# block 1

### src/rtl/mem_read_arbiter.sv
// Read-port arbiter: I-cache, D-cache and prefetcher share one AXI read channel.
// Optional prefetch throttle: define MEM_ARB_PF_THROTTLE_EN.
module mem_read_arbiter #(
  parameter int NUM_REQ    = 3,
  parameter int ADDR_W     = 32,
  parameter int DATA_W     = 32,
  parameter int ID_W       = 4,
  parameter int LEN_W      = 4,
  parameter int PF_HOLDOFF = 4
) (
  input  logic                      clk,
  input  logic                      rst,
  input  logic [NUM_REQ-1:0]        s_arvalid,
  input  logic [NUM_REQ*ADDR_W-1:0] s_araddr,
  input  logic [NUM_REQ*LEN_W-1:0]  s_arlen,
  input  logic [NUM_REQ*ID_W-1:0]   s_arid,
  output logic [NUM_REQ-1:0]        s_arready,
  output logic [NUM_REQ-1:0]        s_rvalid,
  output logic [DATA_W-1:0]         s_rdata,
  output logic                      s_rlast,
  input  logic [NUM_REQ-1:0]        s_rready,
  output logic                      m_arvalid,
  output logic [ADDR_W-1:0]         m_araddr,
  output logic [LEN_W-1:0]          m_arlen,
  output logic [ID_W-1:0]           m_arid,
  input  logic                      m_arready,
  input  logic                      m_rvalid,
  input  logic [DATA_W-1:0]         m_rdata,
  input  logic [ID_W-1:0]           m_rid,
  output logic                      m_rready,
  output logic                      busy,
  output logic                      err_rid
);

  // state | meaning
  // IDLE  | arbitrate; pulse s_arready to the winner and latch its request
  // ADDR  | present latched request on the memory address channel
  // DATA  | route read beats to the granted requester until the last beat

  localparam int ND = NUM_REQ - 1;
  localparam int GW = (NUM_REQ > 1) ? $clog2(NUM_REQ) : 1;
  localparam logic [GW-1:0] PF_IDX = GW'(NUM_REQ - 1);

  if (NUM_REQ < 2 || PF_HOLDOFF < 1) begin : g_bad_params
    $error("mem_read_arbiter: NUM_REQ must be >= 2 and PF_HOLDOFF >= 1");
  end

  typedef enum logic [1:0] {IDLE, ADDR, DATA} state_t;

  state_t              state_q, state_d;
  logic [GW-1:0]       rr_q, rr_d;
  logic [GW-1:0]       grant_q, grant_d;
  logic [GW-1:0]       win_idx, cand;
  logic                win;
  logic                any_demand;
  logic                pf_ok;
  logic                beat_acc;
  logic [ADDR_W-1:0]   addr_q;
  logic [LEN_W-1:0]    len_q;
  logic [ID_W-1:0]     id_q;
  logic [LEN_W:0]      beat_q;
  logic                err_q;

  assign any_demand = |s_arvalid[ND-1:0];

`ifdef MEM_ARB_PF_THROTTLE_EN
  localparam int IW = $clog2(PF_HOLDOFF + 1);
  logic [IW-1:0] idle_q, idle_d;

  // idle_d already counts the current cycle, so eligibility uses it directly
  always_comb begin
    if (any_demand)                      idle_d = '0;
    else if (idle_q == IW'(PF_HOLDOFF))  idle_d = idle_q;
    else                                 idle_d = idle_q + IW'(1);
  end

  assign pf_ok = (idle_d == IW'(PF_HOLDOFF));

  always_ff @(posedge clk) begin
    if (rst) idle_q <= '0;
    else     idle_q <= idle_d;
  end
`else
  assign pf_ok = 1'b1;
`endif

  // Demand requesters searched cyclically from rr; prefetcher only as fallback
  always_comb begin
    win     = 1'b0;
    win_idx = '0;
    cand    = '0;
    for (int k = 0; k < ND; k++) begin
      cand = GW'((int'(rr_q) + k) % ND);
      if (!win && s_arvalid[cand]) begin
        win     = 1'b1;
        win_idx = cand;
      end
    end
    if (!win && s_arvalid[PF_IDX] && pf_ok) begin
      win     = 1'b1;
      win_idx = PF_IDX;
    end
  end

  always_comb begin
    state_d   = state_q;
    rr_d      = rr_q;
    grant_d   = grant_q;
    s_arready = '0;
    s_rvalid  = '0;
    s_rdata   = '0;
    s_rlast   = 1'b0;
    m_arvalid = 1'b0;
    m_araddr  = '0;
    m_arlen   = '0;
    m_arid    = '0;
    m_rready  = 1'b0;
    beat_acc  = 1'b0;
    case (state_q)
      IDLE: begin
        if (win && !rst) begin
          s_arready[win_idx] = 1'b1;
          grant_d            = win_idx;
          state_d            = ADDR;
        end
      end
      ADDR: begin
        m_arvalid = 1'b1;
        m_araddr  = addr_q;
        m_arlen   = len_q;
        m_arid    = id_q;
        if (m_arready) state_d = DATA;
      end
      DATA: begin
        m_rready          = s_rready[grant_q];
        s_rvalid[grant_q] = m_rvalid;
        s_rdata           = m_rdata;
        s_rlast           = (beat_q == {1'b0, len_q});
        beat_acc          = m_rvalid && s_rready[grant_q];
        if (beat_acc && s_rlast) begin
          state_d = IDLE;
          if (grant_q != PF_IDX)
            rr_d = (grant_q == GW'(ND - 1)) ? '0 : grant_q + 1'b1;
        end
      end
      default: state_d = IDLE;
    endcase
  end

  always_ff @(posedge clk) begin
    if (rst) begin
      state_q <= IDLE;
      rr_q    <= '0;
      grant_q <= '0;
      addr_q  <= '0;
      len_q   <= '0;
      id_q    <= '0;
      beat_q  <= '0;
      err_q   <= 1'b0;
    end else begin
      state_q <= state_d;
      rr_q    <= rr_d;
      grant_q <= grant_d;
      if (state_q == IDLE && win) begin
        addr_q <= s_araddr[win_idx*ADDR_W +: ADDR_W];
        len_q  <= s_arlen[win_idx*LEN_W +: LEN_W];
        id_q   <= s_arid[win_idx*ID_W +: ID_W];
      end
      if (state_q == ADDR && m_arready) beat_q <= '0;
      else if (beat_acc)                beat_q <= beat_q + 1'b1;
      if (beat_acc && m_rid != id_q)    err_q  <= 1'b1;
    end
  end

  assign busy    = (state_q != IDLE);
  assign err_rid = err_q;

endmodule
### config.mk
export PLATFORM = sky130hd
export DESIGN_NAME = mem_read_arbiter
export DESIGN_NICKNAME = d
export VERILOG_FILES = /design/src/rtl/mem_read_arbiter.sv
export SDC_FILE = /design/constraint.sdc
export NUM_CORES = 1
export LEC_CHECK = 0
export CAP_MARGIN = 15
export CORE_MARGIN = 8
export CORE_UTILIZATION = 33
export CTS_CLUSTER_SIZE = 10
export DETAILED_ROUTE_END_ITERATION = 10
export PLACE_DENSITY = 0.93
export SETUP_SLACK_MARGIN = 0.5
export SKIP_CTS_REPAIR_TIMING = 1
export SYNTH_ARGS = -nofsm -noshare
export SYNTH_HDL_FRONTEND = slang
export SYNTH_SLANG_ARGS = --single-unit
### constraint.sdc
create_clock -name clk -period 1.8 [get_ports clk]
set_input_delay 0.45 -clock clk [delete_from_list [all_inputs] [get_ports clk]]
set_output_delay 0.45 -clock clk [all_outputs]
set_load 0.05 [all_outputs]
# block 2

[src/rtl/pipeline_ctrl_if.sv]
// pipeline_ctrl_if: hazard/sequencing bundle between the 5-stage datapath
// and pipeline_ctrl.
//   master : datapath side; drives the stage status, observes the controls
//   slave  : controller side; observes the stage status, drives the controls
// Status : ihit, dhit, exmem_dMemREN, exmem_dMemWEN, exmem_Halt, redirect,
//          idex_dMemREN, idex_rt, ifid_rs, ifid_rt
// Control: pc_wen, {ifid,idex,exmem,memwb}_wen, {ifid,idex,exmem,memwb}_flush,
//          halt, state (debug), stall_cycles, flush_events (perf counters)
interface pipeline_ctrl_if #(
   parameter int unsigned REGBITS = 5,
   parameter int unsigned CNT_W   = 32
);
   logic               ihit;
   logic               dhit;
   logic               exmem_dMemREN;
   logic               exmem_dMemWEN;
   logic               exmem_Halt;
   logic               redirect;
   logic               idex_dMemREN;
   logic [REGBITS-1:0] idex_rt;
   logic [REGBITS-1:0] ifid_rs;
   logic [REGBITS-1:0] ifid_rt;

   logic               pc_wen;
   logic               ifid_wen;
   logic               idex_wen;
   logic               exmem_wen;
   logic               memwb_wen;
   logic               ifid_flush;
   logic               idex_flush;
   logic               exmem_flush;
   logic               memwb_flush;
   logic               halt;
   logic [1:0]         state;
   logic [CNT_W-1:0]   stall_cycles;
   logic [CNT_W-1:0]   flush_events;

   modport master (
      output ihit, dhit, exmem_dMemREN, exmem_dMemWEN, exmem_Halt, redirect,
             idex_dMemREN, idex_rt, ifid_rs, ifid_rt,
      input  pc_wen, ifid_wen, idex_wen, exmem_wen, memwb_wen,
             ifid_flush, idex_flush, exmem_flush, memwb_flush,
             halt, state, stall_cycles, flush_events
   );

   modport slave (
      input  ihit, dhit, exmem_dMemREN, exmem_dMemWEN, exmem_Halt, redirect,
             idex_dMemREN, idex_rt, ifid_rs, ifid_rt,
      output pc_wen, ifid_wen, idex_wen, exmem_wen, memwb_wen,
             ifid_flush, idex_flush, exmem_flush, memwb_flush,
             halt, state, stall_cycles, flush_events
   );
endinterface

[src/rtl/pipeline_ctrl.sv]
// pipeline_ctrl: hazard and sequencing controller for the 5-stage pipeline.
// Resolves, in priority order, D-memory wait, control redirect, load-use
// hazard and I-fetch miss, and sequences the end-of-program halt drain.
// Ports:
//   CLK  - system clock, all state changes on the rising edge
//   RST  - synchronous active-high reset; forces every wen/flush/halt low
//   bus  - pipeline_ctrl_if.slave: stage status in, register controls out
// Optional build macro PIPE_PERF_EN adds the stall_cycles / flush_events
// counters; without it both outputs are constant zero and no flops exist.
module pipeline_ctrl #(
   parameter int unsigned REGBITS = 5,
   parameter int unsigned CNT_W   = 32
) (
   input  logic            CLK,
   input  logic            RST,
   pipeline_ctrl_if.slave  bus
);

   typedef enum logic [1:0] {
      RUN    = 2'd0,
      DWAIT  = 2'd1,
      DRAIN  = 2'd2,
      HALTED = 2'd3
   } state_t;

   state_t             state_q, state_d;
   logic               pend_q, pend_d;

   logic [REGBITS-1:0] idex_rt, ifid_rs, ifid_rt;
   logic               fetch_ok, mem_busy, load_use, waiting;
   logic               redirect_taken;

   logic pc_wen, ifid_wen, idex_wen, exmem_wen, memwb_wen;
   logic ifid_flush, idex_flush, exmem_flush, memwb_flush;
   logic halt;

   assign idex_rt = bus.idex_rt;
   assign ifid_rs = bus.ifid_rs;
   assign ifid_rt = bus.ifid_rt;

   always_comb begin
      fetch_ok = bus.ihit | pend_q;
      mem_busy = (bus.exmem_dMemREN | bus.exmem_dMemWEN) & ~bus.dhit;
      load_use = bus.idex_dMemREN & (idex_rt != '0) &
                 ((idex_rt == ifid_rs) | (idex_rt == ifid_rt));
   end

   always_comb begin
      pc_wen         = 1'b1;
      ifid_wen       = 1'b1;
      idex_wen       = 1'b1;
      exmem_wen      = 1'b1;
      memwb_wen      = 1'b1;
      ifid_flush     = 1'b0;
      idex_flush     = 1'b0;
      exmem_flush    = 1'b0;
      memwb_flush    = 1'b0;
      halt           = 1'b0;
      redirect_taken = 1'b0;
      waiting        = 1'b0;
      state_d        = state_q;

      unique case (state_q)
         RUN, DWAIT: begin
            // Once in DWAIT only dhit releases the stall; RUN must see the
            // memory op itself before stalling.
            waiting = (state_q == DWAIT) ? ~bus.dhit : mem_busy;
            state_d = RUN;
            if (waiting) begin
               pc_wen      = 1'b0;
               ifid_wen    = 1'b0;
               idex_wen    = 1'b0;
               exmem_wen   = 1'b0;
               memwb_flush = 1'b1;
               state_d     = DWAIT;
            end else if (bus.exmem_Halt) begin
               pc_wen      = 1'b0;
               ifid_flush  = 1'b1;
               idex_flush  = 1'b1;
               exmem_flush = 1'b1;
               state_d     = DRAIN;
            end else if (bus.redirect) begin
               ifid_flush     = 1'b1;
               idex_flush     = 1'b1;
               exmem_flush    = 1'b1;
               redirect_taken = 1'b1;
            end else if (load_use) begin
               pc_wen     = 1'b0;
               ifid_wen   = 1'b0;
               idex_flush = 1'b1;
            end else if (!fetch_ok) begin
               pc_wen     = 1'b0;
               ifid_flush = 1'b1;
            end
         end
         DRAIN: begin
            // Only MEM/WB advances so the halt instruction retires.
            pc_wen    = 1'b0;
            ifid_wen  = 1'b0;
            idex_wen  = 1'b0;
            exmem_wen = 1'b0;
            state_d   = HALTED;
         end
         HALTED: begin
            pc_wen    = 1'b0;
            ifid_wen  = 1'b0;
            idex_wen  = 1'b0;
            exmem_wen = 1'b0;
            memwb_wen = 1'b0;
            halt      = 1'b1;
         end
         default: state_d = RUN;
      endcase

      if (RST) begin
         pc_wen         = 1'b0;
         ifid_wen       = 1'b0;
         idex_wen       = 1'b0;
         exmem_wen      = 1'b0;
         memwb_wen      = 1'b0;
         ifid_flush     = 1'b0;
         idex_flush     = 1'b0;
         exmem_flush    = 1'b0;
         memwb_flush    = 1'b0;
         halt           = 1'b0;
         redirect_taken = 1'b0;
         state_d        = RUN;
      end
   end

   // A fetch that completes while the PC is held is remembered so the next
   // advancing cycle uses it; any PC update (including a redirect) drops it.
   always_comb begin
      if (pc_wen | redirect_taken) begin
         pend_d = 1'b0;
      end else if (bus.ihit) begin
         pend_d = 1'b1;
      end else begin
         pend_d = pend_q;
      end
   end

   always_ff @(posedge CLK) begin
      if (RST) begin
         state_q <= RUN;
         pend_q  <= 1'b0;
      end else begin
         state_q <= state_d;
         pend_q  <= pend_d;
      end
   end

   assign bus.pc_wen      = pc_wen;
   assign bus.ifid_wen    = ifid_wen;
   assign bus.idex_wen    = idex_wen;
   assign bus.exmem_wen   = exmem_wen;
   assign bus.memwb_wen   = memwb_wen;
   assign bus.ifid_flush  = ifid_flush;
   assign bus.idex_flush  = idex_flush;
   assign bus.exmem_flush = exmem_flush;
   assign bus.memwb_flush = memwb_flush;
   assign bus.halt        = halt;
   assign bus.state       = state_q;

`ifdef PIPE_PERF_EN
   logic [CNT_W-1:0] stall_q, flush_q;
   logic             stall_ev, flush_ev;

   // Halt and redirect are the only rules that flush IF/ID and ID/EX together.
   always_comb begin
      stall_ev = ~pc_wen & ((state_q == RUN) | (state_q == DWAIT));
      flush_ev = ifid_flush & idex_flush;
   end

   always_ff @(posedge CLK) begin
      if (RST) begin
         stall_q <= '0;
         flush_q <= '0;
      end else begin
         if (stall_ev) stall_q <= stall_q + 1'b1;
         if (flush_ev) flush_q <= flush_q + 1'b1;
      end
   end

   assign bus.stall_cycles = stall_q;
   assign bus.flush_events = flush_q;
`else
   localparam logic [CNT_W-1:0] CNT_ZERO = '0;
   assign bus.stall_cycles = CNT_ZERO;
   assign bus.flush_events = CNT_ZERO;
`endif

endmodule

[src/flat_wrapper.sv]
// flat-port wrapper written by rule: the top's interface ports become plain ports
module pipeline_ctrl_flat 
#(
   parameter int unsigned REGBITS = 5,
   parameter int unsigned CNT_W   = 32
)
  (CLK, RST, bus_ihit, bus_dhit, bus_exmem_dMemREN, bus_exmem_dMemWEN, bus_exmem_Halt, bus_redirect, bus_idex_dMemREN, bus_idex_rt, bus_ifid_rs, bus_ifid_rt, bus_pc_wen, bus_ifid_wen, bus_idex_wen, bus_exmem_wen, bus_memwb_wen, bus_ifid_flush, bus_idex_flush, bus_exmem_flush, bus_memwb_flush, bus_halt, bus_state, bus_stall_cycles, bus_flush_events);
  pipeline_ctrl_if #(.REGBITS(REGBITS), .CNT_W(CNT_W)) bus_i ();
  input  logic CLK;
  input  logic RST;
  input wire logic [$bits(bus_i.ihit)-1:0] bus_ihit;
  input wire logic [$bits(bus_i.dhit)-1:0] bus_dhit;
  input wire logic [$bits(bus_i.exmem_dMemREN)-1:0] bus_exmem_dMemREN;
  input wire logic [$bits(bus_i.exmem_dMemWEN)-1:0] bus_exmem_dMemWEN;
  input wire logic [$bits(bus_i.exmem_Halt)-1:0] bus_exmem_Halt;
  input wire logic [$bits(bus_i.redirect)-1:0] bus_redirect;
  input wire logic [$bits(bus_i.idex_dMemREN)-1:0] bus_idex_dMemREN;
  input wire logic [$bits(bus_i.idex_rt)-1:0] bus_idex_rt;
  input wire logic [$bits(bus_i.ifid_rs)-1:0] bus_ifid_rs;
  input wire logic [$bits(bus_i.ifid_rt)-1:0] bus_ifid_rt;
  output wire logic [$bits(bus_i.pc_wen)-1:0] bus_pc_wen;
  output wire logic [$bits(bus_i.ifid_wen)-1:0] bus_ifid_wen;
  output wire logic [$bits(bus_i.idex_wen)-1:0] bus_idex_wen;
  output wire logic [$bits(bus_i.exmem_wen)-1:0] bus_exmem_wen;
  output wire logic [$bits(bus_i.memwb_wen)-1:0] bus_memwb_wen;
  output wire logic [$bits(bus_i.ifid_flush)-1:0] bus_ifid_flush;
  output wire logic [$bits(bus_i.idex_flush)-1:0] bus_idex_flush;
  output wire logic [$bits(bus_i.exmem_flush)-1:0] bus_exmem_flush;
  output wire logic [$bits(bus_i.memwb_flush)-1:0] bus_memwb_flush;
  output wire logic [$bits(bus_i.halt)-1:0] bus_halt;
  output wire logic [$bits(bus_i.state)-1:0] bus_state;
  output wire logic [$bits(bus_i.stall_cycles)-1:0] bus_stall_cycles;
  output wire logic [$bits(bus_i.flush_events)-1:0] bus_flush_events;
  assign bus_i.ihit = bus_ihit;
  assign bus_i.dhit = bus_dhit;
  assign bus_i.exmem_dMemREN = bus_exmem_dMemREN;
  assign bus_i.exmem_dMemWEN = bus_exmem_dMemWEN;
  assign bus_i.exmem_Halt = bus_exmem_Halt;
  assign bus_i.redirect = bus_redirect;
  assign bus_i.idex_dMemREN = bus_idex_dMemREN;
  assign bus_i.idex_rt = bus_idex_rt;
  assign bus_i.ifid_rs = bus_ifid_rs;
  assign bus_i.ifid_rt = bus_ifid_rt;
  assign bus_pc_wen = bus_i.pc_wen;
  assign bus_ifid_wen = bus_i.ifid_wen;
  assign bus_idex_wen = bus_i.idex_wen;
  assign bus_exmem_wen = bus_i.exmem_wen;
  assign bus_memwb_wen = bus_i.memwb_wen;
  assign bus_ifid_flush = bus_i.ifid_flush;
  assign bus_idex_flush = bus_i.idex_flush;
  assign bus_exmem_flush = bus_i.exmem_flush;
  assign bus_memwb_flush = bus_i.memwb_flush;
  assign bus_halt = bus_i.halt;
  assign bus_state = bus_i.state;
  assign bus_stall_cycles = bus_i.stall_cycles;
  assign bus_flush_events = bus_i.flush_events;
  pipeline_ctrl #(.REGBITS(REGBITS), .CNT_W(CNT_W)) u_core (.CLK(CLK), .RST(RST), .bus(bus_i));
endmodule
[config.mk]
export PLATFORM = sky130hd
export DESIGN_NAME = pipeline_ctrl_flat
export DESIGN_NICKNAME = d
export VERILOG_FILES = /design/src/rtl/pipeline_ctrl_if.sv /design/src/rtl/pipeline_ctrl.sv /design/src/flat_wrapper.sv
export SDC_FILE = /design/constraint.sdc
export NUM_CORES = 1
export LEC_CHECK = 0
export CAP_MARGIN = 10
export CELL_PAD_IN_SITES_DETAIL_PLACEMENT = 2
export CELL_PAD_IN_SITES_GLOBAL_PLACEMENT = 2
export CORE_ASPECT_RATIO = 0.7
export CORE_MARGIN = 3
export CORE_UTILIZATION = 11
export CTS_CLUSTER_DIAMETER = 60
export CTS_CLUSTER_SIZE = 14
export DETAILED_ROUTE_END_ITERATION = 10
export MAX_ROUTING_LAYER = met4
export PLACE_DENSITY_LB_ADDON = 0.1
export SLEW_MARGIN = 20
export SYNTH_ARGS = -nofsm -noshare
export SYNTH_HDL_FRONTEND = slang
export SYNTH_SLANG_ARGS = --single-unit
export TNS_END_PERCENT = 20
[constraint.sdc]
create_clock -name CLK -period 1.6 [get_ports CLK]
set_clock_uncertainty 0.05 [all_clocks]
set_input_delay 0.32 -clock CLK [delete_from_list [all_inputs] [get_ports CLK]]
set_output_delay 0.32 -clock CLK [all_outputs]
set_load 0.005 [all_outputs]
# block 3

## src/rtl/sprite_tile_fetcher_pkg.sv

```systemverilog
// Shared PPU definitions for the sprite tile fetch path.
// Latency: n/a (types and constants only).
// Backpressure: n/a.
package sprite_tile_fetcher_pkg;

  typedef enum logic [1:0] {
    ST_IDLE  = 2'd0,
    ST_RD_LO = 2'd1,
    ST_RD_HI = 2'd2,
    ST_LOAD  = 2'd3
  } fetch_state_e;

  // OAM attribute byte bit positions
  localparam int ATTR_PRIO  = 7;
  localparam int ATTR_YFLIP = 6;
  localparam int ATTR_XFLIP = 5;
  localparam int ATTR_PAL   = 4;

  // Tile-data byte address width (offset from 0x8000)
  localparam int VRAM_AW = 13;

  // Mirror a pixel row so the leftmost pixel becomes the rightmost
  function automatic logic [7:0] bit_reverse8(input logic [7:0] d);
    logic [7:0] r;
    for (int i = 0; i < 8; i++) begin
      r[i] = d[7-i];
    end
    return r;
  endfunction

endpackage

```

## src/rtl/sprite_tile_addr.sv

```systemverilog
// Tile-data address generator: row select with Y-flip, 8x16 tile pairing, plane bit.
// Latency: purely combinational.
// Backpressure: none; output follows inputs.
module sprite_tile_addr
  import sprite_tile_fetcher_pkg::*;
(
  input  logic [7:0]         i_tile,
  input  logic [3:0]         i_line,
  input  logic               i_yflip,
  input  logic               i_obj_size,
  input  logic               i_plane,
  output logic [VRAM_AW-1:0] o_addr
);

  logic [3:0] w_r4;
  logic [2:0] w_row;
  logic [7:0] w_tile;

  // 15 - line has 7 - line[2:0] in its low bits, so one flipped value serves both sizes
  assign w_r4   = i_yflip ? (4'd15 - i_line) : i_line;
  assign w_row  = w_r4[2:0];
  // 8x16 sprites: even tile is the top half, odd tile the bottom half
  assign w_tile = i_obj_size ? {i_tile[7:1], w_r4[3]} : i_tile;
  assign o_addr = {1'b0, w_tile, w_row, i_plane};

endmodule

```

## src/rtl/sprite_tile_fetcher.sv

```systemverilog
// Sprite tile fetcher: latches sprite params, reads low/high planes, hands them to the shifter.
// Latency: 3 cycles from accepted fetch_req to spr_load with zero-wait acks; +1 per wait cycle.
// Backpressure: holds vram_req/vram_addr until vram_ack; fetch_req ignored while busy.
module sprite_tile_fetcher
  import sprite_tile_fetcher_pkg::*;
(
  input  logic               clk,
  input  logic               reset,
  input  logic               fetch_req,
  input  logic               fetch_abort,
  input  logic [7:0]         spr_tile,
  input  logic [3:0]         spr_line,
  input  logic [7:0]         spr_attr,
  input  logic               obj_size,
  output logic               vram_req,
  output logic [VRAM_AW-1:0] vram_addr,
  input  logic               vram_ack,
  input  logic [7:0]         vram_data,
  output logic               fetch_busy,
  output logic [7:0]         spr_pix_a,
  output logic [7:0]         spr_pix_b,
  output logic               spr_pal,
  output logic               spr_prio,
  output logic               spr_load
);

  fetch_state_e r_state;
  fetch_state_e w_next_state;

  // latched sprite parameters
  logic [7:0] r_tile;
  logic [3:0] r_line;
  logic       r_yflip;
  logic       r_xflip;
  logic       r_pal_l;
  logic       r_prio_l;
  logic       r_obj_size;

  logic [7:0]         r_plane_lo;
  logic [VRAM_AW-1:0] r_vram_addr;
  logic [7:0]         r_pix_a;
  logic [7:0]         r_pix_b;
  logic               r_pal;
  logic               r_prio;

  logic               w_accept;
  logic               w_cap_lo;
  logic               w_cap_hi;
  logic               w_in_idle;
  logic [7:0]         w_addr_tile;
  logic [3:0]         w_addr_line;
  logic               w_addr_yflip;
  logic               w_addr_size;
  logic               w_addr_plane;
  logic [VRAM_AW-1:0] w_addr;
  logic [7:0]         w_data_oriented;
  logic               w_unused_attr;

  // priority/palette/flip bits are the only attribute bits this block needs
  assign w_unused_attr = ^spr_attr[3:0];

  assign w_in_idle = (r_state == ST_IDLE);

  // In IDLE the address is built from the live inputs so it is ready the
  // cycle RD_LO is entered; afterwards the latched copies feed plane 1.
  assign w_addr_tile  = w_in_idle ? spr_tile : r_tile;
  assign w_addr_line  = w_in_idle ? spr_line : r_line;
  assign w_addr_yflip = w_in_idle ? spr_attr[ATTR_YFLIP] : r_yflip;
  assign w_addr_size  = w_in_idle ? obj_size : r_obj_size;
  assign w_addr_plane = ~w_in_idle;

  sprite_tile_addr u_addr (
    .i_tile     (w_addr_tile),
    .i_line     (w_addr_line),
    .i_yflip    (w_addr_yflip),
    .i_obj_size (w_addr_size),
    .i_plane    (w_addr_plane),
    .o_addr     (w_addr)
  );

  assign w_data_oriented = r_xflip ? bit_reverse8(vram_data) : vram_data;

  // State register
  always_ff @(posedge clk) begin
    if (reset) begin
      r_state <= ST_IDLE;
    end else begin
      r_state <= w_next_state;
    end
  end

  // Next-state logic and capture enables; abort beats a same-cycle ack
  always_comb begin
    w_next_state = r_state;
    w_accept     = 1'b0;
    w_cap_lo     = 1'b0;
    w_cap_hi     = 1'b0;
    case (r_state)
      ST_IDLE: begin
        if (fetch_req) begin
          w_accept     = 1'b1;
          w_next_state = ST_RD_LO;
        end
      end
      ST_RD_LO: begin
        if (fetch_abort) begin
          w_next_state = ST_IDLE;
        end else if (vram_ack) begin
          w_cap_lo     = 1'b1;
          w_next_state = ST_RD_HI;
        end
      end
      ST_RD_HI: begin
        if (fetch_abort) begin
          w_next_state = ST_IDLE;
        end else if (vram_ack) begin
          w_cap_hi     = 1'b1;
          w_next_state = ST_LOAD;
        end
      end
      ST_LOAD: begin
        w_next_state = ST_IDLE;
      end
      default: begin
        w_next_state = ST_IDLE;
      end
    endcase
  end

  // Parameter latch, plane capture and shifter-facing output registers
  always_ff @(posedge clk) begin
    if (reset) begin
      r_tile      <= 8'h00;
      r_line      <= 4'h0;
      r_yflip     <= 1'b0;
      r_xflip     <= 1'b0;
      r_pal_l     <= 1'b0;
      r_prio_l    <= 1'b0;
      r_obj_size  <= 1'b0;
      r_plane_lo  <= 8'h00;
      r_vram_addr <= '0;
      r_pix_a     <= 8'h00;
      r_pix_b     <= 8'h00;
      r_pal       <= 1'b0;
      r_prio      <= 1'b0;
    end else begin
      if (w_accept) begin
        r_tile      <= spr_tile;
        r_line      <= spr_line;
        r_yflip     <= spr_attr[ATTR_YFLIP];
        r_xflip     <= spr_attr[ATTR_XFLIP];
        r_pal_l     <= spr_attr[ATTR_PAL];
        r_prio_l    <= spr_attr[ATTR_PRIO];
        r_obj_size  <= obj_size;
        r_vram_addr <= w_addr;
      end
      if (w_cap_lo) begin
        r_plane_lo  <= w_data_oriented;
        r_vram_addr <= w_addr;
      end
      // outputs only change on a completed fetch, so an aborted one leaves them intact
      if (w_cap_hi) begin
        r_pix_a <= r_plane_lo;
        r_pix_b <= w_data_oriented;
        r_pal   <= r_pal_l;
        r_prio  <= r_prio_l;
      end
    end
  end

  assign vram_req   = (r_state == ST_RD_LO) || (r_state == ST_RD_HI);
  assign vram_addr  = r_vram_addr;
  assign fetch_busy = ~w_in_idle;
  assign spr_load   = (r_state == ST_LOAD);
  assign spr_pix_a  = r_pix_a;
  assign spr_pix_b  = r_pix_b;
  assign spr_pal    = r_pal;
  assign spr_prio   = r_prio;

endmodule
```

## config.mk

```make
export PLATFORM = sky130hd
export DESIGN_NAME = sprite_tile_fetcher
export DESIGN_NICKNAME = d
export VERILOG_FILES = /design/src/rtl/sprite_tile_fetcher_pkg.sv /design/src/rtl/sprite_tile_addr.sv /design/src/rtl/sprite_tile_fetcher.sv
export SDC_FILE = /design/constraint.sdc
export NUM_CORES = 1
export LEC_CHECK = 0
export CAP_MARGIN = 20
export CORE_MARGIN = 4
export CORE_UTILIZATION = 35
export DETAILED_ROUTE_END_ITERATION = 6
export HOLD_SLACK_MARGIN = 0.1
export SLEW_MARGIN = 15
export SYNTH_ARGS = -nofsm -noshare
export SYNTH_HDL_FRONTEND = slang
export SYNTH_SLANG_ARGS = --single-unit
```

## constraint.sdc

```tcl
create_clock -name clk -period 1.9 [get_ports clk]
set_input_delay 0.57 -clock clk [delete_from_list [all_inputs] [get_ports clk]]
set_output_delay 0.57 -clock clk [all_outputs]
set_load 0.02 [all_outputs]
```

# block 4

[src/rtl/pixel_pkg.sv]
// Shared types and constants for the pixel arbiter slice: screen bounds, colours, pixel struct, FSM state.
package pixel_pkg;

  localparam int XW        = 9;
  localparam int YW        = 8;
  localparam int SCR_W_DEF = 160;
  localparam int SCR_H_DEF = 120;

  localparam logic [2:0] BLACK   = 3'd0;
  localparam logic [2:0] BLUE    = 3'd1;
  localparam logic [2:0] GREEN   = 3'd2;
  localparam logic [2:0] CYAN    = 3'd3;
  localparam logic [2:0] RED     = 3'd4;
  localparam logic [2:0] MAGENTA = 3'd5;
  localparam logic [2:0] YELLOW  = 3'd6;
  localparam logic [2:0] WHITE   = 3'd7;

  typedef struct packed {
    logic signed [XW-1:0] x;
    logic signed [YW-1:0] y;
    logic [2:0]           colour;
  } pixel_t;

  typedef enum logic {
    ST_IDLE = 1'b0,
    ST_PASS = 1'b1
  } arb_state_e;

  // Observation bundle: arbiter FSM state and last-granted channel.
  typedef struct packed {
    arb_state_e state;
    logic       rr_last;
  } arb_dbg_t;

endpackage

[src/rtl/pixel_arbiter_rr_arb2.sv]
// Two-input arbiter with last-grant register. Round-robin by default;
// PIXEL_ARB_PRIO_EN makes channel 1 win whenever both request.
module rr_arb2 (
  input  logic       clk_i,
  input  logic       rst_i,
  input  logic       en_i,
  input  logic [1:0] valid_i,
  output logic [1:0] grant_o,
  output logic       last_o
);

  logic last_q;
  logic last_d;

  always_comb begin
    grant_o = 2'b00;
    if (en_i) begin
      case (valid_i)
        2'b01:   grant_o = 2'b01;
        2'b10:   grant_o = 2'b10;
`ifdef PIXEL_ARB_PRIO_EN
        2'b11:   grant_o = 2'b10;
`else
        // last_q=1 means channel 1 was served last, so channel 0 goes next.
        2'b11:   grant_o = last_q ? 2'b01 : 2'b10;
`endif
        default: grant_o = 2'b00;
      endcase
    end
    last_d = (grant_o != 2'b00) ? grant_o[1] : last_q;
  end

  always_ff @(posedge clk_i) begin
    if (rst_i) begin
      last_q <= 1'b1;
    end else begin
      last_q <= last_d;
    end
  end

  assign last_o = last_q;

endmodule

[src/rtl/pixel_arbiter.sv]
// Merges fill/circle pixel streams into one registered vga_adapter port with off-screen clipping.
// Define PIXEL_ARB_PRIO_EN for fixed priority (circle wins) instead of round-robin.
import pixel_pkg::*;

module pixel_arbiter #(
  parameter int SCR_W = SCR_W_DEF,
  parameter int SCR_H = SCR_H_DEF
) (
  input  logic            clk,
  input  logic            rst,
  input  logic [1:0]      req_valid,
  output logic [1:0]      req_ready,
  input  logic [2*XW-1:0] req_x,
  input  logic [2*YW-1:0] req_y,
  input  logic [5:0]      req_colour,
  input  logic            hold,
  output logic [7:0]      vga_x,
  output logic [6:0]      vga_y,
  output logic [2:0]      vga_colour,
  output logic            vga_plot,
  output logic [15:0]     clip_cnt,
  output arb_dbg_t        dbg_o
);

  localparam logic [XW-1:0] X_LIM = XW'(SCR_W);
  localparam logic [YW-1:0] Y_LIM = YW'(SCR_H);

  // Handshake: a channel's pixel is consumed at the posedge where req_valid[i] & req_ready[i];
  // at most one ready bit is high, and none while hold or rst is asserted.
  logic [1:0] grant;
  logic       rr_last;
  logic       accept;
  logic       in_bounds;
  pixel_t     pix0, pix1, sel;

  arb_state_e  state_q, state_d;
  logic        plot_q, plot_d;
  logic [7:0]  x_q, x_d;
  logic [6:0]  y_q, y_d;
  logic [2:0]  col_q, col_d;
  logic [15:0] clip_q, clip_d;

  rr_arb2 u_arb (
    .clk_i   (clk),
    .rst_i   (rst),
    .en_i    (!hold && !rst),
    .valid_i (req_valid),
    .grant_o (grant),
    .last_o  (rr_last)
  );

  assign pix0   = {req_x[XW-1:0],    req_y[YW-1:0],    req_colour[2:0]};
  assign pix1   = {req_x[2*XW-1:XW], req_y[2*YW-1:YW], req_colour[5:3]};
  assign sel    = grant[1] ? pix1 : pix0;
  assign accept = |grant;

  // Negative coordinates have the sign bit set; the rest is an unsigned range check.
  assign in_bounds = !sel.x[XW-1] && ($unsigned(sel.x) < X_LIM) &&
                     !sel.y[YW-1] && ($unsigned(sel.y) < Y_LIM);

  always_comb begin
    state_d = state_q;
    plot_d  = 1'b0;
    x_d     = x_q;
    y_d     = y_q;
    col_d   = col_q;
    clip_d  = clip_q;

    case (state_q)
      ST_IDLE: if (|req_valid && !hold) state_d = ST_PASS;
      ST_PASS: if (!(|req_valid) || hold) state_d = ST_IDLE;
      default: state_d = ST_IDLE;
    endcase

    if (accept) begin
      if (in_bounds) begin
        plot_d = 1'b1;
        x_d    = sel.x[7:0];
        y_d    = sel.y[6:0];
        col_d  = sel.colour;
      end else if (clip_q != 16'hFFFF) begin
        clip_d = clip_q + 16'd1;
      end
    end
  end

  always_ff @(posedge clk) begin
    if (rst) begin
      state_q <= ST_IDLE;
      plot_q  <= 1'b0;
      x_q     <= '0;
      y_q     <= '0;
      col_q   <= '0;
      clip_q  <= '0;
    end else begin
      state_q <= state_d;
      plot_q  <= plot_d;
      x_q     <= x_d;
      y_q     <= y_d;
      col_q   <= col_d;
      clip_q  <= clip_d;
    end
  end

  assign req_ready  = grant;
  assign vga_plot   = plot_q;
  assign vga_x      = x_q;
  assign vga_y      = y_q;
  assign vga_colour = col_q;
  assign clip_cnt   = clip_q;
  assign dbg_o      = '{state: state_q, rr_last: rr_last};

endmodule

[config.mk]
export PLATFORM = sky130hd
export DESIGN_NAME = pixel_arbiter
export DESIGN_NICKNAME = d
export VERILOG_FILES = /design/src/rtl/pixel_pkg.sv /design/src/rtl/pixel_arbiter_rr_arb2.sv /design/src/rtl/pixel_arbiter.sv
export SDC_FILE = /design/constraint.sdc
export NUM_CORES = 1
export LEC_CHECK = 0
export ABC_CLOCK_PERIOD_IN_PS = 5070
export CAP_MARGIN = 20
export CORE_MARGIN = 5
export CORE_UTILIZATION = 45
export DETAILED_ROUTE_END_ITERATION = 7
export GPL_TIMING_DRIVEN = 0
export PLACE_DENSITY_LB_ADDON = 0.08
export SLEW_MARGIN = 0
export SYNTH_ARGS = -nofsm -noshare
export SYNTH_HDL_FRONTEND = slang
export SYNTH_SLANG_ARGS = --single-unit
[constraint.sdc]
create_clock -name clk -period 5.07 [get_ports clk]
set_input_delay 1.521 -clock clk [delete_from_list [all_inputs] [get_ports clk]]
set_output_delay 1.521 -clock clk [all_outputs]
set_load 0.02 [all_outputs]

==> gallery <==
Placement view.
(a)
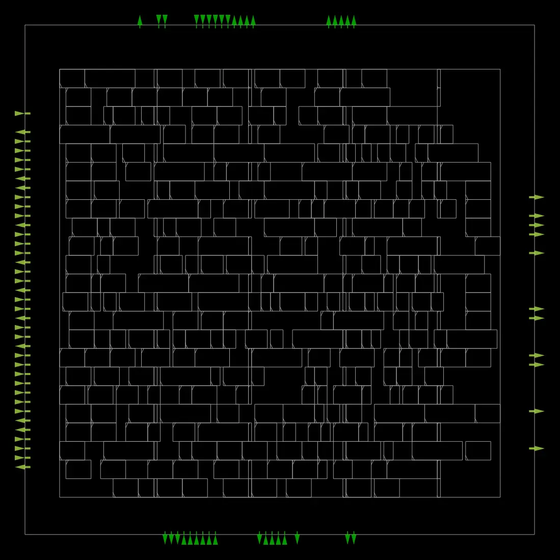
(b)
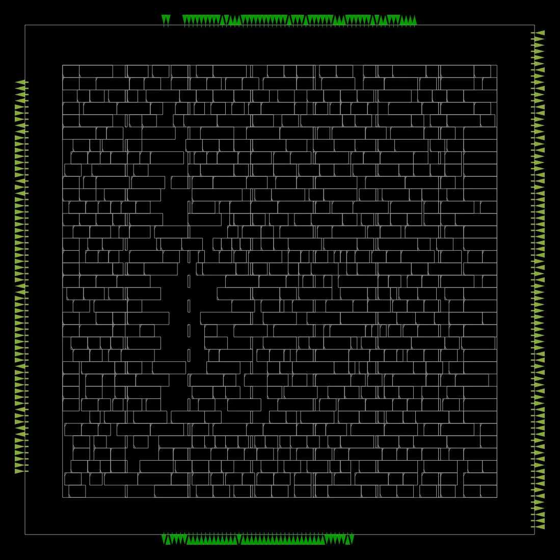
(c)
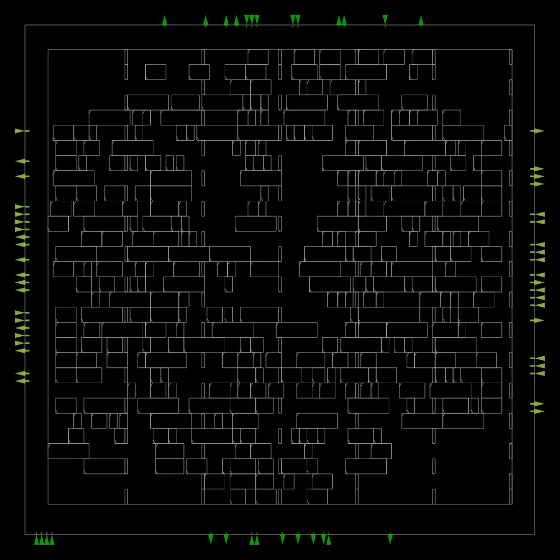
(d)
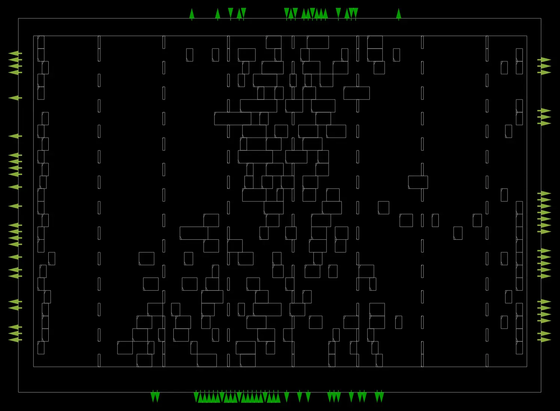
- fewest sequential cells: (d)
- fewest cells: (d)
| picture | from |
|---|---|
| (a) | block 4 |
| (c) | block 3 |
| (d) | block 2 |
| (b) | block 1 |

Block 3, port wiring:
Drawn at 4 px/um.
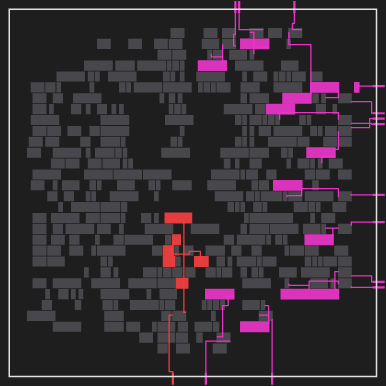
port	color	bits	direction	edge	end cells	buffers	wire
vram_ack	red	1	input	bottom	6	2	61.1 um
vram_addr	magenta	13	output	8 right, 3 top, 2 bottom	13	12	248 um
num ports: 68
count of buffers from port buffering: 62

==> ci_impl_report.md, block 3 <==
### Flow metrics

| Metric | Value |
|---|---|
| Horizontal extent of the die | `91.4 um` |
| Power density relative to cell area | `890 mW/mm2` |
| P_int | `between 2000 and 2500 uW` |
| Violation count after the first detailed-routing iteration | `37` |
| IR drop worst, VDD | `between 0.0004 and 0.0005 V` |
| Largest power group | `registers` |
| Library cell with the highest instance count after synthesis | `sky130_fd_sc_hd__nand2_1` |
| Arrival time of the worst setup path | `1.29 ns` |
| Power, Total | `3050 uW` |
| Uppermost layer routed | `met4` |
| Largest cells by area after synthesis | `sky130_fd_sc_hd__dfxtp_1 (47%), sky130_fd_sc_hd__nand2_1 (9.4%), sky130_fd_sc_hd__a21oi_1 (6.4%), sky130_fd_sc_hd__mux2i_1 (6.2%), sky130_fd_sc_hd__a211oi_1 (4.9%)` |
| Per-cell via count in the routed design | `approximately 4.7` |
| Largest net degree at the start of global routing | `32` |
| Top Layout Cells | `sky130_fd_sc_hd__nand2_1 (61), sky130_fd_sc_hd__dfxtp_1 (57), sky130_fd_sc_hd__clkdlybuf4s50_1 (54)` |
| Number of cells on the critical path | `1` |
| Hold buffer count at CTS | `0` |
| Die height | `91.4 um` |
| Static power due to leakage | `about 0.0014 uW` |
| Routed met2 length | `between 2 and 3 mm` |
| Run status | `completed` |
| Worst-path fanout max | `2` |
| Tally of filler cells in the layout | `669` |
| Min Clock Period, post-route | `1.86 ns` |
## block 3: state kept, by name (all words and copies together) (netlist names)
signal / cells
r_prio_l: 1
spr_pix_b: 8
spr_pix_a: 8
spr_prio: 1
r_tile: 8
r_plane_lo: 8
r_line: 4
r_obj_size: 1
vram_addr: 12
r_yflip: 1
r_xflip: 1
r_state: 2
r_pal_l: 1
spr_pal: 1
## block 3: cells by family after synthesis
logic type | after synthesis
AOI/OAI and AO/OA | 63
xor gates and xnor gates | 8
adders and majority gates | 5
buffers and inverters | 27
DFF | 57
muxes | 15
other | 1
and+or+nand+nor | 102
## block 3: worst register-to-register path: stages (launching register included)
cell and delay [ns]:
sky130_fd_sc_hd__dfxtp_1 0.33, sky130_fd_sc_hd__inv_1 0.06, sky130_fd_sc_hd__buf_4 0.14, sky130_fd_sc_hd__ha_1 0.20, sky130_fd_sc_hd__and3b_1 0.20, sky130_fd_sc_hd__buf_4 0.15, sky130_fd_sc_hd__nor2_1 0.29, sky130_fd_sc_hd__nand2_1 0.10
sky130_fd_sc_hd__a21oi_1 0.13
## block 3: timing repair
item,4_1_cts,5_1_grt
resized,6,6
cloned,0,0
pin swaps,0,0
endpoints found under the setup margin,3,6
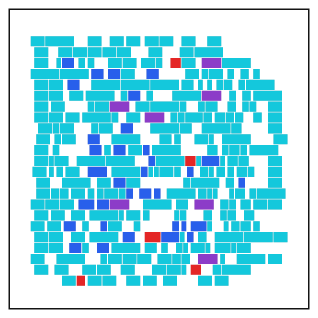
Block 4: cells by drive strength
Drawn at 4 px/um.
size	color	cells	most used
x2	blue	33	a31o_2
x3 and x4	red	5	buf_4
x6 and larger	purple	7	clkbuf_8
x1 and smaller	cyan	253	clkdlybuf4s50_1
post-route setup slack: 0.298 ns
total non-filler cell area in the finished layout: 0.00287 mm2
total of plain and repair buffers excluding clock buffers: 97
area overhead of the layout relative to synthesis: 53.2%

==> ci_impl_report.md, block 4 <==
### Flow metrics

| Metric | Value |
|---|---|
| H-Tree Depth | `2` |
| Number of multi-input combinational cells | `151` |
| Largest net degree at the start of global routing | `12` |
| Root Buffer | `sky130_fd_sc_hd__clkbuf_8` |
| Std-Cell Core Area | `0.00403 mm2` |
| Most area-hungry cell type in the Yosys netlist | `sky130_fd_sc_hd__dfxtp_1` |
| Mean Syn Cell Area | `9.04 um2` |
| Top Layout Cells | `sky130_fd_sc_hd__clkdlybuf4s50_1 (82), sky130_fd_sc_hd__dfxtp_1 (37), sky130_fd_sc_hd__mux2i_1 (21)` |
| Cell area after synthesis | `0.00187 mm2` |
| Worst Setup Start Kind | `input port` |
| Run status | `completed` |
| Chip area | `0.00555 mm2` |
| Number of clock sinks | `37` |
| Combinational gate area | `0.00104 mm2` |
| Worst setup path category | `in -> out` |
[block 4: metal layers]
layer	vias up	global-route usage	wire length (um)
li1	971	-	-
met1	882	0.249	2220
met2	62	0.326	2530
met3	7	0.0784	510
met4	0	0.0692	62
met5	-	0	0
[block 4: cell families (layout without fill, tap and decap cells)]
| logic type | after synthesis | after routing | synth area share |
|---|---|---|---|
| buffers and inverters | 19 | 110 | 0.0502 |
| flip-flops | 37 | 37 | 0.396 |
| AND/OR/NAND/NOR | 77 | 77 | 0.226 |
| multiplexers | 25 | 25 | 0.138 |
| adder cells (fa/ha/maj) | 1 | 1 | 0.00669 |
| AND-OR/OR-AND | 48 | 48 | 0.183 |
[block 4: state kept, by name (all words and copies together) (netlist names)]
| register | count |
|---|---|
| vga_colour | 3 |
| vga_x | 8 |
| clip_cnt | 16 |
| state_q | 1 |
| vga_plot | 1 |
| u_arb.last_o | 1 |
| vga_y | 7 |
[block 4: where the power goes]
| part | switching, uW | internal [uW] | total, uW | leakage (uW) |
|---|---|---|---|---|
| Sequential | 3.45 | 296 | 299 | 0.000299 |
| Combinational | 46.0 | 56.4 | 102 | 0.000773 |
| Clock | 108 | 123 | 231 | 0.0000542 |
| Total | 157 | 475 | 632 | 0.00113 |
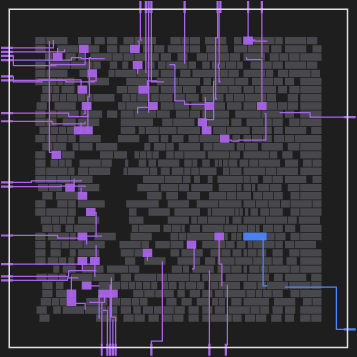
Block 1: port wiring
Drawn at 3 px/um.
port	color	bits	direction	edge	end cells	buffers	wire
m_araddr	purple	32	output	14 left, 9 top, 8 bottom, 1 right	32	32	1050 um
s_rlast	blue	1	output	right	1	1	51.6 um
num ports: 249
count of buffers from port buffering: 248

==> ci_impl_report.md, block 1 <==
### Flow metrics

| Metric | Value |
|---|---|
| Run status | `finished, violations left` |
| Failing checks | `negative setup slack` |
| Registers, synthesis | `51` |
| Power density relative to cell area | `595 mW/mm2` |
| Std-Cell Core Area | `approximately 0.009 mm2` |
| Endpoint class of the critical path | `primary output` |
| Share of the synthesized netlist area taken by xor and xnor gates | `0.0344` |
| Commonest cells in the netlist | `sky130_fd_sc_hd__and2_1 (74), sky130_fd_sc_hd__a22oi_1 (69), sky130_fd_sc_hd__dfxtp_1 (51), sky130_fd_sc_hd__o22ai_1 (35), sky130_fd_sc_hd__clkbuf_1 (23)` |
| Final count of negative-setup-slack endpoints | `121` |
| IR drop worst, VDD | `0.000467 V` |
| Cell row count | `35` |
| Slew HR | `0.706` |
| Final Hold Viols | `0` |
| Cell count of the worst hold path | `2` |
| Post-route setup slack | `-0.215 ns` |
[block 1: power breakdown]
part           internal, uW  switching, uW  total [uW]
combinational          1150            999        2150
sequential             1250            115        1360
clock                   555            426         981
total                  2950           1540        4490
[block 1: layer usage]
layer  GRT usage  part of all wire  vias up
met4      0.0845             0.034        0
li1            -                 -     1847
met2       0.435              0.53      280
met3      0.0751             0.086       44
met1       0.233              0.35     1994
met5           0                 0        -
[block 1: worst max-delay path, stage by stage (launching register included)]
cell and delay, ns:
sky130_fd_sc_hd__dfxtp_4 0.38, sky130_fd_sc_hd__buf_4 0.14, sky130_fd_sc_hd__nor2b_4 0.18, sky130_fd_sc_hd__clkbuf_16 0.24
sky130_fd_sc_hd__and2_4 0.17, sky130_fd_sc_hd__buf_12 0.13
[block 1: area by class of cell]
| cell class | count | area, um2 | area share |
|---|---|---|---|
| timing repair buffer | 293 | 3880 | 0.514 |
| multi-input combinational | 264 | 2320 | 0.308 |
| sequential | 51 | 1050 | 0.139 |
| tap | 111 | 139 | 0.0184 |
| clock buffer | 5 | 68.8 | 0.00912 |
| clock inverter | 3 | 67.6 | 0.00895 |
| inverter | 3 | 11.3 | 0.00149 |
| antenna | 3 | 7.51 | 0.000995 |
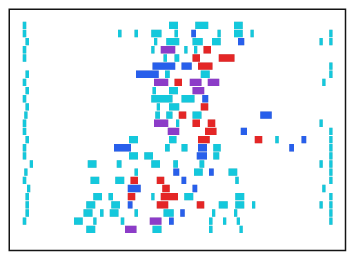
Block 2: cells by drive strength
Drawn at 3 px/um.
size	color	cells	most used
x1 and smaller	cyan	123	conb_1
x2	blue	21	buf_2
x3 and x4	red	19	buf_4
x6 and larger	purple	9	buf_6

==> ci_impl_report.md, block 2 <==
### Flow metrics

| Metric | Value |
|---|---|
| Run status | `finished, violations left` |
| Failing checks | `negative setup slack` |
| Final count of negative-setup-slack endpoints | `5` |
| Unrepaired setup endpoints after global routing | `true` |
| Sw Ratio | `0.340` |
| Delay-heaviest family, CP | `simple AND/OR/NAND/NOR gates` |
| Placed cell count | `262` |
| Non-Filler Instances | `270` |
| Registers, synthesis | `3` |
| Cell row count | `26` |
| Simple logic cell fraction of the synthesized area | `0.130` |
| 1st-pass router iterations | `2` |
| Post-synth tally of flip-flops with integrated enable | `0` |
| Count of buffers from port buffering | `35` |
| Worst Setup Start Kind | `input port` |
| Inserted Diodes | `0` |
| Combinational Power | `276 uW` |
| Summed standard-cell area reported by yosys | `858 um2` |
| Final routed wirelength across all metal layers | `2.81 mm` |
| Post-route setup slack | `-0.258 ns` |
| DR WL met3 | `approximately 210 um` |
| Std-Cell Core Area | `0.00745 mm2` |
| Clock tree from TritonCTS | `done` |
| Weighted congestion at the end of routability-driven global placement | `0.713` |
| Violation count after the first detailed-routing iteration | `11` |
| Worst setup path category | `in -> out` |
| Stage-log warning count | `28` |
| Sequential Power | `slightly below 90 uW` |
| Endpoint class of the critical path | `primary output` |
==> block 2: final timing paths <==
check	start	end	slack [ns]	cells after the start
max reg2reg	u_core.bus.state[1]	u_core.pend_q	0.03	7
min	RST	u_core.bus.state[1]	0.53	3
min reg2reg	u_core.bus.state[1]	u_core.bus.state[1]	0.60	3
max	bus_idex_rt[3]	bus_ifid_wen	-0.26	6
==> block 2: sequential cells by signal, indices dropped and copies added, names as in the netlist <==
register          cells
u_core.bus.state      2
u_core.pend_q         1
==> block 2: metrics by stage <==
step           instance area, um2  setup TNS [ns]  power, uW
5_1_grt                      1280           -1.65        637
4_1_cts                      1270           -1.62        590
2_1_floorplan                1110               0        310
3_3_place_gp                 1180           -7.46        356
6_report                     1280           -1.17        588
3_5_place_dp                 1180           -7.54        356
==> block 2: timing repair <==
item | 4_1_cts | 5_1_grt
endpoints found under the setup margin | 12 | 11
resized | 79 | 10
pin swaps | 22 | 1
buffers inserted | 4 | 0
==> block 2: area by class of cell <==
class / count / area (um2)
fillers: 908 / 6170
multi-input cells: 110 / 604
repair buffers: 52 / 438
well taps: 98 / 123
flip-flops and latches: 3 / 62.6
clock buffers: 4 / 45.0
inverters: 3 / 11.3

# block 5

Block 5, port wiring:
Drawn at 3 px/um.
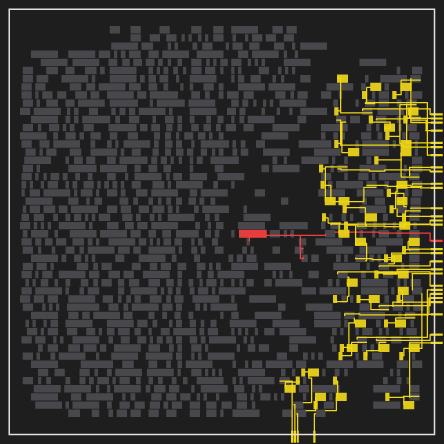

==> src/rtl/inst_fetch.sv <==
// Fetch stage in front of the instruction cache. It owns the PC, issues the
// cache request, and presents the (pc, instruction) pair to decode. It also
// handles cache-miss stalls, downstream stalls, delayed branches and flush
// redirects.
module inst_fetch #(
    parameter logic [31:0] RESET_PC = 32'hBFC0_0000
) (
    input  logic        clk,
    input  logic        rst,
    input  logic        flush,
    input  logic [31:0] flush_pc,
    input  logic        stall_ext,
    input  logic        br_taken,
    input  logic [31:0] br_target,
    output logic        iram_en,
    output logic [31:0] iram_addr,
    input  logic [31:0] iram_rdata,
    input  logic        iram_sreq,
    output logic        iram_stall,
    output logic        id_valid,
    output logic [31:0] id_pc,
    output logic [31:0] id_inst,
    output logic        id_adel
);

    logic [31:0] r_pc;
    logic        r_br_pend;
    logic [31:0] r_br_tgt;
    logic        r_id_valid;
    logic [31:0] r_id_pc;
    logic        r_id_adel;
    logic        r_hold_vld;
    logic [31:0] r_hold_inst;

    logic        w_stall;
    logic        w_adv;
    logic [31:0] w_pc_next;

    assign w_stall = iram_sreq | stall_ext;
    assign w_adv   = !w_stall;

    // Redirect priority: flush, then a live branch, then a branch that was
    // parked during a stall, otherwise sequential fetch.
    always_comb begin
        w_pc_next = r_pc + 32'd4;
        if (flush)
            w_pc_next = flush_pc;
        else if (br_taken)
            w_pc_next = br_target;
        else if (r_br_pend)
            w_pc_next = r_br_tgt;
    end

    // PC register: moves on every advance, and on flush even when stalled
    always_ff @(posedge clk or negedge rst) begin
        if (!rst)
            r_pc <= RESET_PC;
        else if (flush || w_adv)
            r_pc <= w_pc_next;
    end

    // Park a branch resolved during a stall until the pipeline advances
    always_ff @(posedge clk or negedge rst) begin
        if (!rst) begin
            r_br_pend <= 1'b0;
            r_br_tgt  <= '0;
        end else if (flush) begin
            r_br_pend <= 1'b0;
        end else if (!w_adv) begin
            if (br_taken) begin
                r_br_pend <= 1'b1;
                r_br_tgt  <= br_target;
            end
        end else begin
            r_br_pend <= 1'b0;
        end
    end

    // Decode slot: capture the fetched PC on advance, squash on flush
    always_ff @(posedge clk or negedge rst) begin
        if (!rst) begin
            r_id_valid <= 1'b0;
            r_id_pc    <= '0;
            r_id_adel  <= 1'b0;
        end else if (flush) begin
            r_id_valid <= 1'b0;
            r_id_adel  <= 1'b0;
        end else if (w_adv) begin
            r_id_valid <= 1'b1;
            r_id_pc    <= r_pc;
            r_id_adel  <= (r_pc[1:0] != 2'b00);
        end
    end

    // Snapshot the cache word at the first stalled edge so decode keeps
    // seeing it while the cache port is busy with other traffic
    always_ff @(posedge clk or negedge rst) begin
        if (!rst) begin
            r_hold_vld  <= 1'b0;
            r_hold_inst <= '0;
        end else if (flush || w_adv) begin
            r_hold_vld  <= 1'b0;
            r_hold_inst <= '0;
        end else if (!r_hold_vld && r_id_valid) begin
            r_hold_vld  <= 1'b1;
            r_hold_inst <= iram_rdata;
        end
    end

    assign iram_addr  = r_pc;
    assign iram_en    = (r_pc[1:0] == 2'b00) && !flush;
    assign iram_stall = w_stall;
    assign id_valid   = r_id_valid;
    assign id_pc      = r_id_pc;
    assign id_adel    = r_id_adel;
    assign id_inst    = r_id_adel  ? '0 :
                        r_hold_vld ? r_hold_inst : iram_rdata;

endmodule
==> config.mk <==
export PLATFORM = sky130hd
export DESIGN_NAME = inst_fetch
export DESIGN_NICKNAME = d
export VERILOG_FILES = /design/src/rtl/inst_fetch.sv
export SDC_FILE = /design/constraint.sdc
export NUM_CORES = 1
export LEC_CHECK = 0
export CELL_PAD_IN_SITES_DETAIL_PLACEMENT = 1
export CELL_PAD_IN_SITES_GLOBAL_PLACEMENT = 1
export CORE_MARGIN = 3
export CORE_UTILIZATION = 38
export CTS_BUF_LIST = sky130_fd_sc_hd__clkbuf_8 sky130_fd_sc_hd__clkbuf_16
export DETAILED_ROUTE_END_ITERATION = 12
export PLACE_DENSITY = 0.9
export SYNTH_ARGS = -nofsm -noshare
export SYNTH_HDL_FRONTEND = slang
export SYNTH_SLANG_ARGS = --single-unit
==> constraint.sdc <==
create_clock -name clk -period 5.01 [get_ports clk]
set_input_delay 1.2525 -clock clk [delete_from_list [all_inputs] [get_ports clk]]
set_output_delay 1.2525 -clock clk [all_outputs]
set_load 0.03 [all_outputs]
# block 6

--- src/rtl/gather_4_1_pkg.sv ---
// rtl/gather_4_1_pkg.sv - lane pointer type and helpers for the 4-to-1 gatherer
package gather_4_1_pkg;

    localparam int NUM_LANES = 4;
    localparam int PTR_W     = 2;

    typedef logic [PTR_W-1:0] lane_ptr_t;

    // Four lanes on a 2-bit pointer: natural overflow gives the 3 -> 0 wrap.
    function automatic lane_ptr_t next_lane(input lane_ptr_t p);
        return p + 2'd1;
    endfunction

endpackage

--- src/rtl/gather_lane_buf.sv ---
// rtl/gather_lane_buf.sv - one-deep valid/ready holding register for one gather lane
module gather_lane_buf #(
    parameter int WIDTH = 16
) (
    input  logic             clk,
    input  logic             rst_n,
    input  logic             flush_i,
    input  logic             in_valid_i,
    input  logic [WIDTH-1:0] in_data_i,
    output logic             in_ready_o,
    input  logic             take_i,
    output logic             hold_valid_o,
    output logic [WIDTH-1:0] hold_data_o
);

    logic             hold_valid_q, hold_valid_d;
    logic [WIDTH-1:0] hold_data_q, hold_data_d;

    // Ready only reflects emptiness, so a lane being drained cannot refill on the same edge.
    assign in_ready_o   = ~hold_valid_q;
    assign hold_valid_o = hold_valid_q;
    assign hold_data_o  = hold_data_q;

    always_comb begin
        hold_valid_d = hold_valid_q;
        hold_data_d  = hold_data_q;
        if (flush_i) begin
            hold_valid_d = 1'b0;
        end else if (take_i) begin
            hold_valid_d = 1'b0;
        end else if (in_valid_i && in_ready_o) begin
            hold_valid_d = 1'b1;
            hold_data_d  = in_data_i;
        end
    end

    always_ff @(posedge clk or negedge rst_n) begin
        if (!rst_n) begin
            hold_valid_q <= 1'b0;
            hold_data_q  <= '0;
        end else begin
            hold_valid_q <= hold_valid_d;
            hold_data_q  <= hold_data_d;
        end
    end

endmodule

--- src/rtl/gather_4_1.sv ---
// rtl/gather_4_1.sv - ordered 4-to-1 gatherer with registered valid/ready output stage
module gather_4_1
    import gather_4_1_pkg::*;
#(
    parameter int WIDTH  = 16,
    parameter int FCNT_W = 8
) (
    input  logic              clk,
    input  logic              rst_n,
    input  logic              flush,
    input  logic              in_valid_0,
    input  logic              in_valid_1,
    input  logic              in_valid_2,
    input  logic              in_valid_3,
    input  logic [WIDTH-1:0]  in_data_0,
    input  logic [WIDTH-1:0]  in_data_1,
    input  logic [WIDTH-1:0]  in_data_2,
    input  logic [WIDTH-1:0]  in_data_3,
    output logic              in_ready_0,
    output logic              in_ready_1,
    output logic              in_ready_2,
    output logic              in_ready_3,
    output logic              out_valid,
    input  logic              out_ready,
    output logic [WIDTH-1:0]  out_data,
    output logic [1:0]        out_sel,
    output logic              out_last,
    output logic [FCNT_W-1:0] frame_cnt
);

    logic [NUM_LANES-1:0] lane_valid_in, lane_ready, hold_valid, take;
    logic [WIDTH-1:0]     lane_data_in [NUM_LANES];
    logic [WIDTH-1:0]     hold_data    [NUM_LANES];

    lane_ptr_t         ptr_q, ptr_d;
    logic              out_valid_q, out_valid_d;
    logic [WIDTH-1:0]  out_data_q, out_data_d;
    logic [1:0]        out_sel_q, out_sel_d;
    logic              out_last_q, out_last_d;
    logic [FCNT_W-1:0] fcnt_q, fcnt_d;
    logic              stage_free, xfer;

    assign lane_valid_in   = {in_valid_3, in_valid_2, in_valid_1, in_valid_0};
    assign lane_data_in[0] = in_data_0;
    assign lane_data_in[1] = in_data_1;
    assign lane_data_in[2] = in_data_2;
    assign lane_data_in[3] = in_data_3;
    assign {in_ready_3, in_ready_2, in_ready_1, in_ready_0} = lane_ready;

    for (genvar i = 0; i < NUM_LANES; i++) begin : g_lane
        gather_lane_buf #(.WIDTH(WIDTH)) u_buf (
            .clk          (clk),
            .rst_n        (rst_n),
            .flush_i      (flush),
            .in_valid_i   (lane_valid_in[i]),
            .in_data_i    (lane_data_in[i]),
            .in_ready_o   (lane_ready[i]),
            .take_i       (take[i]),
            .hold_valid_o (hold_valid[i]),
            .hold_data_o  (hold_data[i])
        );
    end

    // Only the lane under the pointer may drain; out-of-order lanes simply wait.
    assign stage_free = ~out_valid_q | out_ready;
    assign xfer       = hold_valid[ptr_q] & stage_free & ~flush;
    assign take       = xfer ? (4'b0001 << ptr_q) : 4'b0000;

    always_comb begin
        ptr_d       = ptr_q;
        out_valid_d = out_valid_q;
        out_data_d  = out_data_q;
        out_sel_d   = out_sel_q;
        out_last_d  = out_last_q;
        fcnt_d      = fcnt_q;
        if (flush) begin
            ptr_d       = '0;
            out_valid_d = 1'b0;
            out_last_d  = 1'b0;
        end else begin
            if (xfer) begin
                out_data_d  = hold_data[ptr_q];
                out_sel_d   = ptr_q;
                out_last_d  = (ptr_q == 2'd3);
                out_valid_d = 1'b1;
                ptr_d       = next_lane(ptr_q);
            end else if (out_valid_q && out_ready) begin
                out_valid_d = 1'b0;
            end
            if (out_valid_q && out_ready && out_last_q) begin
                fcnt_d = fcnt_q + {{(FCNT_W-1){1'b0}}, 1'b1};
            end
        end
    end

    always_ff @(posedge clk or negedge rst_n) begin
        if (!rst_n) begin
            ptr_q       <= '0;
            out_valid_q <= 1'b0;
            out_data_q  <= '0;
            out_sel_q   <= '0;
            out_last_q  <= 1'b0;
            fcnt_q      <= '0;
        end else begin
            ptr_q       <= ptr_d;
            out_valid_q <= out_valid_d;
            out_data_q  <= out_data_d;
            out_sel_q   <= out_sel_d;
            out_last_q  <= out_last_d;
            fcnt_q      <= fcnt_d;
        end
    end

    assign out_valid = out_valid_q;
    assign out_data  = out_data_q;
    assign out_sel   = out_sel_q;
    assign out_last  = out_last_q;
    assign frame_cnt = fcnt_q;

endmodule

--- config.mk ---
export PLATFORM = sky130hd
export DESIGN_NAME = gather_4_1
export DESIGN_NICKNAME = d
export VERILOG_FILES = /design/src/rtl/gather_4_1_pkg.sv /design/src/rtl/gather_lane_buf.sv /design/src/rtl/gather_4_1.sv
export SDC_FILE = /design/constraint.sdc
export NUM_CORES = 1
export LEC_CHECK = 0
export ABC_AREA = 0
export CORE_ASPECT_RATIO = 1.25
export CORE_MARGIN = 4
export CORE_UTILIZATION = 50
export CTS_CLUSTER_SIZE = 12
export DETAILED_ROUTE_END_ITERATION = 8
export PLACE_DENSITY_LB_ADDON = 0.1
export RECOVER_POWER = 100
export SYNTH_ARGS = -nofsm -noshare
export SYNTH_HDL_FRONTEND = slang
export SYNTH_SLANG_ARGS = --single-unit
--- constraint.sdc ---
create_clock -name clk -period 6.3 [get_ports clk]
set_clock_uncertainty 0.05 [all_clocks]
set_input_delay 1.26 -clock clk [delete_from_list [all_inputs] [get_ports clk]]
set_output_delay 1.26 -clock clk [all_outputs]
set_load 0.1 [all_outputs]
# block 7

--- src/rtl/uart_tx.sv ---
// UART transmitter: 8N1-style framing (one start bit, DATA_WIDTH data bits
// LSB first, one stop bit), each bit held for CLK_FREQ/BAUD_RATE clock cycles.
//
// Ports:
//   clk   - system clock, rising edge
//   rstn  - asynchronous active-low reset
//   data  - payload, captured only when valid && ready on a rising edge
//   valid - upstream offers data
//   ready - high only while idle (decoded from registered state)
//   sig   - registered serial line, idles high
module uart_tx #(
  parameter int unsigned DATA_WIDTH = 8,
  parameter int unsigned BAUD_RATE  = 115200,
  parameter int unsigned CLK_FREQ   = 100_000_000
) (
  input  logic                  clk,
  input  logic                  rstn,
  input  logic [DATA_WIDTH-1:0] data,
  input  logic                  valid,
  output logic                  ready,
  output logic                  sig
);

  localparam int unsigned PulseWidth = CLK_FREQ / BAUD_RATE;
  localparam int unsigned CntWidth   = $clog2(PulseWidth);
  localparam int unsigned IdxWidth   = $clog2(DATA_WIDTH);

  localparam logic [CntWidth-1:0] BaudLast = CntWidth'(PulseWidth - 1);
  localparam logic [IdxWidth-1:0] BitLast  = IdxWidth'(DATA_WIDTH - 1);
  localparam logic [CntWidth-1:0] BaudOne  = CntWidth'(1);
  localparam logic [IdxWidth-1:0] BitOne   = IdxWidth'(1);

  typedef enum logic [1:0] {
    StIdle,
    StStart,
    StData,
    StStop
  } state_e;

  state_e                state_q, state_d;
  logic [CntWidth-1:0]   baud_cnt_q, baud_cnt_d;
  logic [IdxWidth-1:0]   bit_idx_q, bit_idx_d;
  logic [DATA_WIDTH-1:0] shift_q, shift_d;
  logic                  sig_q, sig_d;
  logic                  baud_done;

  assign baud_done = (baud_cnt_q == BaudLast);

  // sig_d is derived from the state being entered so the line changes on the
  // same edge as the state, giving a one-cycle latency from acceptance.
  always_comb begin
    state_d    = state_q;
    baud_cnt_d = baud_cnt_q;
    bit_idx_d  = bit_idx_q;
    shift_d    = shift_q;
    sig_d      = sig_q;

    case (state_q)
      StIdle: begin
        sig_d = 1'b1;
        if (valid) begin
          state_d    = StStart;
          shift_d    = data;
          baud_cnt_d = '0;
          bit_idx_d  = '0;
          sig_d      = 1'b0;
        end
      end

      StStart: begin
        if (baud_done) begin
          state_d    = StData;
          baud_cnt_d = '0;
          bit_idx_d  = '0;
          sig_d      = shift_q[0];
        end else begin
          baud_cnt_d = baud_cnt_q + BaudOne;
        end
      end

      StData: begin
        if (baud_done) begin
          baud_cnt_d = '0;
          if (bit_idx_q == BitLast) begin
            state_d   = StStop;
            bit_idx_d = '0;
            sig_d     = 1'b1;
          end else begin
            // Shift right so the next bit to send always sits at shift_q[0].
            bit_idx_d = bit_idx_q + BitOne;
            shift_d   = shift_q >> 1;
            sig_d     = shift_q[1];
          end
        end else begin
          baud_cnt_d = baud_cnt_q + BaudOne;
        end
      end

      StStop: begin
        sig_d = 1'b1;
        if (baud_done) begin
          state_d    = StIdle;
          baud_cnt_d = '0;
          bit_idx_d  = '0;
        end else begin
          baud_cnt_d = baud_cnt_q + BaudOne;
        end
      end

      default: begin
        state_d    = StIdle;
        baud_cnt_d = '0;
        bit_idx_d  = '0;
        sig_d      = 1'b1;
      end
    endcase
  end

  always_ff @(posedge clk or negedge rstn) begin
    if (!rstn) begin
      state_q    <= StIdle;
      baud_cnt_q <= '0;
      bit_idx_q  <= '0;
      shift_q    <= '0;
      sig_q      <= 1'b1;
    end else begin
      state_q    <= state_d;
      baud_cnt_q <= baud_cnt_d;
      bit_idx_q  <= bit_idx_d;
      shift_q    <= shift_d;
      sig_q      <= sig_d;
    end
  end

  assign ready = (state_q == StIdle);
  assign sig   = sig_q;

endmodule
--- config.mk ---
export PLATFORM = sky130hd
export DESIGN_NAME = uart_tx
export DESIGN_NICKNAME = d
export VERILOG_FILES = /design/src/rtl/uart_tx.sv
export SDC_FILE = /design/constraint.sdc
export NUM_CORES = 1
export LEC_CHECK = 0
export CORE_MARGIN = 5
export CORE_UTILIZATION = 45
export DETAILED_ROUTE_END_ITERATION = 8
export PLACE_DENSITY_LB_ADDON = 0.12
export SYNTH_ARGS = -nofsm -noshare
export SYNTH_HDL_FRONTEND = slang
export SYNTH_SLANG_ARGS = --single-unit
--- constraint.sdc ---
create_clock -name clk -period 1.9 [get_ports clk]
set_input_delay 0.38 -clock clk [delete_from_list [all_inputs] [get_ports clk]]
set_output_delay 0.38 -clock clk [all_outputs]
set_load 0.01 [all_outputs]
# block 8

<file path="config.mk">
export PLATFORM = sky130hd
export DESIGN_NAME = serial_addsub_ovf
export DESIGN_NICKNAME = d
export VERILOG_FILES = /design/src/rtl/serial_addsub_ovf.sv
export SDC_FILE = /design/constraint.sdc
export NUM_CORES = 1
export LEC_CHECK = 0
export ABC_CLOCK_PERIOD_IN_PS = 1700
export CORE_MARGIN = 8
export CORE_UTILIZATION = 51
export DETAILED_ROUTE_END_ITERATION = 10
export PLACE_DENSITY = 0.79
export SYNTH_ARGS = -nofsm -noshare
export SYNTH_HDL_FRONTEND = slang
export SYNTH_SLANG_ARGS = --single-unit
</file>
<file path="constraint.sdc">
create_clock -name clk -period 1.7 [get_ports clk]
set_input_delay 0.425 -clock clk [delete_from_list [all_inputs] [get_ports clk]]
set_output_delay 0.425 -clock clk [all_outputs]
set_load 0.05 [all_outputs]
</file>
<file path="src/rtl/serial_addsub_ovf.sv">
// Bit-serial two's-complement adder/subtractor with signed-overflow detection.
// One bit is processed per clock, LSB first, through a single carry flop.
// R/C/V/Z/N are registered at completion and held until the next completion.
// A sticky overflow flag accumulates across operations until cleared.
module serial_addsub_ovf #(
  parameter int WIDTH = 8
) (
  input  logic             clk,
  input  logic             rst_n,
  input  logic             start_i,
  input  logic             sub_i,
  input  logic [WIDTH-1:0] a_i,
  input  logic [WIDTH-1:0] b_i,
  input  logic             clr_v_i,
  output logic             busy_o,
  output logic             done_o,
  output logic [WIDTH-1:0] r_o,
  output logic             c_o,
  output logic             v_o,
  output logic             z_o,
  output logic             n_o,
  output logic             sticky_v_o
);

  localparam int CW = (WIDTH > 2) ? $clog2(WIDTH) : 1;
  localparam logic [CW-1:0] LAST = CW'(WIDTH - 1);

  typedef enum logic [1:0] {
    S_IDLE = 2'd0,
    S_RUN  = 2'd1,
    S_DONE = 2'd2
  } state_t;

  state_t          state_q;
  logic [WIDTH-1:0] a_q;
  logic [WIDTH-1:0] b_q;
  logic [WIDTH-1:0] res_q;
  logic [WIDTH-1:0] res_d;
  logic [CW-1:0]    cnt_q;
  logic             carry_q;
  logic             carry_d;
  logic             sum_bit;
  logic             ovf_d;
  logic             last_bit;

  logic             busy_q;
  logic             done_q;
  logic [WIDTH-1:0] r_q;
  logic             c_q;
  logic             v_q;
  logic             z_q;
  logic             n_q;
  logic             sticky_q;

  // Full-adder slice on the current LSBs plus the next result shift value.
  // NOTE: combinational blocks use blocking '=' and assign every output on
  // every path, so no latch can be inferred.
  always_comb begin
    sum_bit  = a_q[0] ^ b_q[0] ^ carry_q;
    carry_d  = (a_q[0] & b_q[0]) | (a_q[0] & carry_q) | (b_q[0] & carry_q);
    res_d    = {sum_bit, res_q[WIDTH-1:1]};
    last_bit = (state_q == S_RUN) && (cnt_q == LAST);
    // While processing the MSB, carry_q is the carry into the MSB.
    ovf_d    = carry_q ^ carry_d;
  end

  // Control FSM, serial datapath and registered result/flag outputs.
  // NOTE: every register here is a plain flop (no memory arrays), so all of
  // them take the asynchronous reset; sequential updates use '<=' only.
  always_ff @(posedge clk or negedge rst_n) begin
    if (!rst_n) begin
      state_q  <= S_IDLE;
      a_q      <= '0;
      b_q      <= '0;
      res_q    <= '0;
      cnt_q    <= '0;
      carry_q  <= 1'b0;
      busy_q   <= 1'b0;
      done_q   <= 1'b0;
      r_q      <= '0;
      c_q      <= 1'b0;
      v_q      <= 1'b0;
      z_q      <= 1'b0;
      n_q      <= 1'b0;
      sticky_q <= 1'b0;
    end else begin
      done_q <= 1'b0;
      case (state_q)
        S_IDLE, S_DONE: begin
          if (start_i) begin
            // Subtract is A + ~B + 1: invert B and seed the carry with 1.
            a_q     <= a_i;
            b_q     <= b_i ^ {WIDTH{sub_i}};
            carry_q <= sub_i;
            cnt_q   <= '0;
            busy_q  <= 1'b1;
            state_q <= S_RUN;
          end else begin
            state_q <= S_IDLE;
          end
        end
        S_RUN: begin
          a_q     <= a_q >> 1;
          b_q     <= b_q >> 1;
          res_q   <= res_d;
          carry_q <= carry_d;
          if (cnt_q == LAST) begin
            // Final bit: publish result and flags, hold counter at the top.
            state_q <= S_DONE;
            busy_q  <= 1'b0;
            done_q  <= 1'b1;
            r_q     <= res_d;
            c_q     <= carry_d;
            v_q     <= ovf_d;
            z_q     <= (res_d == '0);
            n_q     <= sum_bit;
          end else begin
            cnt_q <= cnt_q + CW'(1);
          end
        end
        default: state_q <= S_IDLE;
      endcase

      // Overflow at completion outranks a simultaneous clear request.
      if (last_bit && ovf_d) begin
        sticky_q <= 1'b1;
      end else if (clr_v_i) begin
        sticky_q <= 1'b0;
      end
    end
  end

  assign busy_o     = busy_q;
  assign done_o     = done_q;
  assign r_o        = r_q;
  assign c_o        = c_q;
  assign v_o        = v_q;
  assign z_o        = z_q;
  assign n_o        = n_q;
  assign sticky_v_o = sticky_q;

endmodule
</file>

==> layout pictures side by side <==
Cells by drive strength.
shot_01.png
Drawn at 6 px/um.
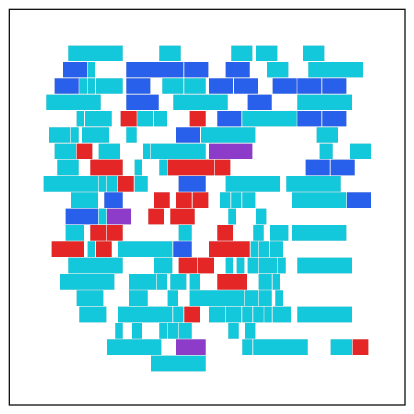
shot_02.png
Drawn at 4 px/um.
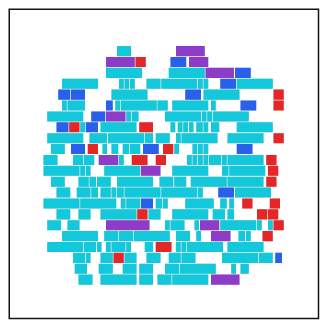
shot_03.png
Drawn at 3 px/um.
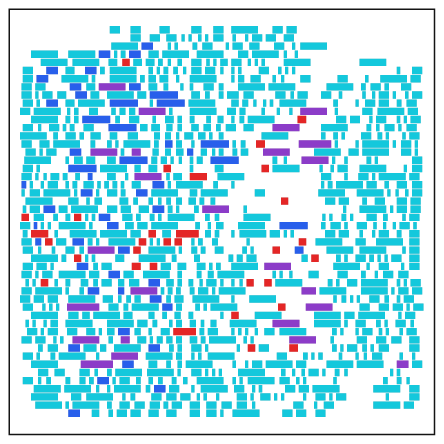
shot_04.png
Drawn at 3 px/um.
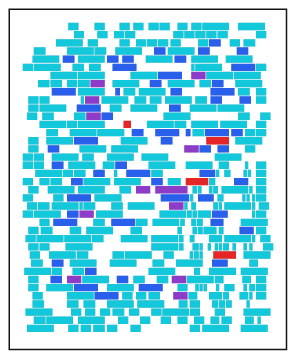
block 7: shot_01.png
block 5: shot_03.png
block 8: shot_02.png
block 6: shot_04.png
- smallest die: shot_01.png
- fewest cells: shot_01.png

Key to shot_02.png:
size	color	cells	most used
x6 and larger	purple	11	clkbuf_8
x3 and x4	red	22	buf_4
x2	blue	17	mux2_2
x1 and smaller	cyan	157	dfrtp_1

Block 8, port wiring:
Drawn at 4 px/um.
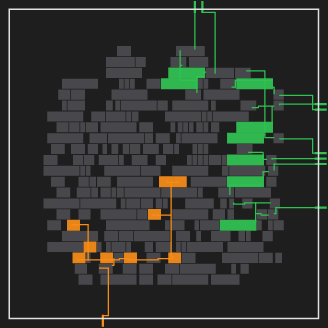
port	color	bits	direction	edge	end cells	buffers	wire
sub_i	orange	1	input	bottom	9	2	84.0 um
r_o	green	8	output	6 right, 2 top	8	8	203 um

==> ci_impl_report.md, block 8 <==
### Flow metrics

| Metric | Value |
|---|---|
| Fraction of post-synthesis cell area in the top cell type by area | `0.568` |
| Fraction of the yosys area taken by sequential cells | `0.568` |
| IR drop worst, VDD | `0.00104 V` |
| Min Clock Period, post-route | `between 1.5 and 2 ns` |
| Run status | `completed` |
| Hold Path Class | `in -> async` |
| Cells after synthesis | `166` |
| Area overhead of the layout relative to synthesis | `27.5%` |
| Met3 usage | `0.0373` |
| TritonCTS buffer count | `5` |
| R2R Setup Slk | `0.13 ns` |
| Largest combinational cell category by area | `simple AND/OR/NAND/NOR gates` |
| Routed length on met1 | `1.52 mm` |
| Placement-stage cell area | `between 0.002 and 0.0025 mm2` |
| Met2 track demand over resource in global routing | `0.251` |
| Root Buffer | `sky130_fd_sc_hd__clkbuf_8` |
| Endpoint class of the critical path | `flip-flop` |
| Total grt overflow | `0` |
| Buffer depth of the longest clock path | `2` |
| Slew Limit Fails | `0` |
| Arrival time of the worst setup path | `1.76 ns` |
| Global routing usage summed across all routing layers | `0.141` |
| Cell area after synthesis | `0.00189 mm2` |
| Highest clock rate | `636 MHz` |
| Routed met2 length | `around 2.2 mm` |
| Share of the synthesized netlist area taken by xor and xnor gates | `0.0416` |
| Clock tree from TritonCTS | `done` |
| Asr flop ratio synth | `1.00` |
| Predominant post-synthesis flop cell | `sky130_fd_sc_hd__dfrtp_1` |
| Simple logic cell fraction of the synthesized area | `0.157` |
| Most area-hungry cell type in the Yosys netlist | `sky130_fd_sc_hd__dfrtp_1` |
| Number of cells on the critical path | `4` |
| Static power due to leakage | `0.00116 uW` |
## block 8: final cells by class
type | instances | area, um2 | share of cell area
Multi-Input combinational cell | 105 | 712 | 0.295
Clock buffer | 6 | 82.6 | 0.0342
Clock inverter | 2 | 35.0 | 0.0145
Sequential cell | 43 | 1080 | 0.446
Timing Repair Buffer | 43 | 418 | 0.173
Tap cell | 48 | 60.1 | 0.0249
Inverter | 8 | 30.0 | 0.0124
## block 8: what timing repair did
| item | 4_1_cts | 5_1_grt |
|---|---|---|
| hold buffers | 0 | 0 |
| setup endpoints to repair | 0 | 3 |
| gates resized | 0 | 1 |
## block 8: stage by stage
| stage | TNS [ns] | utilization | setup slack, ns |
|---|---|---|---|
| global route | 0 | 0.669 | 0.0770 |
| detailed placement | -0.533 | 0.636 | -0.0934 |
| global placement | 0 | 0.636 | 0.0177 |
| finish | 0 | 0.669 | 0.128 |
| floorplan | 0 | - | 0.189 |
| CTS | 0 | 0.669 | 0.0546 |
## block 8: worst reg2reg max path, delay by kind of cell (launching register included)
kind | cells | cell delay (ns)
muxes | 1 | 0.38
adders and majority gates | 2 | 0.41
and+or+nand+nor | 1 | 0.27
DFF | 1 | 0.40
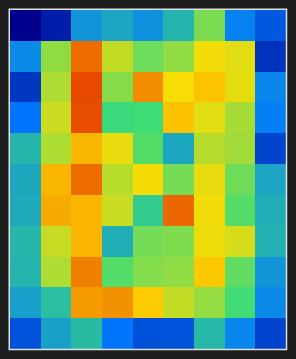
Block 6: local utilization
Drawn at 3 px/um. The die is cut into 9 by 11 equal tiles; dark blue is low, red is high, 0 to 100% covered.
nearly empty tiles	1.0%
tiles over 75% full	18%
fullest tile	92%
mean over tiles	53%
Std-Cell Core Area: 0.00865 mm2
share of the core filled with cells: 0.658
share of the core filled by cells before placement: 0.509

==> ci_impl_report.md, block 6 <==
### Flow metrics

| Metric | Value |
|---|---|
| Root Buffer | `sky130_fd_sc_hd__clkbuf_8` |
| Failing checks | `max-capacitance violations, max-slew violations` |
| Final Net Count | `473` |
| AND-OR/OR-AND share of the synthesized area | `0.0116` |
| Die height | `113 um` |
| Static power due to leakage | `~0.0023 uW` |
| Weighted congestion at the end of routability-driven global placement | `roughly 0.8` |
| Maximum Capacitance Violations | `3` |
| Antenna violations before repair | `0` |
| TNS Setup | `0 ns` |
| Unrepaired setup endpoints after global routing | `false` |
| Library cell with the highest instance count after synthesis | `sky130_fd_sc_hd__dfrtp_1` |
| Run status | `finished, violations left` |
| Slew Limit Fails | `79` |
| Hold buffer count at CTS | `0` |
| Capture point of the critical path | `g_lane[0].u_buf.hold_data_o[2]` |
| Final antenna-violating net count | `0` |
| Per-cell via count in the routed design | `5.36` |
| Worst-path fanout max | `16` |
block 6: state kept, by name, indices dropped and copies added, names as in the netlist:
| name | flops |
|---|---|
| g_lane.u_buf.hold_data_o | 64 |
| out_data | 16 |
| frame_cnt | 8 |
| g_lane.u_buf.hold_valid_o | 4 |
| out_sel | 2 |
| ptr_q | 2 |
| out_last | 1 |
| out_valid | 1 |
block 6: worst max-delay path, delay by kind of cell:
family / cells / cell delay (ns)
buffers and inverters: 1 / 0.57
AND/OR/NAND/NOR: 3 / 2.67
multiplexers: 1 / 0.45
block 6: power by group:
group | total [uW] | switching (uW) | leakage [uW] | internal (uW)
registers | 899 | 103 | 0.00119 | 797
logic | 907 | 599 | 0.00106 | 309
clock network | 406 | 200 | 0.000101 | 206
block 6: area by class of cell:
class	count	area, um2
inverters	6	22.5
flip-flops and latches	98	2450
clock inverters	2	35.0
repair buffers	108	1050
well taps	120	150
fillers	719	2960
multi-input cells	173	1820
clock buffers	14	163
block 6: routing by layer:
metal	GRT usage	vias up	routed length, um
met5	0	-	0
met3	0.0539	14	425
met4	0.0664	0	164
li1	-	1271	-
met1	0.241	1433	3910
met2	0.327	75	4880
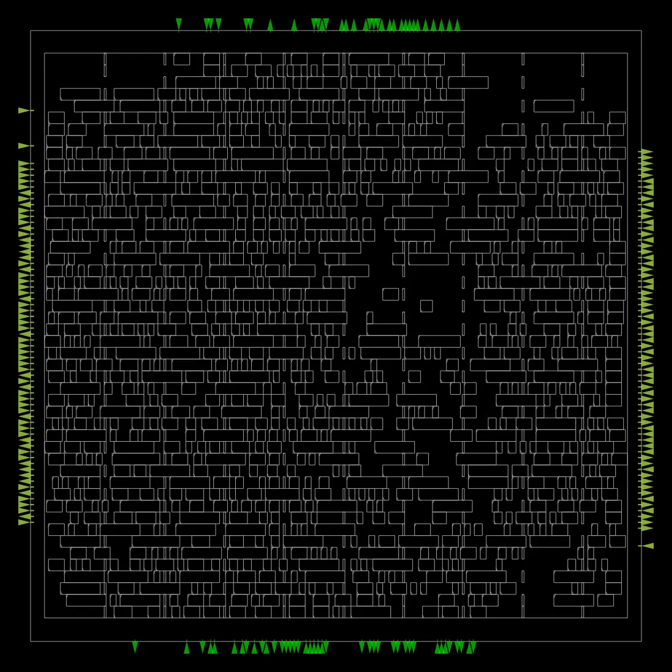
Block 5: placement view
final sequential cell count: 132
share of the final layout cell area in sequential cells: 0.340
share of the core filled with cells: 0.554
cell row count: 48

About 'port wiring' of block 5:
port	color	bits	direction	edge	end cells	buffers	wire
iram_rdata	yellow	32	input	28 right, 4 bottom	64	32	1130 um
id_valid	red	1	output	right	1	1	73.4 um
count of buffers from port buffering: 201
num ports: 202

==> ci_impl_report.md, block 5 <==
### Flow metrics

| Metric | Value |
|---|---|
| Post-Place Setup Slack | `1.05 ns` |
| Fraction of post-synthesis cell area in the top cell type by area | `0.443` |
| Capture point of the critical path | `id_inst[7]` |
| Number of cells on the critical path | `4` |
| Violation count after the first detailed-routing iteration | `416` |
| Top Layout Cells | `sky130_fd_sc_hd__clkdlybuf4s50_1 (199), sky130_fd_sc_hd__nand2_1 (191), sky130_fd_sc_hd__dfrtp_1 (122)` |
| Worst Setup Start Kind | `input port` |
| Horizontal extent of the die | `141 um` |
| AND-OR/OR-AND share of the synthesized area | `0.151` |
| Registers, synthesis | `~130` |
| Wire length of the first global-routing pass | `40.8 mm` |
| Final Net Count | `1073` |
| Largest combinational cell category by area | `simple AND/OR/NAND/NOR gates` |
| 1st-pass router iterations | `5` |
| Run status | `completed` |
| Slew Limit Fails | `0` |
| CP required | `~3.8 ns` |
| Chip area | `0.0199 mm2` |
| Predominant post-synthesis flop cell | `sky130_fd_sc_hd__dfrtp_1` |
| DR WL met3 | `roughly 1.9 mm` |
| Final Hold Viols | `0` |
| Std-Cell Core Area | `0.0176 mm2` |
| Summed standard-cell area reported by yosys | `0.00695 mm2` |
| TNS Setup | `0 ns` |
| Most area-hungry cell type in the Yosys netlist | `sky130_fd_sc_hd__dfrtp_1` |
| H-Tree Depth | `4` |
| Hold buffer count at CTS | `0` |
| Largest cells by area after synthesis | `sky130_fd_sc_hd__dfrtp_1 (44%), sky130_fd_sc_hd__nand2_1 (10%), sky130_fd_sc_hd__mux2i_1 (5.2%), sky130_fd_sc_hd__mux2_2 (5.2%), sky130_fd_sc_hd__nor2_1 (4.2%)` |
[block 5: area by class of cell]
type / instances / share of cell area
timing repair buffer: 220 / 0.220
clock buffer: 18 / 0.0450
sequential: 132 / 0.340
clock inverter: 14 / 0.0182
inverter: 7 / 0.00269
tap: 225 / 0.0289
multi-input combinational: 592 / 0.345
[block 5: report_power, final]
group	switching [uW]	leakage [uW]	internal (uW)
combinational	529	0.00210	400
sequential	147	0.00163	1210
clock	500	0.000289	801
total	1180	0.00403	2410
[block 5: worst min-delay path by stage]
| stage | endpoint | slack, ns | cells after the start | startpoint |
|---|---|---|---|---|
| final | id_pc[13] | 0.47 | 2 | id_pc[13] |
| after global routing | id_pc[20] | 0.50 | 2 | id_pc[20] |
| after CTS | id_pc[19] | 0.48 | 2 | id_pc[19] |
| after detailed placement | id_pc[19] | 0.46 | 2 | id_pc[19] |
| after global placement | id_pc[31] | 0.46 | 2 | id_pc[31] |
| after floorplan | r_br_tgt[2] | 0.47 | 1 | r_br_tgt[2] |
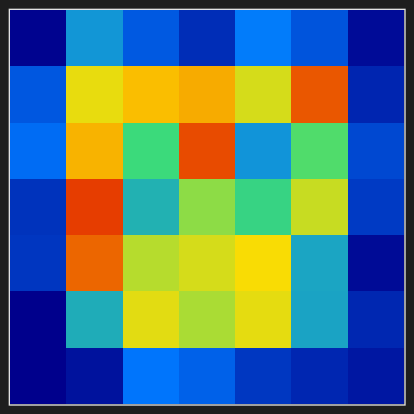
Block 7: local utilization
Drawn at 6 px/um. The die is cut into 7 by 7 equal tiles; dark blue is low, red is high, 0 to 100% covered.
fullest tile	93%
densest ninth of the die	center
nearly empty tiles	6.1%
mean over tiles	39%
tiles over 75% full	14%

==> ci_impl_report.md, block 7 <==
### Flow metrics

| Metric | Value |
|---|---|
| Least-Margin Pin Slew | `0.296 ns` |
| TritonCTS buffer count | `3` |
| Worst setup path category | `reg -> out` |
| Slew HR | `0.801` |
| Asr flop ratio synth | `1.00` |
| Worst path bufs/invs | `3` |
| Run status | `completed` |
| Yosys warnings | `0` |
| Routed length on met1 | `approximately 1.2 mm` |
| Wire length of the first global-routing pass | `4.83 mm` |
| Stage-log warning count | `30` |
| Worst-path fanout max | `12` |
| Critical Path Source | `state_q[1]` |
| Final Hold Viols | `0` |
| Total grt overflow | `0` |
| Final routed DRC violation total | `0` |
| Combinational share of cell area | `0.448` |
| Combinational gate area | `771 um2` |
| Violation count after the first detailed-routing iteration | `21` |
[block 7: per-stage QoR]
stage / power (uW) / hold slack (ns) / setup TNS [ns] / cell area (um2) / worst slack [ns]
2_1_floorplan: 1710 / 0.0844 / 0 / 1400 / 0.0510
4_1_cts: 2430 / 0.401 / 0 / 1680 / 0.00501
3_5_place_dp: 2150 / 0.494 / -1.48 / 1640 / -0.194
3_3_place_gp: 2090 / 0.483 / -1.02 / 1640 / -0.128
6_report: 2500 / 0.400 / 0 / 1720 / 0.0837
5_1_grt: 2720 / 0.416 / -0.0143 / 1720 / -0.00828
[block 7: power groups by stage]
stage	Sequential (uW)	Clock (uW)	Combinational, uW
6_report	829	273	1400
5_1_grt	855	304	1560
4_1_cts	828	284	1310
3_5_place_dp	840	0	1310
3_3_place_gp	830	0	1260
2_1_floorplan	815	0	899
[block 7: cell families after synthesis]
group           share of synthesized area
simple gates                        0.160
compound gates                      0.149
flops                               0.431
mux                                 0.163
buf+inv                            0.0251
fa+ha+maj                          0.0717
[block 7: flip-flops by register name, summed over array words and instances (netlist names)]
name	flops
baud_cnt_q	10
bit_idx_q	3
shift_q	8
sig	1
state_q	2

# block 9

**src/rtl/store_unit_pkg.sv**
```systemverilog
// Shared encodings for the store unit: funct3 store sizes, error codes, FSM states.
package store_unit_pkg;

    localparam int unsigned DW  = 32;
    localparam int unsigned BEW = 4;

    localparam logic [2:0] F3_SB = 3'b000;
    localparam logic [2:0] F3_SH = 3'b001;
    localparam logic [2:0] F3_SW = 3'b010;

    typedef enum logic [1:0] {
        ERR_NONE     = 2'b00,
        ERR_MISALIGN = 2'b01,
        ERR_ILLEGAL  = 2'b10,
        ERR_TIMEOUT  = 2'b11
    } err_code_e;

    typedef enum logic [1:0] {
        S_IDLE  = 2'b00,
        S_ISSUE = 2'b01,
        S_ERR   = 2'b10
    } state_e;

endpackage

```
**src/rtl/store_align.sv**
```systemverilog
// Lane steering for byte/half/word stores: byte enables, replicated write data,
// misalignment and illegal-funct3 detection.
module store_align
    import store_unit_pkg::*;
(
    input  logic [1:0]     addr_lo_i,
    input  logic [DW-1:0]  data_i,
    input  logic [2:0]     f3_i,
    output logic [BEW-1:0] be_c_o,
    output logic [DW-1:0]  wdata_c_o,
    output logic           misalign_c_o,
    output logic           illegal_c_o
);

    // Decode store size into lane enables and replicated data.
    always_comb begin
        be_c_o       = '0;
        wdata_c_o    = data_i;
        misalign_c_o = 1'b0;
        illegal_c_o  = 1'b0;
        case (f3_i)
            F3_SB: begin
                be_c_o    = BEW'(4'b0001 << addr_lo_i);
                wdata_c_o = {4{data_i[7:0]}};
            end
            F3_SH: begin
                be_c_o       = BEW'(4'b0011 << addr_lo_i);
                wdata_c_o    = {2{data_i[15:0]}};
                misalign_c_o = addr_lo_i[0];
            end
            F3_SW: begin
                be_c_o       = 4'b1111;
                misalign_c_o = (addr_lo_i != 2'b00);
            end
            default: begin
                illegal_c_o = 1'b1;
            end
        endcase
    end

endmodule

```
**src/rtl/store_unit.sv**
```systemverilog
// Store unit: accepts one store at a time, issues a word-aligned write to data
// memory and reports completion, rejection or ack timeout as one-cycle pulses.
module store_unit
    import store_unit_pkg::*;
#(
    parameter int unsigned TIMEOUT = 15,
    parameter int unsigned AW      = 32
) (
    input  logic           clk_i,
    input  logic           rst_ni,
    input  logic           st_valid_i,
    output logic           st_ready_o,
    input  logic [AW-1:0]  st_addr_i,
    input  logic [DW-1:0]  st_data_i,
    input  logic [2:0]     st_f3_i,
    output logic           mem_req_o,
    output logic [AW-1:0]  mem_addr_o,
    output logic [DW-1:0]  mem_wdata_o,
    output logic [BEW-1:0] mem_be_o,
    input  logic           mem_ack_i,
    output logic           st_done_o,
    output logic           st_err_o,
    output logic [1:0]     err_code_o
);

    localparam int unsigned CW = $clog2(TIMEOUT + 1);

    state_e         state_q, state_d;
    logic [CW-1:0]  cnt_q, cnt_d;
    logic           st_ready_q, st_ready_d;
    logic           mem_req_q, mem_req_d;
    logic [AW-1:0]  mem_addr_q, mem_addr_d;
    logic [DW-1:0]  mem_wdata_q, mem_wdata_d;
    logic [BEW-1:0] mem_be_q, mem_be_d;
    logic           st_done_q, st_done_d;
    logic           st_err_q, st_err_d;
    err_code_e      err_code_q, err_code_d;

    logic [BEW-1:0] be_c;
    logic [DW-1:0]  wdata_c;
    logic           misalign_c;
    logic           illegal_c;

    store_align u_align (
        .addr_lo_i    (st_addr_i[1:0]),
        .data_i       (st_data_i),
        .f3_i         (st_f3_i),
        .be_c_o       (be_c),
        .wdata_c_o    (wdata_c),
        .misalign_c_o (misalign_c),
        .illegal_c_o  (illegal_c)
    );

    // Next-state and next-output decode; pulses default low every cycle.
    always_comb begin
        state_d     = state_q;
        cnt_d       = cnt_q;
        mem_req_d   = mem_req_q;
        mem_addr_d  = mem_addr_q;
        mem_wdata_d = mem_wdata_q;
        mem_be_d    = mem_be_q;
        st_done_d   = 1'b0;
        st_err_d    = 1'b0;
        err_code_d  = ERR_NONE;
        case (state_q)
            S_IDLE: begin
                if (st_valid_i) begin
                    cnt_d = '0;
                    if (illegal_c) begin
                        state_d    = S_ERR;
                        st_err_d   = 1'b1;
                        err_code_d = ERR_ILLEGAL;
                    end else if (misalign_c) begin
                        state_d    = S_ERR;
                        st_err_d   = 1'b1;
                        err_code_d = ERR_MISALIGN;
                    end else begin
                        state_d     = S_ISSUE;
                        mem_req_d   = 1'b1;
                        mem_addr_d  = {st_addr_i[AW-1:2], 2'b00};
                        mem_wdata_d = wdata_c;
                        mem_be_d    = be_c;
                    end
                end
            end
            S_ISSUE: begin
                // An ack on the final allowed cycle still wins over the timeout.
                if (mem_ack_i) begin
                    state_d   = S_IDLE;
                    mem_req_d = 1'b0;
                    mem_be_d  = '0;
                    st_done_d = 1'b1;
                end else if (cnt_q == CW'(TIMEOUT - 1)) begin
                    state_d    = S_IDLE;
                    mem_req_d  = 1'b0;
                    mem_be_d   = '0;
                    st_err_d   = 1'b1;
                    err_code_d = ERR_TIMEOUT;
                end else begin
                    cnt_d = cnt_q + CW'(1);
                end
            end
            S_ERR: begin
                state_d = S_IDLE;
            end
            default: begin
                state_d   = S_IDLE;
                mem_req_d = 1'b0;
                mem_be_d  = '0;
            end
        endcase
        st_ready_d = (state_d == S_IDLE);
    end

    // State and registered outputs; reset drops any in-flight store silently.
    always_ff @(posedge clk_i or negedge rst_ni) begin
        if (!rst_ni) begin
            state_q     <= S_IDLE;
            cnt_q       <= '0;
            st_ready_q  <= 1'b1;
            mem_req_q   <= 1'b0;
            mem_addr_q  <= '0;
            mem_wdata_q <= '0;
            mem_be_q    <= '0;
            st_done_q   <= 1'b0;
            st_err_q    <= 1'b0;
            err_code_q  <= ERR_NONE;
        end else begin
            state_q     <= state_d;
            cnt_q       <= cnt_d;
            st_ready_q  <= st_ready_d;
            mem_req_q   <= mem_req_d;
            mem_addr_q  <= mem_addr_d;
            mem_wdata_q <= mem_wdata_d;
            mem_be_q    <= mem_be_d;
            st_done_q   <= st_done_d;
            st_err_q    <= st_err_d;
            err_code_q  <= err_code_d;
        end
    end

    assign st_ready_o  = st_ready_q;
    assign mem_req_o   = mem_req_q;
    assign mem_addr_o  = mem_addr_q;
    assign mem_wdata_o = mem_wdata_q;
    assign mem_be_o    = mem_be_q;
    assign st_done_o   = st_done_q;
    assign st_err_o    = st_err_q;
    assign err_code_o  = err_code_q;

endmodule

```
**config.mk**
```make
export PLATFORM = sky130hd
export DESIGN_NAME = store_unit
export DESIGN_NICKNAME = d
export VERILOG_FILES = /design/src/rtl/store_unit_pkg.sv /design/src/rtl/store_align.sv /design/src/rtl/store_unit.sv
export SDC_FILE = /design/constraint.sdc
export NUM_CORES = 1
export LEC_CHECK = 0
export CAP_MARGIN = 20
export CELL_PAD_IN_SITES_DETAIL_PLACEMENT = 1
export CELL_PAD_IN_SITES_GLOBAL_PLACEMENT = 2
export CORE_ASPECT_RATIO = 0.8
export CORE_MARGIN = 4
export CORE_UTILIZATION = 29
export DETAILED_ROUTE_END_ITERATION = 6
export PLACE_DENSITY_LB_ADDON = 0.08
export SLEW_MARGIN = 15
export SYNTH_ARGS = -nofsm -noshare
export SYNTH_HDL_FRONTEND = slang
export SYNTH_SLANG_ARGS = --single-unit
```
**constraint.sdc**
```tcl
create_clock -name clk_i -period 2.81 [get_ports clk_i]
set_clock_uncertainty 0.15 [all_clocks]
set_input_delay 0.562 -clock clk_i [delete_from_list [all_inputs] [get_ports clk_i]]
set_output_delay 0.562 -clock clk_i [all_outputs]
set_load 0.05 [all_outputs]
```
# block 10

[src/rtl/dfp_ilogb128.sv]
// ---------------------------------------------------------------------------
// dfp_ilogb128
// Iterative decimal-float ilogb for IEEE 754 decimal128 (DPD encoding).
// Returns the adjusted decimal exponent n of the operand as a signed 32-bit
// integer, i.e. the n with 1 <= |a| / 10^n < 10. This is the companion of the
// DFP128 scaleb unit: ilogb splits a value and scaleb rebuilds it.
//
// The operand is captured on an accepted ld. It is then unpacked into
// exponent, 34 BCD digits and special flags. Finally a digit-serial scan
// counts the leading zero digits, DPC digits per cycle.
//
// Parameters:
//   DPC      BCD digits examined per scan cycle (1 or 2)
//   N        significand digit count (34 for decimal128)
//
// Ports:
//   clk      in   1    clock, rising edge
//   rst_n    in   1    synchronous active-low reset
//   ce       in   1    clock enable; low freezes all state including outputs
//   ld       in   1    start request, sampled only in IDLE with ce high
//   a        in   128  decimal128 operand, captured when ld is accepted
//   o        out  32   signed result, held until the next accepted ld
//   done     out  1    one-cycle (ce-cycle) pulse when o becomes valid
//   busy     out  1    high while an operation is in flight
//   invalid  out  1    set with done for zero, infinity or NaN operands
//
// Configuration macro:
//   DFP_ILOGB_EARLYOUT_EN  defined   -> variable latency. The scan stops at the
//                                      first nonzero digit. Specials take one
//                                      scan cycle.
//                          undefined -> fixed latency of ceil(N/DPC) scan
//                                      cycles for every operand.
// ---------------------------------------------------------------------------
module dfp_ilogb128 #(
   parameter int DPC = 2,
   parameter int N   = 34
) (
   input  logic         clk,
   input  logic         rst_n,
   input  logic         ce,
   input  logic         ld,
   input  logic [127:0] a,
   output logic [31:0]  o,
   output logic         done,
   output logic         busy,
   output logic         invalid
);

   localparam int          SW        = N * 4;
   localparam int          SCAN_CYC  = (N + DPC - 1) / DPC;
   localparam logic [5:0]  SCAN_LAST = 6'(SCAN_CYC - 1);
   localparam logic [5:0]  LZD_STEP  = 6'(DPC);
   localparam logic [31:0] BIAS      = 32'd6143;

   typedef enum logic [1:0] {IDLE, LOAD, SCAN} state_t;

   state_t        r_state;
   state_t        w_stateNext;

   logic [126:0]  r_a;
   logic [SW-1:0] r_sr;
   logic [15:0]   r_exp;
   logic          r_isNan;
   logic          r_isInf;
   logic [5:0]    r_lzd;
   logic [5:0]    r_cnt;
   logic          r_found;

   logic [4:0]    w_comb;
   logic [1:0]    w_expMsb;
   logic [3:0]    w_lead;
   logic [15:0]   w_exp;
   logic [SW-1:0] w_sig;
   logic          w_isNan;
   logic          w_isInf;

   logic [3:0]    w_top;
   logic [3:0]    w_second;
   logic [5:0]    w_lzdNext;
   logic [SW-1:0] w_srNext;
   logic          w_foundNext;
   logic          w_isZero;
   logic          w_scanEnd;
   logic [31:0]   w_diff;
   logic [31:0]   w_result;
   logic          w_invalid;

   // The sign never affects the result, so the sign bit is never captured.
   logic          w_unusedSign;
   assign w_unusedSign = a[127];

   // Densely-packed-decimal declet to three BCD digits. Bits v, w, x and
   // s, t select which digits are large (8 or 9) and where their low bits sit.
   function automatic logic [11:0] dpdDecode(input logic [9:0] dec);
      logic p, q, r, s, t, u, v, w, x, y;
      logic [11:0] res;
      {p, q, r, s, t, u, v, w, x, y} = dec;
      res = {1'b0, p, q, r, 1'b0, s, t, u, 1'b0, w, x, y};
      if (v) begin
         case ({w, x})
            2'b00:   res = {1'b0, p, q, r, 1'b0, s, t, u, 3'b100, y};
            2'b01:   res = {1'b0, p, q, r, 3'b100, u, 1'b0, s, t, y};
            2'b10:   res = {3'b100, r, 1'b0, s, t, u, 1'b0, p, q, y};
            default: begin
               case ({s, t})
                  2'b00:   res = {3'b100, r, 3'b100, u, 1'b0, p, q, y};
                  2'b01:   res = {3'b100, r, 1'b0, p, q, u, 3'b100, y};
                  2'b10:   res = {1'b0, p, q, r, 3'b100, u, 3'b100, y};
                  default: res = {3'b100, r, 3'b100, u, 3'b100, y};
               endcase
            end
         endcase
      end
      return res;
   endfunction

   // Unpack the captured operand. The 5-bit combination field carries
   // either the two exponent MSBs plus a small leading digit (0-7), or, when
   // it starts with 11, the exponent MSBs plus a large leading digit (8/9).
   // The patterns 11110 and 11111 mark infinity and NaN. The bit after the
   // combination field separates qNaN from sNaN. Both are treated alike here.
   always_comb begin
      w_comb  = r_a[126:122];
      w_isInf = (w_comb == 5'b11110);
      w_isNan = (w_comb == 5'b11111);
      if (w_comb[4:3] != 2'b11) begin
         w_expMsb = w_comb[4:3];
         w_lead   = {1'b0, w_comb[2:0]};
      end else begin
         w_expMsb = w_comb[2:1];
         w_lead   = {3'b100, w_comb[0]};
      end
      w_exp = {2'b00, w_expMsb, r_a[121:110]};
      w_sig = '0;
      w_sig[SW-1 -: 4] = w_lead;
      for (int g = 0; g < 11; g++) begin
         w_sig[g*12 +: 12] = dpdDecode(r_a[g*10 +: 10]);
      end
   end

   // One scan step. Once a nonzero digit has been seen, lzd and sr freeze.
   // This matters only for the fixed-latency build, which keeps cycling
   // after the digit is found.
   assign w_top    = r_sr[SW-1 -: 4];
   assign w_second = r_sr[SW-5 -: 4];
   assign w_isZero = ~|r_sr;

   always_comb begin
      w_lzdNext   = r_lzd;
      w_srNext    = r_sr;
      w_foundNext = r_found;
      if (!r_found) begin
         if (w_top != 4'd0) begin
            w_foundNext = 1'b1;
         end else if ((DPC == 2) && (w_second != 4'd0)) begin
            w_lzdNext   = r_lzd + 6'd1;
            w_foundNext = 1'b1;
         end else begin
            w_lzdNext = r_lzd + LZD_STEP;
            w_srNext  = r_sr << (4 * DPC);
         end
      end
   end

   // Decide the cycle that finishes the scan. In the early-out build the
   // counter bound is a backstop only: a nonzero operand always stops
   // within ceil(N/DPC) cycles anyway.
   always_comb begin
`ifdef DFP_ILOGB_EARLYOUT_EN
      w_scanEnd = r_isNan | r_isInf | w_isZero | w_foundNext | (r_cnt == SCAN_LAST);
`else
      w_scanEnd = (r_cnt == SCAN_LAST);
`endif
   end

   // Result selection in priority order: NaN, infinity, zero, finite.
   // The unsigned exponent minus bias minus lzd yields a two's-complement
   // value in 32 bits.
   always_comb begin
      w_diff = {16'd0, r_exp} - BIAS - {26'd0, w_lzdNext};
      if (r_isNan) begin
         w_result  = 32'h8000_0000;
         w_invalid = 1'b1;
      end else if (r_isInf) begin
         w_result  = 32'h7FFF_FFFF;
         w_invalid = 1'b1;
      end else if (w_isZero) begin
         w_result  = 32'h8000_0000;
         w_invalid = 1'b1;
      end else begin
         w_result  = w_diff;
         w_invalid = 1'b0;
      end
   end

   // State register. Reset wins over ce so a stalled unit can still be reset.
   always_ff @(posedge clk) begin
      if (!rst_n) begin
         r_state <= IDLE;
      end else if (ce) begin
         r_state <= w_stateNext;
      end
   end

   // Next-state logic: IDLE -> LOAD on ld, LOAD -> SCAN, SCAN -> IDLE at end.
   always_comb begin
      w_stateNext = r_state;
      case (r_state)
         IDLE:    if (ld) w_stateNext = LOAD;
         LOAD:    w_stateNext = SCAN;
         SCAN:    if (w_scanEnd) w_stateNext = IDLE;
         default: w_stateNext = IDLE;
      endcase
   end

   // Output logic: busy covers every non-IDLE state. It therefore falls on
   // the same edge that raises done.
   always_comb begin
      busy = (r_state != IDLE);
   end

   // Datapath. The operand is captured on acceptance, and a is not looked
   // at afterwards. LOAD then registers the unpacked fields. Each SCAN
   // cycle advances the scan, and the final SCAN cycle publishes the result.
   // done is cleared on every other ce edge, so it stays high through
   // ce-low cycles.
   always_ff @(posedge clk) begin
      if (!rst_n) begin
         r_a     <= '0;
         r_sr    <= '0;
         r_exp   <= '0;
         r_isNan <= 1'b0;
         r_isInf <= 1'b0;
         r_lzd   <= '0;
         r_cnt   <= '0;
         r_found <= 1'b0;
         o       <= '0;
         done    <= 1'b0;
         invalid <= 1'b0;
      end else if (ce) begin
         done <= 1'b0;
         case (r_state)
            IDLE: begin
               if (ld) r_a <= a[126:0];
            end
            LOAD: begin
               r_sr    <= w_sig;
               r_exp   <= w_exp;
               r_isNan <= w_isNan;
               r_isInf <= w_isInf;
               r_lzd   <= '0;
               r_cnt   <= '0;
               r_found <= 1'b0;
            end
            SCAN: begin
               r_sr    <= w_srNext;
               r_lzd   <= w_lzdNext;
               r_found <= w_foundNext;
               r_cnt   <= r_cnt + 6'd1;
               if (w_scanEnd) begin
                  o       <= w_result;
                  invalid <= w_invalid;
                  done    <= 1'b1;
               end
            end
            default: ;
         endcase
      end
   end

endmodule

[config.mk]
export PLATFORM = sky130hd
export DESIGN_NAME = dfp_ilogb128
export DESIGN_NICKNAME = d
export VERILOG_FILES = /design/src/rtl/dfp_ilogb128.sv
export SDC_FILE = /design/constraint.sdc
export NUM_CORES = 1
export LEC_CHECK = 0
export ABC_CLOCK_PERIOD_IN_PS = 3300
export CAP_MARGIN = 20
export CORE_MARGIN = 1
export CORE_UTILIZATION = 50
export DETAILED_ROUTE_END_ITERATION = 7
export PLACE_DENSITY = 0.83
export RECOVER_POWER = 100
export SLEW_MARGIN = 15
export SYNTH_ARGS = -nofsm -noshare
export SYNTH_HDL_FRONTEND = slang
export SYNTH_SLANG_ARGS = --single-unit
[constraint.sdc]
create_clock -name clk -period 3.3 [get_ports clk]
set_input_delay 0.99 -clock clk [delete_from_list [all_inputs] [get_ports clk]]
set_output_delay 0.99 -clock clk [all_outputs]
set_load 0.05 [all_outputs]
# block 11

<file path="src/rtl/reg_mux_n.sv">
// Registered N-channel mux with valid/ready on every channel and a single output stage.
// Define REG_MUX_RR_EN to add the round-robin auto-select mode (mode = 1).
module reg_mux_n #(
    parameter int WIDTH    = 8,
    parameter int CHANNELS = 4,
    parameter int SEL_W    = $clog2(CHANNELS)
) (
    input  logic                      clk,
    input  logic                      rst_n,
    input  logic [CHANNELS*WIDTH-1:0] in_data,
    input  logic [CHANNELS-1:0]       in_valid,
    output logic [CHANNELS-1:0]       in_ready,
    input  logic [SEL_W-1:0]          sel,
    input  logic                      mode,
    output logic [WIDTH-1:0]          out_data,
    output logic                      out_valid,
    input  logic                      out_ready
);

    logic [CHANNELS-1:0] grant_fix;
    logic [CHANNELS-1:0] grant;
    logic [CHANNELS-1:0] hs_p0;
    logic                load;
    logic                xfer_p0;
    logic [WIDTH-1:0]    data_p0;
    logic [SEL_W-1:0]    idx_p0;
    logic [WIDTH-1:0]    data_p1;
    logic                vld_p1;

    // An out-of-range sel matches no channel, so the mux simply stalls.
    always_comb begin
        grant_fix = '0;
        for (int k = 0; k < CHANNELS; k++) begin
            grant_fix[k] = (sel == SEL_W'(k));
        end
    end

`ifdef REG_MUX_RR_EN
    logic [SEL_W-1:0]    last;
    logic [CHANNELS-1:0] grant_rr;
    int                  dist;
    int                  best;

    // Distance from last+1 (mod CHANNELS); the nearest valid channel wins, last itself ranks lowest.
    always_comb begin
        grant_rr = '0;
        best     = CHANNELS;
        dist     = 0;
        for (int k = 0; k < CHANNELS; k++) begin
            dist = (k + CHANNELS - 1 - int'(last)) % CHANNELS;
            if (in_valid[k] && (dist < best)) begin
                best        = dist;
                grant_rr    = '0;
                grant_rr[k] = 1'b1;
            end
        end
    end

    assign grant = mode ? grant_rr : grant_fix;

    always_ff @(posedge clk or negedge rst_n) begin
        if (!rst_n) begin
            last <= SEL_W'(CHANNELS - 1);
        end else if (xfer_p0 && mode) begin
            last <= idx_p0;
        end
    end
`else
    logic unused_mode;

    assign unused_mode = mode;
    assign grant       = grant_fix;
`endif

    assign load     = !vld_p1 || out_ready;
    assign in_ready = grant & {CHANNELS{load && rst_n}};
    assign hs_p0    = in_valid & in_ready;
    assign xfer_p0  = |hs_p0;

    always_comb begin
        data_p0 = '0;
        idx_p0  = '0;
        for (int k = 0; k < CHANNELS; k++) begin
            if (hs_p0[k]) begin
                data_p0 = in_data[k*WIDTH +: WIDTH];
                idx_p0  = SEL_W'(k);
            end
        end
    end

    // p0 -> p1: output register, refilled on transfer, emptied on drain
    always_ff @(posedge clk or negedge rst_n) begin
        if (!rst_n) begin
            data_p1 <= '0;
            vld_p1  <= 1'b0;
        end else if (xfer_p0) begin
            data_p1 <= data_p0;
            vld_p1  <= 1'b1;
        end else if (out_ready) begin
            vld_p1  <= 1'b0;
        end
    end

    assign out_data  = data_p1;
    assign out_valid = vld_p1;

endmodule

</file>
<file path="config.mk">
export PLATFORM = sky130hd
export DESIGN_NAME = reg_mux_n
export DESIGN_NICKNAME = d
export VERILOG_FILES = /design/src/rtl/reg_mux_n.sv
export SDC_FILE = /design/constraint.sdc
export NUM_CORES = 1
export LEC_CHECK = 0
export CORE_MARGIN = 1.5
export CORE_UTILIZATION = 34
export CTS_BUF_LIST = sky130_fd_sc_hd__clkbuf_16
export DETAILED_ROUTE_END_ITERATION = 10
export PLACE_DENSITY = 0.79
export SETUP_SLACK_MARGIN = 0.15
export SLEW_MARGIN = 25
export SYNTH_ARGS = -nofsm -noshare
export SYNTH_HDL_FRONTEND = slang
export SYNTH_SLANG_ARGS = --single-unit
</file>
<file path="constraint.sdc">
create_clock -name clk -period 1.6 [get_ports clk]
set_clock_uncertainty 0.1 [all_clocks]
set_input_delay 0.32 -clock clk [delete_from_list [all_inputs] [get_ports clk]]
set_output_delay 0.32 -clock clk [all_outputs]
set_load 0.02 [all_outputs]
</file>

==> notes/layouts.md <==
Pictures saved along the way, in no particular order.

Placement view.
image #1
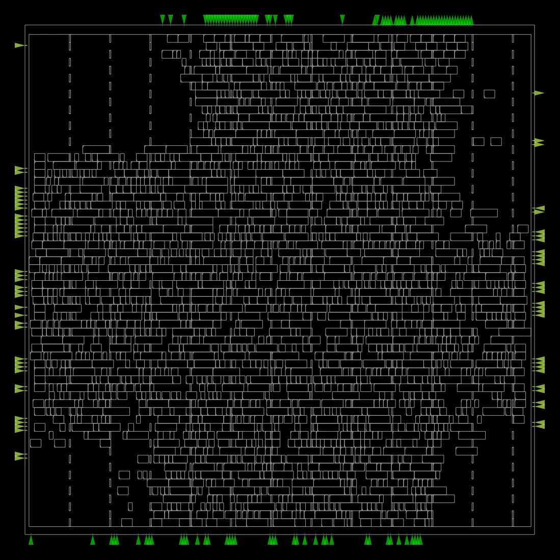
image #2
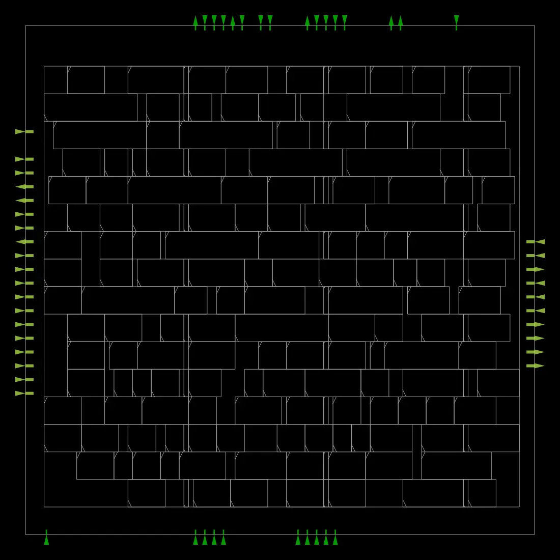
image #3
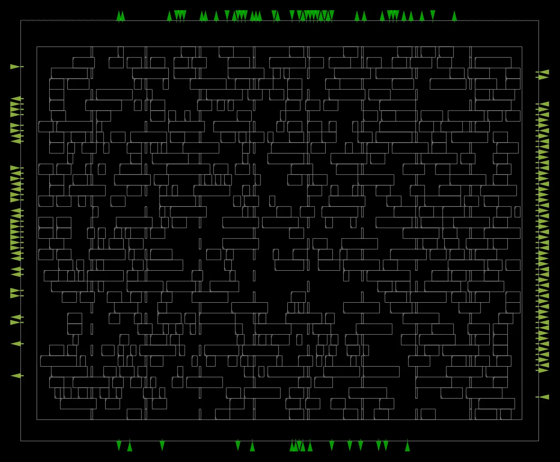
image #2 -> block 11
image #3 -> block 9
image #1 -> block 10
- most sequential cells: image #1
- fewest sequential cells: image #2

Block 10, local utilization:
Drawn at 2 px/um. The die is cut into 17 by 17 equal tiles; dark blue is low, red is high, 0 to 100% covered.
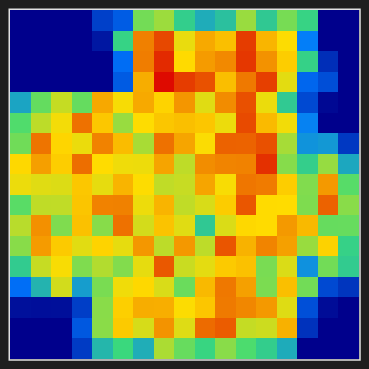
nearly empty tiles	14%
fullest tile	99%
mean over tiles	56%
tiles over 75% full	37%
Std-Cell Core Area: 0.0290 mm2
share of the core filled with cells: 0.610

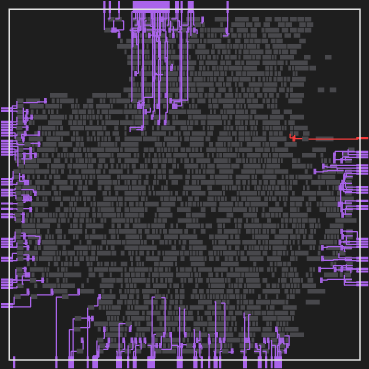
Block 10: port wiring
Drawn at 2 px/um.
port	color	bits	direction	edge	end cells	buffers	wire
busy	red	1	output	right	1	1	35.3 um
a	purple	128	input	39 bottom, 36 left, 30 top, 23 right	127	127	2470 um

==> ci_impl_report.md, block 10 <==
### Flow metrics

| Metric | Value |
|---|---|
| Root Buffer | `sky130_fd_sc_hd__clkbuf_16` |
| Asr flop ratio synth | `0` |
| Registers, synthesis | `~310` |
| Number of setup buffers added after CTS | `0` |
| Combinational Power | `1160 uW` |
| WL per Instance | `15.9 um` |
| Library cell with the highest instance count after synthesis | `sky130_fd_sc_hd__nand2_1` |
| Net switching power figure | `2330 uW` |
| Mean Syn Cell Area | `7.65 um2` |
| Resize count post-CTS | `0` |
| Number of cells on the critical path | `4` |
| CP required | `2.31 ns` |
| Static power due to leakage | `about 0.006 uW` |
| Sequential Power | `4130 uW` |
| Synthesized-area fraction occupied by adder cells | `0.0139` |
| Fraction of the yosys area taken by sequential cells | `0.421` |
| Run status | `completed` |
| Sw Ratio | `0.259` |
| TritonCTS buffer count | `34` |
| Placement-stage cell area | `0.0166 mm2` |
| Layer carrying the most global-route usage | `met2` |
| Most common library cell in the layout ignoring fill and taps | `sky130_fd_sc_hd__nand2_1` |
| Endpoint class of the critical path | `primary output` |
| Distinct cells, synth | `59` |
| Slew Limit Fails | `0` |
| Post-synth tally of flip-flops with integrated enable | `0` |
| Per-cell via count in the routed design | `5.78` |
| AND-OR/OR-AND share of the synthesized area | `0.209` |
| Yosys warnings | `0` |
block 10: how the worst max path moves through the flow:
| stage | from | end | slack [ns] |
|---|---|---|---|
| 3_5_place_dp | r_sr[132] | o[31] | 0.06 |
| 5_1_grt | r_sr[133] | o[7] | -0.01 |
| 6_report | r_state[0] | busy | 0.14 |
| 2_1_floorplan | r_sr[132] | o[31] | 0.15 |
| 4_1_cts | r_sr[132] | o[31] | 0.04 |
| 3_3_place_gp | r_sr[132] | o[31] | 0.13 |
block 10: layout make-up:
class | count | area (um2) | area share
inverter | 25 | 101 | 0.00573
antenna | 1 | 2.50 | 0.000141
clock inverter | 13 | 126 | 0.00714
multi-input combinational | 1435 | 7840 | 0.443
timing repair buffer | 193 | 1910 | 0.108
tap | 384 | 480 | 0.0272
clock buffer | 46 | 957 | 0.0541
sequential | 313 | 6270 | 0.354
block 10: sequential cells by signal, summed over array words and instances (netlist names), 2 cells and up:
| signal | count |
|---|---|
| o | 17 |
| r_a | 127 |
| r_cnt | 6 |
| r_exp | 14 |
| r_lzd | 6 |
| r_sr | 136 |
| r_state | 2 |
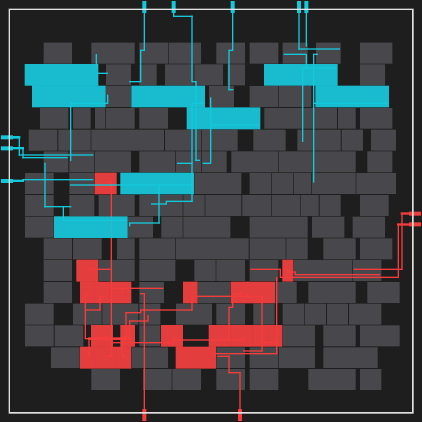
Block 11: port wiring
Drawn at 8 px/um.
port	color	bits	direction	edge	end cells	buffers	wire
out_data	cyan	8	output	5 top, 3 left	8	8	224 um
in_valid	red	4	input	2 bottom, 2 right	19	5	215 um
num ports: 55
count of buffers from port buffering: 53

==> ci_impl_report.md, block 11 <==
### Flow metrics

| Metric | Value |
|---|---|
| Run status | `finished, violations left` |
| Failing checks | `negative setup slack` |
| Worst setup path category | `in -> reg` |
| Worst path bufs/invs | `5` |
| Final count of negative-setup-slack endpoints | `9` |
| Total non-filler cell area in the finished layout | `0.00172 mm2` |
| Fraction of post-synthesis cell area in the top cell type by area | `0.297` |
| Combinational cell fraction of total power | `0.413` |
| Mean Syn Cell Area | `approximately 9.3 um2` |
| Min Clock Period, post-route | `about 1.7 ns` |
| Sequential share of power | `0.247` |
| Cells after synthesis | `82` |
| Asr flop ratio synth | `1.00` |
| Final routed DRC violation total | `0` |
| R2R cell count | `7` |
| Largest stage delay on the critical path | `0.29 ns` |
| DR WL met3 | `151 um` |
| Critical Path Source | `sel[0]` |
| Layer carrying the most global-route usage | `met2` |
| Flip-flop count of the largest register, all copies and words added | `8` |
| Post-route setup slack | `-0.0895 ns` |
| TritonCTS buffer count | `3` |
| Number of cells on the critical path | `9` |
| CP required | `1.61 ns` |
| Library cell with the highest instance count after synthesis | `sky130_fd_sc_hd__a211oi_1` |
| Final critical-path share of the clock period | `1.06` |
==> block 11: timing repair <==
item / CTS / global route
pin swaps: 12 / 4
endpoints found under the setup margin: 22 / 13
gates resized: 69 / 9
gates cloned: 1 / 0
buffers inserted: 3 / 0
==> block 11: power by group through the flow <==
stage               Combinational, uW  Sequential [uW]  Clock (uW)
finish                            532              318         439
global route                      559              324         459
CTS                               509              315         444
detailed placement                492              316           0
global placement                  481              317           0
floorplan                         152              382           0
==> block 11: layout make-up <==
| cell class | instances | share of cell area |
|---|---|---|
| Timing Repair Buffer | 72 | 0.404 |
| Sequential cell | 9 | 0.132 |
| Clock inverter | 1 | 0.00218 |
| Multi-Input combinational cell | 66 | 0.398 |
| Clock buffer | 3 | 0.0437 |
| Tap cell | 27 | 0.0197 |
==> block 11: logic make-up after synthesis <==
family / count (synthesis)
DFF: 9
and+or+nand+nor: 38
buffers and inverters: 8
AOI/OAI and AO/OA: 26
muxes: 1
==> block 11: through the flow <==
stage,TNS (ns),setup slack [ns]
3_5_place_dp,-7.65,-0.710
4_1_cts,-0.174,-0.0527
5_1_grt,-0.717,-0.119
6_report,-0.367,-0.0895
3_3_place_gp,-7.17,-0.639
2_1_floorplan,0,0.0769
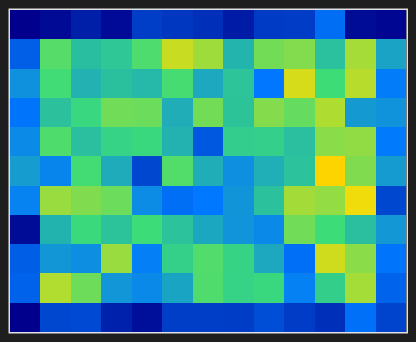
Block 9: local utilization
Drawn at 3 px/um. The die is cut into 13 by 11 equal tiles; dark blue is low, red is high, 0 to 100% covered.
tiles over 75% full	0.70%
mean over tiles	37%
densest ninth of the die	middle right
fullest tile	76%
nearly empty tiles	2.1%
Std-Cell Core Area: 0.0118 mm2
share of the core filled with cells: 0.465
share of the core filled by cells before placement: 0.303

==> ci_impl_report.md, block 9 <==
### Flow metrics

| Metric | Value |
|---|---|
| Maximum Capacitance Violations | `0` |
| Mean Syn Cell Area | `approximately 12 um2` |
| Largest net degree at the start of global routing | `61` |
| Power, Total | `5140 uW` |
| Final routed wirelength across all metal layers | `10.1 mm` |
| Num ports | `145` |
| Per-cell via count in the routed design | `4.59` |
| Number of global-route vias before repair | `2841` |
| Final sequential cell count | `78` |
| TritonCTS buffer count | `9` |
| Hold Path Class | `in -> async` |
| Run status | `completed` |
| TNS Setup | `0 ns` |
| Layout clock buffer count | `9` |
| Asr flop ratio synth | `1.00` |
| Global routing usage summed across all routing layers | `0.147` |
## block 9: report_power, final
group	switching [uW]	internal [uW]	total (uW)	leakage [uW]
sequential	179	1420	1600	0.000965
combinational	1420	878	2300	0.00136
clock	466	771	1240	0.000144
## block 9: layer usage
metal,up-vias,share of wire,global-route usage
met1,1288,0.49,0.208
met4,0,0.011,0.0427
met5,-,0,0
li1,1277,-,-
met3,7,0.074,0.0570
met2,104,0.42,0.208
## block 9: final timing paths
| kind | from | to | slack (ns) | cells after the start |
|---|---|---|---|---|
| hold / removal | rst_ni | mem_addr_o[11] | 0.05 | 1 |
| hold reg to reg | mem_wdata_o[10] | mem_wdata_o[10] | 0.33 | 2 |
| setup reg to reg | state_q[0] | mem_addr_o[24] | 0.99 | 4 |
| setup / recovery | st_ready_o | st_ready_o | 0.47 | 1 |
| min in group clk_i | mem_wdata_o[10] | mem_wdata_o[10] | 0.33 | 2 |
| max in group asynchronous | rst_ni | mem_addr_o[3] | 1.81 | 2 |
## block 9: state kept, by name, indices dropped and copies added, names as in the netlist
register / count
cnt_q: 4
mem_addr_o: 30
st_done_o: 1
st_ready_o: 1
mem_wdata_o: 32
mem_be_o: 4
st_err_o: 1
state_q: 2
err_code_o: 2
mem_req_o: 1

# block 12

Block 12, signal wires on met1:
Drawn at 8 px/um. Supply wires on this layer in gray.
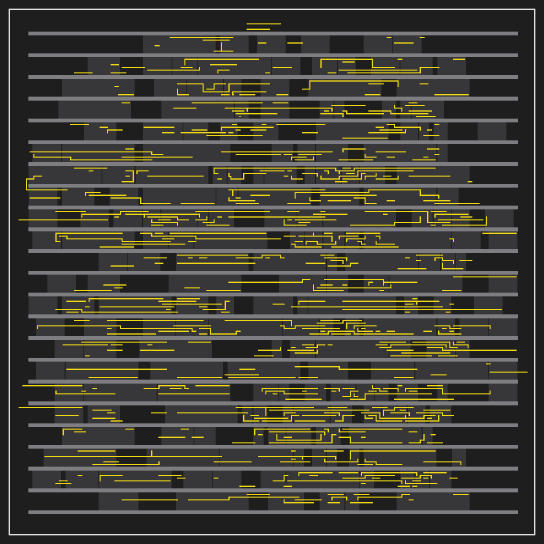

--- src/rtl/cpu_sequencer.sv ---
// Multi-cycle control sequencer for the 8-bit, 4-register CPU datapath.
// Walks FETCH/DECODE/READ/EXEC/WRITE and owns the PC, fetch handshake, halt and fault state.
module cpu_sequencer #(
  parameter int unsigned PC_W      = 4,
  parameter int unsigned FETCH_TMO = 15
) (
  input  logic            clk,
  input  logic            reset,
  input  logic            start,
  input  logic            step_mode,
  input  logic            halt_req,
  input  logic            imem_ack,
  input  logic [7:0]      imem_data,
  output logic [PC_W-1:0] pc,
  output logic            imem_req,
  output logic [1:0]      op,
  output logic [1:0]      src1_addr,
  output logic [1:0]      src2_addr,
  output logic [1:0]      dest_addr,
  output logic            rd_en,
  output logic            alu_en,
  output logic            wr_en,
  output logic            busy,
  output logic            halted,
  output logic            fault,
  output logic [7:0]      retired
);

  typedef enum logic [2:0] {
    S_IDLE,
    S_FETCH,
    S_DECODE,
    S_READ,
    S_EXEC,
    S_WRITE
  } state_t;

  // Counter value on the last allowed FETCH cycle without an ack.
  localparam logic [7:0] TMO_LAST = 8'(FETCH_TMO - 1);

  state_t      state;
  state_t      state_nx;
  logic [7:0]  ir;
  logic [7:0]  tmo_cnt;
  logic        halt_flag;
  logic        tmo_hit;
  logic        halt_now;
  logic        launch;

  logic        imem_req_d;
  logic        rd_en_d;
  logic        alu_en_d;
  logic        wr_en_d;
  logic        busy_d;

  assign tmo_hit  = (state == S_FETCH) && !imem_ack && (tmo_cnt == TMO_LAST);
  // A halt request arriving in WRITE itself still stops at this boundary.
  assign halt_now = halt_flag || halt_req;
  assign launch   = (state == S_IDLE) && start && !fault;

  always_ff @(posedge clk or negedge reset) begin
    if (!reset) begin
      state    <= S_IDLE;
      imem_req <= 1'b0;
      rd_en    <= 1'b0;
      alu_en   <= 1'b0;
      wr_en    <= 1'b0;
      busy     <= 1'b0;
    end else begin
      state    <= state_nx;
      imem_req <= imem_req_d;
      rd_en    <= rd_en_d;
      alu_en   <= alu_en_d;
      wr_en    <= wr_en_d;
      busy     <= busy_d;
    end
  end

  always_comb begin
    state_nx = state;
    unique case (state)
      S_IDLE: begin
        if (start && !fault) state_nx = S_FETCH;
      end
      S_FETCH: begin
        if (imem_ack)     state_nx = S_DECODE;
        else if (tmo_hit) state_nx = S_IDLE;
      end
      S_DECODE: state_nx = S_READ;
      S_READ:   state_nx = S_EXEC;
      S_EXEC:   state_nx = S_WRITE;
      S_WRITE: begin
        if (halt_now || step_mode) state_nx = S_IDLE;
        else                       state_nx = S_FETCH;
      end
      default: state_nx = S_IDLE;
    endcase
  end

  // Strobes are decoded from the next state so they leave the flops aligned with the state.
  always_comb begin
    imem_req_d = (state_nx == S_FETCH);
    rd_en_d    = (state_nx == S_READ);
    alu_en_d   = (state_nx == S_EXEC);
    wr_en_d    = (state_nx == S_WRITE);
    busy_d     = (state_nx != S_IDLE);
  end

  always_ff @(posedge clk or negedge reset) begin
    if (!reset) begin
      pc        <= '0;
      ir        <= '0;
      tmo_cnt   <= '0;
      halt_flag <= 1'b0;
      halted    <= 1'b0;
      fault     <= 1'b0;
      retired   <= '0;
      op        <= '0;
      src1_addr <= '0;
      src2_addr <= '0;
      dest_addr <= '0;
    end else begin
      // Counter is held at zero outside FETCH, so it is clear on every FETCH entry.
      if (state != S_FETCH)  tmo_cnt <= '0;
      else if (!imem_ack)    tmo_cnt <= tmo_cnt + 8'd1;

      if (state == S_FETCH && imem_ack) begin
        ir <= imem_data;
        pc <= pc + PC_W'(1);
      end

      if (tmo_hit) fault <= 1'b1;

      if (state == S_DECODE) begin
        op        <= ir[7:6];
        dest_addr <= ir[5:4];
        src1_addr <= ir[3:2];
        src2_addr <= ir[1:0];
      end

      if (launch)                                halt_flag <= 1'b0;
      else if (state != S_IDLE && halt_req)      halt_flag <= 1'b1;

      if (launch)                                halted <= 1'b0;
      else if (state == S_WRITE && halt_now)     halted <= 1'b1;

      if (state == S_WRITE && retired != 8'hFF)  retired <= retired + 8'd1;
    end
  end

endmodule

--- config.mk ---
export PLATFORM = sky130hd
export DESIGN_NAME = cpu_sequencer
export DESIGN_NICKNAME = d
export VERILOG_FILES = /design/src/rtl/cpu_sequencer.sv
export SDC_FILE = /design/constraint.sdc
export NUM_CORES = 1
export LEC_CHECK = 0
export CAP_MARGIN = 20
export CORE_MARGIN = 2
export CORE_UTILIZATION = 55
export DETAILED_ROUTE_END_ITERATION = 8
export PLACE_DENSITY = 0.82
export SLEW_MARGIN = 5
export SYNTH_ARGS = -nofsm -noshare
export SYNTH_HDL_FRONTEND = slang
export SYNTH_SLANG_ARGS = --single-unit
export TNS_END_PERCENT = 20
--- constraint.sdc ---
create_clock -name clk -period 2.3 [get_ports clk]
set_input_delay 0.575 -clock clk [delete_from_list [all_inputs] [get_ports clk]]
set_output_delay 0.575 -clock clk [all_outputs]
set_load 0.01 [all_outputs]
# block 13

==> config.mk <==
export PLATFORM = sky130hd
export DESIGN_NAME = ps2_frame_rx
export DESIGN_NICKNAME = d
export VERILOG_FILES = /design/src/rtl/ps2_frame_rx.sv
export SDC_FILE = /design/constraint.sdc
export NUM_CORES = 1
export LEC_CHECK = 0
export CAP_MARGIN = 5
export CORE_ASPECT_RATIO = 0.75
export CORE_MARGIN = 2
export CORE_UTILIZATION = 45
export CTS_CLUSTER_SIZE = 12
export DETAILED_ROUTE_END_ITERATION = 12
export PLACE_DENSITY = 0.74
export REMOVE_ABC_BUFFERS = 1
export SYNTH_ARGS = -nofsm -noshare
export SYNTH_HDL_FRONTEND = slang
export SYNTH_SLANG_ARGS = --single-unit
==> constraint.sdc <==
create_clock -name clk -period 2.9 [get_ports clk]
set_input_delay 0.29 -clock clk [delete_from_list [all_inputs] [get_ports clk]]
set_output_delay 0.29 -clock clk [all_outputs]
set_load 0.005 [all_outputs]
==> src/rtl/ps2_frame_rx.sv <==
// PS/2 device->host frame receiver: deserialises 11-bit frames, checks start/parity/stop,
// aborts stalled frames on timeout and buffers good bytes in a first-word-fall-through FIFO.
module ps2_frame_rx #(
  parameter int FIFO_DEPTH     = 8,
  parameter int TIMEOUT_CYCLES = 100000
) (
  input  logic                          clk,
  input  logic                          rst,
  input  logic                          ps2_clk,
  input  logic                          ps2_data,
  output logic [7:0]                    frame_data,
  output logic                          frame_valid,
  input  logic                          frame_ready,
  output logic [$clog2(FIFO_DEPTH):0]   count,
  output logic                          parity_err,
  output logic                          framing_err,
  output logic                          overflow
);

  localparam int AW = $clog2(FIFO_DEPTH);
  localparam int CW = AW + 1;
  localparam int TW = $clog2(TIMEOUT_CYCLES + 1);

  typedef enum logic [1:0] {
    IDLE   = 2'd0,
    DATA   = 2'd1,
    PARITY = 2'd2,
    STOP   = 2'd3
  } state_t;

  state_t          state;
  state_t          next_state;
  logic            ps2_clk_prev;
  logic [2:0]      bit_cnt;
  logic [7:0]      shift;
  logic            parity_bit;
  logic [TW-1:0]   tmo_cnt;
  logic [AW-1:0]   wr_ptr;
  logic [AW-1:0]   rd_ptr;
  logic [7:0]      mem [FIFO_DEPTH];

  logic            fall;
  logic            pop;
  logic            full;
  logic            timeout;
  logic            push;
  logic            parity_err_next;
  logic            framing_err_next;
  logic            overflow_next;

  // Odd parity over data plus parity bit holds when the XOR of all nine bits is 1.
  function automatic logic parity_odd(input logic [7:0] d, input logic p);
    return ^{d, p};
  endfunction

  assign fall        = ps2_clk_prev & ~ps2_clk;
  assign frame_valid = (count != {CW{1'b0}});
  assign pop         = frame_valid & frame_ready;
  assign full        = (count == CW'(FIFO_DEPTH));
  assign timeout     = (state != IDLE) && !fall && (tmo_cnt == TW'(TIMEOUT_CYCLES - 1));
  assign frame_data  = mem[rd_ptr];

  // Next-state and frame verdict; the stop-bit fall decides exactly one of drop/push.
  always_comb begin
    next_state       = state;
    push             = 1'b0;
    parity_err_next  = 1'b0;
    framing_err_next = 1'b0;
    overflow_next    = 1'b0;
    if (fall) begin
      case (state)
        IDLE: begin
          if (!ps2_data) next_state = DATA;
          else           next_state = IDLE;
        end
        DATA: begin
          if (bit_cnt == 3'd7) next_state = PARITY;
          else                 next_state = DATA;
        end
        PARITY: next_state = STOP;
        STOP: begin
          next_state = IDLE;
          if (!ps2_data)                           framing_err_next = 1'b1;
          else if (!parity_odd(shift, parity_bit)) parity_err_next  = 1'b1;
          else if (full && !pop)                   overflow_next    = 1'b1;
          else                                     push             = 1'b1;
        end
        default: next_state = IDLE;
      endcase
    end else if (timeout) begin
      next_state       = IDLE;
      framing_err_next = 1'b1;
    end else begin
      next_state = state;
    end
  end

  // State register.
  always_ff @(posedge clk) begin
    if (rst) state <= IDLE;
    else     state <= next_state;
  end

  // Edge detector, bit shifter and inter-edge timeout counter.
  always_ff @(posedge clk) begin
    if (rst) begin
      ps2_clk_prev <= 1'b1;
      bit_cnt      <= 3'd0;
      shift        <= 8'd0;
      parity_bit   <= 1'b0;
      tmo_cnt      <= {TW{1'b0}};
    end else begin
      ps2_clk_prev <= ps2_clk;
      if (fall) begin
        case (state)
          IDLE:   bit_cnt <= 3'd0;
          DATA: begin
            shift[bit_cnt] <= ps2_data;
            bit_cnt        <= bit_cnt + 3'd1;
          end
          PARITY: parity_bit <= ps2_data;
          default: bit_cnt <= bit_cnt;
        endcase
      end
      if (fall || state == IDLE || timeout) tmo_cnt <= {TW{1'b0}};
      else                                  tmo_cnt <= tmo_cnt + TW'(1);
    end
  end

  // Registered error pulses, one cycle after the deciding edge.
  always_ff @(posedge clk) begin
    if (rst) begin
      parity_err  <= 1'b0;
      framing_err <= 1'b0;
      overflow    <= 1'b0;
    end else begin
      parity_err  <= parity_err_next;
      framing_err <= framing_err_next;
      overflow    <= overflow_next;
    end
  end

  // FIFO pointers and occupancy; simultaneous push and pop leaves count unchanged.
  always_ff @(posedge clk) begin
    if (rst) begin
      wr_ptr <= {AW{1'b0}};
      rd_ptr <= {AW{1'b0}};
      count  <= {CW{1'b0}};
    end else begin
      if (push) wr_ptr <= wr_ptr + AW'(1);
      if (pop)  rd_ptr <= rd_ptr + AW'(1);
      case ({push, pop})
        2'b10:   count <= count + CW'(1);
        2'b01:   count <= count - CW'(1);
        default: count <= count;
      endcase
    end
  end

  // Storage array; contents are don't-care until written.
  always_ff @(posedge clk) begin
    if (push) mem[wr_ptr] <= shift;
  end

endmodule
# block 14

**src/rtl/pipelined_adder.sv**
```systemverilog
// pipelined_adder: WIDTH-bit adder/subtractor split into STAGES ripple sections,
// one section per pipeline stage, with valid/ready handshakes on both sides.
//
// Parameters:
//   WIDTH   operand/result width (>= 1)
//   STAGES  pipeline depth and ripple section count; 1 <= STAGES <= WIDTH,
//           WIDTH must be a multiple of STAGES. Section width CW = WIDTH/STAGES.
//
// Ports:
//   clk        clock, all state on rising edge
//   rst        synchronous active-high reset; clears every stage
//   in_valid   a, b, cin, sub valid this cycle
//   in_ready   block accepts an input this cycle (low while rst is high)
//   a, b       operands
//   cin        carry in (add) / borrow in (subtract)
//   sub        0: a+b+cin, 1: a-b-cin
//   out_valid  sum, cout, ovf valid this cycle
//   out_ready  downstream accepts the output this cycle
//   sum        result modulo 2^WIDTH
//   cout       raw carry out of the top section (subtract: 1 = no borrow)
//   ovf        two's-complement overflow of the result
//
// Each stage register holds the full operand words so that the next section can
// pick its slice with a fixed offset; bits of a/b below the active section are
// never consumed downstream, and only the MSBs survive to the last stage for ovf.

module pipelined_adder #(
  parameter int unsigned WIDTH  = 16,
  parameter int unsigned STAGES = 4
) (
  input  logic             clk,
  input  logic             rst,
  input  logic             in_valid,
  output logic             in_ready,
  input  logic [WIDTH-1:0] a,
  input  logic [WIDTH-1:0] b,
  input  logic             cin,
  input  logic             sub,
  output logic             out_valid,
  input  logic             out_ready,
  output logic [WIDTH-1:0] sum,
  output logic             cout,
  output logic             ovf
);

  localparam int unsigned CW   = WIDTH / STAGES;
  localparam int unsigned Last = STAGES - 1;

  // Operand conditioning: subtraction is a + ~b + ~cin.
  logic [WIDTH-1:0] b_eff;
  logic             c0;

  assign b_eff = sub ? ~b : b;
  assign c0    = sub ? ~cin : cin;

  // Stage registers.
  logic [WIDTH-1:0]  a_q   [STAGES];
  logic [WIDTH-1:0]  b_q   [STAGES];
  logic [WIDTH-1:0]  sum_q [STAGES];
  logic [STAGES-1:0] c_q;
  logic [STAGES-1:0] v_q;

  // Upstream view of each stage: the primary inputs for stage 0, otherwise the
  // registers of the previous stage.
  logic [WIDTH-1:0]  src_a   [STAGES];
  logic [WIDTH-1:0]  src_b   [STAGES];
  logic [WIDTH-1:0]  src_sum [STAGES];
  logic [STAGES-1:0] src_c;
  logic [STAGES-1:0] src_v;

  // Per-stage next values.
  logic [CW:0]       sec     [STAGES];
  logic [WIDTH-1:0]  sum_d   [STAGES];
  logic [STAGES-1:0] c_d;

  logic [STAGES-1:0] rdy;

  // ---------------------------------------------------------------------------
  // Handshake: a stage may load when it is empty or everything downstream of it
  // can move. The chain is evaluated from the output side back to the input.
  // ---------------------------------------------------------------------------
  always_comb begin
    rdy = '0;
    rdy[Last] = !v_q[Last] || out_ready;
    for (int k = int'(STAGES) - 2; k >= 0; k--) begin
      rdy[k] = !v_q[k] || rdy[k+1];
    end
  end

  assign in_ready = rdy[0] && !rst;

  // ---------------------------------------------------------------------------
  // Section datapath.
  // ---------------------------------------------------------------------------
  always_comb begin
    src_a[0]   = a;
    src_b[0]   = b_eff;
    src_sum[0] = '0;
    src_c      = '0;
    src_v      = '0;
    src_c[0]   = c0;
    src_v[0]   = in_valid;
    for (int k = 1; k < int'(STAGES); k++) begin
      src_a[k]   = a_q[k-1];
      src_b[k]   = b_q[k-1];
      src_sum[k] = sum_q[k-1];
      src_c[k]   = c_q[k-1];
      src_v[k]   = v_q[k-1];
    end

    c_d = '0;
    for (int k = 0; k < int'(STAGES); k++) begin
      sec[k] = {1'b0, src_a[k][k*CW +: CW]}
             + {1'b0, src_b[k][k*CW +: CW]}
             + {{CW{1'b0}}, src_c[k]};
      // Completed lower sections pass through; this section's bits are inserted.
      sum_d[k]                = src_sum[k];
      sum_d[k][k*CW +: CW]    = sec[k][CW-1:0];
      c_d[k]                  = sec[k][CW];
    end
  end

  // ---------------------------------------------------------------------------
  // Stage registers. A stage that is not ready holds its contents, which keeps
  // the output stable under backpressure.
  // ---------------------------------------------------------------------------
  always_ff @(posedge clk) begin
    if (rst) begin
      for (int k = 0; k < int'(STAGES); k++) begin
        a_q[k]   <= '0;
        b_q[k]   <= '0;
        sum_q[k] <= '0;
      end
      c_q <= '0;
      v_q <= '0;
    end else begin
      for (int k = 0; k < int'(STAGES); k++) begin
        if (rdy[k]) begin
          v_q[k]   <= src_v[k];
          a_q[k]   <= src_a[k];
          b_q[k]   <= src_b[k];
          sum_q[k] <= sum_d[k];
          c_q[k]   <= c_d[k];
        end
      end
    end
  end

  // ---------------------------------------------------------------------------
  // Outputs straight from the last stage.
  // ---------------------------------------------------------------------------
  assign out_valid = v_q[Last];
  assign sum       = sum_q[Last];
  assign cout      = c_q[Last];
  assign ovf       = (a_q[Last][WIDTH-1] == b_q[Last][WIDTH-1]) &&
                     (sum_q[Last][WIDTH-1] != a_q[Last][WIDTH-1]);

  // Lower operand bits reach the last stage but only the MSBs are used there.
  if (WIDTH > 1) begin : g_unused
    logic unused_low;
    assign unused_low = ^{a_q[Last][WIDTH-2:0], b_q[Last][WIDTH-2:0]};
  end

endmodule

```
**config.mk**
```make
export PLATFORM = sky130hd
export DESIGN_NAME = pipelined_adder
export DESIGN_NICKNAME = d
export VERILOG_FILES = /design/src/rtl/pipelined_adder.sv
export SDC_FILE = /design/constraint.sdc
export NUM_CORES = 1
export LEC_CHECK = 0
export CAP_MARGIN = 20
export CORE_UTILIZATION = 35
export CTS_BUF_LIST = sky130_fd_sc_hd__clkbuf_8
export DETAILED_ROUTE_END_ITERATION = 10
export PLACE_DENSITY_LB_ADDON = 0.15
export SYNTH_ARGS = -nofsm -noshare
export SYNTH_HDL_FRONTEND = slang
export SYNTH_SLANG_ARGS = --single-unit
```
**constraint.sdc**
```tcl
create_clock -name clk -period 3.8 [get_ports clk]
set_input_delay 0.38 -clock clk [delete_from_list [all_inputs] [get_ports clk]]
set_output_delay 0.38 -clock clk [all_outputs]
set_load 0.02 [all_outputs]
```
# block 15

$ cat src/rtl/reg_bank_n.sv
// reg_bank_n: NCH x WIDTH register bank with masked load,
// shift chain, clear and a registered addressed readback.
module reg_bank_n #(
  parameter int unsigned WIDTH = 4,
  parameter int unsigned NCH = 4,
  parameter int unsigned AW = 2,
  parameter logic [WIDTH-1:0] RESET_VAL = '0
) (
  input  logic               Clk,
  input  logic               Rst,
  input  logic [1:0]         Mode,
  input  logic [NCH-1:0]     LoadEn,
  input  logic [NCH*WIDTH-1:0] DataIn,
  input  logic [WIDTH-1:0]   ShiftIn,
  input  logic               RdReq,
  input  logic [AW-1:0]      RdAddr,
  output logic [NCH*WIDTH-1:0] Regs,
  output logic [WIDTH-1:0]   ShiftOut,
  output logic [WIDTH-1:0]   RdData,
  output logic               RdValid,
  output logic               AddrErr
);

  typedef enum logic [1:0] {
    HOLD  = 2'b00,
    LOAD  = 2'b01,
    SHIFT = 2'b10,
    CLEAR = 2'b11
  } mode_e;

  localparam logic [AW:0] NCH_W = (AW+1)'(NCH);

  logic [WIDTH-1:0] ch [NCH];
  logic [WIDTH-1:0] rd_word;
  logic             addr_ok;
  mode_e            mode;

  assign mode = mode_e'(Mode);

  // Channel storage: update all channels according to mode
  always_ff @(posedge Clk or posedge Rst) begin
    if (Rst) begin
      for (int i = 0; i < NCH; i++) ch[i] <= RESET_VAL;
    end else begin
      case (mode)
        LOAD: begin
          for (int i = 0; i < NCH; i++)
            if (LoadEn[i]) ch[i] <= DataIn[i*WIDTH +: WIDTH];
        end
        SHIFT: begin
          ch[0] <= ShiftIn;
          for (int i = 1; i < NCH; i++) ch[i] <= ch[i-1];
        end
        CLEAR: begin
          for (int i = 0; i < NCH; i++) ch[i] <= RESET_VAL;
        end
        default: ;
      endcase
    end
  end

  // Parallel view straight from the flops
  always_comb begin
    Regs = '0;
    for (int i = 0; i < NCH; i++) Regs[i*WIDTH +: WIDTH] = ch[i];
  end

  assign ShiftOut = ch[NCH-1];
  assign addr_ok  = {1'b0, RdAddr} < NCH_W;

  // Readback mux over the pre-update channel values
  always_comb begin
    rd_word = '0;
    for (int i = 0; i < NCH; i++)
      if (RdAddr == AW'(i)) rd_word = ch[i];
  end

  // Registered readback with one-cycle valid/error pulses
  always_ff @(posedge Clk or posedge Rst) begin
    if (Rst) begin
      RdData  <= '0;
      RdValid <= 1'b0;
      AddrErr <= 1'b0;
    end else begin
      RdValid <= RdReq;
      AddrErr <= RdReq & ~addr_ok;
      if (RdReq) RdData <= addr_ok ? rd_word : '0;
    end
  end

endmodule

$ cat config.mk
export PLATFORM = sky130hd
export DESIGN_NAME = reg_bank_n
export DESIGN_NICKNAME = d
export VERILOG_FILES = /design/src/rtl/reg_bank_n.sv
export SDC_FILE = /design/constraint.sdc
export NUM_CORES = 1
export LEC_CHECK = 0
export CAP_MARGIN = 20
export CORE_MARGIN = 5
export CORE_UTILIZATION = 43
export DETAILED_ROUTE_END_ITERATION = 10
export HOLD_SLACK_MARGIN = 0.02
export PLACE_DENSITY = 0.85
export SYNTH_ARGS = -nofsm -noshare
export SYNTH_HDL_FRONTEND = slang
export SYNTH_SLANG_ARGS = --single-unit
$ cat constraint.sdc
create_clock -name Clk -period 1.93 [get_ports Clk]
set_input_delay 0.2895 -clock Clk [delete_from_list [all_inputs] [get_ports Clk]]
set_output_delay 0.2895 -clock Clk [all_outputs]
set_load 0.02 [all_outputs]
Block 14, placement view:
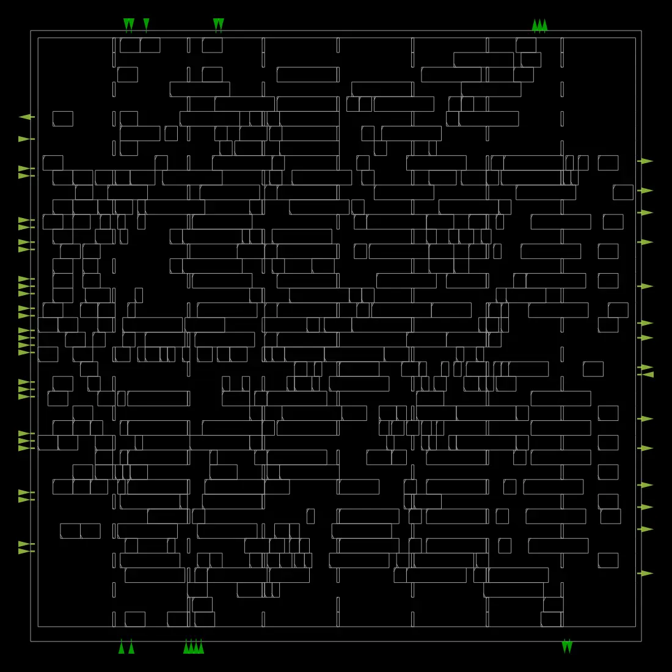
Non-Filler Instances: 521
share of the core filled with cells: 0.431
Well Taps: 147

==> ci_impl_report.md, block 14 <==
### Flow metrics

| Metric | Value |
|---|---|
| Run status | `completed` |
| Mean Syn Cell Area | `between 10 and 15 um2` |
| Final Hold Viols | `0` |
| Clock transition at path regs | `0.07 ns` |
| Layout clock buffer count | `10` |
| Distinct cells, synth | `29` |
| Cells after synthesis | `308` |
| Worst setup path category | `in -> out` |
| Worst-path fanout max | `15` |
| Post-route setup slack | `0.804 ns` |
| Library cell with the highest instance count after synthesis | `sky130_fd_sc_hd__edfxtp_1` |
| Per-cell via count in the routed design | `4.13` |
| H-Tree Depth | `3` |
| Slew HR | `0.468` |
| Std-Cell Core Area | `roughly 0.012 mm2` |
| IR drop worst, VDD | `~0.00013 V` |
| Area taken by flip-flops and latches | `0.00286 mm2` |
| Largest combinational cell category by area | `simple AND/OR/NAND/NOR gates` |
| Yosys warnings | `0` |
| Commonest cells in the netlist | `sky130_fd_sc_hd__edfxtp_1 (90), sky130_fd_sc_hd__and2_1 (67), sky130_fd_sc_hd__nor2_1 (35), sky130_fd_sc_hd__xnor2_1 (14), sky130_fd_sc_hd__ha_1 (12)` |
| Worst Min Path Start | `c_q[3]` |
| Number of global-route vias before repair | `2089` |
| Cell area after synthesis | `0.00430 mm2` |
[block 14: per-layer routing]
layer	share of wire	wire [um]	GRT usage	vias up
li1	-	-	-	1164
met1	0.47	2710	0.120	927
met2	0.46	2680	0.159	52
met3	0.040	233	0.0187	10
met4	0.025	147	0.0684	0
met5	0	0	0	-
[block 14: kinds of logic after synthesis]
group | Yosys count
fa+ha+maj | 20
compound gates | 19
xor+xnor | 22
simple gates | 126
buf+inv | 23
flops | 98
[block 14: state kept, by name (all words and copies together), names as in the netlist]
signal / cells
a_q: 25
sum_q: 40
b_q: 25
c_q: 4
v_q: 4
[block 14: critical path, stage by stage]
cell and delay [ns]:
sky130_fd_sc_hd__clkdlybuf4s50_1 0.43, sky130_fd_sc_hd__and4b_1 0.43, sky130_fd_sc_hd__and2_4 0.23, sky130_fd_sc_hd__or2_1 0.45
sky130_fd_sc_hd__inv_6 0.12, sky130_fd_sc_hd__clkdlybuf4s50_1 0.57
[block 14: power breakdown]
part	internal [uW]	switching [uW]	total (uW)
logic	112	88.8	201
registers	1240	16.9	1260
clock network	244	313	557
total	1600	419	2020
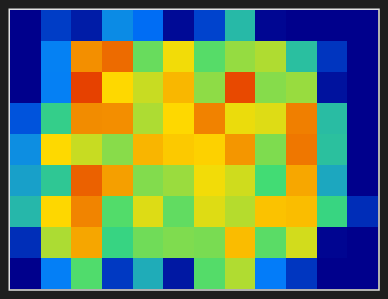
Block 13: local utilization
Drawn at 3 px/um. The die is cut into 12 by 9 equal tiles; dark blue is low, red is high, 0 to 100% covered.
nearly empty tiles	16%
fullest tile	93%
emptiest ninth of the die	upper right
mean over tiles	47%
densest ninth of the die	center
tiles over 75% full	24%
share of the core filled by cells before placement: 0.463
Std-Cell Core Area: 0.0103 mm2
share of the core filled with cells: 0.537

==> ci_impl_report.md, block 13 <==
### Flow metrics

| Metric | Value |
|---|---|
| Antenna violations before repair | `0` |
| Uppermost layer routed | `met4` |
| Horizontal extent of the die | `about 120 um` |
| 1st-pass router iterations | `4` |
| Post-route setup slack | `0.200 ns` |
| Worst-path fanout max | `2` |
| Combinational gate area | `0.00178 mm2` |
| Area taken by flip-flops and latches | `0.00288 mm2` |
| Number of multi-input combinational cells | `227` |
| Fraction of post-synthesis cell area in the top cell type by area | `0.404` |
| Layout clock buffer count | `14` |
| Run status | `completed` |
| Non-Clock Buffer Area Fraction | `0.0702` |
| Final Net Count | `a little over 400` |
| Final count of negative-setup-slack endpoints | `0` |
| Number of global-route vias before repair | `2835` |
| Vias post-DR | `2892` |
-- block 13: repair_timing --
item	4_1_cts	5_1_grt
endpoints found under the setup margin	0	1
gates resized	0	1
buffers inserted	0	1
-- block 13: registers in the layout (all words and copies together) (netlist names), 2 cells and up, named ones only --
| signal | cells |
|---|---|
| state | 2 |
| shift | 8 |
| mem | 64 |
| wr_ptr | 3 |
| tmo_cnt | 17 |
| rd_ptr | 3 |
| bit_cnt | 3 |
| count | 4 |
-- block 13: worst max-delay path, stage by stage (launching register included) --
cell                       delay, ns
sky130_fd_sc_hd__dfxtp_1        0.35
sky130_fd_sc_hd__xnor3_2        0.42
sky130_fd_sc_hd__a2111o_1       0.40
sky130_fd_sc_hd__mux2i_4        0.15
sky130_fd_sc_hd__inv_1          0.08
sky130_fd_sc_hd__ha_1           0.23
sky130_fd_sc_hd__xor2_1         0.15
sky130_fd_sc_hd__ha_1           0.18
sky130_fd_sc_hd__a21oi_1        0.14
sky130_fd_sc_hd__xor2_1         0.09
sky130_fd_sc_hd__or3_1          0.31
sky130_fd_sc_hd__a21oi_1        0.15
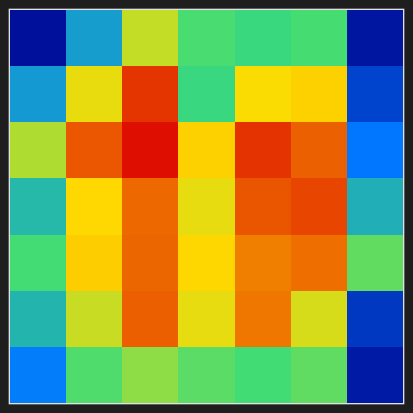
Block 12: local utilization
Drawn at 6 px/um. The die is cut into 7 by 7 equal tiles; dark blue is low, red is high, 0 to 100% covered.
tiles over 75% full	37%
mean over tiles	61%
densest ninth of the die	center
fullest tile	98%
share of the core filled with cells: 0.726
share of the core filled by cells before placement: 0.568

## Picture notes: 'signal wires on met1' of block 12
share of all routed wire	44%
nets with wire on the layer	195
main direction	horizontal
longest straight run	22.1 um
wire length on this layer	1850 um

==> ci_impl_report.md, block 12 <==
### Flow metrics

| Metric | Value |
|---|---|
| Slew HR | `0.570` |
| Global routing usage summed across all routing layers | `0.229` |
| Portion of netlist area occupied by mux cells | `0.114` |
| Insertion delay to the later sink of the worst-skew pair | `roughly 0.30 ns` |
| TNS Setup | `0 ns` |
| Num ports | `41` |
| Stage-log warning count | `27` |
| Launch point of the worst reg-to-reg path | `state[1]` |
| Chip area | `0.00429 mm2` |
| Asr flop ratio synth | `1.00` |
| Top Layout Cells | `sky130_fd_sc_hd__dfrtp_1 (47), sky130_fd_sc_hd__clkdlybuf4s50_1 (39), sky130_fd_sc_hd__mux2_2 (20)` |
| Yosys warnings | `0` |
| CP required | `1.73 ns` |
| Wire length of the first global-routing pass | `7.27 mm` |
| Total grt overflow | `0` |
| Arrival time of the worst setup path | `1.33 ns` |
| Hold buffer count at CTS | `0` |
| Final routed wirelength across all metal layers | `4.20 mm` |
| Worst setup path category | `reg -> out` |
| Antenna violations before repair | `0` |
| Post-route setup slack | `approximately 0.39 ns` |
| Fraction of post-synthesis cell area in the top cell type by area | `0.566` |
| Library cell with the highest instance count after synthesis | `sky130_fd_sc_hd__dfrtp_1` |
| Buffer depth of the longest clock path | `2` |
| WL per Instance | `16.0 um` |
| Commonest cells in the netlist | `sky130_fd_sc_hd__dfrtp_1 (47), sky130_fd_sc_hd__mux2_2 (20), sky130_fd_sc_hd__a21oi_1 (10), sky130_fd_sc_hd__nor2_1 (8)` |
| Worst path bufs/invs | `1` |
| Final antenna-violating net count | `0` |
| Run status | `completed` |
| P_int | `between 2000 and 2500 uW` |
| Clock group share of total power | `0.218` |
| Sequential share of power | `0.434` |
| Fraction of the yosys area taken by sequential cells | `0.566` |
[block 12: per-layer routing]
metal  share of wire  global-route usage  up-vias
met5               0                   0        -
met4           0.014              0.0833        0
met2            0.49               0.376       39
met1            0.44               0.285      749
met3           0.051              0.0702        6
li1                -                   -      696
[block 12: final timing paths]
path	endpoint	slack, ns	cells past startpoint
setup reg to reg	dest_addr[0]	0.62	3
min in group clk	pc[3]	0.51	1
max in group asynchronous	busy	1.46	2
hold reg to reg	pc[3]	0.51	1
setup / recovery	retired[4]	0.39	1
hold / removal	tmo_cnt[7]	0.25	1
[block 12: power by group through the flow]
stage                     clock [uW]  sequential (uW)  combinational (uW)
final                            705             1400                1130
after detailed placement           0             1410                1130
after global placement             0             1400                1080
after floorplan                    0             1390                 619
after global routing             757             1450                1230
after CTS                        715             1400                1140
[block 12: cell type report]
type | count | share of cell area
inverter | 5 | 0.00706
sequential | 47 | 0.442
clock buffer | 6 | 0.0273
tap | 48 | 0.0226
timing repair buffer | 43 | 0.157
multi-input combinational | 111 | 0.321
clock inverter | 2 | 0.0226
[block 12: per-stage QoR]
stage,utilization,cells
finish,0.726,262
detailed placement,0.690,254
CTS,0.726,262
global route,0.726,262
global placement,0.690,254
floorplan,-,169
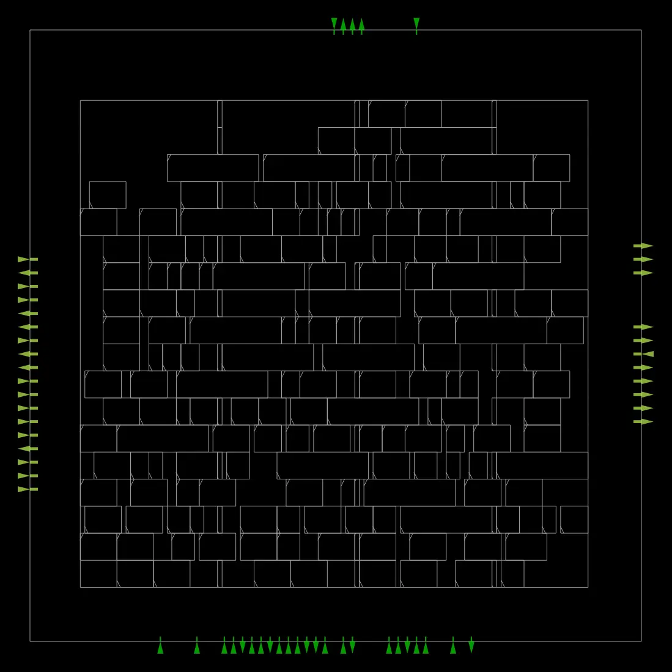
Block 15: placement view
share of the core filled with cells: 0.692
Std-Cell Core Area: 0.00250 mm2

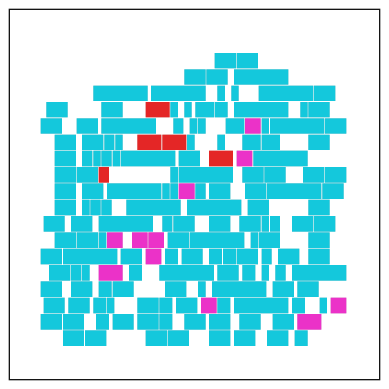
Block 15: cells by drive strength
Drawn at 6 px/um.
size	color	cells	most used
x1 and smaller	cyan	151	clkdlybuf4s50_1
x3 and x4	magenta	11	buf_4
x2	red	5	mux2_2

==> ci_impl_report.md, block 15 <==
### Flow metrics

| Metric | Value |
|---|---|
| Predominant post-synthesis flop cell | `sky130_fd_sc_hd__dfrtp_1` |
| Mean Syn Cell Area | `10.2 um2` |
| Largest combinational cell category by area | `multiplexers` |
| Registers, synthesis | `21` |
| Arrival time of the worst setup path | `between 1 and 1.5 ns` |
| Routed length on met1 | `1.21 mm` |
| Flip-flop count of the largest register, all copies and words added | `12` |
| Per-cell via count in the routed design | `5.22` |
| Yosys warnings | `0` |
| Largest stage delay on the critical path | `0.64 ns` |
| Capture instance of the worst register-to-register path | `RdData[1]` |
| Run status | `completed` |
| Sequential Power | `533 uW` |
| Post-route setup slack | `0.231 ns` |
| Distinct cells, synth | `16` |
| TNS Setup | `0 ns` |
| Clock Power | `225 uW` |
| Area overhead of the layout relative to synthesis | `51.8%` |
block 15: final cells by class:
cell class                 instances  area (um2)
clock inverter                     1        5.00
fill                             207         769
multi-input combinational         76         526
sequential                        21         526
inverter                           5        18.8
tap                               30        37.5
clock buffer                       3        22.5
timing repair buffer              61         596
block 15: cell usage in the layout, fill, tap and decap left out:
master                            count
sky130_fd_sc_hd__mux2_2               4
sky130_fd_sc_hd__o221ai_1             4
sky130_fd_sc_hd__nand2_4              2
sky130_fd_sc_hd__nand2_1             19
sky130_fd_sc_hd__clkbuf_4             3
sky130_fd_sc_hd__inv_1                5
sky130_fd_sc_hd__o21ai_0             12
sky130_fd_sc_hd__nor2b_1              6
sky130_fd_sc_hd__conb_1               1
sky130_fd_sc_hd__clkdlybuf4s50_1     55
sky130_fd_sc_hd__dfrtp_1             21
sky130_fd_sc_hd__a31oi_1              4
sky130_fd_sc_hd__clkinv_2             1
sky130_fd_sc_hd__o22ai_1              4
sky130_fd_sc_hd__buf_4                6
sky130_fd_sc_hd__mux2i_1             20
block 15: layer usage:
layer	GRT usage	up-vias
met5	0	-
met4	0.0576	0
met3	0.0566	8
met2	0.315	38
met1	0.216	484
li1	-	499

==> notes/layouts.md <==
Pictures saved along the way, in no particular order.

Port wiring.
panel A
Drawn at 3 px/um.
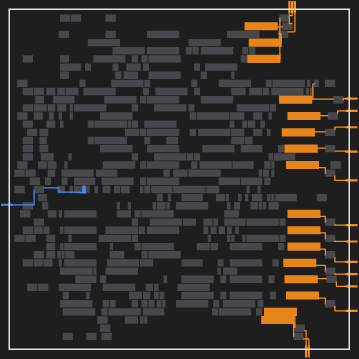
panel B
Drawn at 6 px/um.
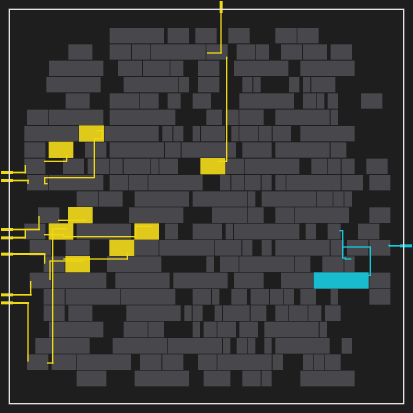
panel C
Drawn at 6 px/um.
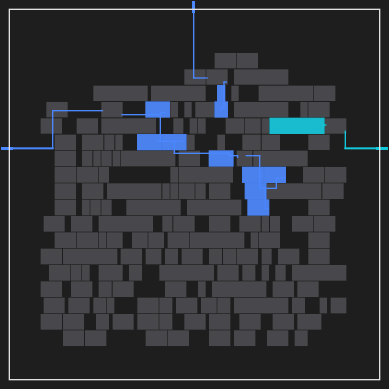
panel D
Drawn at 3 px/um.
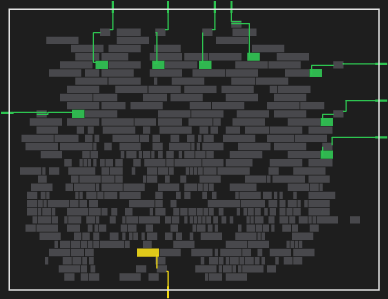
Block 15 is panel C.
Block 12 is panel B.
Block 14 is panel A.
Block 13 is panel D.


# block 16

Block 16, placement view:
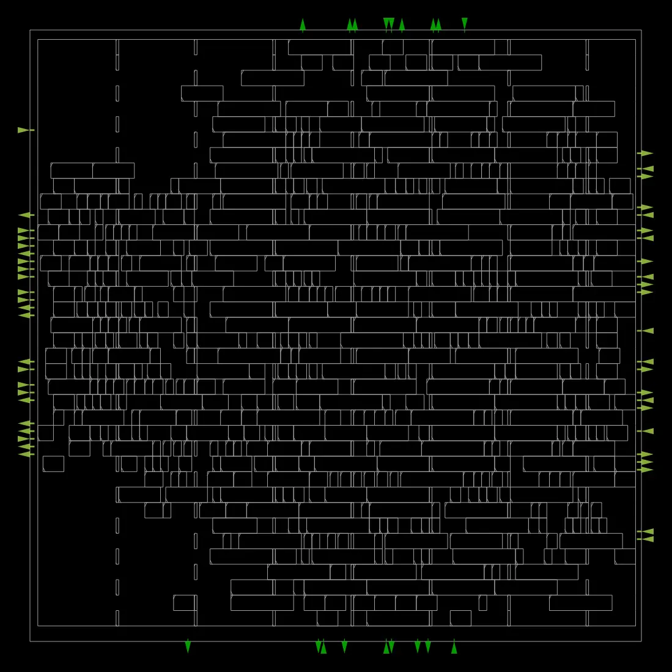

===== src/rtl/tpu_fetch_pkg.sv =====
// tpu_fetch_pkg: shared widths, fetch FSM states and FIFO entry layout for the instruction prefetch stage
package tpu_fetch_pkg;
    localparam int ADDR_W = 7;
    localparam int DATA_W = 16;
    typedef enum logic {FS_IDLE, FS_REQ} fetch_state_t;
    typedef struct packed {
        logic [ADDR_W-1:0] pc;
        logic [DATA_W-1:0] inst;
    } fetch_entry_t;
endpackage


===== src/rtl/sync_fifo.sv =====
// sync_fifo: circular buffer with wrap-bit pointers, registered head read and synchronous clear
module sync_fifo #(
    parameter int DEPTH = 4,
    parameter int WIDTH = 23
) (
    input  logic                   clk,
    input  logic                   rst,
    input  logic                   clr,
    input  logic                   push,
    input  logic [WIDTH-1:0]       wdata,
    input  logic                   pop,
    output logic [WIDTH-1:0]       rdata,
    output logic [$clog2(DEPTH):0] count
);
    localparam int AW = $clog2(DEPTH);
    logic [WIDTH-1:0] mem [DEPTH];
    logic [AW:0] wr_ptr, rd_ptr, rd_nxt;
    logic do_pop;
    assign count = wr_ptr - rd_ptr;
    assign do_pop = pop && (count != '0);
    assign rd_nxt = rd_ptr + (AW+1)'(do_pop);
    // storage write; slots are only observed through valid pointers so no reset is needed
    always_ff @(posedge clk) begin
        if (push) mem[wr_ptr[AW-1:0]] <= wdata;
    end
    // pointers plus a registered copy of the next head, bypassing a word written into the head slot
    always_ff @(posedge clk) begin
        if (rst || clr) begin
            wr_ptr <= '0;
            rd_ptr <= '0;
            rdata <= '0;
        end else begin
            wr_ptr <= wr_ptr + (AW+1)'(push);
            rd_ptr <= rd_nxt;
            rdata <= (push && wr_ptr[AW-1:0] == rd_nxt[AW-1:0]) ? wdata : mem[rd_nxt[AW-1:0]];
        end
    end
    no_overflow: assert property (@(posedge clk) disable iff (rst) !(push && !clr && count[AW]));
endmodule


===== src/rtl/inst_fetch_buffer.sv =====
// inst_fetch_buffer: sequential ROM prefetch into a small FIFO with flush/jump redirect
module inst_fetch_buffer #(
    parameter int DEPTH  = 4,
    parameter int ADDR_W = 7,
    parameter int DATA_W = 16
) (
    input  logic                   i_SCLK,
    input  logic                   i_RESET,
    input  logic                   i_REB,
    output logic                   o_RD_RQST,
    output logic [ADDR_W-1:0]      o_ADDR,
    input  logic                   i_ROM_READY,
    input  logic [DATA_W-1:0]      i_ROM_DO,
    input  logic                   i_POP,
    output logic [DATA_W-1:0]      o_INST,
    output logic [ADDR_W-1:0]      o_INST_PC,
    output logic                   o_INST_VALID,
    input  logic                   i_FLUSH,
    input  logic [ADDR_W-1:0]      i_JUMP_ADDR,
    output logic [$clog2(DEPTH):0] o_COUNT
);
    import tpu_fetch_pkg::*;
    localparam int CW = $clog2(DEPTH) + 1;
    fetch_state_t state;
    logic [ADDR_W-1:0] fetch_addr;
    logic drop;
    logic push;
    logic [ADDR_W+DATA_W-1:0] head;
    assign push = (state == FS_REQ) && i_ROM_READY && !drop && !i_FLUSH;
    assign o_INST_PC = head[ADDR_W+DATA_W-1:DATA_W];
    assign o_INST = head[DATA_W-1:0];
    assign o_INST_VALID = o_COUNT != '0;
    sync_fifo #(.DEPTH(DEPTH), .WIDTH(ADDR_W+DATA_W)) u_fifo (
        .clk(i_SCLK),
        .rst(i_RESET),
        .clr(i_FLUSH),
        .push(push),
        .wdata({o_ADDR, i_ROM_DO}),
        .pop(i_POP),
        .rdata(head),
        .count(o_COUNT)
    );
    // fetch FSM: one request in flight, issued only with a free slot reserved; a flush mid-request marks its word stale
    always_ff @(posedge i_SCLK) begin
        if (i_RESET) begin
            state <= FS_IDLE;
            o_RD_RQST <= 1'b0;
            o_ADDR <= '0;
            fetch_addr <= '0;
            drop <= 1'b0;
        end else if (state == FS_IDLE) begin
            if (i_FLUSH) begin
                fetch_addr <= i_JUMP_ADDR;
            end else if (!i_REB && !o_COUNT[CW-1]) begin
                state <= FS_REQ;
                o_RD_RQST <= 1'b1;
                o_ADDR <= fetch_addr;
            end
        end else begin
            if (i_FLUSH) fetch_addr <= i_JUMP_ADDR;
            else if (i_ROM_READY && !drop) fetch_addr <= fetch_addr + ADDR_W'(1);
            if (i_ROM_READY) begin
                state <= FS_IDLE;
                o_RD_RQST <= 1'b0;
                drop <= 1'b0;
            end else if (i_FLUSH) begin
                drop <= 1'b1;
            end
        end
    end
endmodule


===== config.mk =====
export PLATFORM = sky130hd
export DESIGN_NAME = inst_fetch_buffer
export DESIGN_NICKNAME = d
export VERILOG_FILES = /design/src/rtl/tpu_fetch_pkg.sv /design/src/rtl/sync_fifo.sv /design/src/rtl/inst_fetch_buffer.sv
export SDC_FILE = /design/constraint.sdc
export NUM_CORES = 1
export LEC_CHECK = 0
export ABC_AREA = 1
export CAP_MARGIN = 0
export CORE_UTILIZATION = 50
export DETAILED_ROUTE_END_ITERATION = 10
export PLACE_DENSITY = 0.82
export SYNTH_ARGS = -nofsm -noshare
export SYNTH_HDL_FRONTEND = slang
export SYNTH_SLANG_ARGS = --single-unit

===== constraint.sdc =====
create_clock -name i_SCLK -period 3.1 [get_ports i_SCLK]
set_input_delay 0.62 -clock i_SCLK [delete_from_list [all_inputs] [get_ports i_SCLK]]
set_output_delay 0.62 -clock i_SCLK [all_outputs]
set_load 0.05 [all_outputs]

# block 17

--- config.mk ---
export PLATFORM = sky130hd
export DESIGN_NAME = alu_decode_stage
export DESIGN_NICKNAME = d
export VERILOG_FILES = /design/src/rtl/alu_decode_stage_pkg.sv /design/src/rtl/alu_op_decoder.sv /design/src/rtl/alu_decode_stage.sv
export SDC_FILE = /design/constraint.sdc
export NUM_CORES = 1
export LEC_CHECK = 0
export ABC_AREA = 1
export ABC_CLOCK_PERIOD_IN_PS = 1400
export CORE_ASPECT_RATIO = 0.7
export CORE_MARGIN = 5
export CORE_UTILIZATION = 36
export CTS_CLUSTER_DIAMETER = 80
export DETAILED_ROUTE_END_ITERATION = 10
export PLACE_DENSITY = 0.8
export SYNTH_ARGS = -nofsm -noshare
export SYNTH_HDL_FRONTEND = slang
export SYNTH_SLANG_ARGS = --single-unit
--- constraint.sdc ---
create_clock -name clk -period 1.4 [get_ports clk]
set_input_delay 0.42 -clock clk [delete_from_list [all_inputs] [get_ports clk]]
set_output_delay 0.42 -clock clk [all_outputs]
set_load 0.02 [all_outputs]
--- src/rtl/alu_decode_stage_pkg.sv ---
// Shared constants for the ALU decode stage: op bit indices, MIPS opcode/funct
// encodings and the decoder result bundle.
package alu_decode_stage_pkg;

  localparam int unsigned AluOpW = 15;

  localparam int unsigned AluAnd  = 0;
  localparam int unsigned AluOr   = 1;
  localparam int unsigned AluXor  = 2;
  localparam int unsigned AluNor  = 3;
  localparam int unsigned AluAdd  = 4;
  localparam int unsigned AluSub  = 5;
  localparam int unsigned AluSlt  = 6;
  localparam int unsigned AluSll  = 7;
  localparam int unsigned AluSrl  = 8;
  localparam int unsigned AluSllv = 9;
  localparam int unsigned AluSrlv = 10;
  localparam int unsigned AluSltu = 11;
  localparam int unsigned AluLui  = 12;
  localparam int unsigned AluSra  = 13;
  localparam int unsigned AluSrav = 14;

  localparam logic [5:0] OpSpecial = 6'h00;
  localparam logic [5:0] OpAddi    = 6'h08;
  localparam logic [5:0] OpAddiu   = 6'h09;
  localparam logic [5:0] OpSlti    = 6'h0A;
  localparam logic [5:0] OpSltiu   = 6'h0B;
  localparam logic [5:0] OpAndi    = 6'h0C;
  localparam logic [5:0] OpOri     = 6'h0D;
  localparam logic [5:0] OpXori    = 6'h0E;
  localparam logic [5:0] OpLui     = 6'h0F;

  localparam logic [5:0] FnSll  = 6'h00;
  localparam logic [5:0] FnSrl  = 6'h02;
  localparam logic [5:0] FnSra  = 6'h03;
  localparam logic [5:0] FnSllv = 6'h04;
  localparam logic [5:0] FnSrlv = 6'h06;
  localparam logic [5:0] FnSrav = 6'h07;
  localparam logic [5:0] FnAdd  = 6'h20;
  localparam logic [5:0] FnAddu = 6'h21;
  localparam logic [5:0] FnSub  = 6'h22;
  localparam logic [5:0] FnSubu = 6'h23;
  localparam logic [5:0] FnAnd  = 6'h24;
  localparam logic [5:0] FnOr   = 6'h25;
  localparam logic [5:0] FnXor  = 6'h26;
  localparam logic [5:0] FnNor  = 6'h27;
  localparam logic [5:0] FnSlt  = 6'h2A;
  localparam logic [5:0] FnSltu = 6'h2B;

  typedef struct packed {
    logic [AluOpW-1:0] alu_op;
    logic              use_imm;   // B from immediate instead of rt_value
    logic              imm_zext;  // zero- rather than sign-extend immediate
    logic              dest_rt;   // dest from inst[20:16] instead of inst[15:11]
    logic              ovf_trap;
    logic              illegal;
  } dec_t;

endpackage

--- src/rtl/alu_op_decoder.sv ---
// Combinational opcode/funct decoder producing the one-hot ALU op and operand
// routing controls.
module alu_op_decoder
  import alu_decode_stage_pkg::*;
(
  input  logic [5:0] i_opcode,
  input  logic [5:0] i_funct,
  output dec_t       o_dec
);

  always_comb begin
    o_dec = '0;
    if (i_opcode == OpSpecial) begin
      case (i_funct)
        FnSll:          o_dec.alu_op[AluSll]  = 1'b1;
        FnSrl:          o_dec.alu_op[AluSrl]  = 1'b1;
        FnSra:          o_dec.alu_op[AluSra]  = 1'b1;
        FnSllv:         o_dec.alu_op[AluSllv] = 1'b1;
        FnSrlv:         o_dec.alu_op[AluSrlv] = 1'b1;
        FnSrav:         o_dec.alu_op[AluSrav] = 1'b1;
        FnAdd: begin
          o_dec.alu_op[AluAdd] = 1'b1;
          o_dec.ovf_trap       = 1'b1;
        end
        FnAddu:         o_dec.alu_op[AluAdd]  = 1'b1;
        FnSub: begin
          o_dec.alu_op[AluSub] = 1'b1;
          o_dec.ovf_trap       = 1'b1;
        end
        FnSubu:         o_dec.alu_op[AluSub]  = 1'b1;
        FnAnd:          o_dec.alu_op[AluAnd]  = 1'b1;
        FnOr:           o_dec.alu_op[AluOr]   = 1'b1;
        FnXor:          o_dec.alu_op[AluXor]  = 1'b1;
        FnNor:          o_dec.alu_op[AluNor]  = 1'b1;
        FnSlt:          o_dec.alu_op[AluSlt]  = 1'b1;
        FnSltu:         o_dec.alu_op[AluSltu] = 1'b1;
        default:        o_dec.illegal         = 1'b1;
      endcase
    end else begin
      o_dec.use_imm  = 1'b1;
      o_dec.dest_rt  = 1'b1;
      o_dec.imm_zext = i_opcode[2];  // 0C-0F zero-extend, 08-0B sign-extend
      case (i_opcode)
        OpAddi: begin
          o_dec.alu_op[AluAdd] = 1'b1;
          o_dec.ovf_trap       = 1'b1;
        end
        OpAddiu:        o_dec.alu_op[AluAdd]  = 1'b1;
        OpSlti:         o_dec.alu_op[AluSlt]  = 1'b1;
        OpSltiu:        o_dec.alu_op[AluSltu] = 1'b1;
        OpAndi:         o_dec.alu_op[AluAnd]  = 1'b1;
        OpOri:          o_dec.alu_op[AluOr]   = 1'b1;
        OpXori:         o_dec.alu_op[AluXor]  = 1'b1;
        OpLui:          o_dec.alu_op[AluLui]  = 1'b1;
        default: begin
          o_dec          = '0;
          o_dec.illegal  = 1'b1;
        end
      endcase
    end
  end

endmodule

--- src/rtl/alu_decode_stage.sv ---
// Decode pipeline stage: decodes a MIPS ALU instruction, selects operands and
// holds the result in a valid/allowin handshaked register for execute.
module alu_decode_stage
  import alu_decode_stage_pkg::*;
(
  input  logic              clk,
  input  logic              reset,
  input  logic              in_valid,
  output logic              in_allowin,
  input  logic [31:0]       in_inst,
  input  logic [31:0]       in_pc,
  input  logic [31:0]       rs_value,
  input  logic [31:0]       rt_value,
  input  logic              flush,
  output logic              out_valid,
  input  logic              out_allowin,
  output logic [AluOpW-1:0] out_alu_op,
  output logic [31:0]       out_alu_a,
  output logic [31:0]       out_alu_b,
  output logic [4:0]        out_shamt,
  output logic [4:0]        out_dest,
  output logic [31:0]       out_pc,
  output logic              out_ovf_trap,
  output logic              out_illegal
);

  dec_t              w_dec;
  logic              w_transfer;
  logic [31:0]       w_imm_ext;
  logic [31:0]       w_alu_b;
  logic [4:0]        w_dest;
  logic              w_unused_rs_field;

  logic              r_valid;
  logic [AluOpW-1:0] r_alu_op;
  logic [31:0]       r_alu_a;
  logic [31:0]       r_alu_b;
  logic [4:0]        r_shamt;
  logic [4:0]        r_dest;
  logic [31:0]       r_pc;
  logic              r_ovf_trap;
  logic              r_illegal;

  alu_op_decoder u_alu_op_decoder (
    .i_opcode (in_inst[31:26]),
    .i_funct  (in_inst[5:0]),
    .o_dec    (w_dec)
  );

  // The rs index is consumed by the register file; only its read data is used here.
  assign w_unused_rs_field = ^in_inst[25:21];

  assign in_allowin = !r_valid || out_allowin;
  assign w_transfer = in_valid && in_allowin && !flush;

  assign w_imm_ext = w_dec.imm_zext ? {16'h0000, in_inst[15:0]}
                                    : {{16{in_inst[15]}}, in_inst[15:0]};
  assign w_alu_b   = w_dec.use_imm ? w_imm_ext : rt_value;
  assign w_dest    = w_dec.illegal ? 5'd0 :
                     (w_dec.dest_rt ? in_inst[20:16] : in_inst[15:11]);

  always_ff @(posedge clk) begin
    if (reset) begin
      r_valid    <= 1'b0;
      r_alu_op   <= '0;
      r_alu_a    <= '0;
      r_alu_b    <= '0;
      r_shamt    <= '0;
      r_dest     <= '0;
      r_pc       <= '0;
      r_ovf_trap <= 1'b0;
      r_illegal  <= 1'b0;
    end else begin
      if (flush) begin
        r_valid <= 1'b0;
      end else if (in_allowin) begin
        r_valid <= in_valid;
      end
      if (w_transfer) begin
        r_alu_op   <= w_dec.alu_op;
        r_alu_a    <= rs_value;
        r_alu_b    <= w_alu_b;
        r_shamt    <= in_inst[10:6];
        r_dest     <= w_dest;
        r_pc       <= in_pc;
        r_ovf_trap <= w_dec.ovf_trap;
        r_illegal  <= w_dec.illegal;
      end
    end
  end

  assign out_valid    = r_valid;
  assign out_alu_op   = r_alu_op;
  assign out_alu_a    = r_alu_a;
  assign out_alu_b    = r_alu_b;
  assign out_shamt    = r_shamt;
  assign out_dest     = r_dest;
  assign out_pc       = r_pc;
  assign out_ovf_trap = r_ovf_trap;
  assign out_illegal  = r_illegal;

endmodule

# block 18

### src/rtl/aes_pkg.sv
// Shared AES constants: key length encoding, Nk/Nr per mode,
// Rcon and S-box tables, FSM state type.
package aes_pkg;

  typedef enum logic [1:0] {
    KL_128 = 2'd0,
    KL_192 = 2'd1,
    KL_256 = 2'd2,
    KL_RSV = 2'd3
  } key_len_t;

  typedef enum logic [1:0] {
    IDLE   = 2'd0,
    EXPAND = 2'd1,
    DONE   = 2'd2
  } ks_state_t;

  function automatic logic [3:0] nk_of(input logic [1:0] kl);
    unique case (kl)
      KL_128:  nk_of = 4'd4;
      KL_192:  nk_of = 4'd6;
      default: nk_of = 4'd8;
    endcase
  endfunction

  function automatic logic [3:0] nr_of(input logic [1:0] kl);
    unique case (kl)
      KL_128:  nr_of = 4'd10;
      KL_192:  nr_of = 4'd12;
      default: nr_of = 4'd14;
    endcase
  endfunction

  function automatic int key_bits_of(input logic [1:0] kl);
    unique case (kl)
      KL_128:  key_bits_of = 128;
      KL_192:  key_bits_of = 192;
      default: key_bits_of = 256;
    endcase
  endfunction

  function automatic logic [7:0] rcon(input logic [3:0] r);
    unique case (r)
      4'd1:    rcon = 8'h01;
      4'd2:    rcon = 8'h02;
      4'd3:    rcon = 8'h04;
      4'd4:    rcon = 8'h08;
      4'd5:    rcon = 8'h10;
      4'd6:    rcon = 8'h20;
      4'd7:    rcon = 8'h40;
      4'd8:    rcon = 8'h80;
      4'd9:    rcon = 8'h1b;
      4'd10:   rcon = 8'h36;
      default: rcon = 8'h00;
    endcase
  endfunction

  localparam logic [0:255][7:0] SBOX = {
    128'h637c777bf26b6fc53001672bfed7ab76,
    128'hca82c97dfa5947f0add4a2af9ca472c0,
    128'hb7fd9326363ff7cc34a5e5f171d83115,
    128'h04c723c31896059a071280e2eb27b275,
    128'h09832c1a1b6e5aa0523bd6b329e32f84,
    128'h53d100ed20fcb15b6acbbe394a4c58cf,
    128'hd0efaafb434d338545f9027f503c9fa8,
    128'h51a3408f929d38f5bcb6da2110fff3d2,
    128'hcd0c13ec5f974417c4a77e3d645d1973,
    128'h60814fdc222a908846eeb814de5e0bdb,
    128'he0323a0a4906245cc2d3ac629195e479,
    128'he7c8376d8dd54ea96c56f4ea657aae08,
    128'hba78252e1ca6b4c6e8dd741f4bbd8b8a,
    128'h703eb5664803f60e613557b986c11d9e,
    128'he1f8981169d98e949b1e87e9ce5528df,
    128'h8ca1890dbfe6426841992d0fb054bb16
  };

endpackage

### src/rtl/aes_subword.sv
// SubWord: four parallel S-box lookups, purely combinational.
module aes_subword
  import aes_pkg::*;
(
  input  logic [31:0] din,
  output logic [31:0] dout
);

  assign dout = {SBOX[din[31:24]], SBOX[din[23:16]],
                 SBOX[din[15:8]],  SBOX[din[7:0]]};

endmodule

### src/rtl/aes_key_schedule_iter.sv
// Iterative AES key expansion, one word per cycle, with round-key read port.
// Optional AES_KS_REVERSE_READ_EN adds rd_rev for decryption-order reads.
module aes_key_schedule_iter
  import aes_pkg::*;
#(
  parameter int MAX_KEY_BITS = 256
) (
  input  logic         clk,
  input  logic         reset_n,
  input  logic         start,
  input  logic [1:0]   key_len,
  input  logic [255:0] key,
  output logic         ready,
  output logic         done,
  output logic         valid,
  output logic         err,
  input  logic [3:0]   rd_idx,
`ifdef AES_KS_REVERSE_READ_EN
  input  logic         rd_rev,
`endif
  output logic [127:0] rd_data
);

  localparam int NR_MAX = (MAX_KEY_BITS <= 128) ? 10 :
                          (MAX_KEY_BITS <= 192) ? 12 : 14;
  localparam int WORDS  = 4 * (NR_MAX + 1);

  ks_state_t   state;
  logic [31:0] w [WORDS];
  logic [3:0]  nk, nr, rc;
  logic [5:0]  i, last;
  logic [2:0]  pos;

  logic        bad, accept;
  logic [31:0] temp, sub_in, sub_out, f, new_word;

  assign bad    = (key_len == KL_RSV) ||
                  (key_bits_of(key_len) > MAX_KEY_BITS);
  assign accept = (state == IDLE) && start && !bad;

  // pos tracks i mod Nk so no divider is needed
  always_comb begin
    temp   = w[i - 6'd1];
    sub_in = (pos == 3'd0) ? {temp[23:0], temp[31:24]} : temp;
    if (pos == 3'd0)
      f = sub_out ^ {rcon(rc), 24'h0};
    else if (nk == 4'd8 && pos == 3'd4)
      f = sub_out;
    else
      f = temp;
    new_word = w[i - {2'b00, nk}] ^ f;
  end

  aes_subword u_subword (
    .din  (sub_in),
    .dout (sub_out)
  );

  always_ff @(posedge clk) begin
    if (reset_n) begin
      if (accept) begin
        for (int j = 0; j < 8; j++)
          if (j < int'(nk_of(key_len)))
            w[j] <= key[255 - 32*j -: 32];
      end else if (state == EXPAND) begin
        w[i] <= new_word;
      end
    end
  end

  always_ff @(posedge clk) begin
    if (!reset_n) begin
      state <= IDLE;
      ready <= 1'b1;
      done  <= 1'b0;
      valid <= 1'b0;
      err   <= 1'b0;
      nk    <= 4'd4;
      nr    <= 4'd10;
      rc    <= 4'd1;
      i     <= 6'd0;
      last  <= 6'd0;
      pos   <= 3'd0;
    end else begin
      done <= 1'b0;
      err  <= 1'b0;
      unique case (state)
        IDLE: begin
          if (start && bad) begin
            err <= 1'b1;
          end else if (start) begin
            nk    <= nk_of(key_len);
            nr    <= nr_of(key_len);
            last  <= {nr_of(key_len), 2'b00} + 6'd3;
            i     <= {2'b00, nk_of(key_len)};
            pos   <= 3'd0;
            rc    <= 4'd1;
            valid <= 1'b0;
            ready <= 1'b0;
            state <= EXPAND;
          end
        end
        EXPAND: begin
          i <= i + 6'd1;
          if ({1'b0, pos} == nk - 4'd1) pos <= 3'd0;
          else pos <= pos + 3'd1;
          if (pos == 3'd0) rc <= rc + 4'd1;
          if (i == last) begin
            state <= DONE;
            done  <= 1'b1;
            valid <= 1'b1;
          end
        end
        DONE: begin
          state <= IDLE;
          ready <= 1'b1;
        end
        default: state <= IDLE;
      endcase
    end
  end

  logic [3:0] r;
  logic [5:0] base;
  logic       in_range;

  always_comb begin
`ifdef AES_KS_REVERSE_READ_EN
    r = rd_rev ? nr - rd_idx : rd_idx;
`else
    r = rd_idx;
`endif
    base     = {r, 2'b00};
    in_range = valid && (rd_idx <= nr);
  end

  always_ff @(posedge clk) begin
    if (!reset_n)
      rd_data <= 128'h0;
    else if (in_range)
      rd_data <= {w[base], w[base + 6'd1],
                  w[base + 6'd2], w[base + 6'd3]};
    else
      rd_data <= 128'h0;
  end

endmodule

### config.mk
export PLATFORM = sky130hd
export DESIGN_NAME = aes_key_schedule_iter
export DESIGN_NICKNAME = d
export VERILOG_FILES = /design/src/rtl/aes_pkg.sv /design/src/rtl/aes_subword.sv /design/src/rtl/aes_key_schedule_iter.sv
export SDC_FILE = /design/constraint.sdc
export NUM_CORES = 2
export LEC_CHECK = 0
export CAP_MARGIN = 5
export CORE_AREA = 2 2 598 481
export CTS_CLUSTER_SIZE = 10
export DETAILED_ROUTE_END_ITERATION = 10
export DIE_AREA = 0 0 600 483
export PLACE_DENSITY = 0.67
export SLEW_MARGIN = 15
export SYNTH_ARGS = -nofsm -noshare
export SYNTH_HDL_FRONTEND = slang
export SYNTH_SLANG_ARGS = --single-unit
### constraint.sdc
create_clock -name clk -period 8.2 [get_ports clk]
set_input_delay 1.23 -clock clk [delete_from_list [all_inputs] [get_ports clk]]
set_output_delay 1.23 -clock clk [all_outputs]
set_load 0.01 [all_outputs]

## Gallery

Signal wires on met1.
picture 1
Drawn at 1 px/um. Supply wires on this layer in gray.
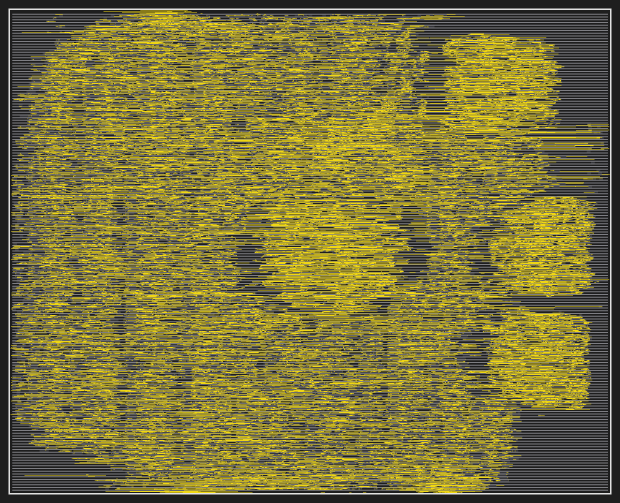
picture 2
Drawn at 6 px/um. Supply wires on this layer in gray.
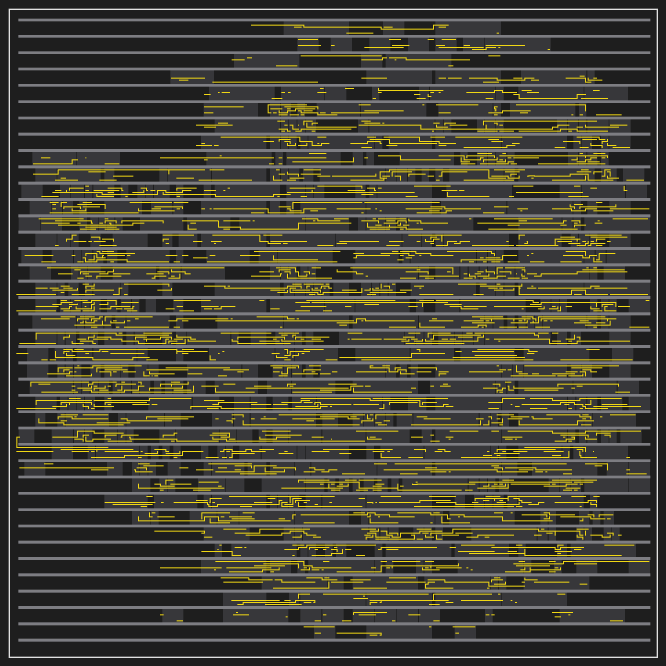
picture 3
Drawn at 4 px/um. Supply wires on this layer in gray.
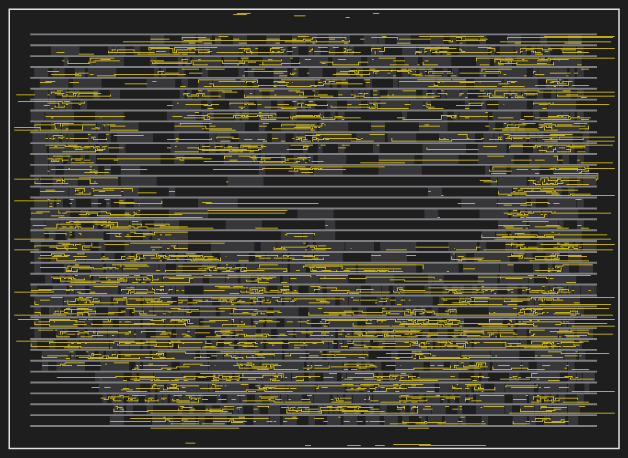
Picture 1 comes from block 18.
Picture 2 comes from block 16.
Picture 3 comes from block 17.

Key to picture 3:
longest straight run	35.9 um
nets with wire on the layer	1078
main direction	horizontal

Block 18, port wiring:
Drawn at 1 px/um.
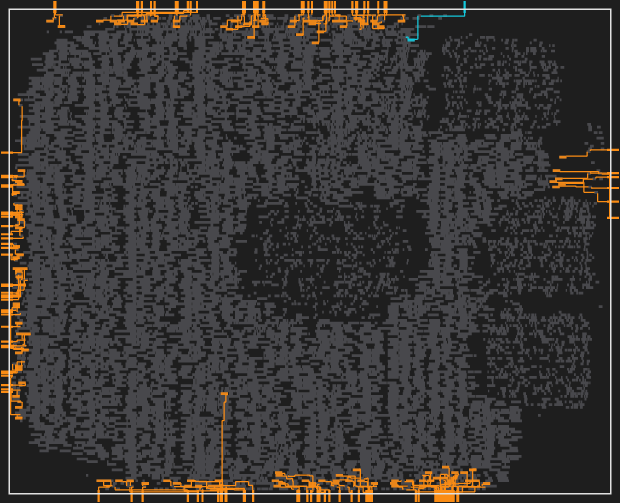
port	color	bits	direction	edge	end cells	buffers	wire
ready	cyan	1	output	top	1	1	87.0 um
rd_data	orange	128	output	50 bottom, 39 top, 33 left, 6 right	128	128	4050 um

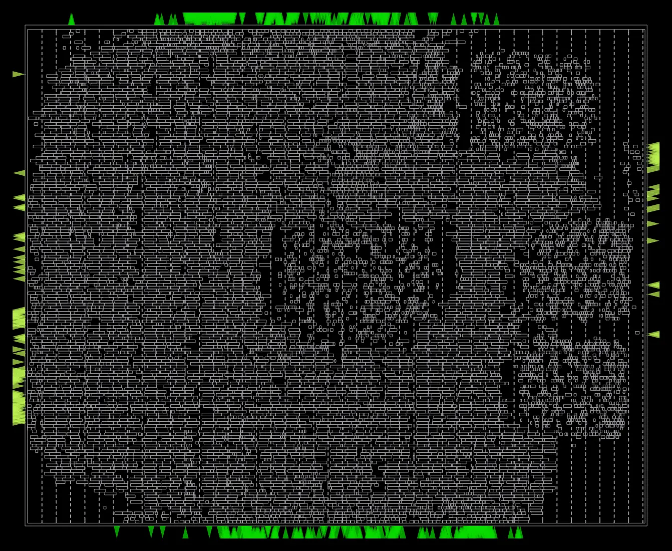
Block 18: placement view
Non-Filler Instances: 12900
tally of filler cells in the layout: 22400

==> ci_impl_report.md, block 18 <==
### Flow metrics

| Metric | Value |
|---|---|
| Highest clock rate | `between 100 and 150 MHz` |
| Num ports | `roughly 400` |
| Final Hold Viols | `0` |
| Antenna violations before repair | `around 40` |
| GRT met1 Usage | `0.536` |
| Min Clock Period, post-route | `8.17 ns` |
| Mean Syn Cell Area | `15.7 um2` |
| Maximum Capacitance Violations | `0` |
| Clock transition at path regs | `0.06 ns` |
| Std-Cell Core Area | `0.284 mm2` |
| Number of cells on the critical path | `24` |
| Predominant post-synthesis flop cell | `sky130_fd_sc_hd__edfxtp_1` |
| TNS Setup | `0 ns` |
| Number of global-route vias before repair | `about 96000` |
| Most common library cell in the layout ignoring fill and taps | `sky130_fd_sc_hd__edfxtp_1` |
| R2R Setup Slk | `0.03 ns` |
| Run status | `completed` |
| Worst Min Path Start | `nk[2]` |
| Weighted congestion at the end of routability-driven global placement | `between 1 and 1.5` |
| Root Buffer | `sky130_fd_sc_hd__clkbuf_16` |
| Vias post-DR | `102000` |
| Worst Setup Start Kind | `flip-flop` |
| Number of clock sinks | `between 2000 and 2500` |
| Routed length on met1 | `205 mm` |
| Power density relative to cell area | `443 mW/mm2` |
| Largest cells by area after synthesis | `sky130_fd_sc_hd__edfxtp_1 (46%), sky130_fd_sc_hd__mux4_2 (31%), sky130_fd_sc_hd__dfxtp_1 (2.4%), sky130_fd_sc_hd__mux2i_1 (2.3%), sky130_fd_sc_hd__nand2_1 (1.6%)` |
## block 18: through the flow
stage               setup slack, ns  utilization  instances  cell area, um2  hold WS, ns
CTS                          0.0474        0.537      12900          152000        0.452
finish                       0.0336        0.538      12900          153000        0.453
global route                0.00731        0.538      12900          152000        0.486
global placement            -0.0337        0.510      12500          144000        0.432
detailed placement           0.0845        0.510      12500          145000        0.440
floorplan                    0.0540            -       8481          133000        0.426
## block 18: repair_timing
item                       in CTS  in global routing
setup endpoints to repair       0                486
resized                         0                  7
setup buffers                   0                  0
## block 18: flip-flops by register name, summed over array words and instances, names as in the netlist, 2 cells and up, named ones only
signal	cells
nk	3
i	6
rc	4
rd_data	128
state	2
w	2048
last	3
pos	3
## block 18: cell type report
| cell class | instances | area (um2) | area share |
|---|---|---|---|
| timing repair buffer | 1005 | 9830 | 0.0644 |
| inverter | 93 | 349 | 0.00229 |
| clock inverter | 27 | 290 | 0.00190 |
| sequential | 2210 | 64700 | 0.424 |
| clock buffer | 393 | 7350 | 0.0482 |
| tap | 3805 | 4760 | 0.0312 |
| multi-input combinational | 5355 | 65100 | 0.427 |
| antenna | 39 | 97.6 | 0.000640 |
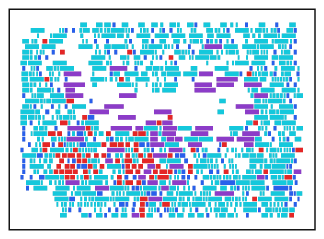
Block 17: cells by drive strength
Drawn at 2 px/um.
size	color	cells	most used
x2	blue	171	buf_2
x6 and larger	purple	58	clkbuf_16
x1 and smaller	cyan	726	nor2_1
x3 and x4	red	92	buf_4
post-route setup slack: -0.0543 ns
total non-filler cell area in the finished layout: 0.00884 mm2
area overhead of the layout relative to synthesis: 73.8%
total of plain and repair buffers excluding clock buffers: 347

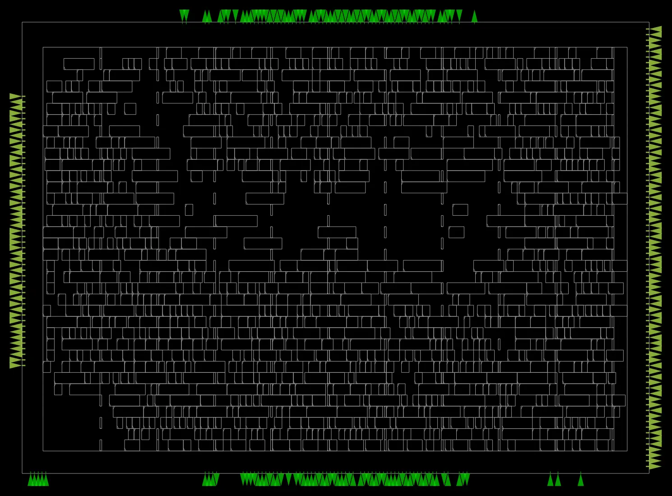
Block 17: placement view
final sequential cell count: 124
Std-Cell Core Area: 0.0139 mm2
share of the final layout cell area in sequential cells: 0.281

==> ci_impl_report.md, block 17 <==
### Flow metrics

| Metric | Value |
|---|---|
| Library cell with the highest instance count after synthesis | `sky130_fd_sc_hd__nor2_1` |
| Final routed DRC violation total | `0` |
| Root Buffer | `sky130_fd_sc_hd__clkbuf_16` |
| Met2 track demand over resource in global routing | `0.364` |
| Combinational gate area | `around 0.0023 mm2` |
| Hold buffer count at CTS | `0` |
| Final antenna-violating net count | `0` |
| Endpoint class of the critical path | `primary output` |
| Min Clock Period, post-route | `1.45 ns` |
| Combinational share of cell area | `0.262` |
| Fraction of the yosys area taken by sequential cells | `0.488` |
| Vias post-DR | `5738` |
| CP required | `0.98 ns` |
| Stage-log warning count | `34` |
| Worst clock skew | `~0.0095 ns` |
| Post-route setup slack | `-0.0543 ns` |
| Share of the core filled with cells | `0.637` |
| Worst path bufs/invs | `3` |
| Share of final-layout standard cells stronger than drive strength 1 | `0.307` |
| R2R Setup Slk | `-0.01 ns` |
| Run status | `finished, violations left` |
| Predominant post-synthesis flop cell | `sky130_fd_sc_hd__dfxtp_1` |
| Horizontal extent of the die | `between 150 and 200 um` |
| Launch point of the worst reg-to-reg path | `out_valid` |
| Final count of negative-setup-slack endpoints | `2` |
| Failing checks | `negative setup slack` |
| Die height | `109 um` |
| Power, Total | `10500 uW` |
| Largest net degree at the start of global routing | `approximately 42` |
| Count of buffers from port buffering | `252` |
| Number of setup buffers added after CTS | `14` |
## block 17: how the worst max path moves through the flow
| stage | slack [ns] | end | start | depth (start not counted) |
|---|---|---|---|---|
| floorplan | -0.07 | out_alu_b[10] | in_inst[27] | 10 |
| global placement | -0.68 | out_dest[3] | in_inst[5] | 11 |
| detailed placement | -0.75 | out_dest[2] | in_inst[5] | 11 |
| CTS | -0.1 | in_allowin | out_valid | 4 |
| global route | -0.10 | out_dest[0] | out_valid | 10 |
| finish | -0.05 | in_allowin | out_valid | 4 |
## block 17: where the power goes
| part | total [uW] | leakage, uW | switching, uW | internal, uW |
|---|---|---|---|---|
| logic | 1940 | 0.00298 | 1020 | 923 |
| clock network | 4660 | 0.000299 | 1590 | 3070 |
| registers | 3860 | 0.00102 | 104 | 3750 |
| total | 10500 | 0.00430 | 2710 | 7750 |
## block 17: kinds of logic (layout without fill, tap and decap cells)
logic type,after synthesis,after routing,share of synthesized area
AND-OR/OR-AND,138,138,0.148
buffers and inverters,116,448,0.0962
flip-flops,124,124,0.488
AND/OR/NAND/NOR,337,337,0.268
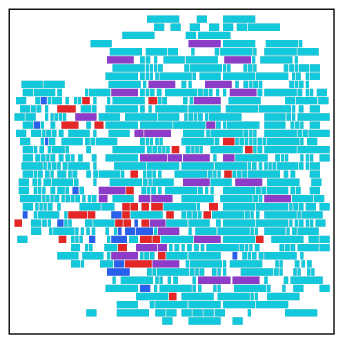
Block 16: cells by drive strength
Drawn at 3 px/um.
size	color	cells	most used
x1 and smaller	cyan	549	nor2_1
x2	blue	17	nor3_2
x3 and x4	red	33	buf_4
x6 and larger	purple	32	clkbuf_16

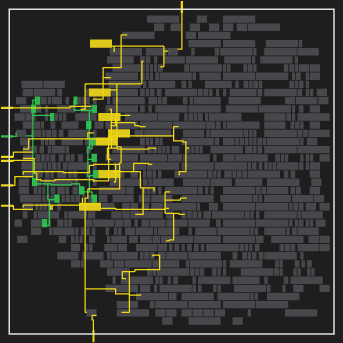
Block 16: port wiring
Drawn at 3 px/um.
port	color	bits	direction	edge	end cells	buffers	wire
i_RESET	green	1	input	left	14	1	131 um
o_ADDR	yellow	7	output	5 left, 1 top, 1 bottom	7	7	705 um

## Picture notes: 'placement view' of block 16
share of the core filled with cells: 0.656
share of the final layout cell area in sequential cells: 0.516
Well Taps: 140
tally of filler cells in the layout: 775
final sequential cell count: 138

==> ci_impl_report.md, block 16 <==
### Flow metrics

| Metric | Value |
|---|---|
| Weighted congestion at the end of routability-driven global placement | `0.847` |
| Slowest library cell on the worst path | `sky130_fd_sc_hd__fa_1` |
| Distinct cells, synth | `30` |
| Worst path bufs/invs | `4` |
| Final routed DRC violation total | `0` |
| Cell row count | `38` |
| Number of clock sinks | `around 140` |
| Worst clock skew | `0.0106 ns` |
| Summed standard-cell area reported by yosys | `between 0.005 and 0.006 mm2` |
| Critical path's most frequent cell | `sky130_fd_sc_hd__inv_1` |
| Post-route setup slack | `just under 0.2 ns` |
| R2R Setup Slk | `0.20 ns` |
| Most area-hungry cell type in the Yosys netlist | `sky130_fd_sc_hd__edfxtp_1` |
| Share of the core filled by cells before placement | `0.514` |
| Final antenna-violating net count | `0` |
| Run status | `completed` |
| Std-Cell Core Area | `0.0109 mm2` |
| Hold Path End | `drop` |
| Final count of negative-setup-slack endpoints | `0` |
| Hold Path Class | `reg -> reg` |
| Cell breakdown of the critical path | `inv_1 > ha_1 > fa_1 > nand3b_1 > nand2_2 > nand3_4 > nand2_1 > inv_1 > ha_2 > ha_4 > xor2_2 > nor2_4 > buf_6 > clkbuf_16 > nand3_1 > a21oi_1` |
| Mean Syn Cell Area | `10.4 um2` |
| Post-synth tally of flip-flops with integrated enable | `92` |
| Endpoint class of the critical path | `flip-flop` |
| Highest clock rate | `approximately 340 MHz` |
| Capture instance of the worst register-to-register path | `u_fifo.rdata[22]` |
| Commonest cells in the netlist | `sky130_fd_sc_hd__nor2_1 (108), sky130_fd_sc_hd__edfxtp_1 (92), sky130_fd_sc_hd__nand2_1 (78), sky130_fd_sc_hd__dfxtp_1 (46), sky130_fd_sc_hd__nand3_1 (39)` |
| Placed cell count | `about 730` |
==> block 16: power breakdown <==
part           internal, uW  switching (uW)
Clock                  1160             810
Combinational          98.4             157
Sequential             1980            23.1
Total                  3240             990
==> block 16: routing by layer <==
layer	wire, um	GRT usage	vias to the layer above
met3	1070	0.0611	19
li1	-	-	1990
met1	5370	0.286	2053
met4	231	0.0773	0
met5	0	0	-
met2	6990	0.395	226
==> block 16: area by class of cell <==
type | count | area (um2) | area share
inverter | 25 | 93.8 | 0.0131
tap | 140 | 175 | 0.0245
multi-input combinational | 348 | 1720 | 0.241
sequential | 138 | 3680 | 0.516
clock buffer | 17 | 414 | 0.0579
clock inverter | 15 | 165 | 0.0231
timing repair buffer | 88 | 892 | 0.125
==> block 16: cells by family after synthesis <==
| group | Yosys count | synth area share |
|---|---|---|
| AND/OR/NAND/NOR | 239 | 0.181 |
| XOR/XNOR | 5 | 0.00783 |
| adder cells (fa/ha/maj) | 7 | 0.0170 |
| buffers and inverters | 52 | 0.0474 |
| multiplexers | 1 | 0.00179 |
| AND-OR/OR-AND | 95 | 0.0861 |
| flip-flops | 138 | 0.659 |

# block 19

Block 19, placement view:
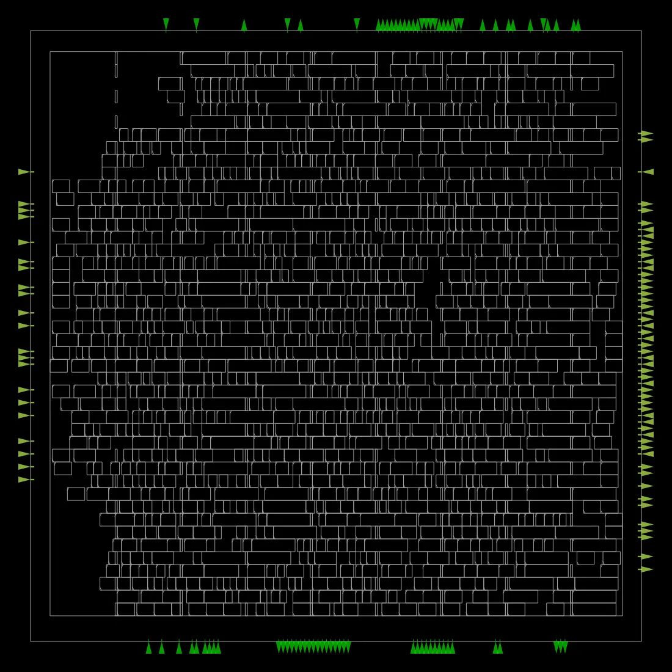

===== src/rtl/synaptic_current_gen.sv =====
// Exponentially decaying synapse: accepted presynaptic edges add a signed Q16.16 weight,
// the state decays geometrically on a divided tick, and a biased, saturated current is registered.
module synaptic_current_gen #(
  parameter int unsigned TAU_SHIFT      = 4,
  parameter int unsigned DECAY_DIV      = 16,
  parameter int unsigned REFRACT_CYCLES = 8
) (
  input  logic               clk,
  input  logic               reset,
  input  logic               enable,
  input  logic               pre_spike,
  input  logic signed [31:0] weight,
  input  logic signed [31:0] bias,
  output logic signed [31:0] current,
  output logic signed [31:0] i_syn,
  output logic               event_pulse,
  output logic               refractory,
  output logic [15:0]        spike_count
);

  if (TAU_SHIFT < 1 || TAU_SHIFT > 15) begin : g_bad_tau
    $error("TAU_SHIFT must be in 1..15");
  end
  if (DECAY_DIV < 1) begin : g_bad_div
    $error("DECAY_DIV must be >= 1");
  end
  if (REFRACT_CYCLES < 1) begin : g_bad_refract
    $error("REFRACT_CYCLES must be >= 1");
  end

  localparam int unsigned CntW = (DECAY_DIV > 1) ? $clog2(DECAY_DIV) : 1;
  localparam int unsigned RefW = (REFRACT_CYCLES > 1) ? $clog2(REFRACT_CYCLES) : 1;
  localparam logic [CntW-1:0] CntMax  = CntW'(DECAY_DIV - 1);
  localparam logic [RefW-1:0] RefLoad = RefW'(REFRACT_CYCLES - 1);
  localparam logic signed [33:0] SatMax = 34'sd2147483647;
  localparam logic signed [33:0] SatMin = -34'sd2147483648;

  typedef enum logic [0:0] {StReady, StRefract} state_e;

  state_e             state_q, state_d;
  logic [RefW-1:0]    ref_cnt_q, ref_cnt_d;
  logic [CntW-1:0]    tick_cnt_q, tick_cnt_d;
  logic               pre_spike_q;
  logic signed [31:0] i_syn_q, i_syn_d;
  logic signed [31:0] current_q, current_d;
  logic               event_pulse_q;
  logic [15:0]        spike_count_q, spike_count_d;

  logic               rise;
  logic               evt;
  logic               tick;
  logic signed [31:0] dec_raw;
  logic signed [31:0] dec;
  logic signed [33:0] isyn_ext;
  logic signed [33:0] sum;

  function automatic logic signed [31:0] sat32(input logic signed [33:0] v);
    logic signed [31:0] r;
    if (v > SatMax) begin
      r = 32'sh7FFF_FFFF;
    end else if (v < SatMin) begin
      r = 32'sh8000_0000;
    end else begin
      r = v[31:0];
    end
    return r;
  endfunction

  assign rise = pre_spike & ~pre_spike_q;
  assign evt  = enable & rise & (state_q == StReady);
  assign tick = enable & (tick_cnt_q == CntMax);

  assign isyn_ext = {{2{i_syn_q[31]}}, i_syn_q};
  assign dec_raw  = i_syn_q >>> TAU_SHIFT;

  // Small positive values shift to zero; force a 1 LSB step so decay always lands on exactly 0.
  always_comb begin
    dec = dec_raw;
    if (dec_raw == 32'sd0 && i_syn_q != 32'sd0) begin
      dec = i_syn_q[31] ? -32'sd1 : 32'sd1;
    end
  end

  // Decay is applied before the weight when both happen on the same cycle.
  always_comb begin
    sum = isyn_ext;
    if (tick) begin
      sum = sum - {{2{dec[31]}}, dec};
    end
    if (evt) begin
      sum = sum + {{2{weight[31]}}, weight};
    end
    i_syn_d   = sat32(sum);
    current_d = sat32(isyn_ext + {{2{bias[31]}}, bias});
  end

  always_comb begin
    tick_cnt_d = tick_cnt_q;
    if (enable) begin
      tick_cnt_d = tick ? '0 : tick_cnt_q + CntW'(1);
    end
  end

  always_comb begin
    spike_count_d = spike_count_q;
    if (evt && spike_count_q != 16'hFFFF) begin
      spike_count_d = spike_count_q + 16'd1;
    end
  end

  always_comb begin
    state_d   = state_q;
    ref_cnt_d = ref_cnt_q;
    case (state_q)
      StReady: begin
        if (evt) begin
          state_d   = StRefract;
          ref_cnt_d = RefLoad;
        end
      end
      StRefract: begin
        if (enable) begin
          if (ref_cnt_q == '0) begin
            state_d = StReady;
          end else begin
            ref_cnt_d = ref_cnt_q - RefW'(1);
          end
        end
      end
      default: state_d = StReady;
    endcase
  end

  // The edge sampler runs regardless of enable so a level held across enable stays one edge.
  always_ff @(posedge clk or posedge reset) begin
    if (reset) begin
      pre_spike_q <= 1'b0;
    end else begin
      pre_spike_q <= pre_spike;
    end
  end

  always_ff @(posedge clk or posedge reset) begin
    if (reset) begin
      state_q       <= StReady;
      ref_cnt_q     <= '0;
      tick_cnt_q    <= '0;
      i_syn_q       <= '0;
      current_q     <= '0;
      event_pulse_q <= 1'b0;
      spike_count_q <= '0;
    end else begin
      state_q       <= state_d;
      ref_cnt_q     <= ref_cnt_d;
      tick_cnt_q    <= tick_cnt_d;
      i_syn_q       <= i_syn_d;
      current_q     <= current_d;
      event_pulse_q <= evt;
      spike_count_q <= spike_count_d;
    end
  end

  assign current     = current_q;
  assign i_syn       = i_syn_q;
  assign event_pulse = event_pulse_q;
  assign refractory  = (state_q == StRefract);
  assign spike_count = spike_count_q;

endmodule


===== config.mk =====
export PLATFORM = sky130hd
export DESIGN_NAME = synaptic_current_gen
export DESIGN_NICKNAME = d
export VERILOG_FILES = /design/src/rtl/synaptic_current_gen.sv
export SDC_FILE = /design/constraint.sdc
export NUM_CORES = 1
export LEC_CHECK = 0
export CORE_MARGIN = 4
export CORE_UTILIZATION = 61
export CTS_BUF_LIST = sky130_fd_sc_hd__clkbuf_8
export CTS_CLUSTER_SIZE = 28
export DETAILED_ROUTE_END_ITERATION = 16
export PLACE_DENSITY = 0.9
export SLEW_MARGIN = 10
export SYNTH_ARGS = -nofsm -noshare
export SYNTH_HDL_FRONTEND = slang
export SYNTH_SLANG_ARGS = --single-unit

===== constraint.sdc =====
create_clock -name clk -period 11.5 [get_ports clk]
set_input_delay 1.15 -clock clk [delete_from_list [all_inputs] [get_ports clk]]
set_output_delay 1.15 -clock clk [all_outputs]
set_load 0.01 [all_outputs]

# block 20

### config.mk
export PLATFORM = sky130hd
export DESIGN_NAME = param_updown_counter
export DESIGN_NICKNAME = d
export VERILOG_FILES = /design/src/rtl/param_updown_counter.sv
export SDC_FILE = /design/constraint.sdc
export NUM_CORES = 1
export LEC_CHECK = 0
export CORE_MARGIN = 2
export CORE_UTILIZATION = 42
export CTS_CLUSTER_DIAMETER = 150
export DETAILED_ROUTE_END_ITERATION = 16
export HOLD_SLACK_MARGIN = 0.1
export PLACE_DENSITY = 0.75
export SLEW_MARGIN = 15
export SYNTH_ARGS = -nofsm -noshare
export SYNTH_HDL_FRONTEND = slang
export SYNTH_SLANG_ARGS = --single-unit
### constraint.sdc
create_clock -name clk -period 1.7 [get_ports clk]
set_clock_uncertainty 0.05 [all_clocks]
set_input_delay 0.17 -clock clk [delete_from_list [all_inputs] [get_ports clk]]
set_output_delay 0.17 -clock clk [all_outputs]
set_load 0.005 [all_outputs]
### src/rtl/param_updown_counter.sv
// param_updown_counter: parametrised up/down counter with modulo limit,
// step size, wrap or saturate mode, enable prescaler and terminal count.
//
// Ports:
//   clk       rising-edge clock
//   rst_n     asynchronous active-low reset
//   clear     synchronous clear (highest priority)
//   load      synchronous load of load_val, clamped to MAX_VAL
//   load_val  value to load [WIDTH-1:0]
//   enable    count enable, feeds the prescaler
//   up_down   1 = up, 0 = down, sampled on each advance
//   count     registered counter value [WIDTH-1:0]
//   tc        registered pulse, high the cycle after a wrap or clamp
//   wrap_cnt  [7:0] saturating count of tc events, present only when
//             PARAM_COUNTER_WRAP_CNT_EN is defined
//
// Optional feature macro: PARAM_COUNTER_WRAP_CNT_EN

module param_updown_counter #(
    parameter int WIDTH    = 8,
    parameter int MAX_VAL  = 2**WIDTH - 1,
    parameter int STEP     = 1,
    parameter int SATURATE = 0,
    parameter int PRESCALE = 1
) (
    input  logic             clk,
    input  logic             rst_n,
    input  logic             clear,
    input  logic             load,
    input  logic [WIDTH-1:0] load_val,
    input  logic             enable,
    input  logic             up_down,
    output logic [WIDTH-1:0] count,
    output logic             tc
`ifdef PARAM_COUNTER_WRAP_CNT_EN
    ,
    output logic [7:0]       wrap_cnt
`endif
);

    // Prescaler needs at least one bit even when PRESCALE is 1.
    localparam int PW = (PRESCALE > 1) ? $clog2(PRESCALE) : 1;

    localparam logic [PW-1:0]    PRE_LAST = PW'(PRESCALE - 1);
    localparam logic [WIDTH-1:0] MAX_C    = WIDTH'(MAX_VAL);

    // Advance arithmetic is done one bit wider so count+STEP and
    // count+MAX_VAL+1 never overflow.
    localparam logic [WIDTH:0] MAX_X  = (WIDTH+1)'(MAX_VAL);
    localparam logic [WIDTH:0] STEP_X = (WIDTH+1)'(STEP);
    localparam logic [WIDTH:0] MOD_X  = (WIDTH+1)'(MAX_VAL + 1);

    localparam bit SAT = (SATURATE != 0);

    if (MAX_VAL > 2**WIDTH - 1) begin : g_bad_max
        $error("MAX_VAL does not fit in WIDTH bits");
    end
    if (STEP < 1 || STEP > MAX_VAL) begin : g_bad_step
        $error("STEP must lie in 1..MAX_VAL");
    end
    if (PRESCALE < 1) begin : g_bad_pre
        $error("PRESCALE must be at least 1");
    end

    logic [PW-1:0]    presc;
    logic             pre_roll;

    logic [WIDTH:0]   cnt_x;
    logic [WIDTH:0]   sum_x;
    logic             up_hit;
    logic             dn_hit;
    logic [WIDTH-1:0] up_nxt;
    logic [WIDTH-1:0] dn_nxt;
    logic [WIDTH-1:0] adv_val;
    logic             adv_hit;
    logic [WIDTH-1:0] ld_val;

    assign pre_roll = (presc == PRE_LAST);
    assign ld_val   = (load_val > MAX_C) ? MAX_C : load_val;

    always_comb begin
        cnt_x  = {1'b0, count};
        sum_x  = cnt_x + STEP_X;
        up_hit = (sum_x > MAX_X);
        dn_hit = (cnt_x < STEP_X);

        up_nxt = WIDTH'(sum_x);
        if (up_hit) begin
            if (SAT) begin
                up_nxt = MAX_C;
            end else begin
                up_nxt = WIDTH'(sum_x - MOD_X);
            end
        end

        dn_nxt = WIDTH'(cnt_x - STEP_X);
        if (dn_hit) begin
            if (SAT) begin
                dn_nxt = '0;
            end else begin
                dn_nxt = WIDTH'(cnt_x + MOD_X - STEP_X);
            end
        end

        adv_val = up_down ? up_nxt : dn_nxt;
        adv_hit = up_down ? up_hit : dn_hit;
    end

    // tc defaults low every edge so it is a single-cycle pulse.
    always_ff @(posedge clk or negedge rst_n) begin
        if (!rst_n) begin
            count <= '0;
            presc <= '0;
            tc    <= 1'b0;
        end else if (clear) begin
            count <= '0;
            presc <= '0;
            tc    <= 1'b0;
        end else if (load) begin
            count <= ld_val;
            presc <= '0;
            tc    <= 1'b0;
        end else if (enable) begin
            if (pre_roll) begin
                presc <= '0;
                count <= adv_val;
                tc    <= adv_hit;
            end else begin
                presc <= presc + 1'b1;
                tc    <= 1'b0;
            end
        end else begin
            tc <= 1'b0;
        end
    end

`ifdef PARAM_COUNTER_WRAP_CNT_EN
    logic wrap_evt;

    assign wrap_evt = !clear && !load && enable && pre_roll && adv_hit;

    always_ff @(posedge clk or negedge rst_n) begin
        if (!rst_n) begin
            wrap_cnt <= 8'd0;
        end else if (clear) begin
            wrap_cnt <= 8'd0;
        end else if (wrap_evt && wrap_cnt != 8'hFF) begin
            wrap_cnt <= wrap_cnt + 8'd1;
        end
    end
`endif

endmodule

# block 21

===== src/rtl/pwm_capture.sv =====
// PWM receive-side measurement: synchronizes and filters pwm_in, then reports
// high time, rising-to-rising period and a quarter-step duty level per period.
module pwm_capture #(
    parameter int CNT_W      = 18,
    parameter int PERIOD_MAX = 200000,
    parameter int FILT       = 2
) (
    input  logic             CLK100MHZ,
    input  logic             reset,
    input  logic             pwm_in,
    output logic [CNT_W-1:0] high_cnt,
    output logic [CNT_W-1:0] period_cnt,
    output logic [1:0]       duty_lvl,
    output logic             sample_valid,
    output logic             timeout
);

    localparam int              FW      = (FILT > 1) ? $clog2(FILT) : 1;
    localparam int              DW      = CNT_W + 2;
    localparam logic [CNT_W-1:0] C_MAX  = CNT_W'(PERIOD_MAX);
    localparam logic [FW-1:0]    C_FLAST = FW'(FILT - 1);

    typedef enum logic [1:0] {
        ST_IDLE = 2'd0,
        ST_HIGH = 2'd1,
        ST_LOW  = 2'd2
    } state_t;

    logic             r_sync1;
    logic             r_sync2;
    logic             r_pwm_f;
    logic             r_pwm_d;
    logic [FW-1:0]    r_filt_cnt;
    state_t           r_state;
    logic             r_primed;
    logic [CNT_W-1:0] r_per_ctr;
    logic [CNT_W-1:0] r_hi_ctr;

    logic             w_rise;
    logic             w_fall;
    logic             w_at_max;
    logic [DW-1:0]    w_h;
    logic [DW-1:0]    w_p;
    logic [DW-1:0]    w_h2;
    logic [DW-1:0]    w_h4;
    logic [DW-1:0]    w_p3;
    logic [1:0]       w_duty;

    // Two-flop synchronizer, then a run-length filter: pwm_f only moves after
    // FILT consecutive synchronized samples disagree with it.
    always_ff @(posedge CLK100MHZ) begin
        if (reset) begin
            r_sync1    <= 1'b0;
            r_sync2    <= 1'b0;
            r_pwm_f    <= 1'b0;
            r_pwm_d    <= 1'b0;
            r_filt_cnt <= '0;
        end else begin
            r_sync1 <= pwm_in;
            r_sync2 <= r_sync1;
            r_pwm_d <= r_pwm_f;
            if (r_sync2 == r_pwm_f) begin
                r_filt_cnt <= '0;
            end else if (r_filt_cnt == C_FLAST) begin
                r_pwm_f    <= r_sync2;
                r_filt_cnt <= '0;
            end else begin
                r_filt_cnt <= r_filt_cnt + FW'(1);
            end
        end
    end

    assign w_rise   = r_pwm_f & ~r_pwm_d;
    assign w_fall   = ~r_pwm_f & r_pwm_d;
    assign w_at_max = (r_per_ctr == C_MAX);

    assign w_h  = DW'(r_hi_ctr);
    assign w_p  = DW'(r_per_ctr);
    assign w_h2 = w_h << 1;
    assign w_h4 = w_h << 2;
    assign w_p3 = (w_p << 1) + w_p;

    // Quarter-step duty classification of the period being closed.
    always_comb begin
        w_duty = 2'd3;
        if (w_h4 < w_p) begin
            w_duty = 2'd0;
        end else if (w_h2 < w_p) begin
            w_duty = 2'd1;
        end else if (w_h4 < w_p3) begin
            w_duty = 2'd2;
        end else begin
            w_duty = 2'd3;
        end
    end

    // Measurement FSM with period/high counters and registered outputs.
    always_ff @(posedge CLK100MHZ) begin
        if (reset) begin
            r_state      <= ST_IDLE;
            r_primed     <= 1'b0;
            r_per_ctr    <= '0;
            r_hi_ctr     <= '0;
            high_cnt     <= '0;
            period_cnt   <= '0;
            duty_lvl     <= 2'd0;
            sample_valid <= 1'b0;
            timeout      <= 1'b0;
        end else begin
            sample_valid <= 1'b0;

            if (w_rise) begin
                r_per_ctr <= CNT_W'(1);
            end else if (!w_at_max) begin
                r_per_ctr <= r_per_ctr + CNT_W'(1);
            end else begin
                r_per_ctr <= r_per_ctr;
            end

            // A rise at the limit closes the period normally instead of timing out.
            if ((r_state != ST_IDLE) && w_at_max && !w_rise) begin
                sample_valid <= 1'b1;
                high_cnt     <= '0;
                period_cnt   <= '0;
                duty_lvl     <= r_pwm_f ? 2'd3 : 2'd0;
                timeout      <= 1'b1;
                r_primed     <= 1'b0;
                r_state      <= ST_IDLE;
            end else begin
                case (r_state)
                    ST_IDLE: begin
                        if (w_rise) begin
                            r_state <= ST_HIGH;
                        end
                    end
                    ST_HIGH: begin
                        if (w_fall) begin
                            r_hi_ctr <= r_per_ctr;
                            r_state  <= ST_LOW;
                        end
                    end
                    ST_LOW: begin
                        if (w_rise) begin
                            if (r_primed) begin
                                high_cnt     <= r_hi_ctr;
                                period_cnt   <= r_per_ctr;
                                duty_lvl     <= w_duty;
                                sample_valid <= 1'b1;
                                timeout      <= 1'b0;
                            end
                            r_primed <= 1'b1;
                            r_state  <= ST_HIGH;
                        end
                    end
                    default: begin
                        r_state <= ST_IDLE;
                    end
                endcase
            end
        end
    end

endmodule


===== config.mk =====
export PLATFORM = sky130hd
export DESIGN_NAME = pwm_capture
export DESIGN_NICKNAME = d
export VERILOG_FILES = /design/src/rtl/pwm_capture.sv
export SDC_FILE = /design/constraint.sdc
export NUM_CORES = 1
export LEC_CHECK = 0
export CAP_MARGIN = 20
export CORE_ASPECT_RATIO = 0.5
export CORE_MARGIN = 4
export CORE_UTILIZATION = 59
export DETAILED_ROUTE_END_ITERATION = 7
export PLACE_DENSITY_LB_ADDON = 0.1
export RECOVER_POWER = 100
export SLEW_MARGIN = 20
export SYNTH_ARGS = -nofsm -noshare
export SYNTH_HDL_FRONTEND = slang
export SYNTH_SLANG_ARGS = --single-unit

===== constraint.sdc =====
create_clock -name CLK100MHZ -period 3.9 [get_ports CLK100MHZ]
set_clock_uncertainty 0.05 [all_clocks]
set_input_delay 0.585 -clock CLK100MHZ [delete_from_list [all_inputs] [get_ports CLK100MHZ]]
set_output_delay 0.585 -clock CLK100MHZ [all_outputs]
set_load 0.1 [all_outputs]

# block 22

$ cat src/rtl/payout_pkg.sv
// Shared definitions for the payout BCD conversion slice.
//   state_t  : conversion sequencer states
//   BCD_NINE : value of a saturated BCD digit
//   pow10    : elaboration-time power of ten, used to size the display range
package payout_pkg;

   typedef enum logic [1:0] {
      IDLE  = 2'd0,
      SHIFT = 2'd1,
      LATCH = 2'd2
   } state_t;

   localparam logic [3:0] BCD_NINE = 4'd9;

   function automatic longint unsigned pow10(input int unsigned n);
      longint unsigned r;
      r = 1;
      for (int unsigned i = 0; i < n; i++) begin
         r = r * 10;
      end
      return r;
   endfunction

endpackage

$ cat src/rtl/bcd_digit_adj.sv
// Double-dabble digit correction: a BCD digit of 5 or more gets +3 before the
// shift, so that doubling it carries correctly into the next decade.
//   digit    : current 4-bit BCD digit
//   adjusted : digit + 3 when digit >= 5, otherwise digit unchanged
module bcd_digit_adj (
   input  logic [3:0] digit,
   output logic [3:0] adjusted
);

   always_comb begin
      adjusted = digit;
      if (digit >= 4'd5) begin
         adjusted = digit + 4'd3;
      end
   end

endmodule

$ cat src/rtl/payout_bcd_seq.sv
// Sequential binary-to-BCD converter for the payout display.
// Converts the winnings total into DIGITS packed BCD digits using one
// shift-add-3 step per clock, and reports winner / no-win / overflow flags.
//   clk       : rising-edge clock
//   reset     : asynchronous active-low reset
//   start     : request conversion of sum (honoured only when idle)
//   sum       : binary winnings total, captured on an accepted start
//   abort     : cancels any conversion and clears the flags (bcd holds)
//   busy      : conversion in progress
//   done      : one-cycle pulse when bcd and flags are updated
//   bcd       : packed BCD, units digit in bits [3:0]
//   winner    : last conversion had a nonzero sum
//   not_a_win : last conversion had a zero sum
//   overflow  : last conversion exceeded the displayable range
module payout_bcd_seq
   import payout_pkg::*;
#(
   parameter int SUM_W    = 14,
   parameter int DIGITS   = 4,
   parameter bit SATURATE = 1'b1
) (
   input  logic                clk,
   input  logic                reset,
   input  logic                start,
   input  logic [SUM_W-1:0]    sum,
   input  logic                abort,
   output logic                busy,
   output logic                done,
   output logic [4*DIGITS-1:0] bcd,
   output logic                winner,
   output logic                not_a_win,
   output logic                overflow
);

   localparam int                 BCD_W        = 4 * DIGITS;
   localparam int                 CNT_W        = $clog2(SUM_W + 1);
   localparam logic [63:0]        MAXV         = 64'(pow10(DIGITS) - 1);
   localparam logic [63:0]        SUM_MAX      = (64'd1 << SUM_W) - 64'd1;
   localparam bit                 OVF_POSSIBLE = (SUM_MAX > MAXV);
   localparam logic [BCD_W-1:0]   ALL_NINES    = {DIGITS{BCD_NINE}};

   state_t             state;
   logic [SUM_W-1:0]   bin;
   logic [BCD_W-1:0]   acc;
   logic [BCD_W-1:0]   adj;
   logic [CNT_W-1:0]   cnt;
   logic               ovf_cap;
   logic               zero_cap;
   logic               ovf_now;

   // When the input width cannot exceed the display range the compare is
   // dropped entirely rather than left to the synthesiser.
   generate
      if (OVF_POSSIBLE) begin : g_ovf
         assign ovf_now = (64'(sum) > MAXV);
      end else begin : g_no_ovf
         assign ovf_now = 1'b0;
      end
   endgenerate

   for (genvar g = 0; g < DIGITS; g++) begin : g_adj
      bcd_digit_adj u_adj (
         .digit    (acc[4*g +: 4]),
         .adjusted (adj[4*g +: 4])
      );
   end

   assign busy = (state != IDLE);

   always_ff @(posedge clk or negedge reset) begin
      if (!reset) begin
         state     <= IDLE;
         bin       <= '0;
         acc       <= '0;
         cnt       <= '0;
         ovf_cap   <= 1'b0;
         zero_cap  <= 1'b0;
         bcd       <= '0;
         done      <= 1'b0;
         winner    <= 1'b0;
         not_a_win <= 1'b0;
         overflow  <= 1'b0;
      end else begin
         done <= 1'b0;
         if (abort) begin
            // bcd deliberately keeps the last displayed value
            state     <= IDLE;
            winner    <= 1'b0;
            not_a_win <= 1'b0;
            overflow  <= 1'b0;
         end else begin
            case (state)
               IDLE: begin
                  if (start) begin
                     bin      <= sum;
                     acc      <= '0;
                     cnt      <= CNT_W'(SUM_W);
                     ovf_cap  <= ovf_now;
                     zero_cap <= (sum == '0);
                     // a zero total needs no shifting; acc is already 0
                     state    <= (sum == '0) ? LATCH : SHIFT;
                  end
               end
               SHIFT: begin
                  // bits leaving the top digit are dropped: result is mod 10^DIGITS
                  acc <= {adj[BCD_W-2:0], bin[SUM_W-1]};
                  bin <= {bin[SUM_W-2:0], 1'b0};
                  cnt <= cnt - CNT_W'(1);
                  if (cnt == CNT_W'(1)) begin
                     state <= LATCH;
                  end
               end
               LATCH: begin
                  bcd       <= (ovf_cap && SATURATE) ? ALL_NINES : acc;
                  winner    <= !zero_cap;
                  not_a_win <= zero_cap;
                  overflow  <= ovf_cap;
                  done      <= 1'b1;
                  state     <= IDLE;
               end
               default: state <= IDLE;
            endcase
         end
      end
   end

endmodule

$ cat config.mk
export PLATFORM = sky130hd
export DESIGN_NAME = payout_bcd_seq
export DESIGN_NICKNAME = d
export VERILOG_FILES = /design/src/rtl/payout_pkg.sv /design/src/rtl/bcd_digit_adj.sv /design/src/rtl/payout_bcd_seq.sv
export SDC_FILE = /design/constraint.sdc
export NUM_CORES = 1
export LEC_CHECK = 0
export ABC_AREA = 1
export CORE_ASPECT_RATIO = 1.5
export CORE_MARGIN = 2
export CORE_UTILIZATION = 30
export CTS_BUF_LIST = sky130_fd_sc_hd__clkbuf_2
export CTS_CLUSTER_SIZE = 30
export DETAILED_ROUTE_END_ITERATION = 6
export SETUP_SLACK_MARGIN = 0.05
export SYNTH_ARGS = -nofsm -noshare
export SYNTH_HDL_FRONTEND = slang
export SYNTH_HIERARCHICAL = 1
export SYNTH_SLANG_ARGS = --single-unit
export TNS_END_PERCENT = 100
$ cat constraint.sdc
create_clock -name clk -period 2.95 [get_ports clk]
set_input_delay 0.59 -clock clk [delete_from_list [all_inputs] [get_ports clk]]
set_output_delay 0.59 -clock clk [all_outputs]
set_load 0.02 [all_outputs]
# block 23

===== src/rtl/serial_sub.sv =====
// serial_sub: bit-serial subtractor recovering a = y - b LSB-first, one bit per clock.
// Rev 1.0 - start/busy/done framed, with underflow (neg) and does-not-fit (ovf) flags.
`default_nettype none

module serial_sub #(
  parameter int W = 3
) (
  input  logic         clk,
  input  logic         rst_n,
  input  logic         start,
  input  logic [W-1:0] y,
  input  logic [W-2:0] b,
  output logic         busy,
  output logic         done,
  output logic [W-2:0] a,
  output logic         neg,
  output logic         ovf
);

  localparam int CW = (W > 2) ? $clog2(W) : 1;
  localparam logic [CW-1:0] C_LAST = CW'(W - 1);

  typedef enum logic [1:0] {
    S_IDLE  = 2'd0,
    S_SHIFT = 2'd1,
    S_DONE  = 2'd2
  } state_t;

  state_t        state_q;
  logic [W-1:0]  ym_q;
  logic [W-1:0]  bm_q;
  logic [W-1:0]  res_q;
  logic [W-1:0]  res_d;
  logic [CW-1:0] cnt_q;
  logic          br_q;
  logic          br_d;
  logic          diff_d;

  always_comb begin
    diff_d = ym_q[0] ^ bm_q[0] ^ br_q;
    br_d   = (~ym_q[0] & bm_q[0]) | (~(ym_q[0] ^ bm_q[0]) & br_q);
    res_d  = {diff_d, res_q[W-1:1]};
  end

  always_ff @(posedge clk) begin
    if (!rst_n) begin
      state_q <= S_IDLE;
      ym_q    <= '0;
      bm_q    <= '0;
      res_q   <= '0;
      cnt_q   <= '0;
      br_q    <= 1'b0;
      busy    <= 1'b0;
      done    <= 1'b0;
      a       <= '0;
      neg     <= 1'b0;
      ovf     <= 1'b0;
    end else begin
      done <= 1'b0;
      case (state_q)
        S_IDLE, S_DONE: begin
          busy <= 1'b0;
          if (start) begin
            ym_q    <= y;
            bm_q    <= {1'b0, b};
            res_q   <= '0;
            cnt_q   <= '0;
            br_q    <= 1'b0;
            busy    <= 1'b1;
            state_q <= S_SHIFT;
          end else begin
            state_q <= S_IDLE;
          end
        end
        S_SHIFT: begin
          res_q <= res_d;
          br_q  <= br_d;
          ym_q  <= {1'b0, ym_q[W-1:1]};
          bm_q  <= {1'b0, bm_q[W-1:1]};
          cnt_q <= cnt_q + CW'(1);
          // The edge that consumes the MSB publishes the result directly.
          if (cnt_q == C_LAST) begin
            busy    <= 1'b0;
            done    <= 1'b1;
            a       <= res_d[W-2:0];
            neg     <= br_d;
            ovf     <= res_d[W-1] & ~br_d;
            state_q <= S_DONE;
          end
        end
        default: begin
          busy    <= 1'b0;
          state_q <= S_IDLE;
        end
      endcase
    end
  end

endmodule

`default_nettype wire


===== config.mk =====
export PLATFORM = sky130hd
export DESIGN_NAME = serial_sub
export DESIGN_NICKNAME = d
export VERILOG_FILES = /design/src/rtl/serial_sub.sv
export SDC_FILE = /design/constraint.sdc
export NUM_CORES = 1
export LEC_CHECK = 0
export ABC_AREA = 1
export CORE_UTILIZATION = 35
export DETAILED_ROUTE_END_ITERATION = 8
export HOLD_SLACK_MARGIN = 0.03
export PLACE_DENSITY = 0.55
export SYNTH_ARGS = -nofsm -noshare
export SYNTH_HDL_FRONTEND = slang
export SYNTH_SLANG_ARGS = --single-unit

===== constraint.sdc =====
create_clock -name clk -period 4.1 [get_ports clk]
set_clock_uncertainty 0.15 [all_clocks]
set_input_delay 1.23 -clock clk [delete_from_list [all_inputs] [get_ports clk]]
set_output_delay 1.23 -clock clk [all_outputs]
set_load 0.01 [all_outputs]

Block 23, local utilization:
Drawn at 8 px/um. The die is cut into 10 by 10 equal tiles; dark blue is low, red is high, 0 to 100% covered.
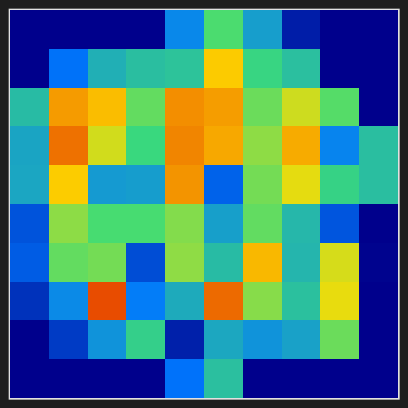
tiles over 75% full	14%
nearly empty tiles	23%
fullest tile	91%
emptiest ninth of the die	lower left
mean over tiles	38%
share of the core filled with cells: 0.460
Std-Cell Core Area: 0.00200 mm2
share of the core filled by cells before placement: 0.378

==> ci_impl_report.md, block 23 <==
### Flow metrics

| Metric | Value |
|---|---|
| H-Tree Depth | `1` |
| Worst setup path category | `reg -> out` |
| Number of nets at floorplan | `~110` |
| Worst path bufs/invs | `1` |
| Detailed-placement wirelength estimate | `~1.0 mm` |
| P_int | `about 240 uW` |
| Final critical-path share of the clock period | `0.628` |
| Cell count of the worst hold path | `2` |
| Met2 track demand over resource in global routing | `0.204` |
| AND-OR/OR-AND share of the synthesized area | `0.0826` |
| Slew HR | `0.728` |
| Sequential share of power | `0.580` |
| Final routed DRC violation total | `0` |
| Share of the synthesized netlist area taken by xor and xnor gates | `0` |
| Number of multi-input combinational cells | `63` |
| Weighted congestion at the end of routability-driven global placement | `0.733` |
| Power density relative to cell area | `354 mW/mm2` |
| Run status | `completed` |
| Largest net degree at the start of global routing | `16` |
| Area taken by flip-flops and latches | `360 um2` |
| Share of final-layout standard cells stronger than drive strength 1 | `0.0348` |
| Static power due to leakage | `0.000413 uW` |
| Stage-log warning count | `26` |
| Yosys warnings | `0` |
| Chip area | `0.00235 mm2` |
| Routed met2 length | `~650 um` |
| Wire length of the first global-routing pass | `2.43 mm` |
block 23: cells in the mapped netlist (all sizes together):
master  count
nand2      24
o21a        1
clkbuf      1
fa          1
inv        18
ha          1
o21ai       1
nand3      14
buf         3
a21oi      10
nand3b      1
dfxtp      18
nor3        3
nor2        7
block 23: how the worst max path moves through the flow:
stage                     start  endpoint  slack [ns]  depth (start not counted)
after floorplan           start   bm_q[0]        2.17                          4
after global placement    rst_n       neg        1.51                          5
after detailed placement  rst_n      a[1]        1.46                          5
after CTS                  a[1]      a[1]        1.51                          1
after global routing       a[1]      a[1]        1.48                          1
final                      a[1]      a[1]        1.52                          1
block 23: state kept, by name (all words and copies together) (netlist names), 2 cells and up:
| signal | cells |
|---|---|
| cnt_q | 2 |
| a | 2 |
| ym_q | 3 |
| state_q | 2 |
| res_q | 2 |
| bm_q | 2 |
block 23: power by group through the flow:
stage / combinational, uW / sequential (uW) / clock, uW
2_1_floorplan: 35.9 / 192 / 0
3_3_place_gp: 50.6 / 193 / 0
3_5_place_dp: 50.6 / 193 / 0
4_1_cts: 50.8 / 189 / 89.4
5_1_grt: 57.3 / 190 / 97.8
6_report: 50.8 / 189 / 86.1
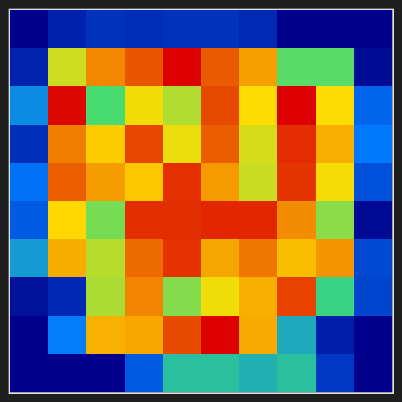
Block 20: local utilization
Drawn at 8 px/um. The die is cut into 10 by 10 equal tiles; dark blue is low, red is high, 0 to 100% covered.
tiles over 75% full	41%
emptiest ninth of the die	lower left
mean over tiles	54%
fullest tile	100%

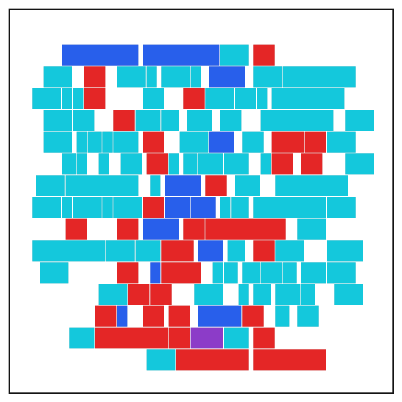
Block 20: cells by drive strength
Drawn at 8 px/um.
size	color	cells
x1 and smaller	cyan	83
x3 and x4	red	32
x6 and larger	purple	1
x2	blue	12
total non-filler cell area in the finished layout: 0.00126 mm2
total of plain and repair buffers excluding clock buffers: 45

==> ci_impl_report.md, block 20 <==
### Flow metrics

| Metric | Value |
|---|---|
| Min Clock Period, post-route | `around 1.7 ns` |
| Resize count post-CTS | `3` |
| Run status | `finished, violations left` |
| Summed standard-cell area reported by yosys | `~810 um2` |
| Least-Margin Pin Slew | `0.429 ns` |
| Launch point of the worst reg-to-reg path | `count[0]` |
| Distinct cells, synth | `30` |
| Cell row count | `15` |
| Layer carrying the most global-route usage | `met2` |
| Hold buffer count at CTS | `0` |
| Total grt overflow | `0` |
| Std-Cell Core Area | `0.00176 mm2` |
| Sw Ratio | `0.302` |
| Library cell with the highest instance count after synthesis | `sky130_fd_sc_hd__dfrtp_1` |
| Weighted congestion at the end of routability-driven global placement | `between 0.8 and 0.9` |
| R2R cell count | `6` |
| Final count of negative-setup-slack endpoints | `1` |
| Net switching power figure | `around 210 uW` |
| Die height | `47.8 um` |
| Uppermost layer routed | `met3` |
| Count of instantiated cells in the yosys netlist | `88` |
| Largest combinational cell category by area | `simple AND/OR/NAND/NOR gates` |
| Failing checks | `negative setup slack` |
| Post-route setup slack | `-0.00785 ns` |
[block 20: area by class of cell]
class / count / area (um2) / share of cell area
flip-flops and latches: 9 / 228 / 0.181
multi-input cells: 66 / 562 / 0.445
repair buffers: 45 / 399 / 0.316
clock buffers: 4 / 26.3 / 0.0208
inverters: 4 / 15.0 / 0.0119
well taps: 25 / 31.3 / 0.0248
[block 20: through the flow]
stage                     hold WS, ns  setup WS, ns   util  instance area (um2)
after global routing            0.177       -0.0775  0.715                 1260
after floorplan                -0.176       -0.0498      -                  833
after CTS                       0.158       -0.0175  0.681                 1200
after detailed placement        0.453        -0.148  0.646                 1140
after global placement          0.447        -0.133  0.646                 1140
final                           0.162      -0.00785  0.715                 1260
[block 20: worst max-delay path by stage]
stage,endpoint,from,slack [ns]
global route,count[4],count[1],-0.08
detailed placement,count[7],up_down,-0.15
floorplan,count[6],count[0],-0.05
CTS,count[6],count[1],-0.02
global placement,count[7],up_down,-0.13
finish,count[4],count[0],-0.008
[block 20: power by group through the flow]
stage               logic, uW  registers, uW  clock network, uW
floorplan                 148            251                  0
global placement          256            254                  0
detailed placement        261            254                  0
finish                    294            251                164
CTS                       274            250                176
global route              317            253                186
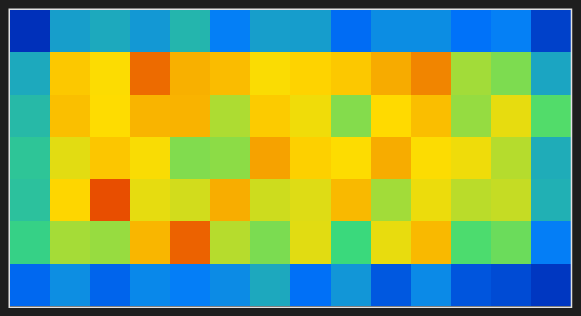
Block 21: local utilization
Drawn at 4 px/um. The die is cut into 14 by 7 equal tiles; dark blue is low, red is high, 0 to 100% covered.
fullest tile	91%
mean over tiles	56%
emptiest ninth of the die	lower right
tiles over 75% full	26%

==> ci_impl_report.md, block 21 <==
### Flow metrics

| Metric | Value |
|---|---|
| P_int | `1350 uW` |
| R2R Setup Slk | `~0.32 ns` |
| Routed length on met1 | `7.01 mm` |
| Non-Clock Buffer Area Fraction | `0.0821` |
| Power, Total | `1780 uW` |
| Vias post-DR | `4522` |
| Combinational gate area | `roughly 0.0032 mm2` |
| Cell breakdown of the critical path | `inv_1 > ha_1 > nor2b_1 > a31o_2 > a21oi_2 > o21ai_0 > or3b_1 > nand3_1 > ha_1 > nand4_1 > nor2_1 > a21oi_1 > o211ai_1 > o31ai_1 > a21oi_1` |
| Share of the core filled by cells before placement | `0.624` |
| Total grt overflow | `0` |
| Final antenna-violating net count | `0` |
| Layout clock buffer count | `10` |
| Slew Limit Fails | `0` |
| Run status | `completed` |
| Mean Syn Cell Area | `a little over 8 um2` |
| Number of global-route vias before repair | `approximately 4100` |
| Count of buffers from port buffering | `42` |
| Combinational cell fraction of total power | `0.039` |
| Most common library cell in the layout ignoring fill and taps | `sky130_fd_sc_hd__a21oi_1` |
| Endpoint class of the critical path | `flip-flop` |
| Inserted Diodes | `0` |
| Maximum Capacitance Violations | `0` |
| Clock group share of total power | `0.473` |
==> block 21: synthesized netlist by cell type, types with 3 or more instances <==
cell type                   n  area (um2)
sky130_fd_sc_hd__a21oi_1   96         480
sky130_fd_sc_hd__nand2_1   86         323
sky130_fd_sc_hd__dfxtp_1   84        1680
sky130_fd_sc_hd__ha_1      79         988
sky130_fd_sc_hd__nor2_1    74         278
sky130_fd_sc_hd__inv_1     31         116
sky130_fd_sc_hd__xnor2_1   26         228
sky130_fd_sc_hd__nand3_1   20         100
sky130_fd_sc_hd__o21ai_0   17        85.1
sky130_fd_sc_hd__a21o_1    15         113
sky130_fd_sc_hd__nand4_1    9        56.3
sky130_fd_sc_hd__nor2b_1    9        56.3
sky130_fd_sc_hd__nand2b_1   8        50.1
sky130_fd_sc_hd__clkbuf_1   6        22.5
sky130_fd_sc_hd__nor3_1     6        30.0
sky130_fd_sc_hd__buf_2      5        25.0
sky130_fd_sc_hd__xor2_1     5        43.8
sky130_fd_sc_hd__buf_4      4        30.0
sky130_fd_sc_hd__a211oi_1   3        22.5
sky130_fd_sc_hd__o21a_1     3        22.5
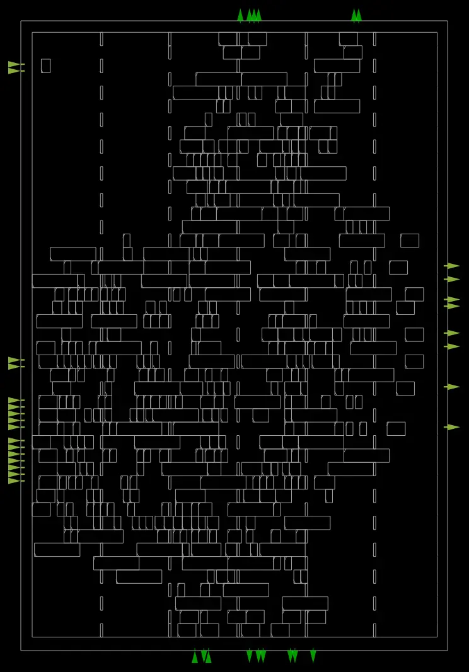
Block 22: placement view
final sequential cell count: 58
cell row count: 45
Non-Filler Instances: 544
share of the final layout cell area in sequential cells: 0.398
Well Taps: 117

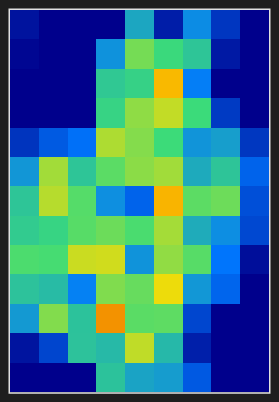
Block 22: local utilization
Drawn at 3 px/um. The die is cut into 9 by 13 equal tiles; dark blue is low, red is high, 0 to 100% covered.
tiles over 75% full	2.6%
mean over tiles	32%
nearly empty tiles	23%
share of the core filled by cells before placement: 0.304
share of the core filled with cells: 0.363
Std-Cell Core Area: 0.0100 mm2

==> ci_impl_report.md, block 22 <==
### Flow metrics

| Metric | Value |
|---|---|
| Run status | `completed` |
| Count of buffers from port buffering | `38` |
| Final Net Count | `449` |
| Sequential share of power | `0.494` |
| Endpoint class of the critical path | `primary output` |
| Per-cell via count in the routed design | `4.62` |
| Clock transition at path regs | `about 0.17 ns` |
| WL per Instance | `approximately 12 um` |
| Detailed-placement wirelength estimate | `4.71 mm` |
| R2R Setup Slk | `1.03 ns` |
| Combinational gate area | `0.00137 mm2` |
| Sequential Power | `1020 uW` |
| Number of setup buffers added after CTS | `0` |
| Launch point of the worst reg-to-reg path | `state[0]` |
| Insertion delay to the later sink of the worst-skew pair | `a little under 0.5 ns` |
| Final routed DRC violation total | `0` |
| Worst Setup Start Kind | `flip-flop` |
| Maximum Capacitance Violations | `0` |
| Cells after synthesis | `around 380` |
| Number of global-route vias before repair | `about 2500` |
| Clock tree from TritonCTS | `done` |
| Critical Path Source | `state[0]` |
[block 22: worst max-delay path, cell delays in order, from the launching register on]
cell and delay [ns]:
sky130_fd_sc_hd__dfrtp_1 0.53, sky130_fd_sc_hd__nor2_1 0.12, sky130_fd_sc_hd__inv_1 0.07, sky130_fd_sc_hd__clkdlybuf4s50_1 0.59
[block 22: state kept, by name, summed over array words and instances (netlist names), 2 cells and up]
name and flops:
cnt 4, state 2, bcd 16, acc 16, bin 14
[block 22: worst min-delay path by stage]
stage / slack [ns] / cells past startpoint / to
after floorplan: 0.29 / 0 / acc[0]
after global placement: 0.46 / 2 / cnt[3]
after detailed placement: 0.47 / 2 / bin[0]
after CTS: 0.21 / 1 / bcd[4]
after global routing: 0.25 / 1 / bcd[4]
final: 0.21 / 1 / bcd[4]
[block 22: metrics by stage]
step                total power (uW)  worst slack, ns  hold WS (ns)  instance area (um2)  cells
finish                          2060            0.584         0.214                 3640    544
global route                    2210            0.473         0.246                 3640    544
CTS                             2100            0.513         0.213                 3640    543
detailed placement              1610            0.827         0.469                 3540    527
global placement                1600            0.840         0.463                 3540    527
floorplan                       1380             1.57         0.294                 3050    378
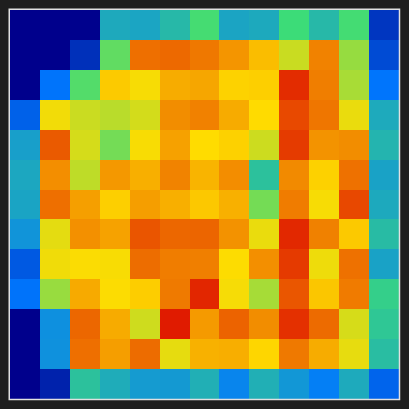
Block 19: local utilization
Drawn at 3 px/um. The die is cut into 13 by 13 equal tiles; dark blue is low, red is high, 0 to 100% covered.
nearly empty tiles	5.3%
tiles over 75% full	48%
emptiest ninth of the die	upper left
mean over tiles	63%
densest ninth of the die	center
share of the core filled with cells: 0.746
share of the core filled by cells before placement: 0.621
Std-Cell Core Area: 0.0145 mm2

Notes on 'placement view' of block 19 above:
share of the final layout cell area in sequential cells: 0.208
cell row count: 44
tally of filler cells in the layout: 1135
Well Taps: 184

==> ci_impl_report.md, block 19 <==
### Flow metrics

| Metric | Value |
|---|---|
| Run status | `completed` |
| Slew Limit Fails | `0` |
| Cells after synthesis | `~1100` |
| Combinational Power | `3010 uW` |
| Hold Path Class | `reg -> reg` |
| Root Buffer | `sky130_fd_sc_hd__clkbuf_8` |
| Final critical-path share of the clock period | `0.641` |
| AND-OR/OR-AND share of the synthesized area | `0.285` |
| Simple logic cell fraction of the synthesized area | `0.154` |
| 1st-pass router iterations | `5` |
| Critical Path Source | `i_syn[31]` |
| Final routed DRC violation total | `0` |
| Slowest library cell on the worst path | `sky130_fd_sc_hd__nand2_1` |
| Sequential Power | `633 uW` |
| CP required | `11.69 ns` |
| H-Tree Depth | `3` |
| Violation count after the first detailed-routing iteration | `850` |
| Worst-path fanout max | `31` |
| Least-Margin Pin Slew | `roughly 0.86 ns` |
| TNS Setup | `0 ns` |
| Chip area | `0.0168 mm2` |
| Placement-stage cell area | `0.0106 mm2` |
| Worst clock skew | `0.00926 ns` |
| Per-cell via count in the routed design | `6.22` |
| Launch point of the worst reg-to-reg path | `i_syn[31]` |
## block 19: per-layer routing
layer | wire length (um) | GRT usage | vias up | part of all wire
met3 | 2010 | 0.0371 | 44 | 0.081
met1 | 11000 | 0.418 | 4094 | 0.45
met4 | 555 | 0.0825 | 0 | 0.023
met2 | 11000 | 0.466 | 420 | 0.45
met5 | 0 | 0 | - | 0
li1 | - | - | 4317 | -
## block 19: worst reg2reg max path, delay by kind of cell (launching register included)
| family | cells | cell delay (ns) |
|---|---|---|
| xor gates and xnor gates | 1 | 0.23 |
| AOI/OAI and AO/OA | 14 | 2.85 |
| adders and majority gates | 4 | 1.14 |
| and+or+nand+nor | 8 | 2.31 |
| DFF | 1 | 0.43 |
| buffers and inverters | 2 | 0.22 |
## block 19: layout make-up
| cell class | instances | area [um2] |
|---|---|---|
| Tap cell | 184 | 230 |
| Multi-Input combinational cell | 917 | 6340 |
| Clock buffer | 10 | 138 |
| Clock inverter | 5 | 103 |
| Sequential cell | 90 | 2250 |
| Fill cell | 1135 | 3690 |
| Timing Repair Buffer | 154 | 1530 |
| Inverter | 66 | 249 |

==> gallery <==
Signal wires on met1.
Plate I
Drawn at 12 px/um. Supply wires on this layer in gray.
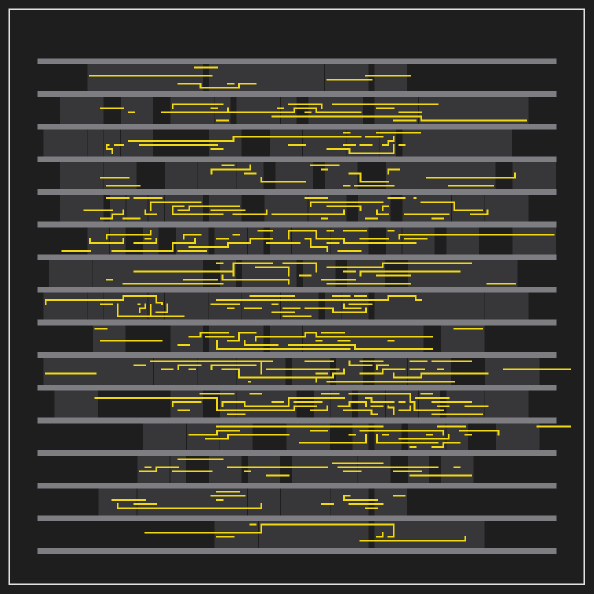
Plate II
Drawn at 6 px/um. Supply wires on this layer in gray.
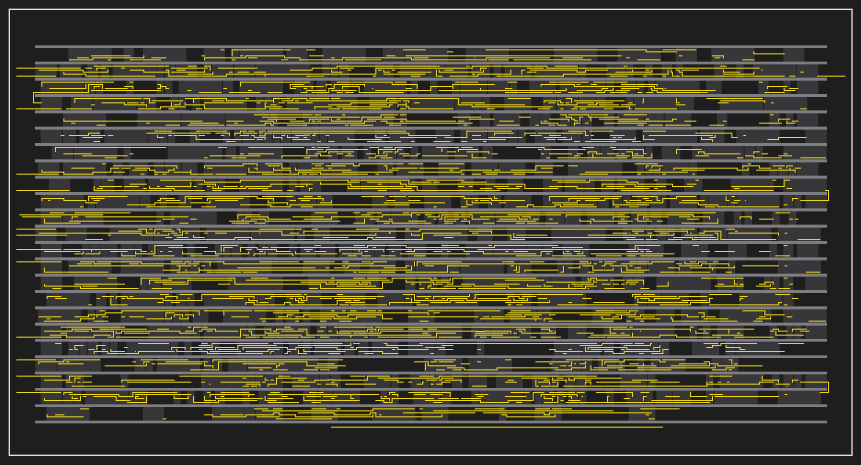
Plate III
Drawn at 4 px/um. Supply wires on this layer in gray.
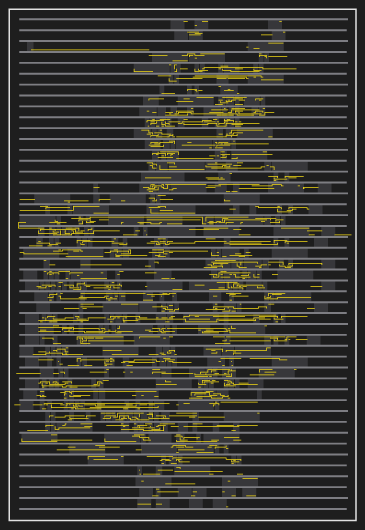
Plate IV
Drawn at 4 px/um. Supply wires on this layer in gray.
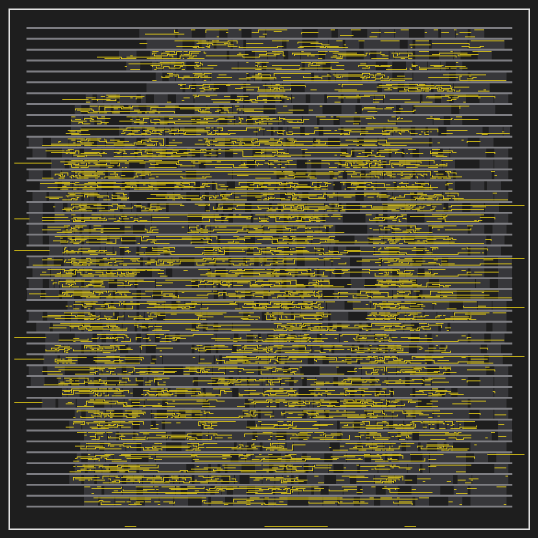
Plate V
Drawn at 12 px/um. Supply wires on this layer in gray.
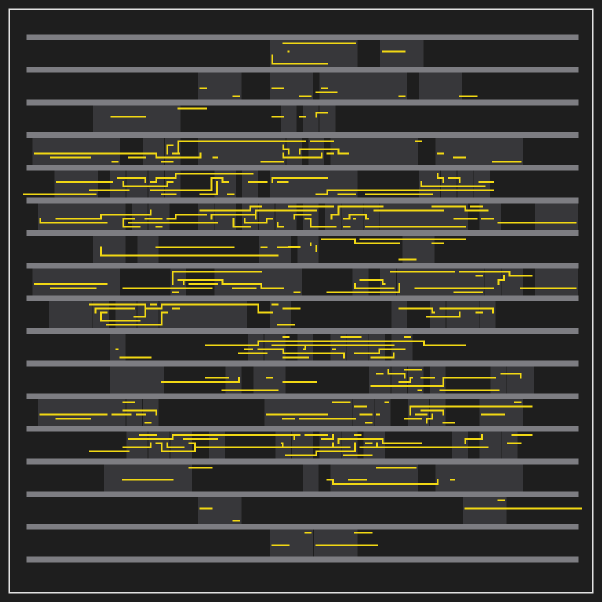
The one with the largest die is Plate IV.
Plate V -> block 23
Plate II -> block 21
Plate IV -> block 19
Plate I -> block 20
Plate III -> block 22

Key to Plate V:
main direction	horizontal
wire length on this layer	697 um
nets with wire on the layer	115


# block 24

--- config.mk ---
export PLATFORM = sky130hd
export DESIGN_NAME = payload_char_decoder
export DESIGN_NICKNAME = d
export VERILOG_FILES = /design/src/rtl/payload_pkg.sv /design/src/rtl/payload_word_serializer.sv /design/src/rtl/payload_char_decoder.sv
export SDC_FILE = /design/constraint.sdc
export NUM_CORES = 1
export LEC_CHECK = 0
export CORE_MARGIN = 1.5
export CORE_UTILIZATION = 45
export CTS_BUF_LIST = sky130_fd_sc_hd__clkbuf_16
export DETAILED_ROUTE_END_ITERATION = 10
export PLACE_DENSITY = 0.88
export REMOVE_ABC_BUFFERS = 1
export SYNTH_ARGS = -nofsm -noshare
export SYNTH_HDL_FRONTEND = slang
export SYNTH_SLANG_ARGS = --single-unit
--- constraint.sdc ---
create_clock -name clk -period 4.6 [get_ports clk]
set_input_delay 0.46 -clock clk [delete_from_list [all_inputs] [get_ports clk]]
set_output_delay 0.46 -clock clk [all_outputs]
set_load 0.1 [all_outputs]
--- src/rtl/payload_pkg.sv ---
// Shared definitions for the payload character decoder: class indices,
// the case-insensitive byte-to-class table and the control FSM states.
package payload_pkg;

    localparam int NUM_CLASSES = 64;

    localparam int CLS_WS     = 1;
    localparam int CLS_DIGIT  = 2;
    localparam int CLS_N      = 3;
    localparam int CLS_W      = 4;
    localparam int CLS_E      = 17;
    localparam int CLS_T      = 18;
    localparam int CLS_LPAREN = 42;
    localparam int CLS_RPAREN = 43;
    localparam int CLS_SEMI   = 44;

    typedef enum logic [1:0] {
        ST_IDLE   = 2'd0,
        ST_SOD    = 2'd1,
        ST_STREAM = 2'd2,
        ST_EOD    = 2'd3
    } state_e;

    // Upper-case letters fold onto lower case before the lookup.
    function automatic logic [NUM_CLASSES-1:0] char_class(input logic [7:0] b);
        logic [7:0]             lc;
        logic [NUM_CLASSES-1:0] v;
        v = '0;
        if (b >= 8'h41 && b <= 8'h5A) begin
            lc = b | 8'h20;
        end else begin
            lc = b;
        end
        case (lc)
            8'h20, 8'h09, 8'h0A, 8'h0B, 8'h0C, 8'h0D: v[CLS_WS] = 1'b1;
            8'h30, 8'h31, 8'h32, 8'h33, 8'h34,
            8'h35, 8'h36, 8'h37, 8'h38, 8'h39:        v[CLS_DIGIT] = 1'b1;
            8'h6E:                                    v[CLS_N] = 1'b1;
            8'h77:                                    v[CLS_W] = 1'b1;
            8'h65:                                    v[CLS_E] = 1'b1;
            8'h74:                                    v[CLS_T] = 1'b1;
            8'h28:                                    v[CLS_LPAREN] = 1'b1;
            8'h29:                                    v[CLS_RPAREN] = 1'b1;
            8'h3B:                                    v[CLS_SEMI] = 1'b1;
            default:                                  v = '0;
        endcase
        return v;
    endfunction

endpackage

--- src/rtl/payload_word_serializer.sv ---
// Word buffer with keep-scan: hands out the kept byte lanes of one buffered
// word in ascending order and decides when the next word may be accepted.
module payload_word_serializer import payload_pkg::*; #(
    parameter int DATA_W = 64
) (
    input  logic                clk,
    input  logic                rst,
    input  logic [DATA_W-1:0]   s_data,
    input  logic [DATA_W/8-1:0] s_keep,
    input  logic                s_valid,
    input  logic                s_last,
    output logic                s_ready,
    input  logic                arm_i,
    input  logic                idle_i,
    input  logic                step_i,
    output logic                byte_vld_o,
    output logic [7:0]          byte_o,
    output logic                word_done_o,
    output logic                word_last_o
);

    localparam int NL = DATA_W / 8;

    logic [DATA_W-1:0] data_q, data_d;
    logic [NL-1:0]     keep_q, keep_d;
    logic              last_q, last_d;
    logic              full_q, full_d;

    logic [NL-1:0]     low_onehot_s;
    logic [NL-1:0]     rest_s;
    logic              accept_s;
    logic [7:0]        byte_s;

    assign low_onehot_s = keep_q & (~keep_q + NL'(1));
    assign rest_s       = keep_q & ~low_onehot_s;

    // An all-zero keep word is consumed in a single step with no byte.
    assign byte_vld_o  = step_i & full_q & (|keep_q);
    assign word_done_o = step_i & full_q & (rest_s == '0);
    assign word_last_o = last_q;
    assign byte_o      = byte_s;

    // The word closing a packet never lets the next packet in behind it.
    assign s_ready  = arm_i & (idle_i | (step_i & (~full_q | (word_done_o & ~last_q))));
    assign accept_s = s_valid & s_ready;

    // One-hot lane select of the lowest remaining kept lane.
    always_comb begin
        byte_s = 8'h00;
        for (int i = 0; i < NL; i++) begin
            if (low_onehot_s[i]) begin
                byte_s = byte_s | data_q[i*8 +: 8];
            end else begin
                byte_s = byte_s;
            end
        end
    end

    always_comb begin
        data_d = data_q;
        keep_d = keep_q;
        last_d = last_q;
        full_d = full_q;
        if (accept_s) begin
            data_d = s_data;
            keep_d = s_keep;
            last_d = s_last;
            full_d = 1'b1;
        end else begin
            if (byte_vld_o) begin
                keep_d = rest_s;
            end else begin
                keep_d = keep_q;
            end
            if (word_done_o) begin
                full_d = 1'b0;
            end else begin
                full_d = full_q;
            end
        end
    end

    always_ff @(posedge clk) begin
        if (rst) begin
            data_q <= '0;
            keep_q <= '0;
            last_q <= 1'b0;
            full_q <= 1'b0;
        end else begin
            data_q <= data_d;
            keep_q <= keep_d;
            last_q <= last_d;
            full_q <= full_d;
        end
    end

endmodule

--- src/rtl/payload_char_decoder.sv ---
// Packet payload front end: serialises words to bytes, classifies each byte
// and generates the sod/en/eod strobes for the downstream engines.
module payload_char_decoder import payload_pkg::*; #(
    parameter int DATA_W      = 64,
    parameter int NUM_CLASSES = payload_pkg::NUM_CLASSES
) (
    input  logic                   clk,
    input  logic                   rst,
    input  logic [DATA_W-1:0]      s_data,
    input  logic [DATA_W/8-1:0]    s_keep,
    input  logic                   s_valid,
    input  logic                   s_last,
    output logic                   s_ready,
    output logic [NUM_CLASSES-1:0] cls,
    output logic                   en,
    output logic                   sod,
    output logic                   eod
);

    state_e state_q, state_d;
    logic   arm_q;

    logic       sod_s, eod_s, idle_s, step_s;
    logic       byte_vld_s, word_done_s, word_last_s;
    logic [7:0] byte_s;

    logic       p1_vld_q, p1_vld_d;
    logic [7:0] p1_byte_q, p1_byte_d;
    logic       p1_sod_q, p1_sod_d;
    logic       p1_eod_q, p1_eod_d;

    logic                   en_q, en_d;
    logic [NUM_CLASSES-1:0] cls_q, cls_d;
    logic                   sod_q, sod_d;
    logic                   eod_q, eod_d;

    payload_word_serializer #(
        .DATA_W (DATA_W)
    ) u_ser (
        .clk         (clk),
        .rst         (rst),
        .s_data      (s_data),
        .s_keep      (s_keep),
        .s_valid     (s_valid),
        .s_last      (s_last),
        .s_ready     (s_ready),
        .arm_i       (arm_q),
        .idle_i      (idle_s),
        .step_i      (step_s),
        .byte_vld_o  (byte_vld_s),
        .byte_o      (byte_s),
        .word_done_o (word_done_s),
        .word_last_o (word_last_s)
    );

    // SOD is a dedicated cycle because the engine clear dominates its enable.
    always_comb begin
        state_d = state_q;
        sod_s   = 1'b0;
        eod_s   = 1'b0;
        idle_s  = 1'b0;
        step_s  = 1'b0;
        case (state_q)
            ST_IDLE: begin
                idle_s = 1'b1;
                if (s_valid && s_ready) begin
                    state_d = ST_SOD;
                end else begin
                    state_d = ST_IDLE;
                end
            end
            ST_SOD: begin
                sod_s   = 1'b1;
                state_d = ST_STREAM;
            end
            ST_STREAM: begin
                step_s = 1'b1;
                if (word_done_s && word_last_s) begin
                    state_d = ST_EOD;
                end else begin
                    state_d = ST_STREAM;
                end
            end
            ST_EOD: begin
                eod_s   = 1'b1;
                state_d = ST_IDLE;
            end
            default: begin
                state_d = ST_IDLE;
            end
        endcase
    end

    always_ff @(posedge clk) begin
        if (rst) begin
            state_q <= ST_IDLE;
            arm_q   <= 1'b0;
        end else begin
            state_q <= state_d;
            arm_q   <= 1'b1;
        end
    end

    // sod and eod ride the same two stages as the bytes so ordering is preserved.
    always_comb begin
        p1_vld_d  = byte_vld_s;
        p1_byte_d = byte_s;
        p1_sod_d  = sod_s;
        p1_eod_d  = eod_s;
        en_d      = p1_vld_q;
        sod_d     = p1_sod_q;
        eod_d     = p1_eod_q;
        if (p1_vld_q) begin
            cls_d = NUM_CLASSES'(char_class(p1_byte_q));
        end else begin
            cls_d = '0;
        end
    end

    always_ff @(posedge clk) begin
        if (rst) begin
            p1_vld_q  <= 1'b0;
            p1_byte_q <= 8'h00;
            p1_sod_q  <= 1'b0;
            p1_eod_q  <= 1'b0;
            en_q      <= 1'b0;
            cls_q     <= '0;
            sod_q     <= 1'b0;
            eod_q     <= 1'b0;
        end else begin
            p1_vld_q  <= p1_vld_d;
            p1_byte_q <= p1_byte_d;
            p1_sod_q  <= p1_sod_d;
            p1_eod_q  <= p1_eod_d;
            en_q      <= en_d;
            cls_q     <= cls_d;
            sod_q     <= sod_d;
            eod_q     <= eod_d;
        end
    end

    assign en  = en_q;
    assign cls = cls_q;
    assign sod = sod_q;
    assign eod = eod_q;

endmodule

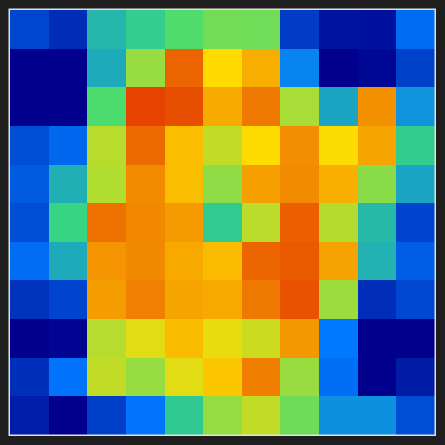
Block 24: local utilization
Drawn at 4 px/um. The die is cut into 11 by 11 equal tiles; dark blue is low, red is high, 0 to 100% covered.
nearly empty tiles	9.9%
tiles over 75% full	31%
mean over tiles	49%
densest ninth of the die	center

==> ci_impl_report.md <==
### Flow metrics

| Metric | Value |
|---|---|
| Run status | `completed` |
| Number of multi-input combinational cells | `416` |
| H-Tree Depth | `3` |
| Endpoint class of the critical path | `flip-flop` |
| TritonCTS buffer count | `9` |
| Largest cells by area after synthesis | `sky130_fd_sc_hd__dfxtp_1 (42%), sky130_fd_sc_hd__buf_4 (8.9%), sky130_fd_sc_hd__a21oi_1 (7.5%), sky130_fd_sc_hd__nand3_1 (7.5%), sky130_fd_sc_hd__o21ai_0 (7.2%)` |
| Detailed-placement wirelength estimate | `7.72 mm` |
| Num ports | `144` |
| CP required | `4.80 ns` |
| Power, Total | `2150 uW` |
| Static power due to leakage | `~0.0020 uW` |
| Largest net degree at the start of global routing | `72` |
| Cell row count | `37` |
| Most common library cell in the layout ignoring fill and taps | `sky130_fd_sc_hd__dfxtp_1` |
| Share of the core filled with cells | `0.556` |
| Capture point of the critical path | `u_ser.keep_q[4]` |
| Combinational gate area | `0.00230 mm2` |
| Worst Hold Margin | `0.437 ns` |
| Violation count after the first detailed-routing iteration | `about 370` |
| Area overhead of the layout relative to synthesis | `19.8%` |
| Count of instantiated cells in the yosys netlist | `578` |
| Placed cell count | `752` |
| Total non-filler cell area in the finished layout | `around 0.0057 mm2` |
| Fraction of the yosys area taken by sequential cells | `0.418` |
| Hold Path Class | `reg -> reg` |
| Most area-hungry cell type in the Yosys netlist | `sky130_fd_sc_hd__dfxtp_1` |
| Buffer depth of the longest clock path | `2` |
| Maximum Capacitance Violations | `0` |
[layer usage]
layer / part of all wire / vias up
li1: - / 2075
met1: 0.42 / 1961
met2: 0.51 / 142
met3: 0.053 / 22
met4: 0.016 / 0
met5: 0 / -
[Yosys cell counts (all sizes together) (5+ instances only)]
master  count
ha          5
o211ai      8
nor3        9
clkbuf     35
dfxtp     100
nand2      23
a221oi      8
a21oi      72
a221o       8
inv         7
a22oi       8
buf        73
nor2b       8
nor2       13
o21ai      75
a31oi       9
nand3      72
[flip-flops by register name, indices dropped and copies added (netlist names)]
name               cells
u_ser.full_q           1
state_q                2
eod_d                  1
eod                    1
arm_q                  1
u_ser.keep_q           8
u_ser.data_q          64
en_d                   1
p1_byte_q              8
sod                    1
p1_sod_q               1
cls                    9
u_ser.word_last_o      1
en                     1
[cell families after synthesis]
family                     after synthesis  share of synthesized area
muxes                                    1                    0.00209
DFF                                    100                      0.418
and+or+nand+nor                        149                      0.165
other                                    1                   0.000783
buffers and inverters                  116                      0.147
AOI/OAI and AO/OA                      205                      0.252
adders and majority gates                6                     0.0152
[power breakdown]
part           total, uW  internal, uW  switching [uW]
Sequential           944           907            37.3
Combinational        432           117             316
Clock                773           431             343
Total               2150          1450             696


## Gallery

Placement view.
picture 1
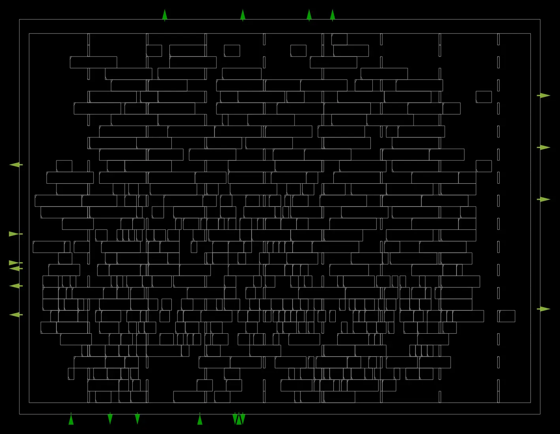
picture 2
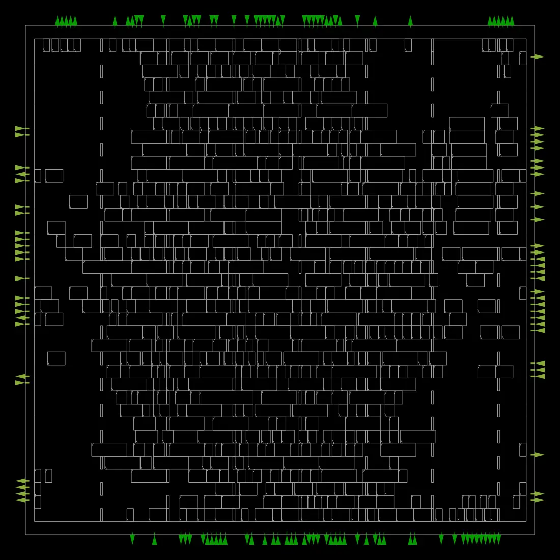
picture 3
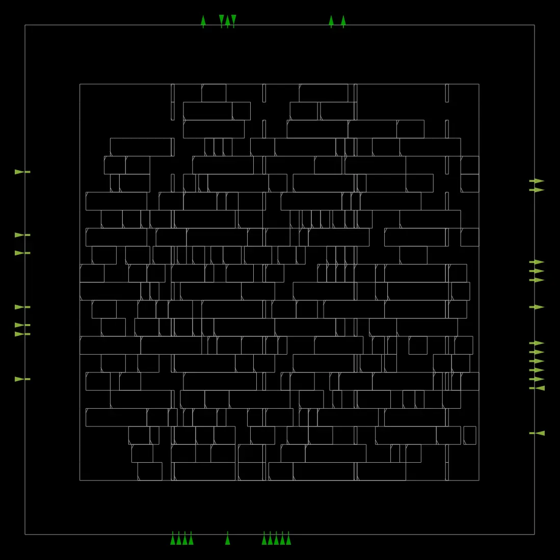
picture 4
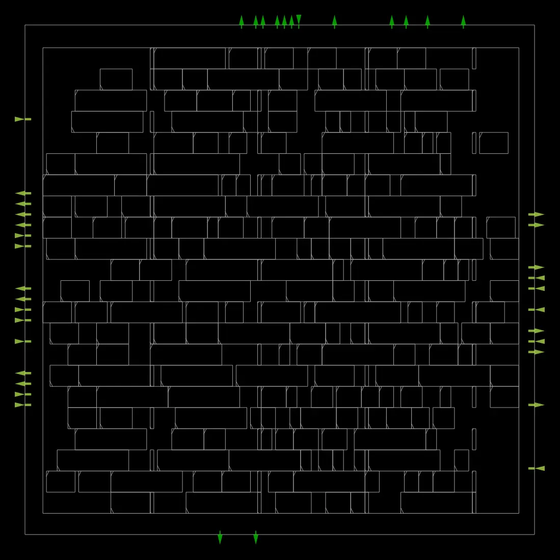
picture 5
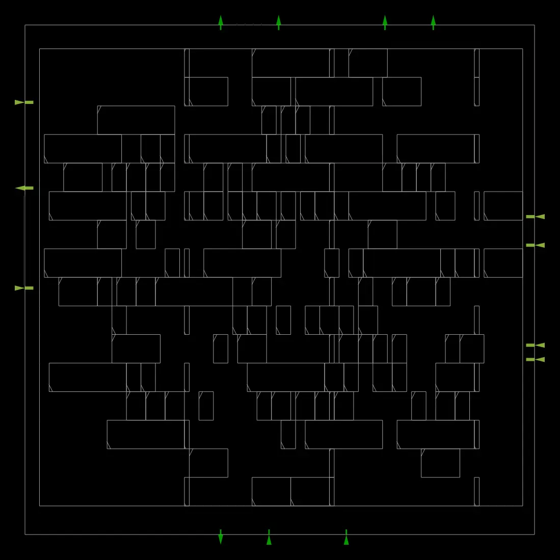
picture 6
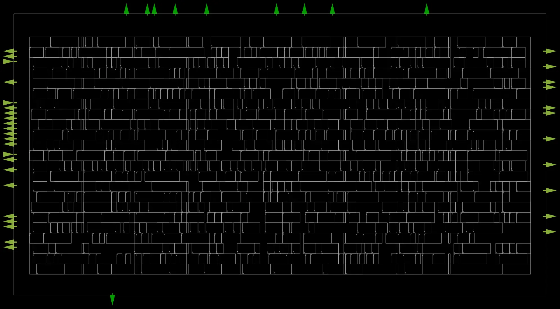
| from | picture |
|---|---|
| block 21 | picture 6 |
| block 8 | picture 3 |
| block 24 | picture 2 |
| block 13 | picture 1 |
| block 12 | picture 4 |
| block 23 | picture 5 |


==> layout pictures side by side <==
Port wiring.
panel A
Drawn at 4 px/um.
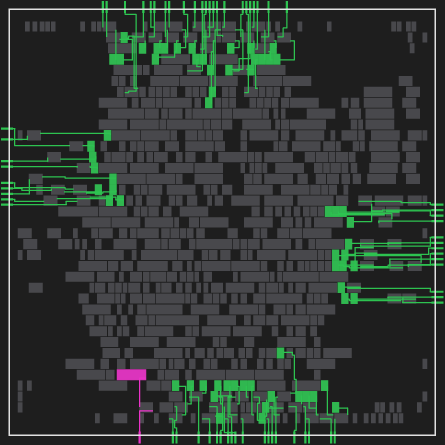
panel B
Drawn at 4 px/um.
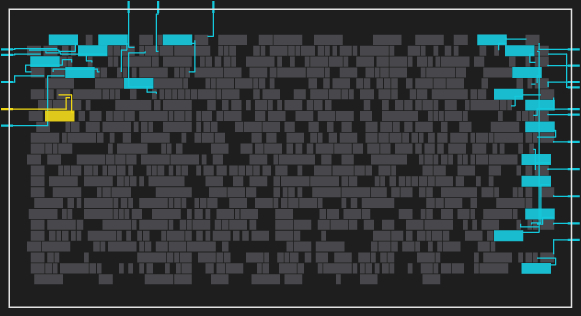
panel C
Drawn at 3 px/um.
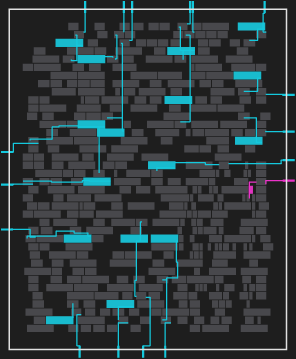
panel D
Drawn at 6 px/um.
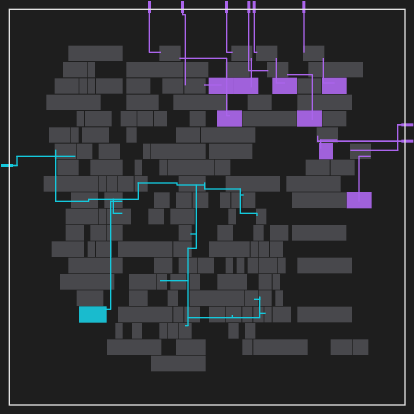
panel E
Drawn at 3 px/um.
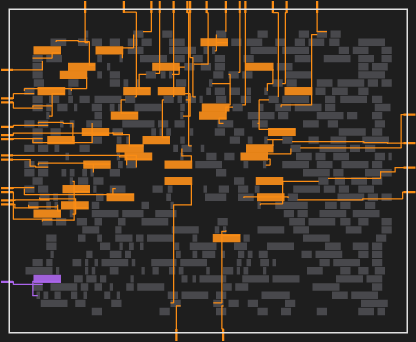
panel F
Drawn at 3 px/um.
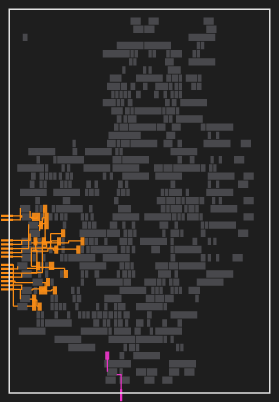
- fewest cells: panel D
- smallest die: panel D
block 24 -> panel A
block 9 -> panel E
block 21 -> panel B
block 7 -> panel D
block 22 -> panel F
block 6 -> panel C

Power figures rest on the tool's default switching activity, not on a simulated workload.
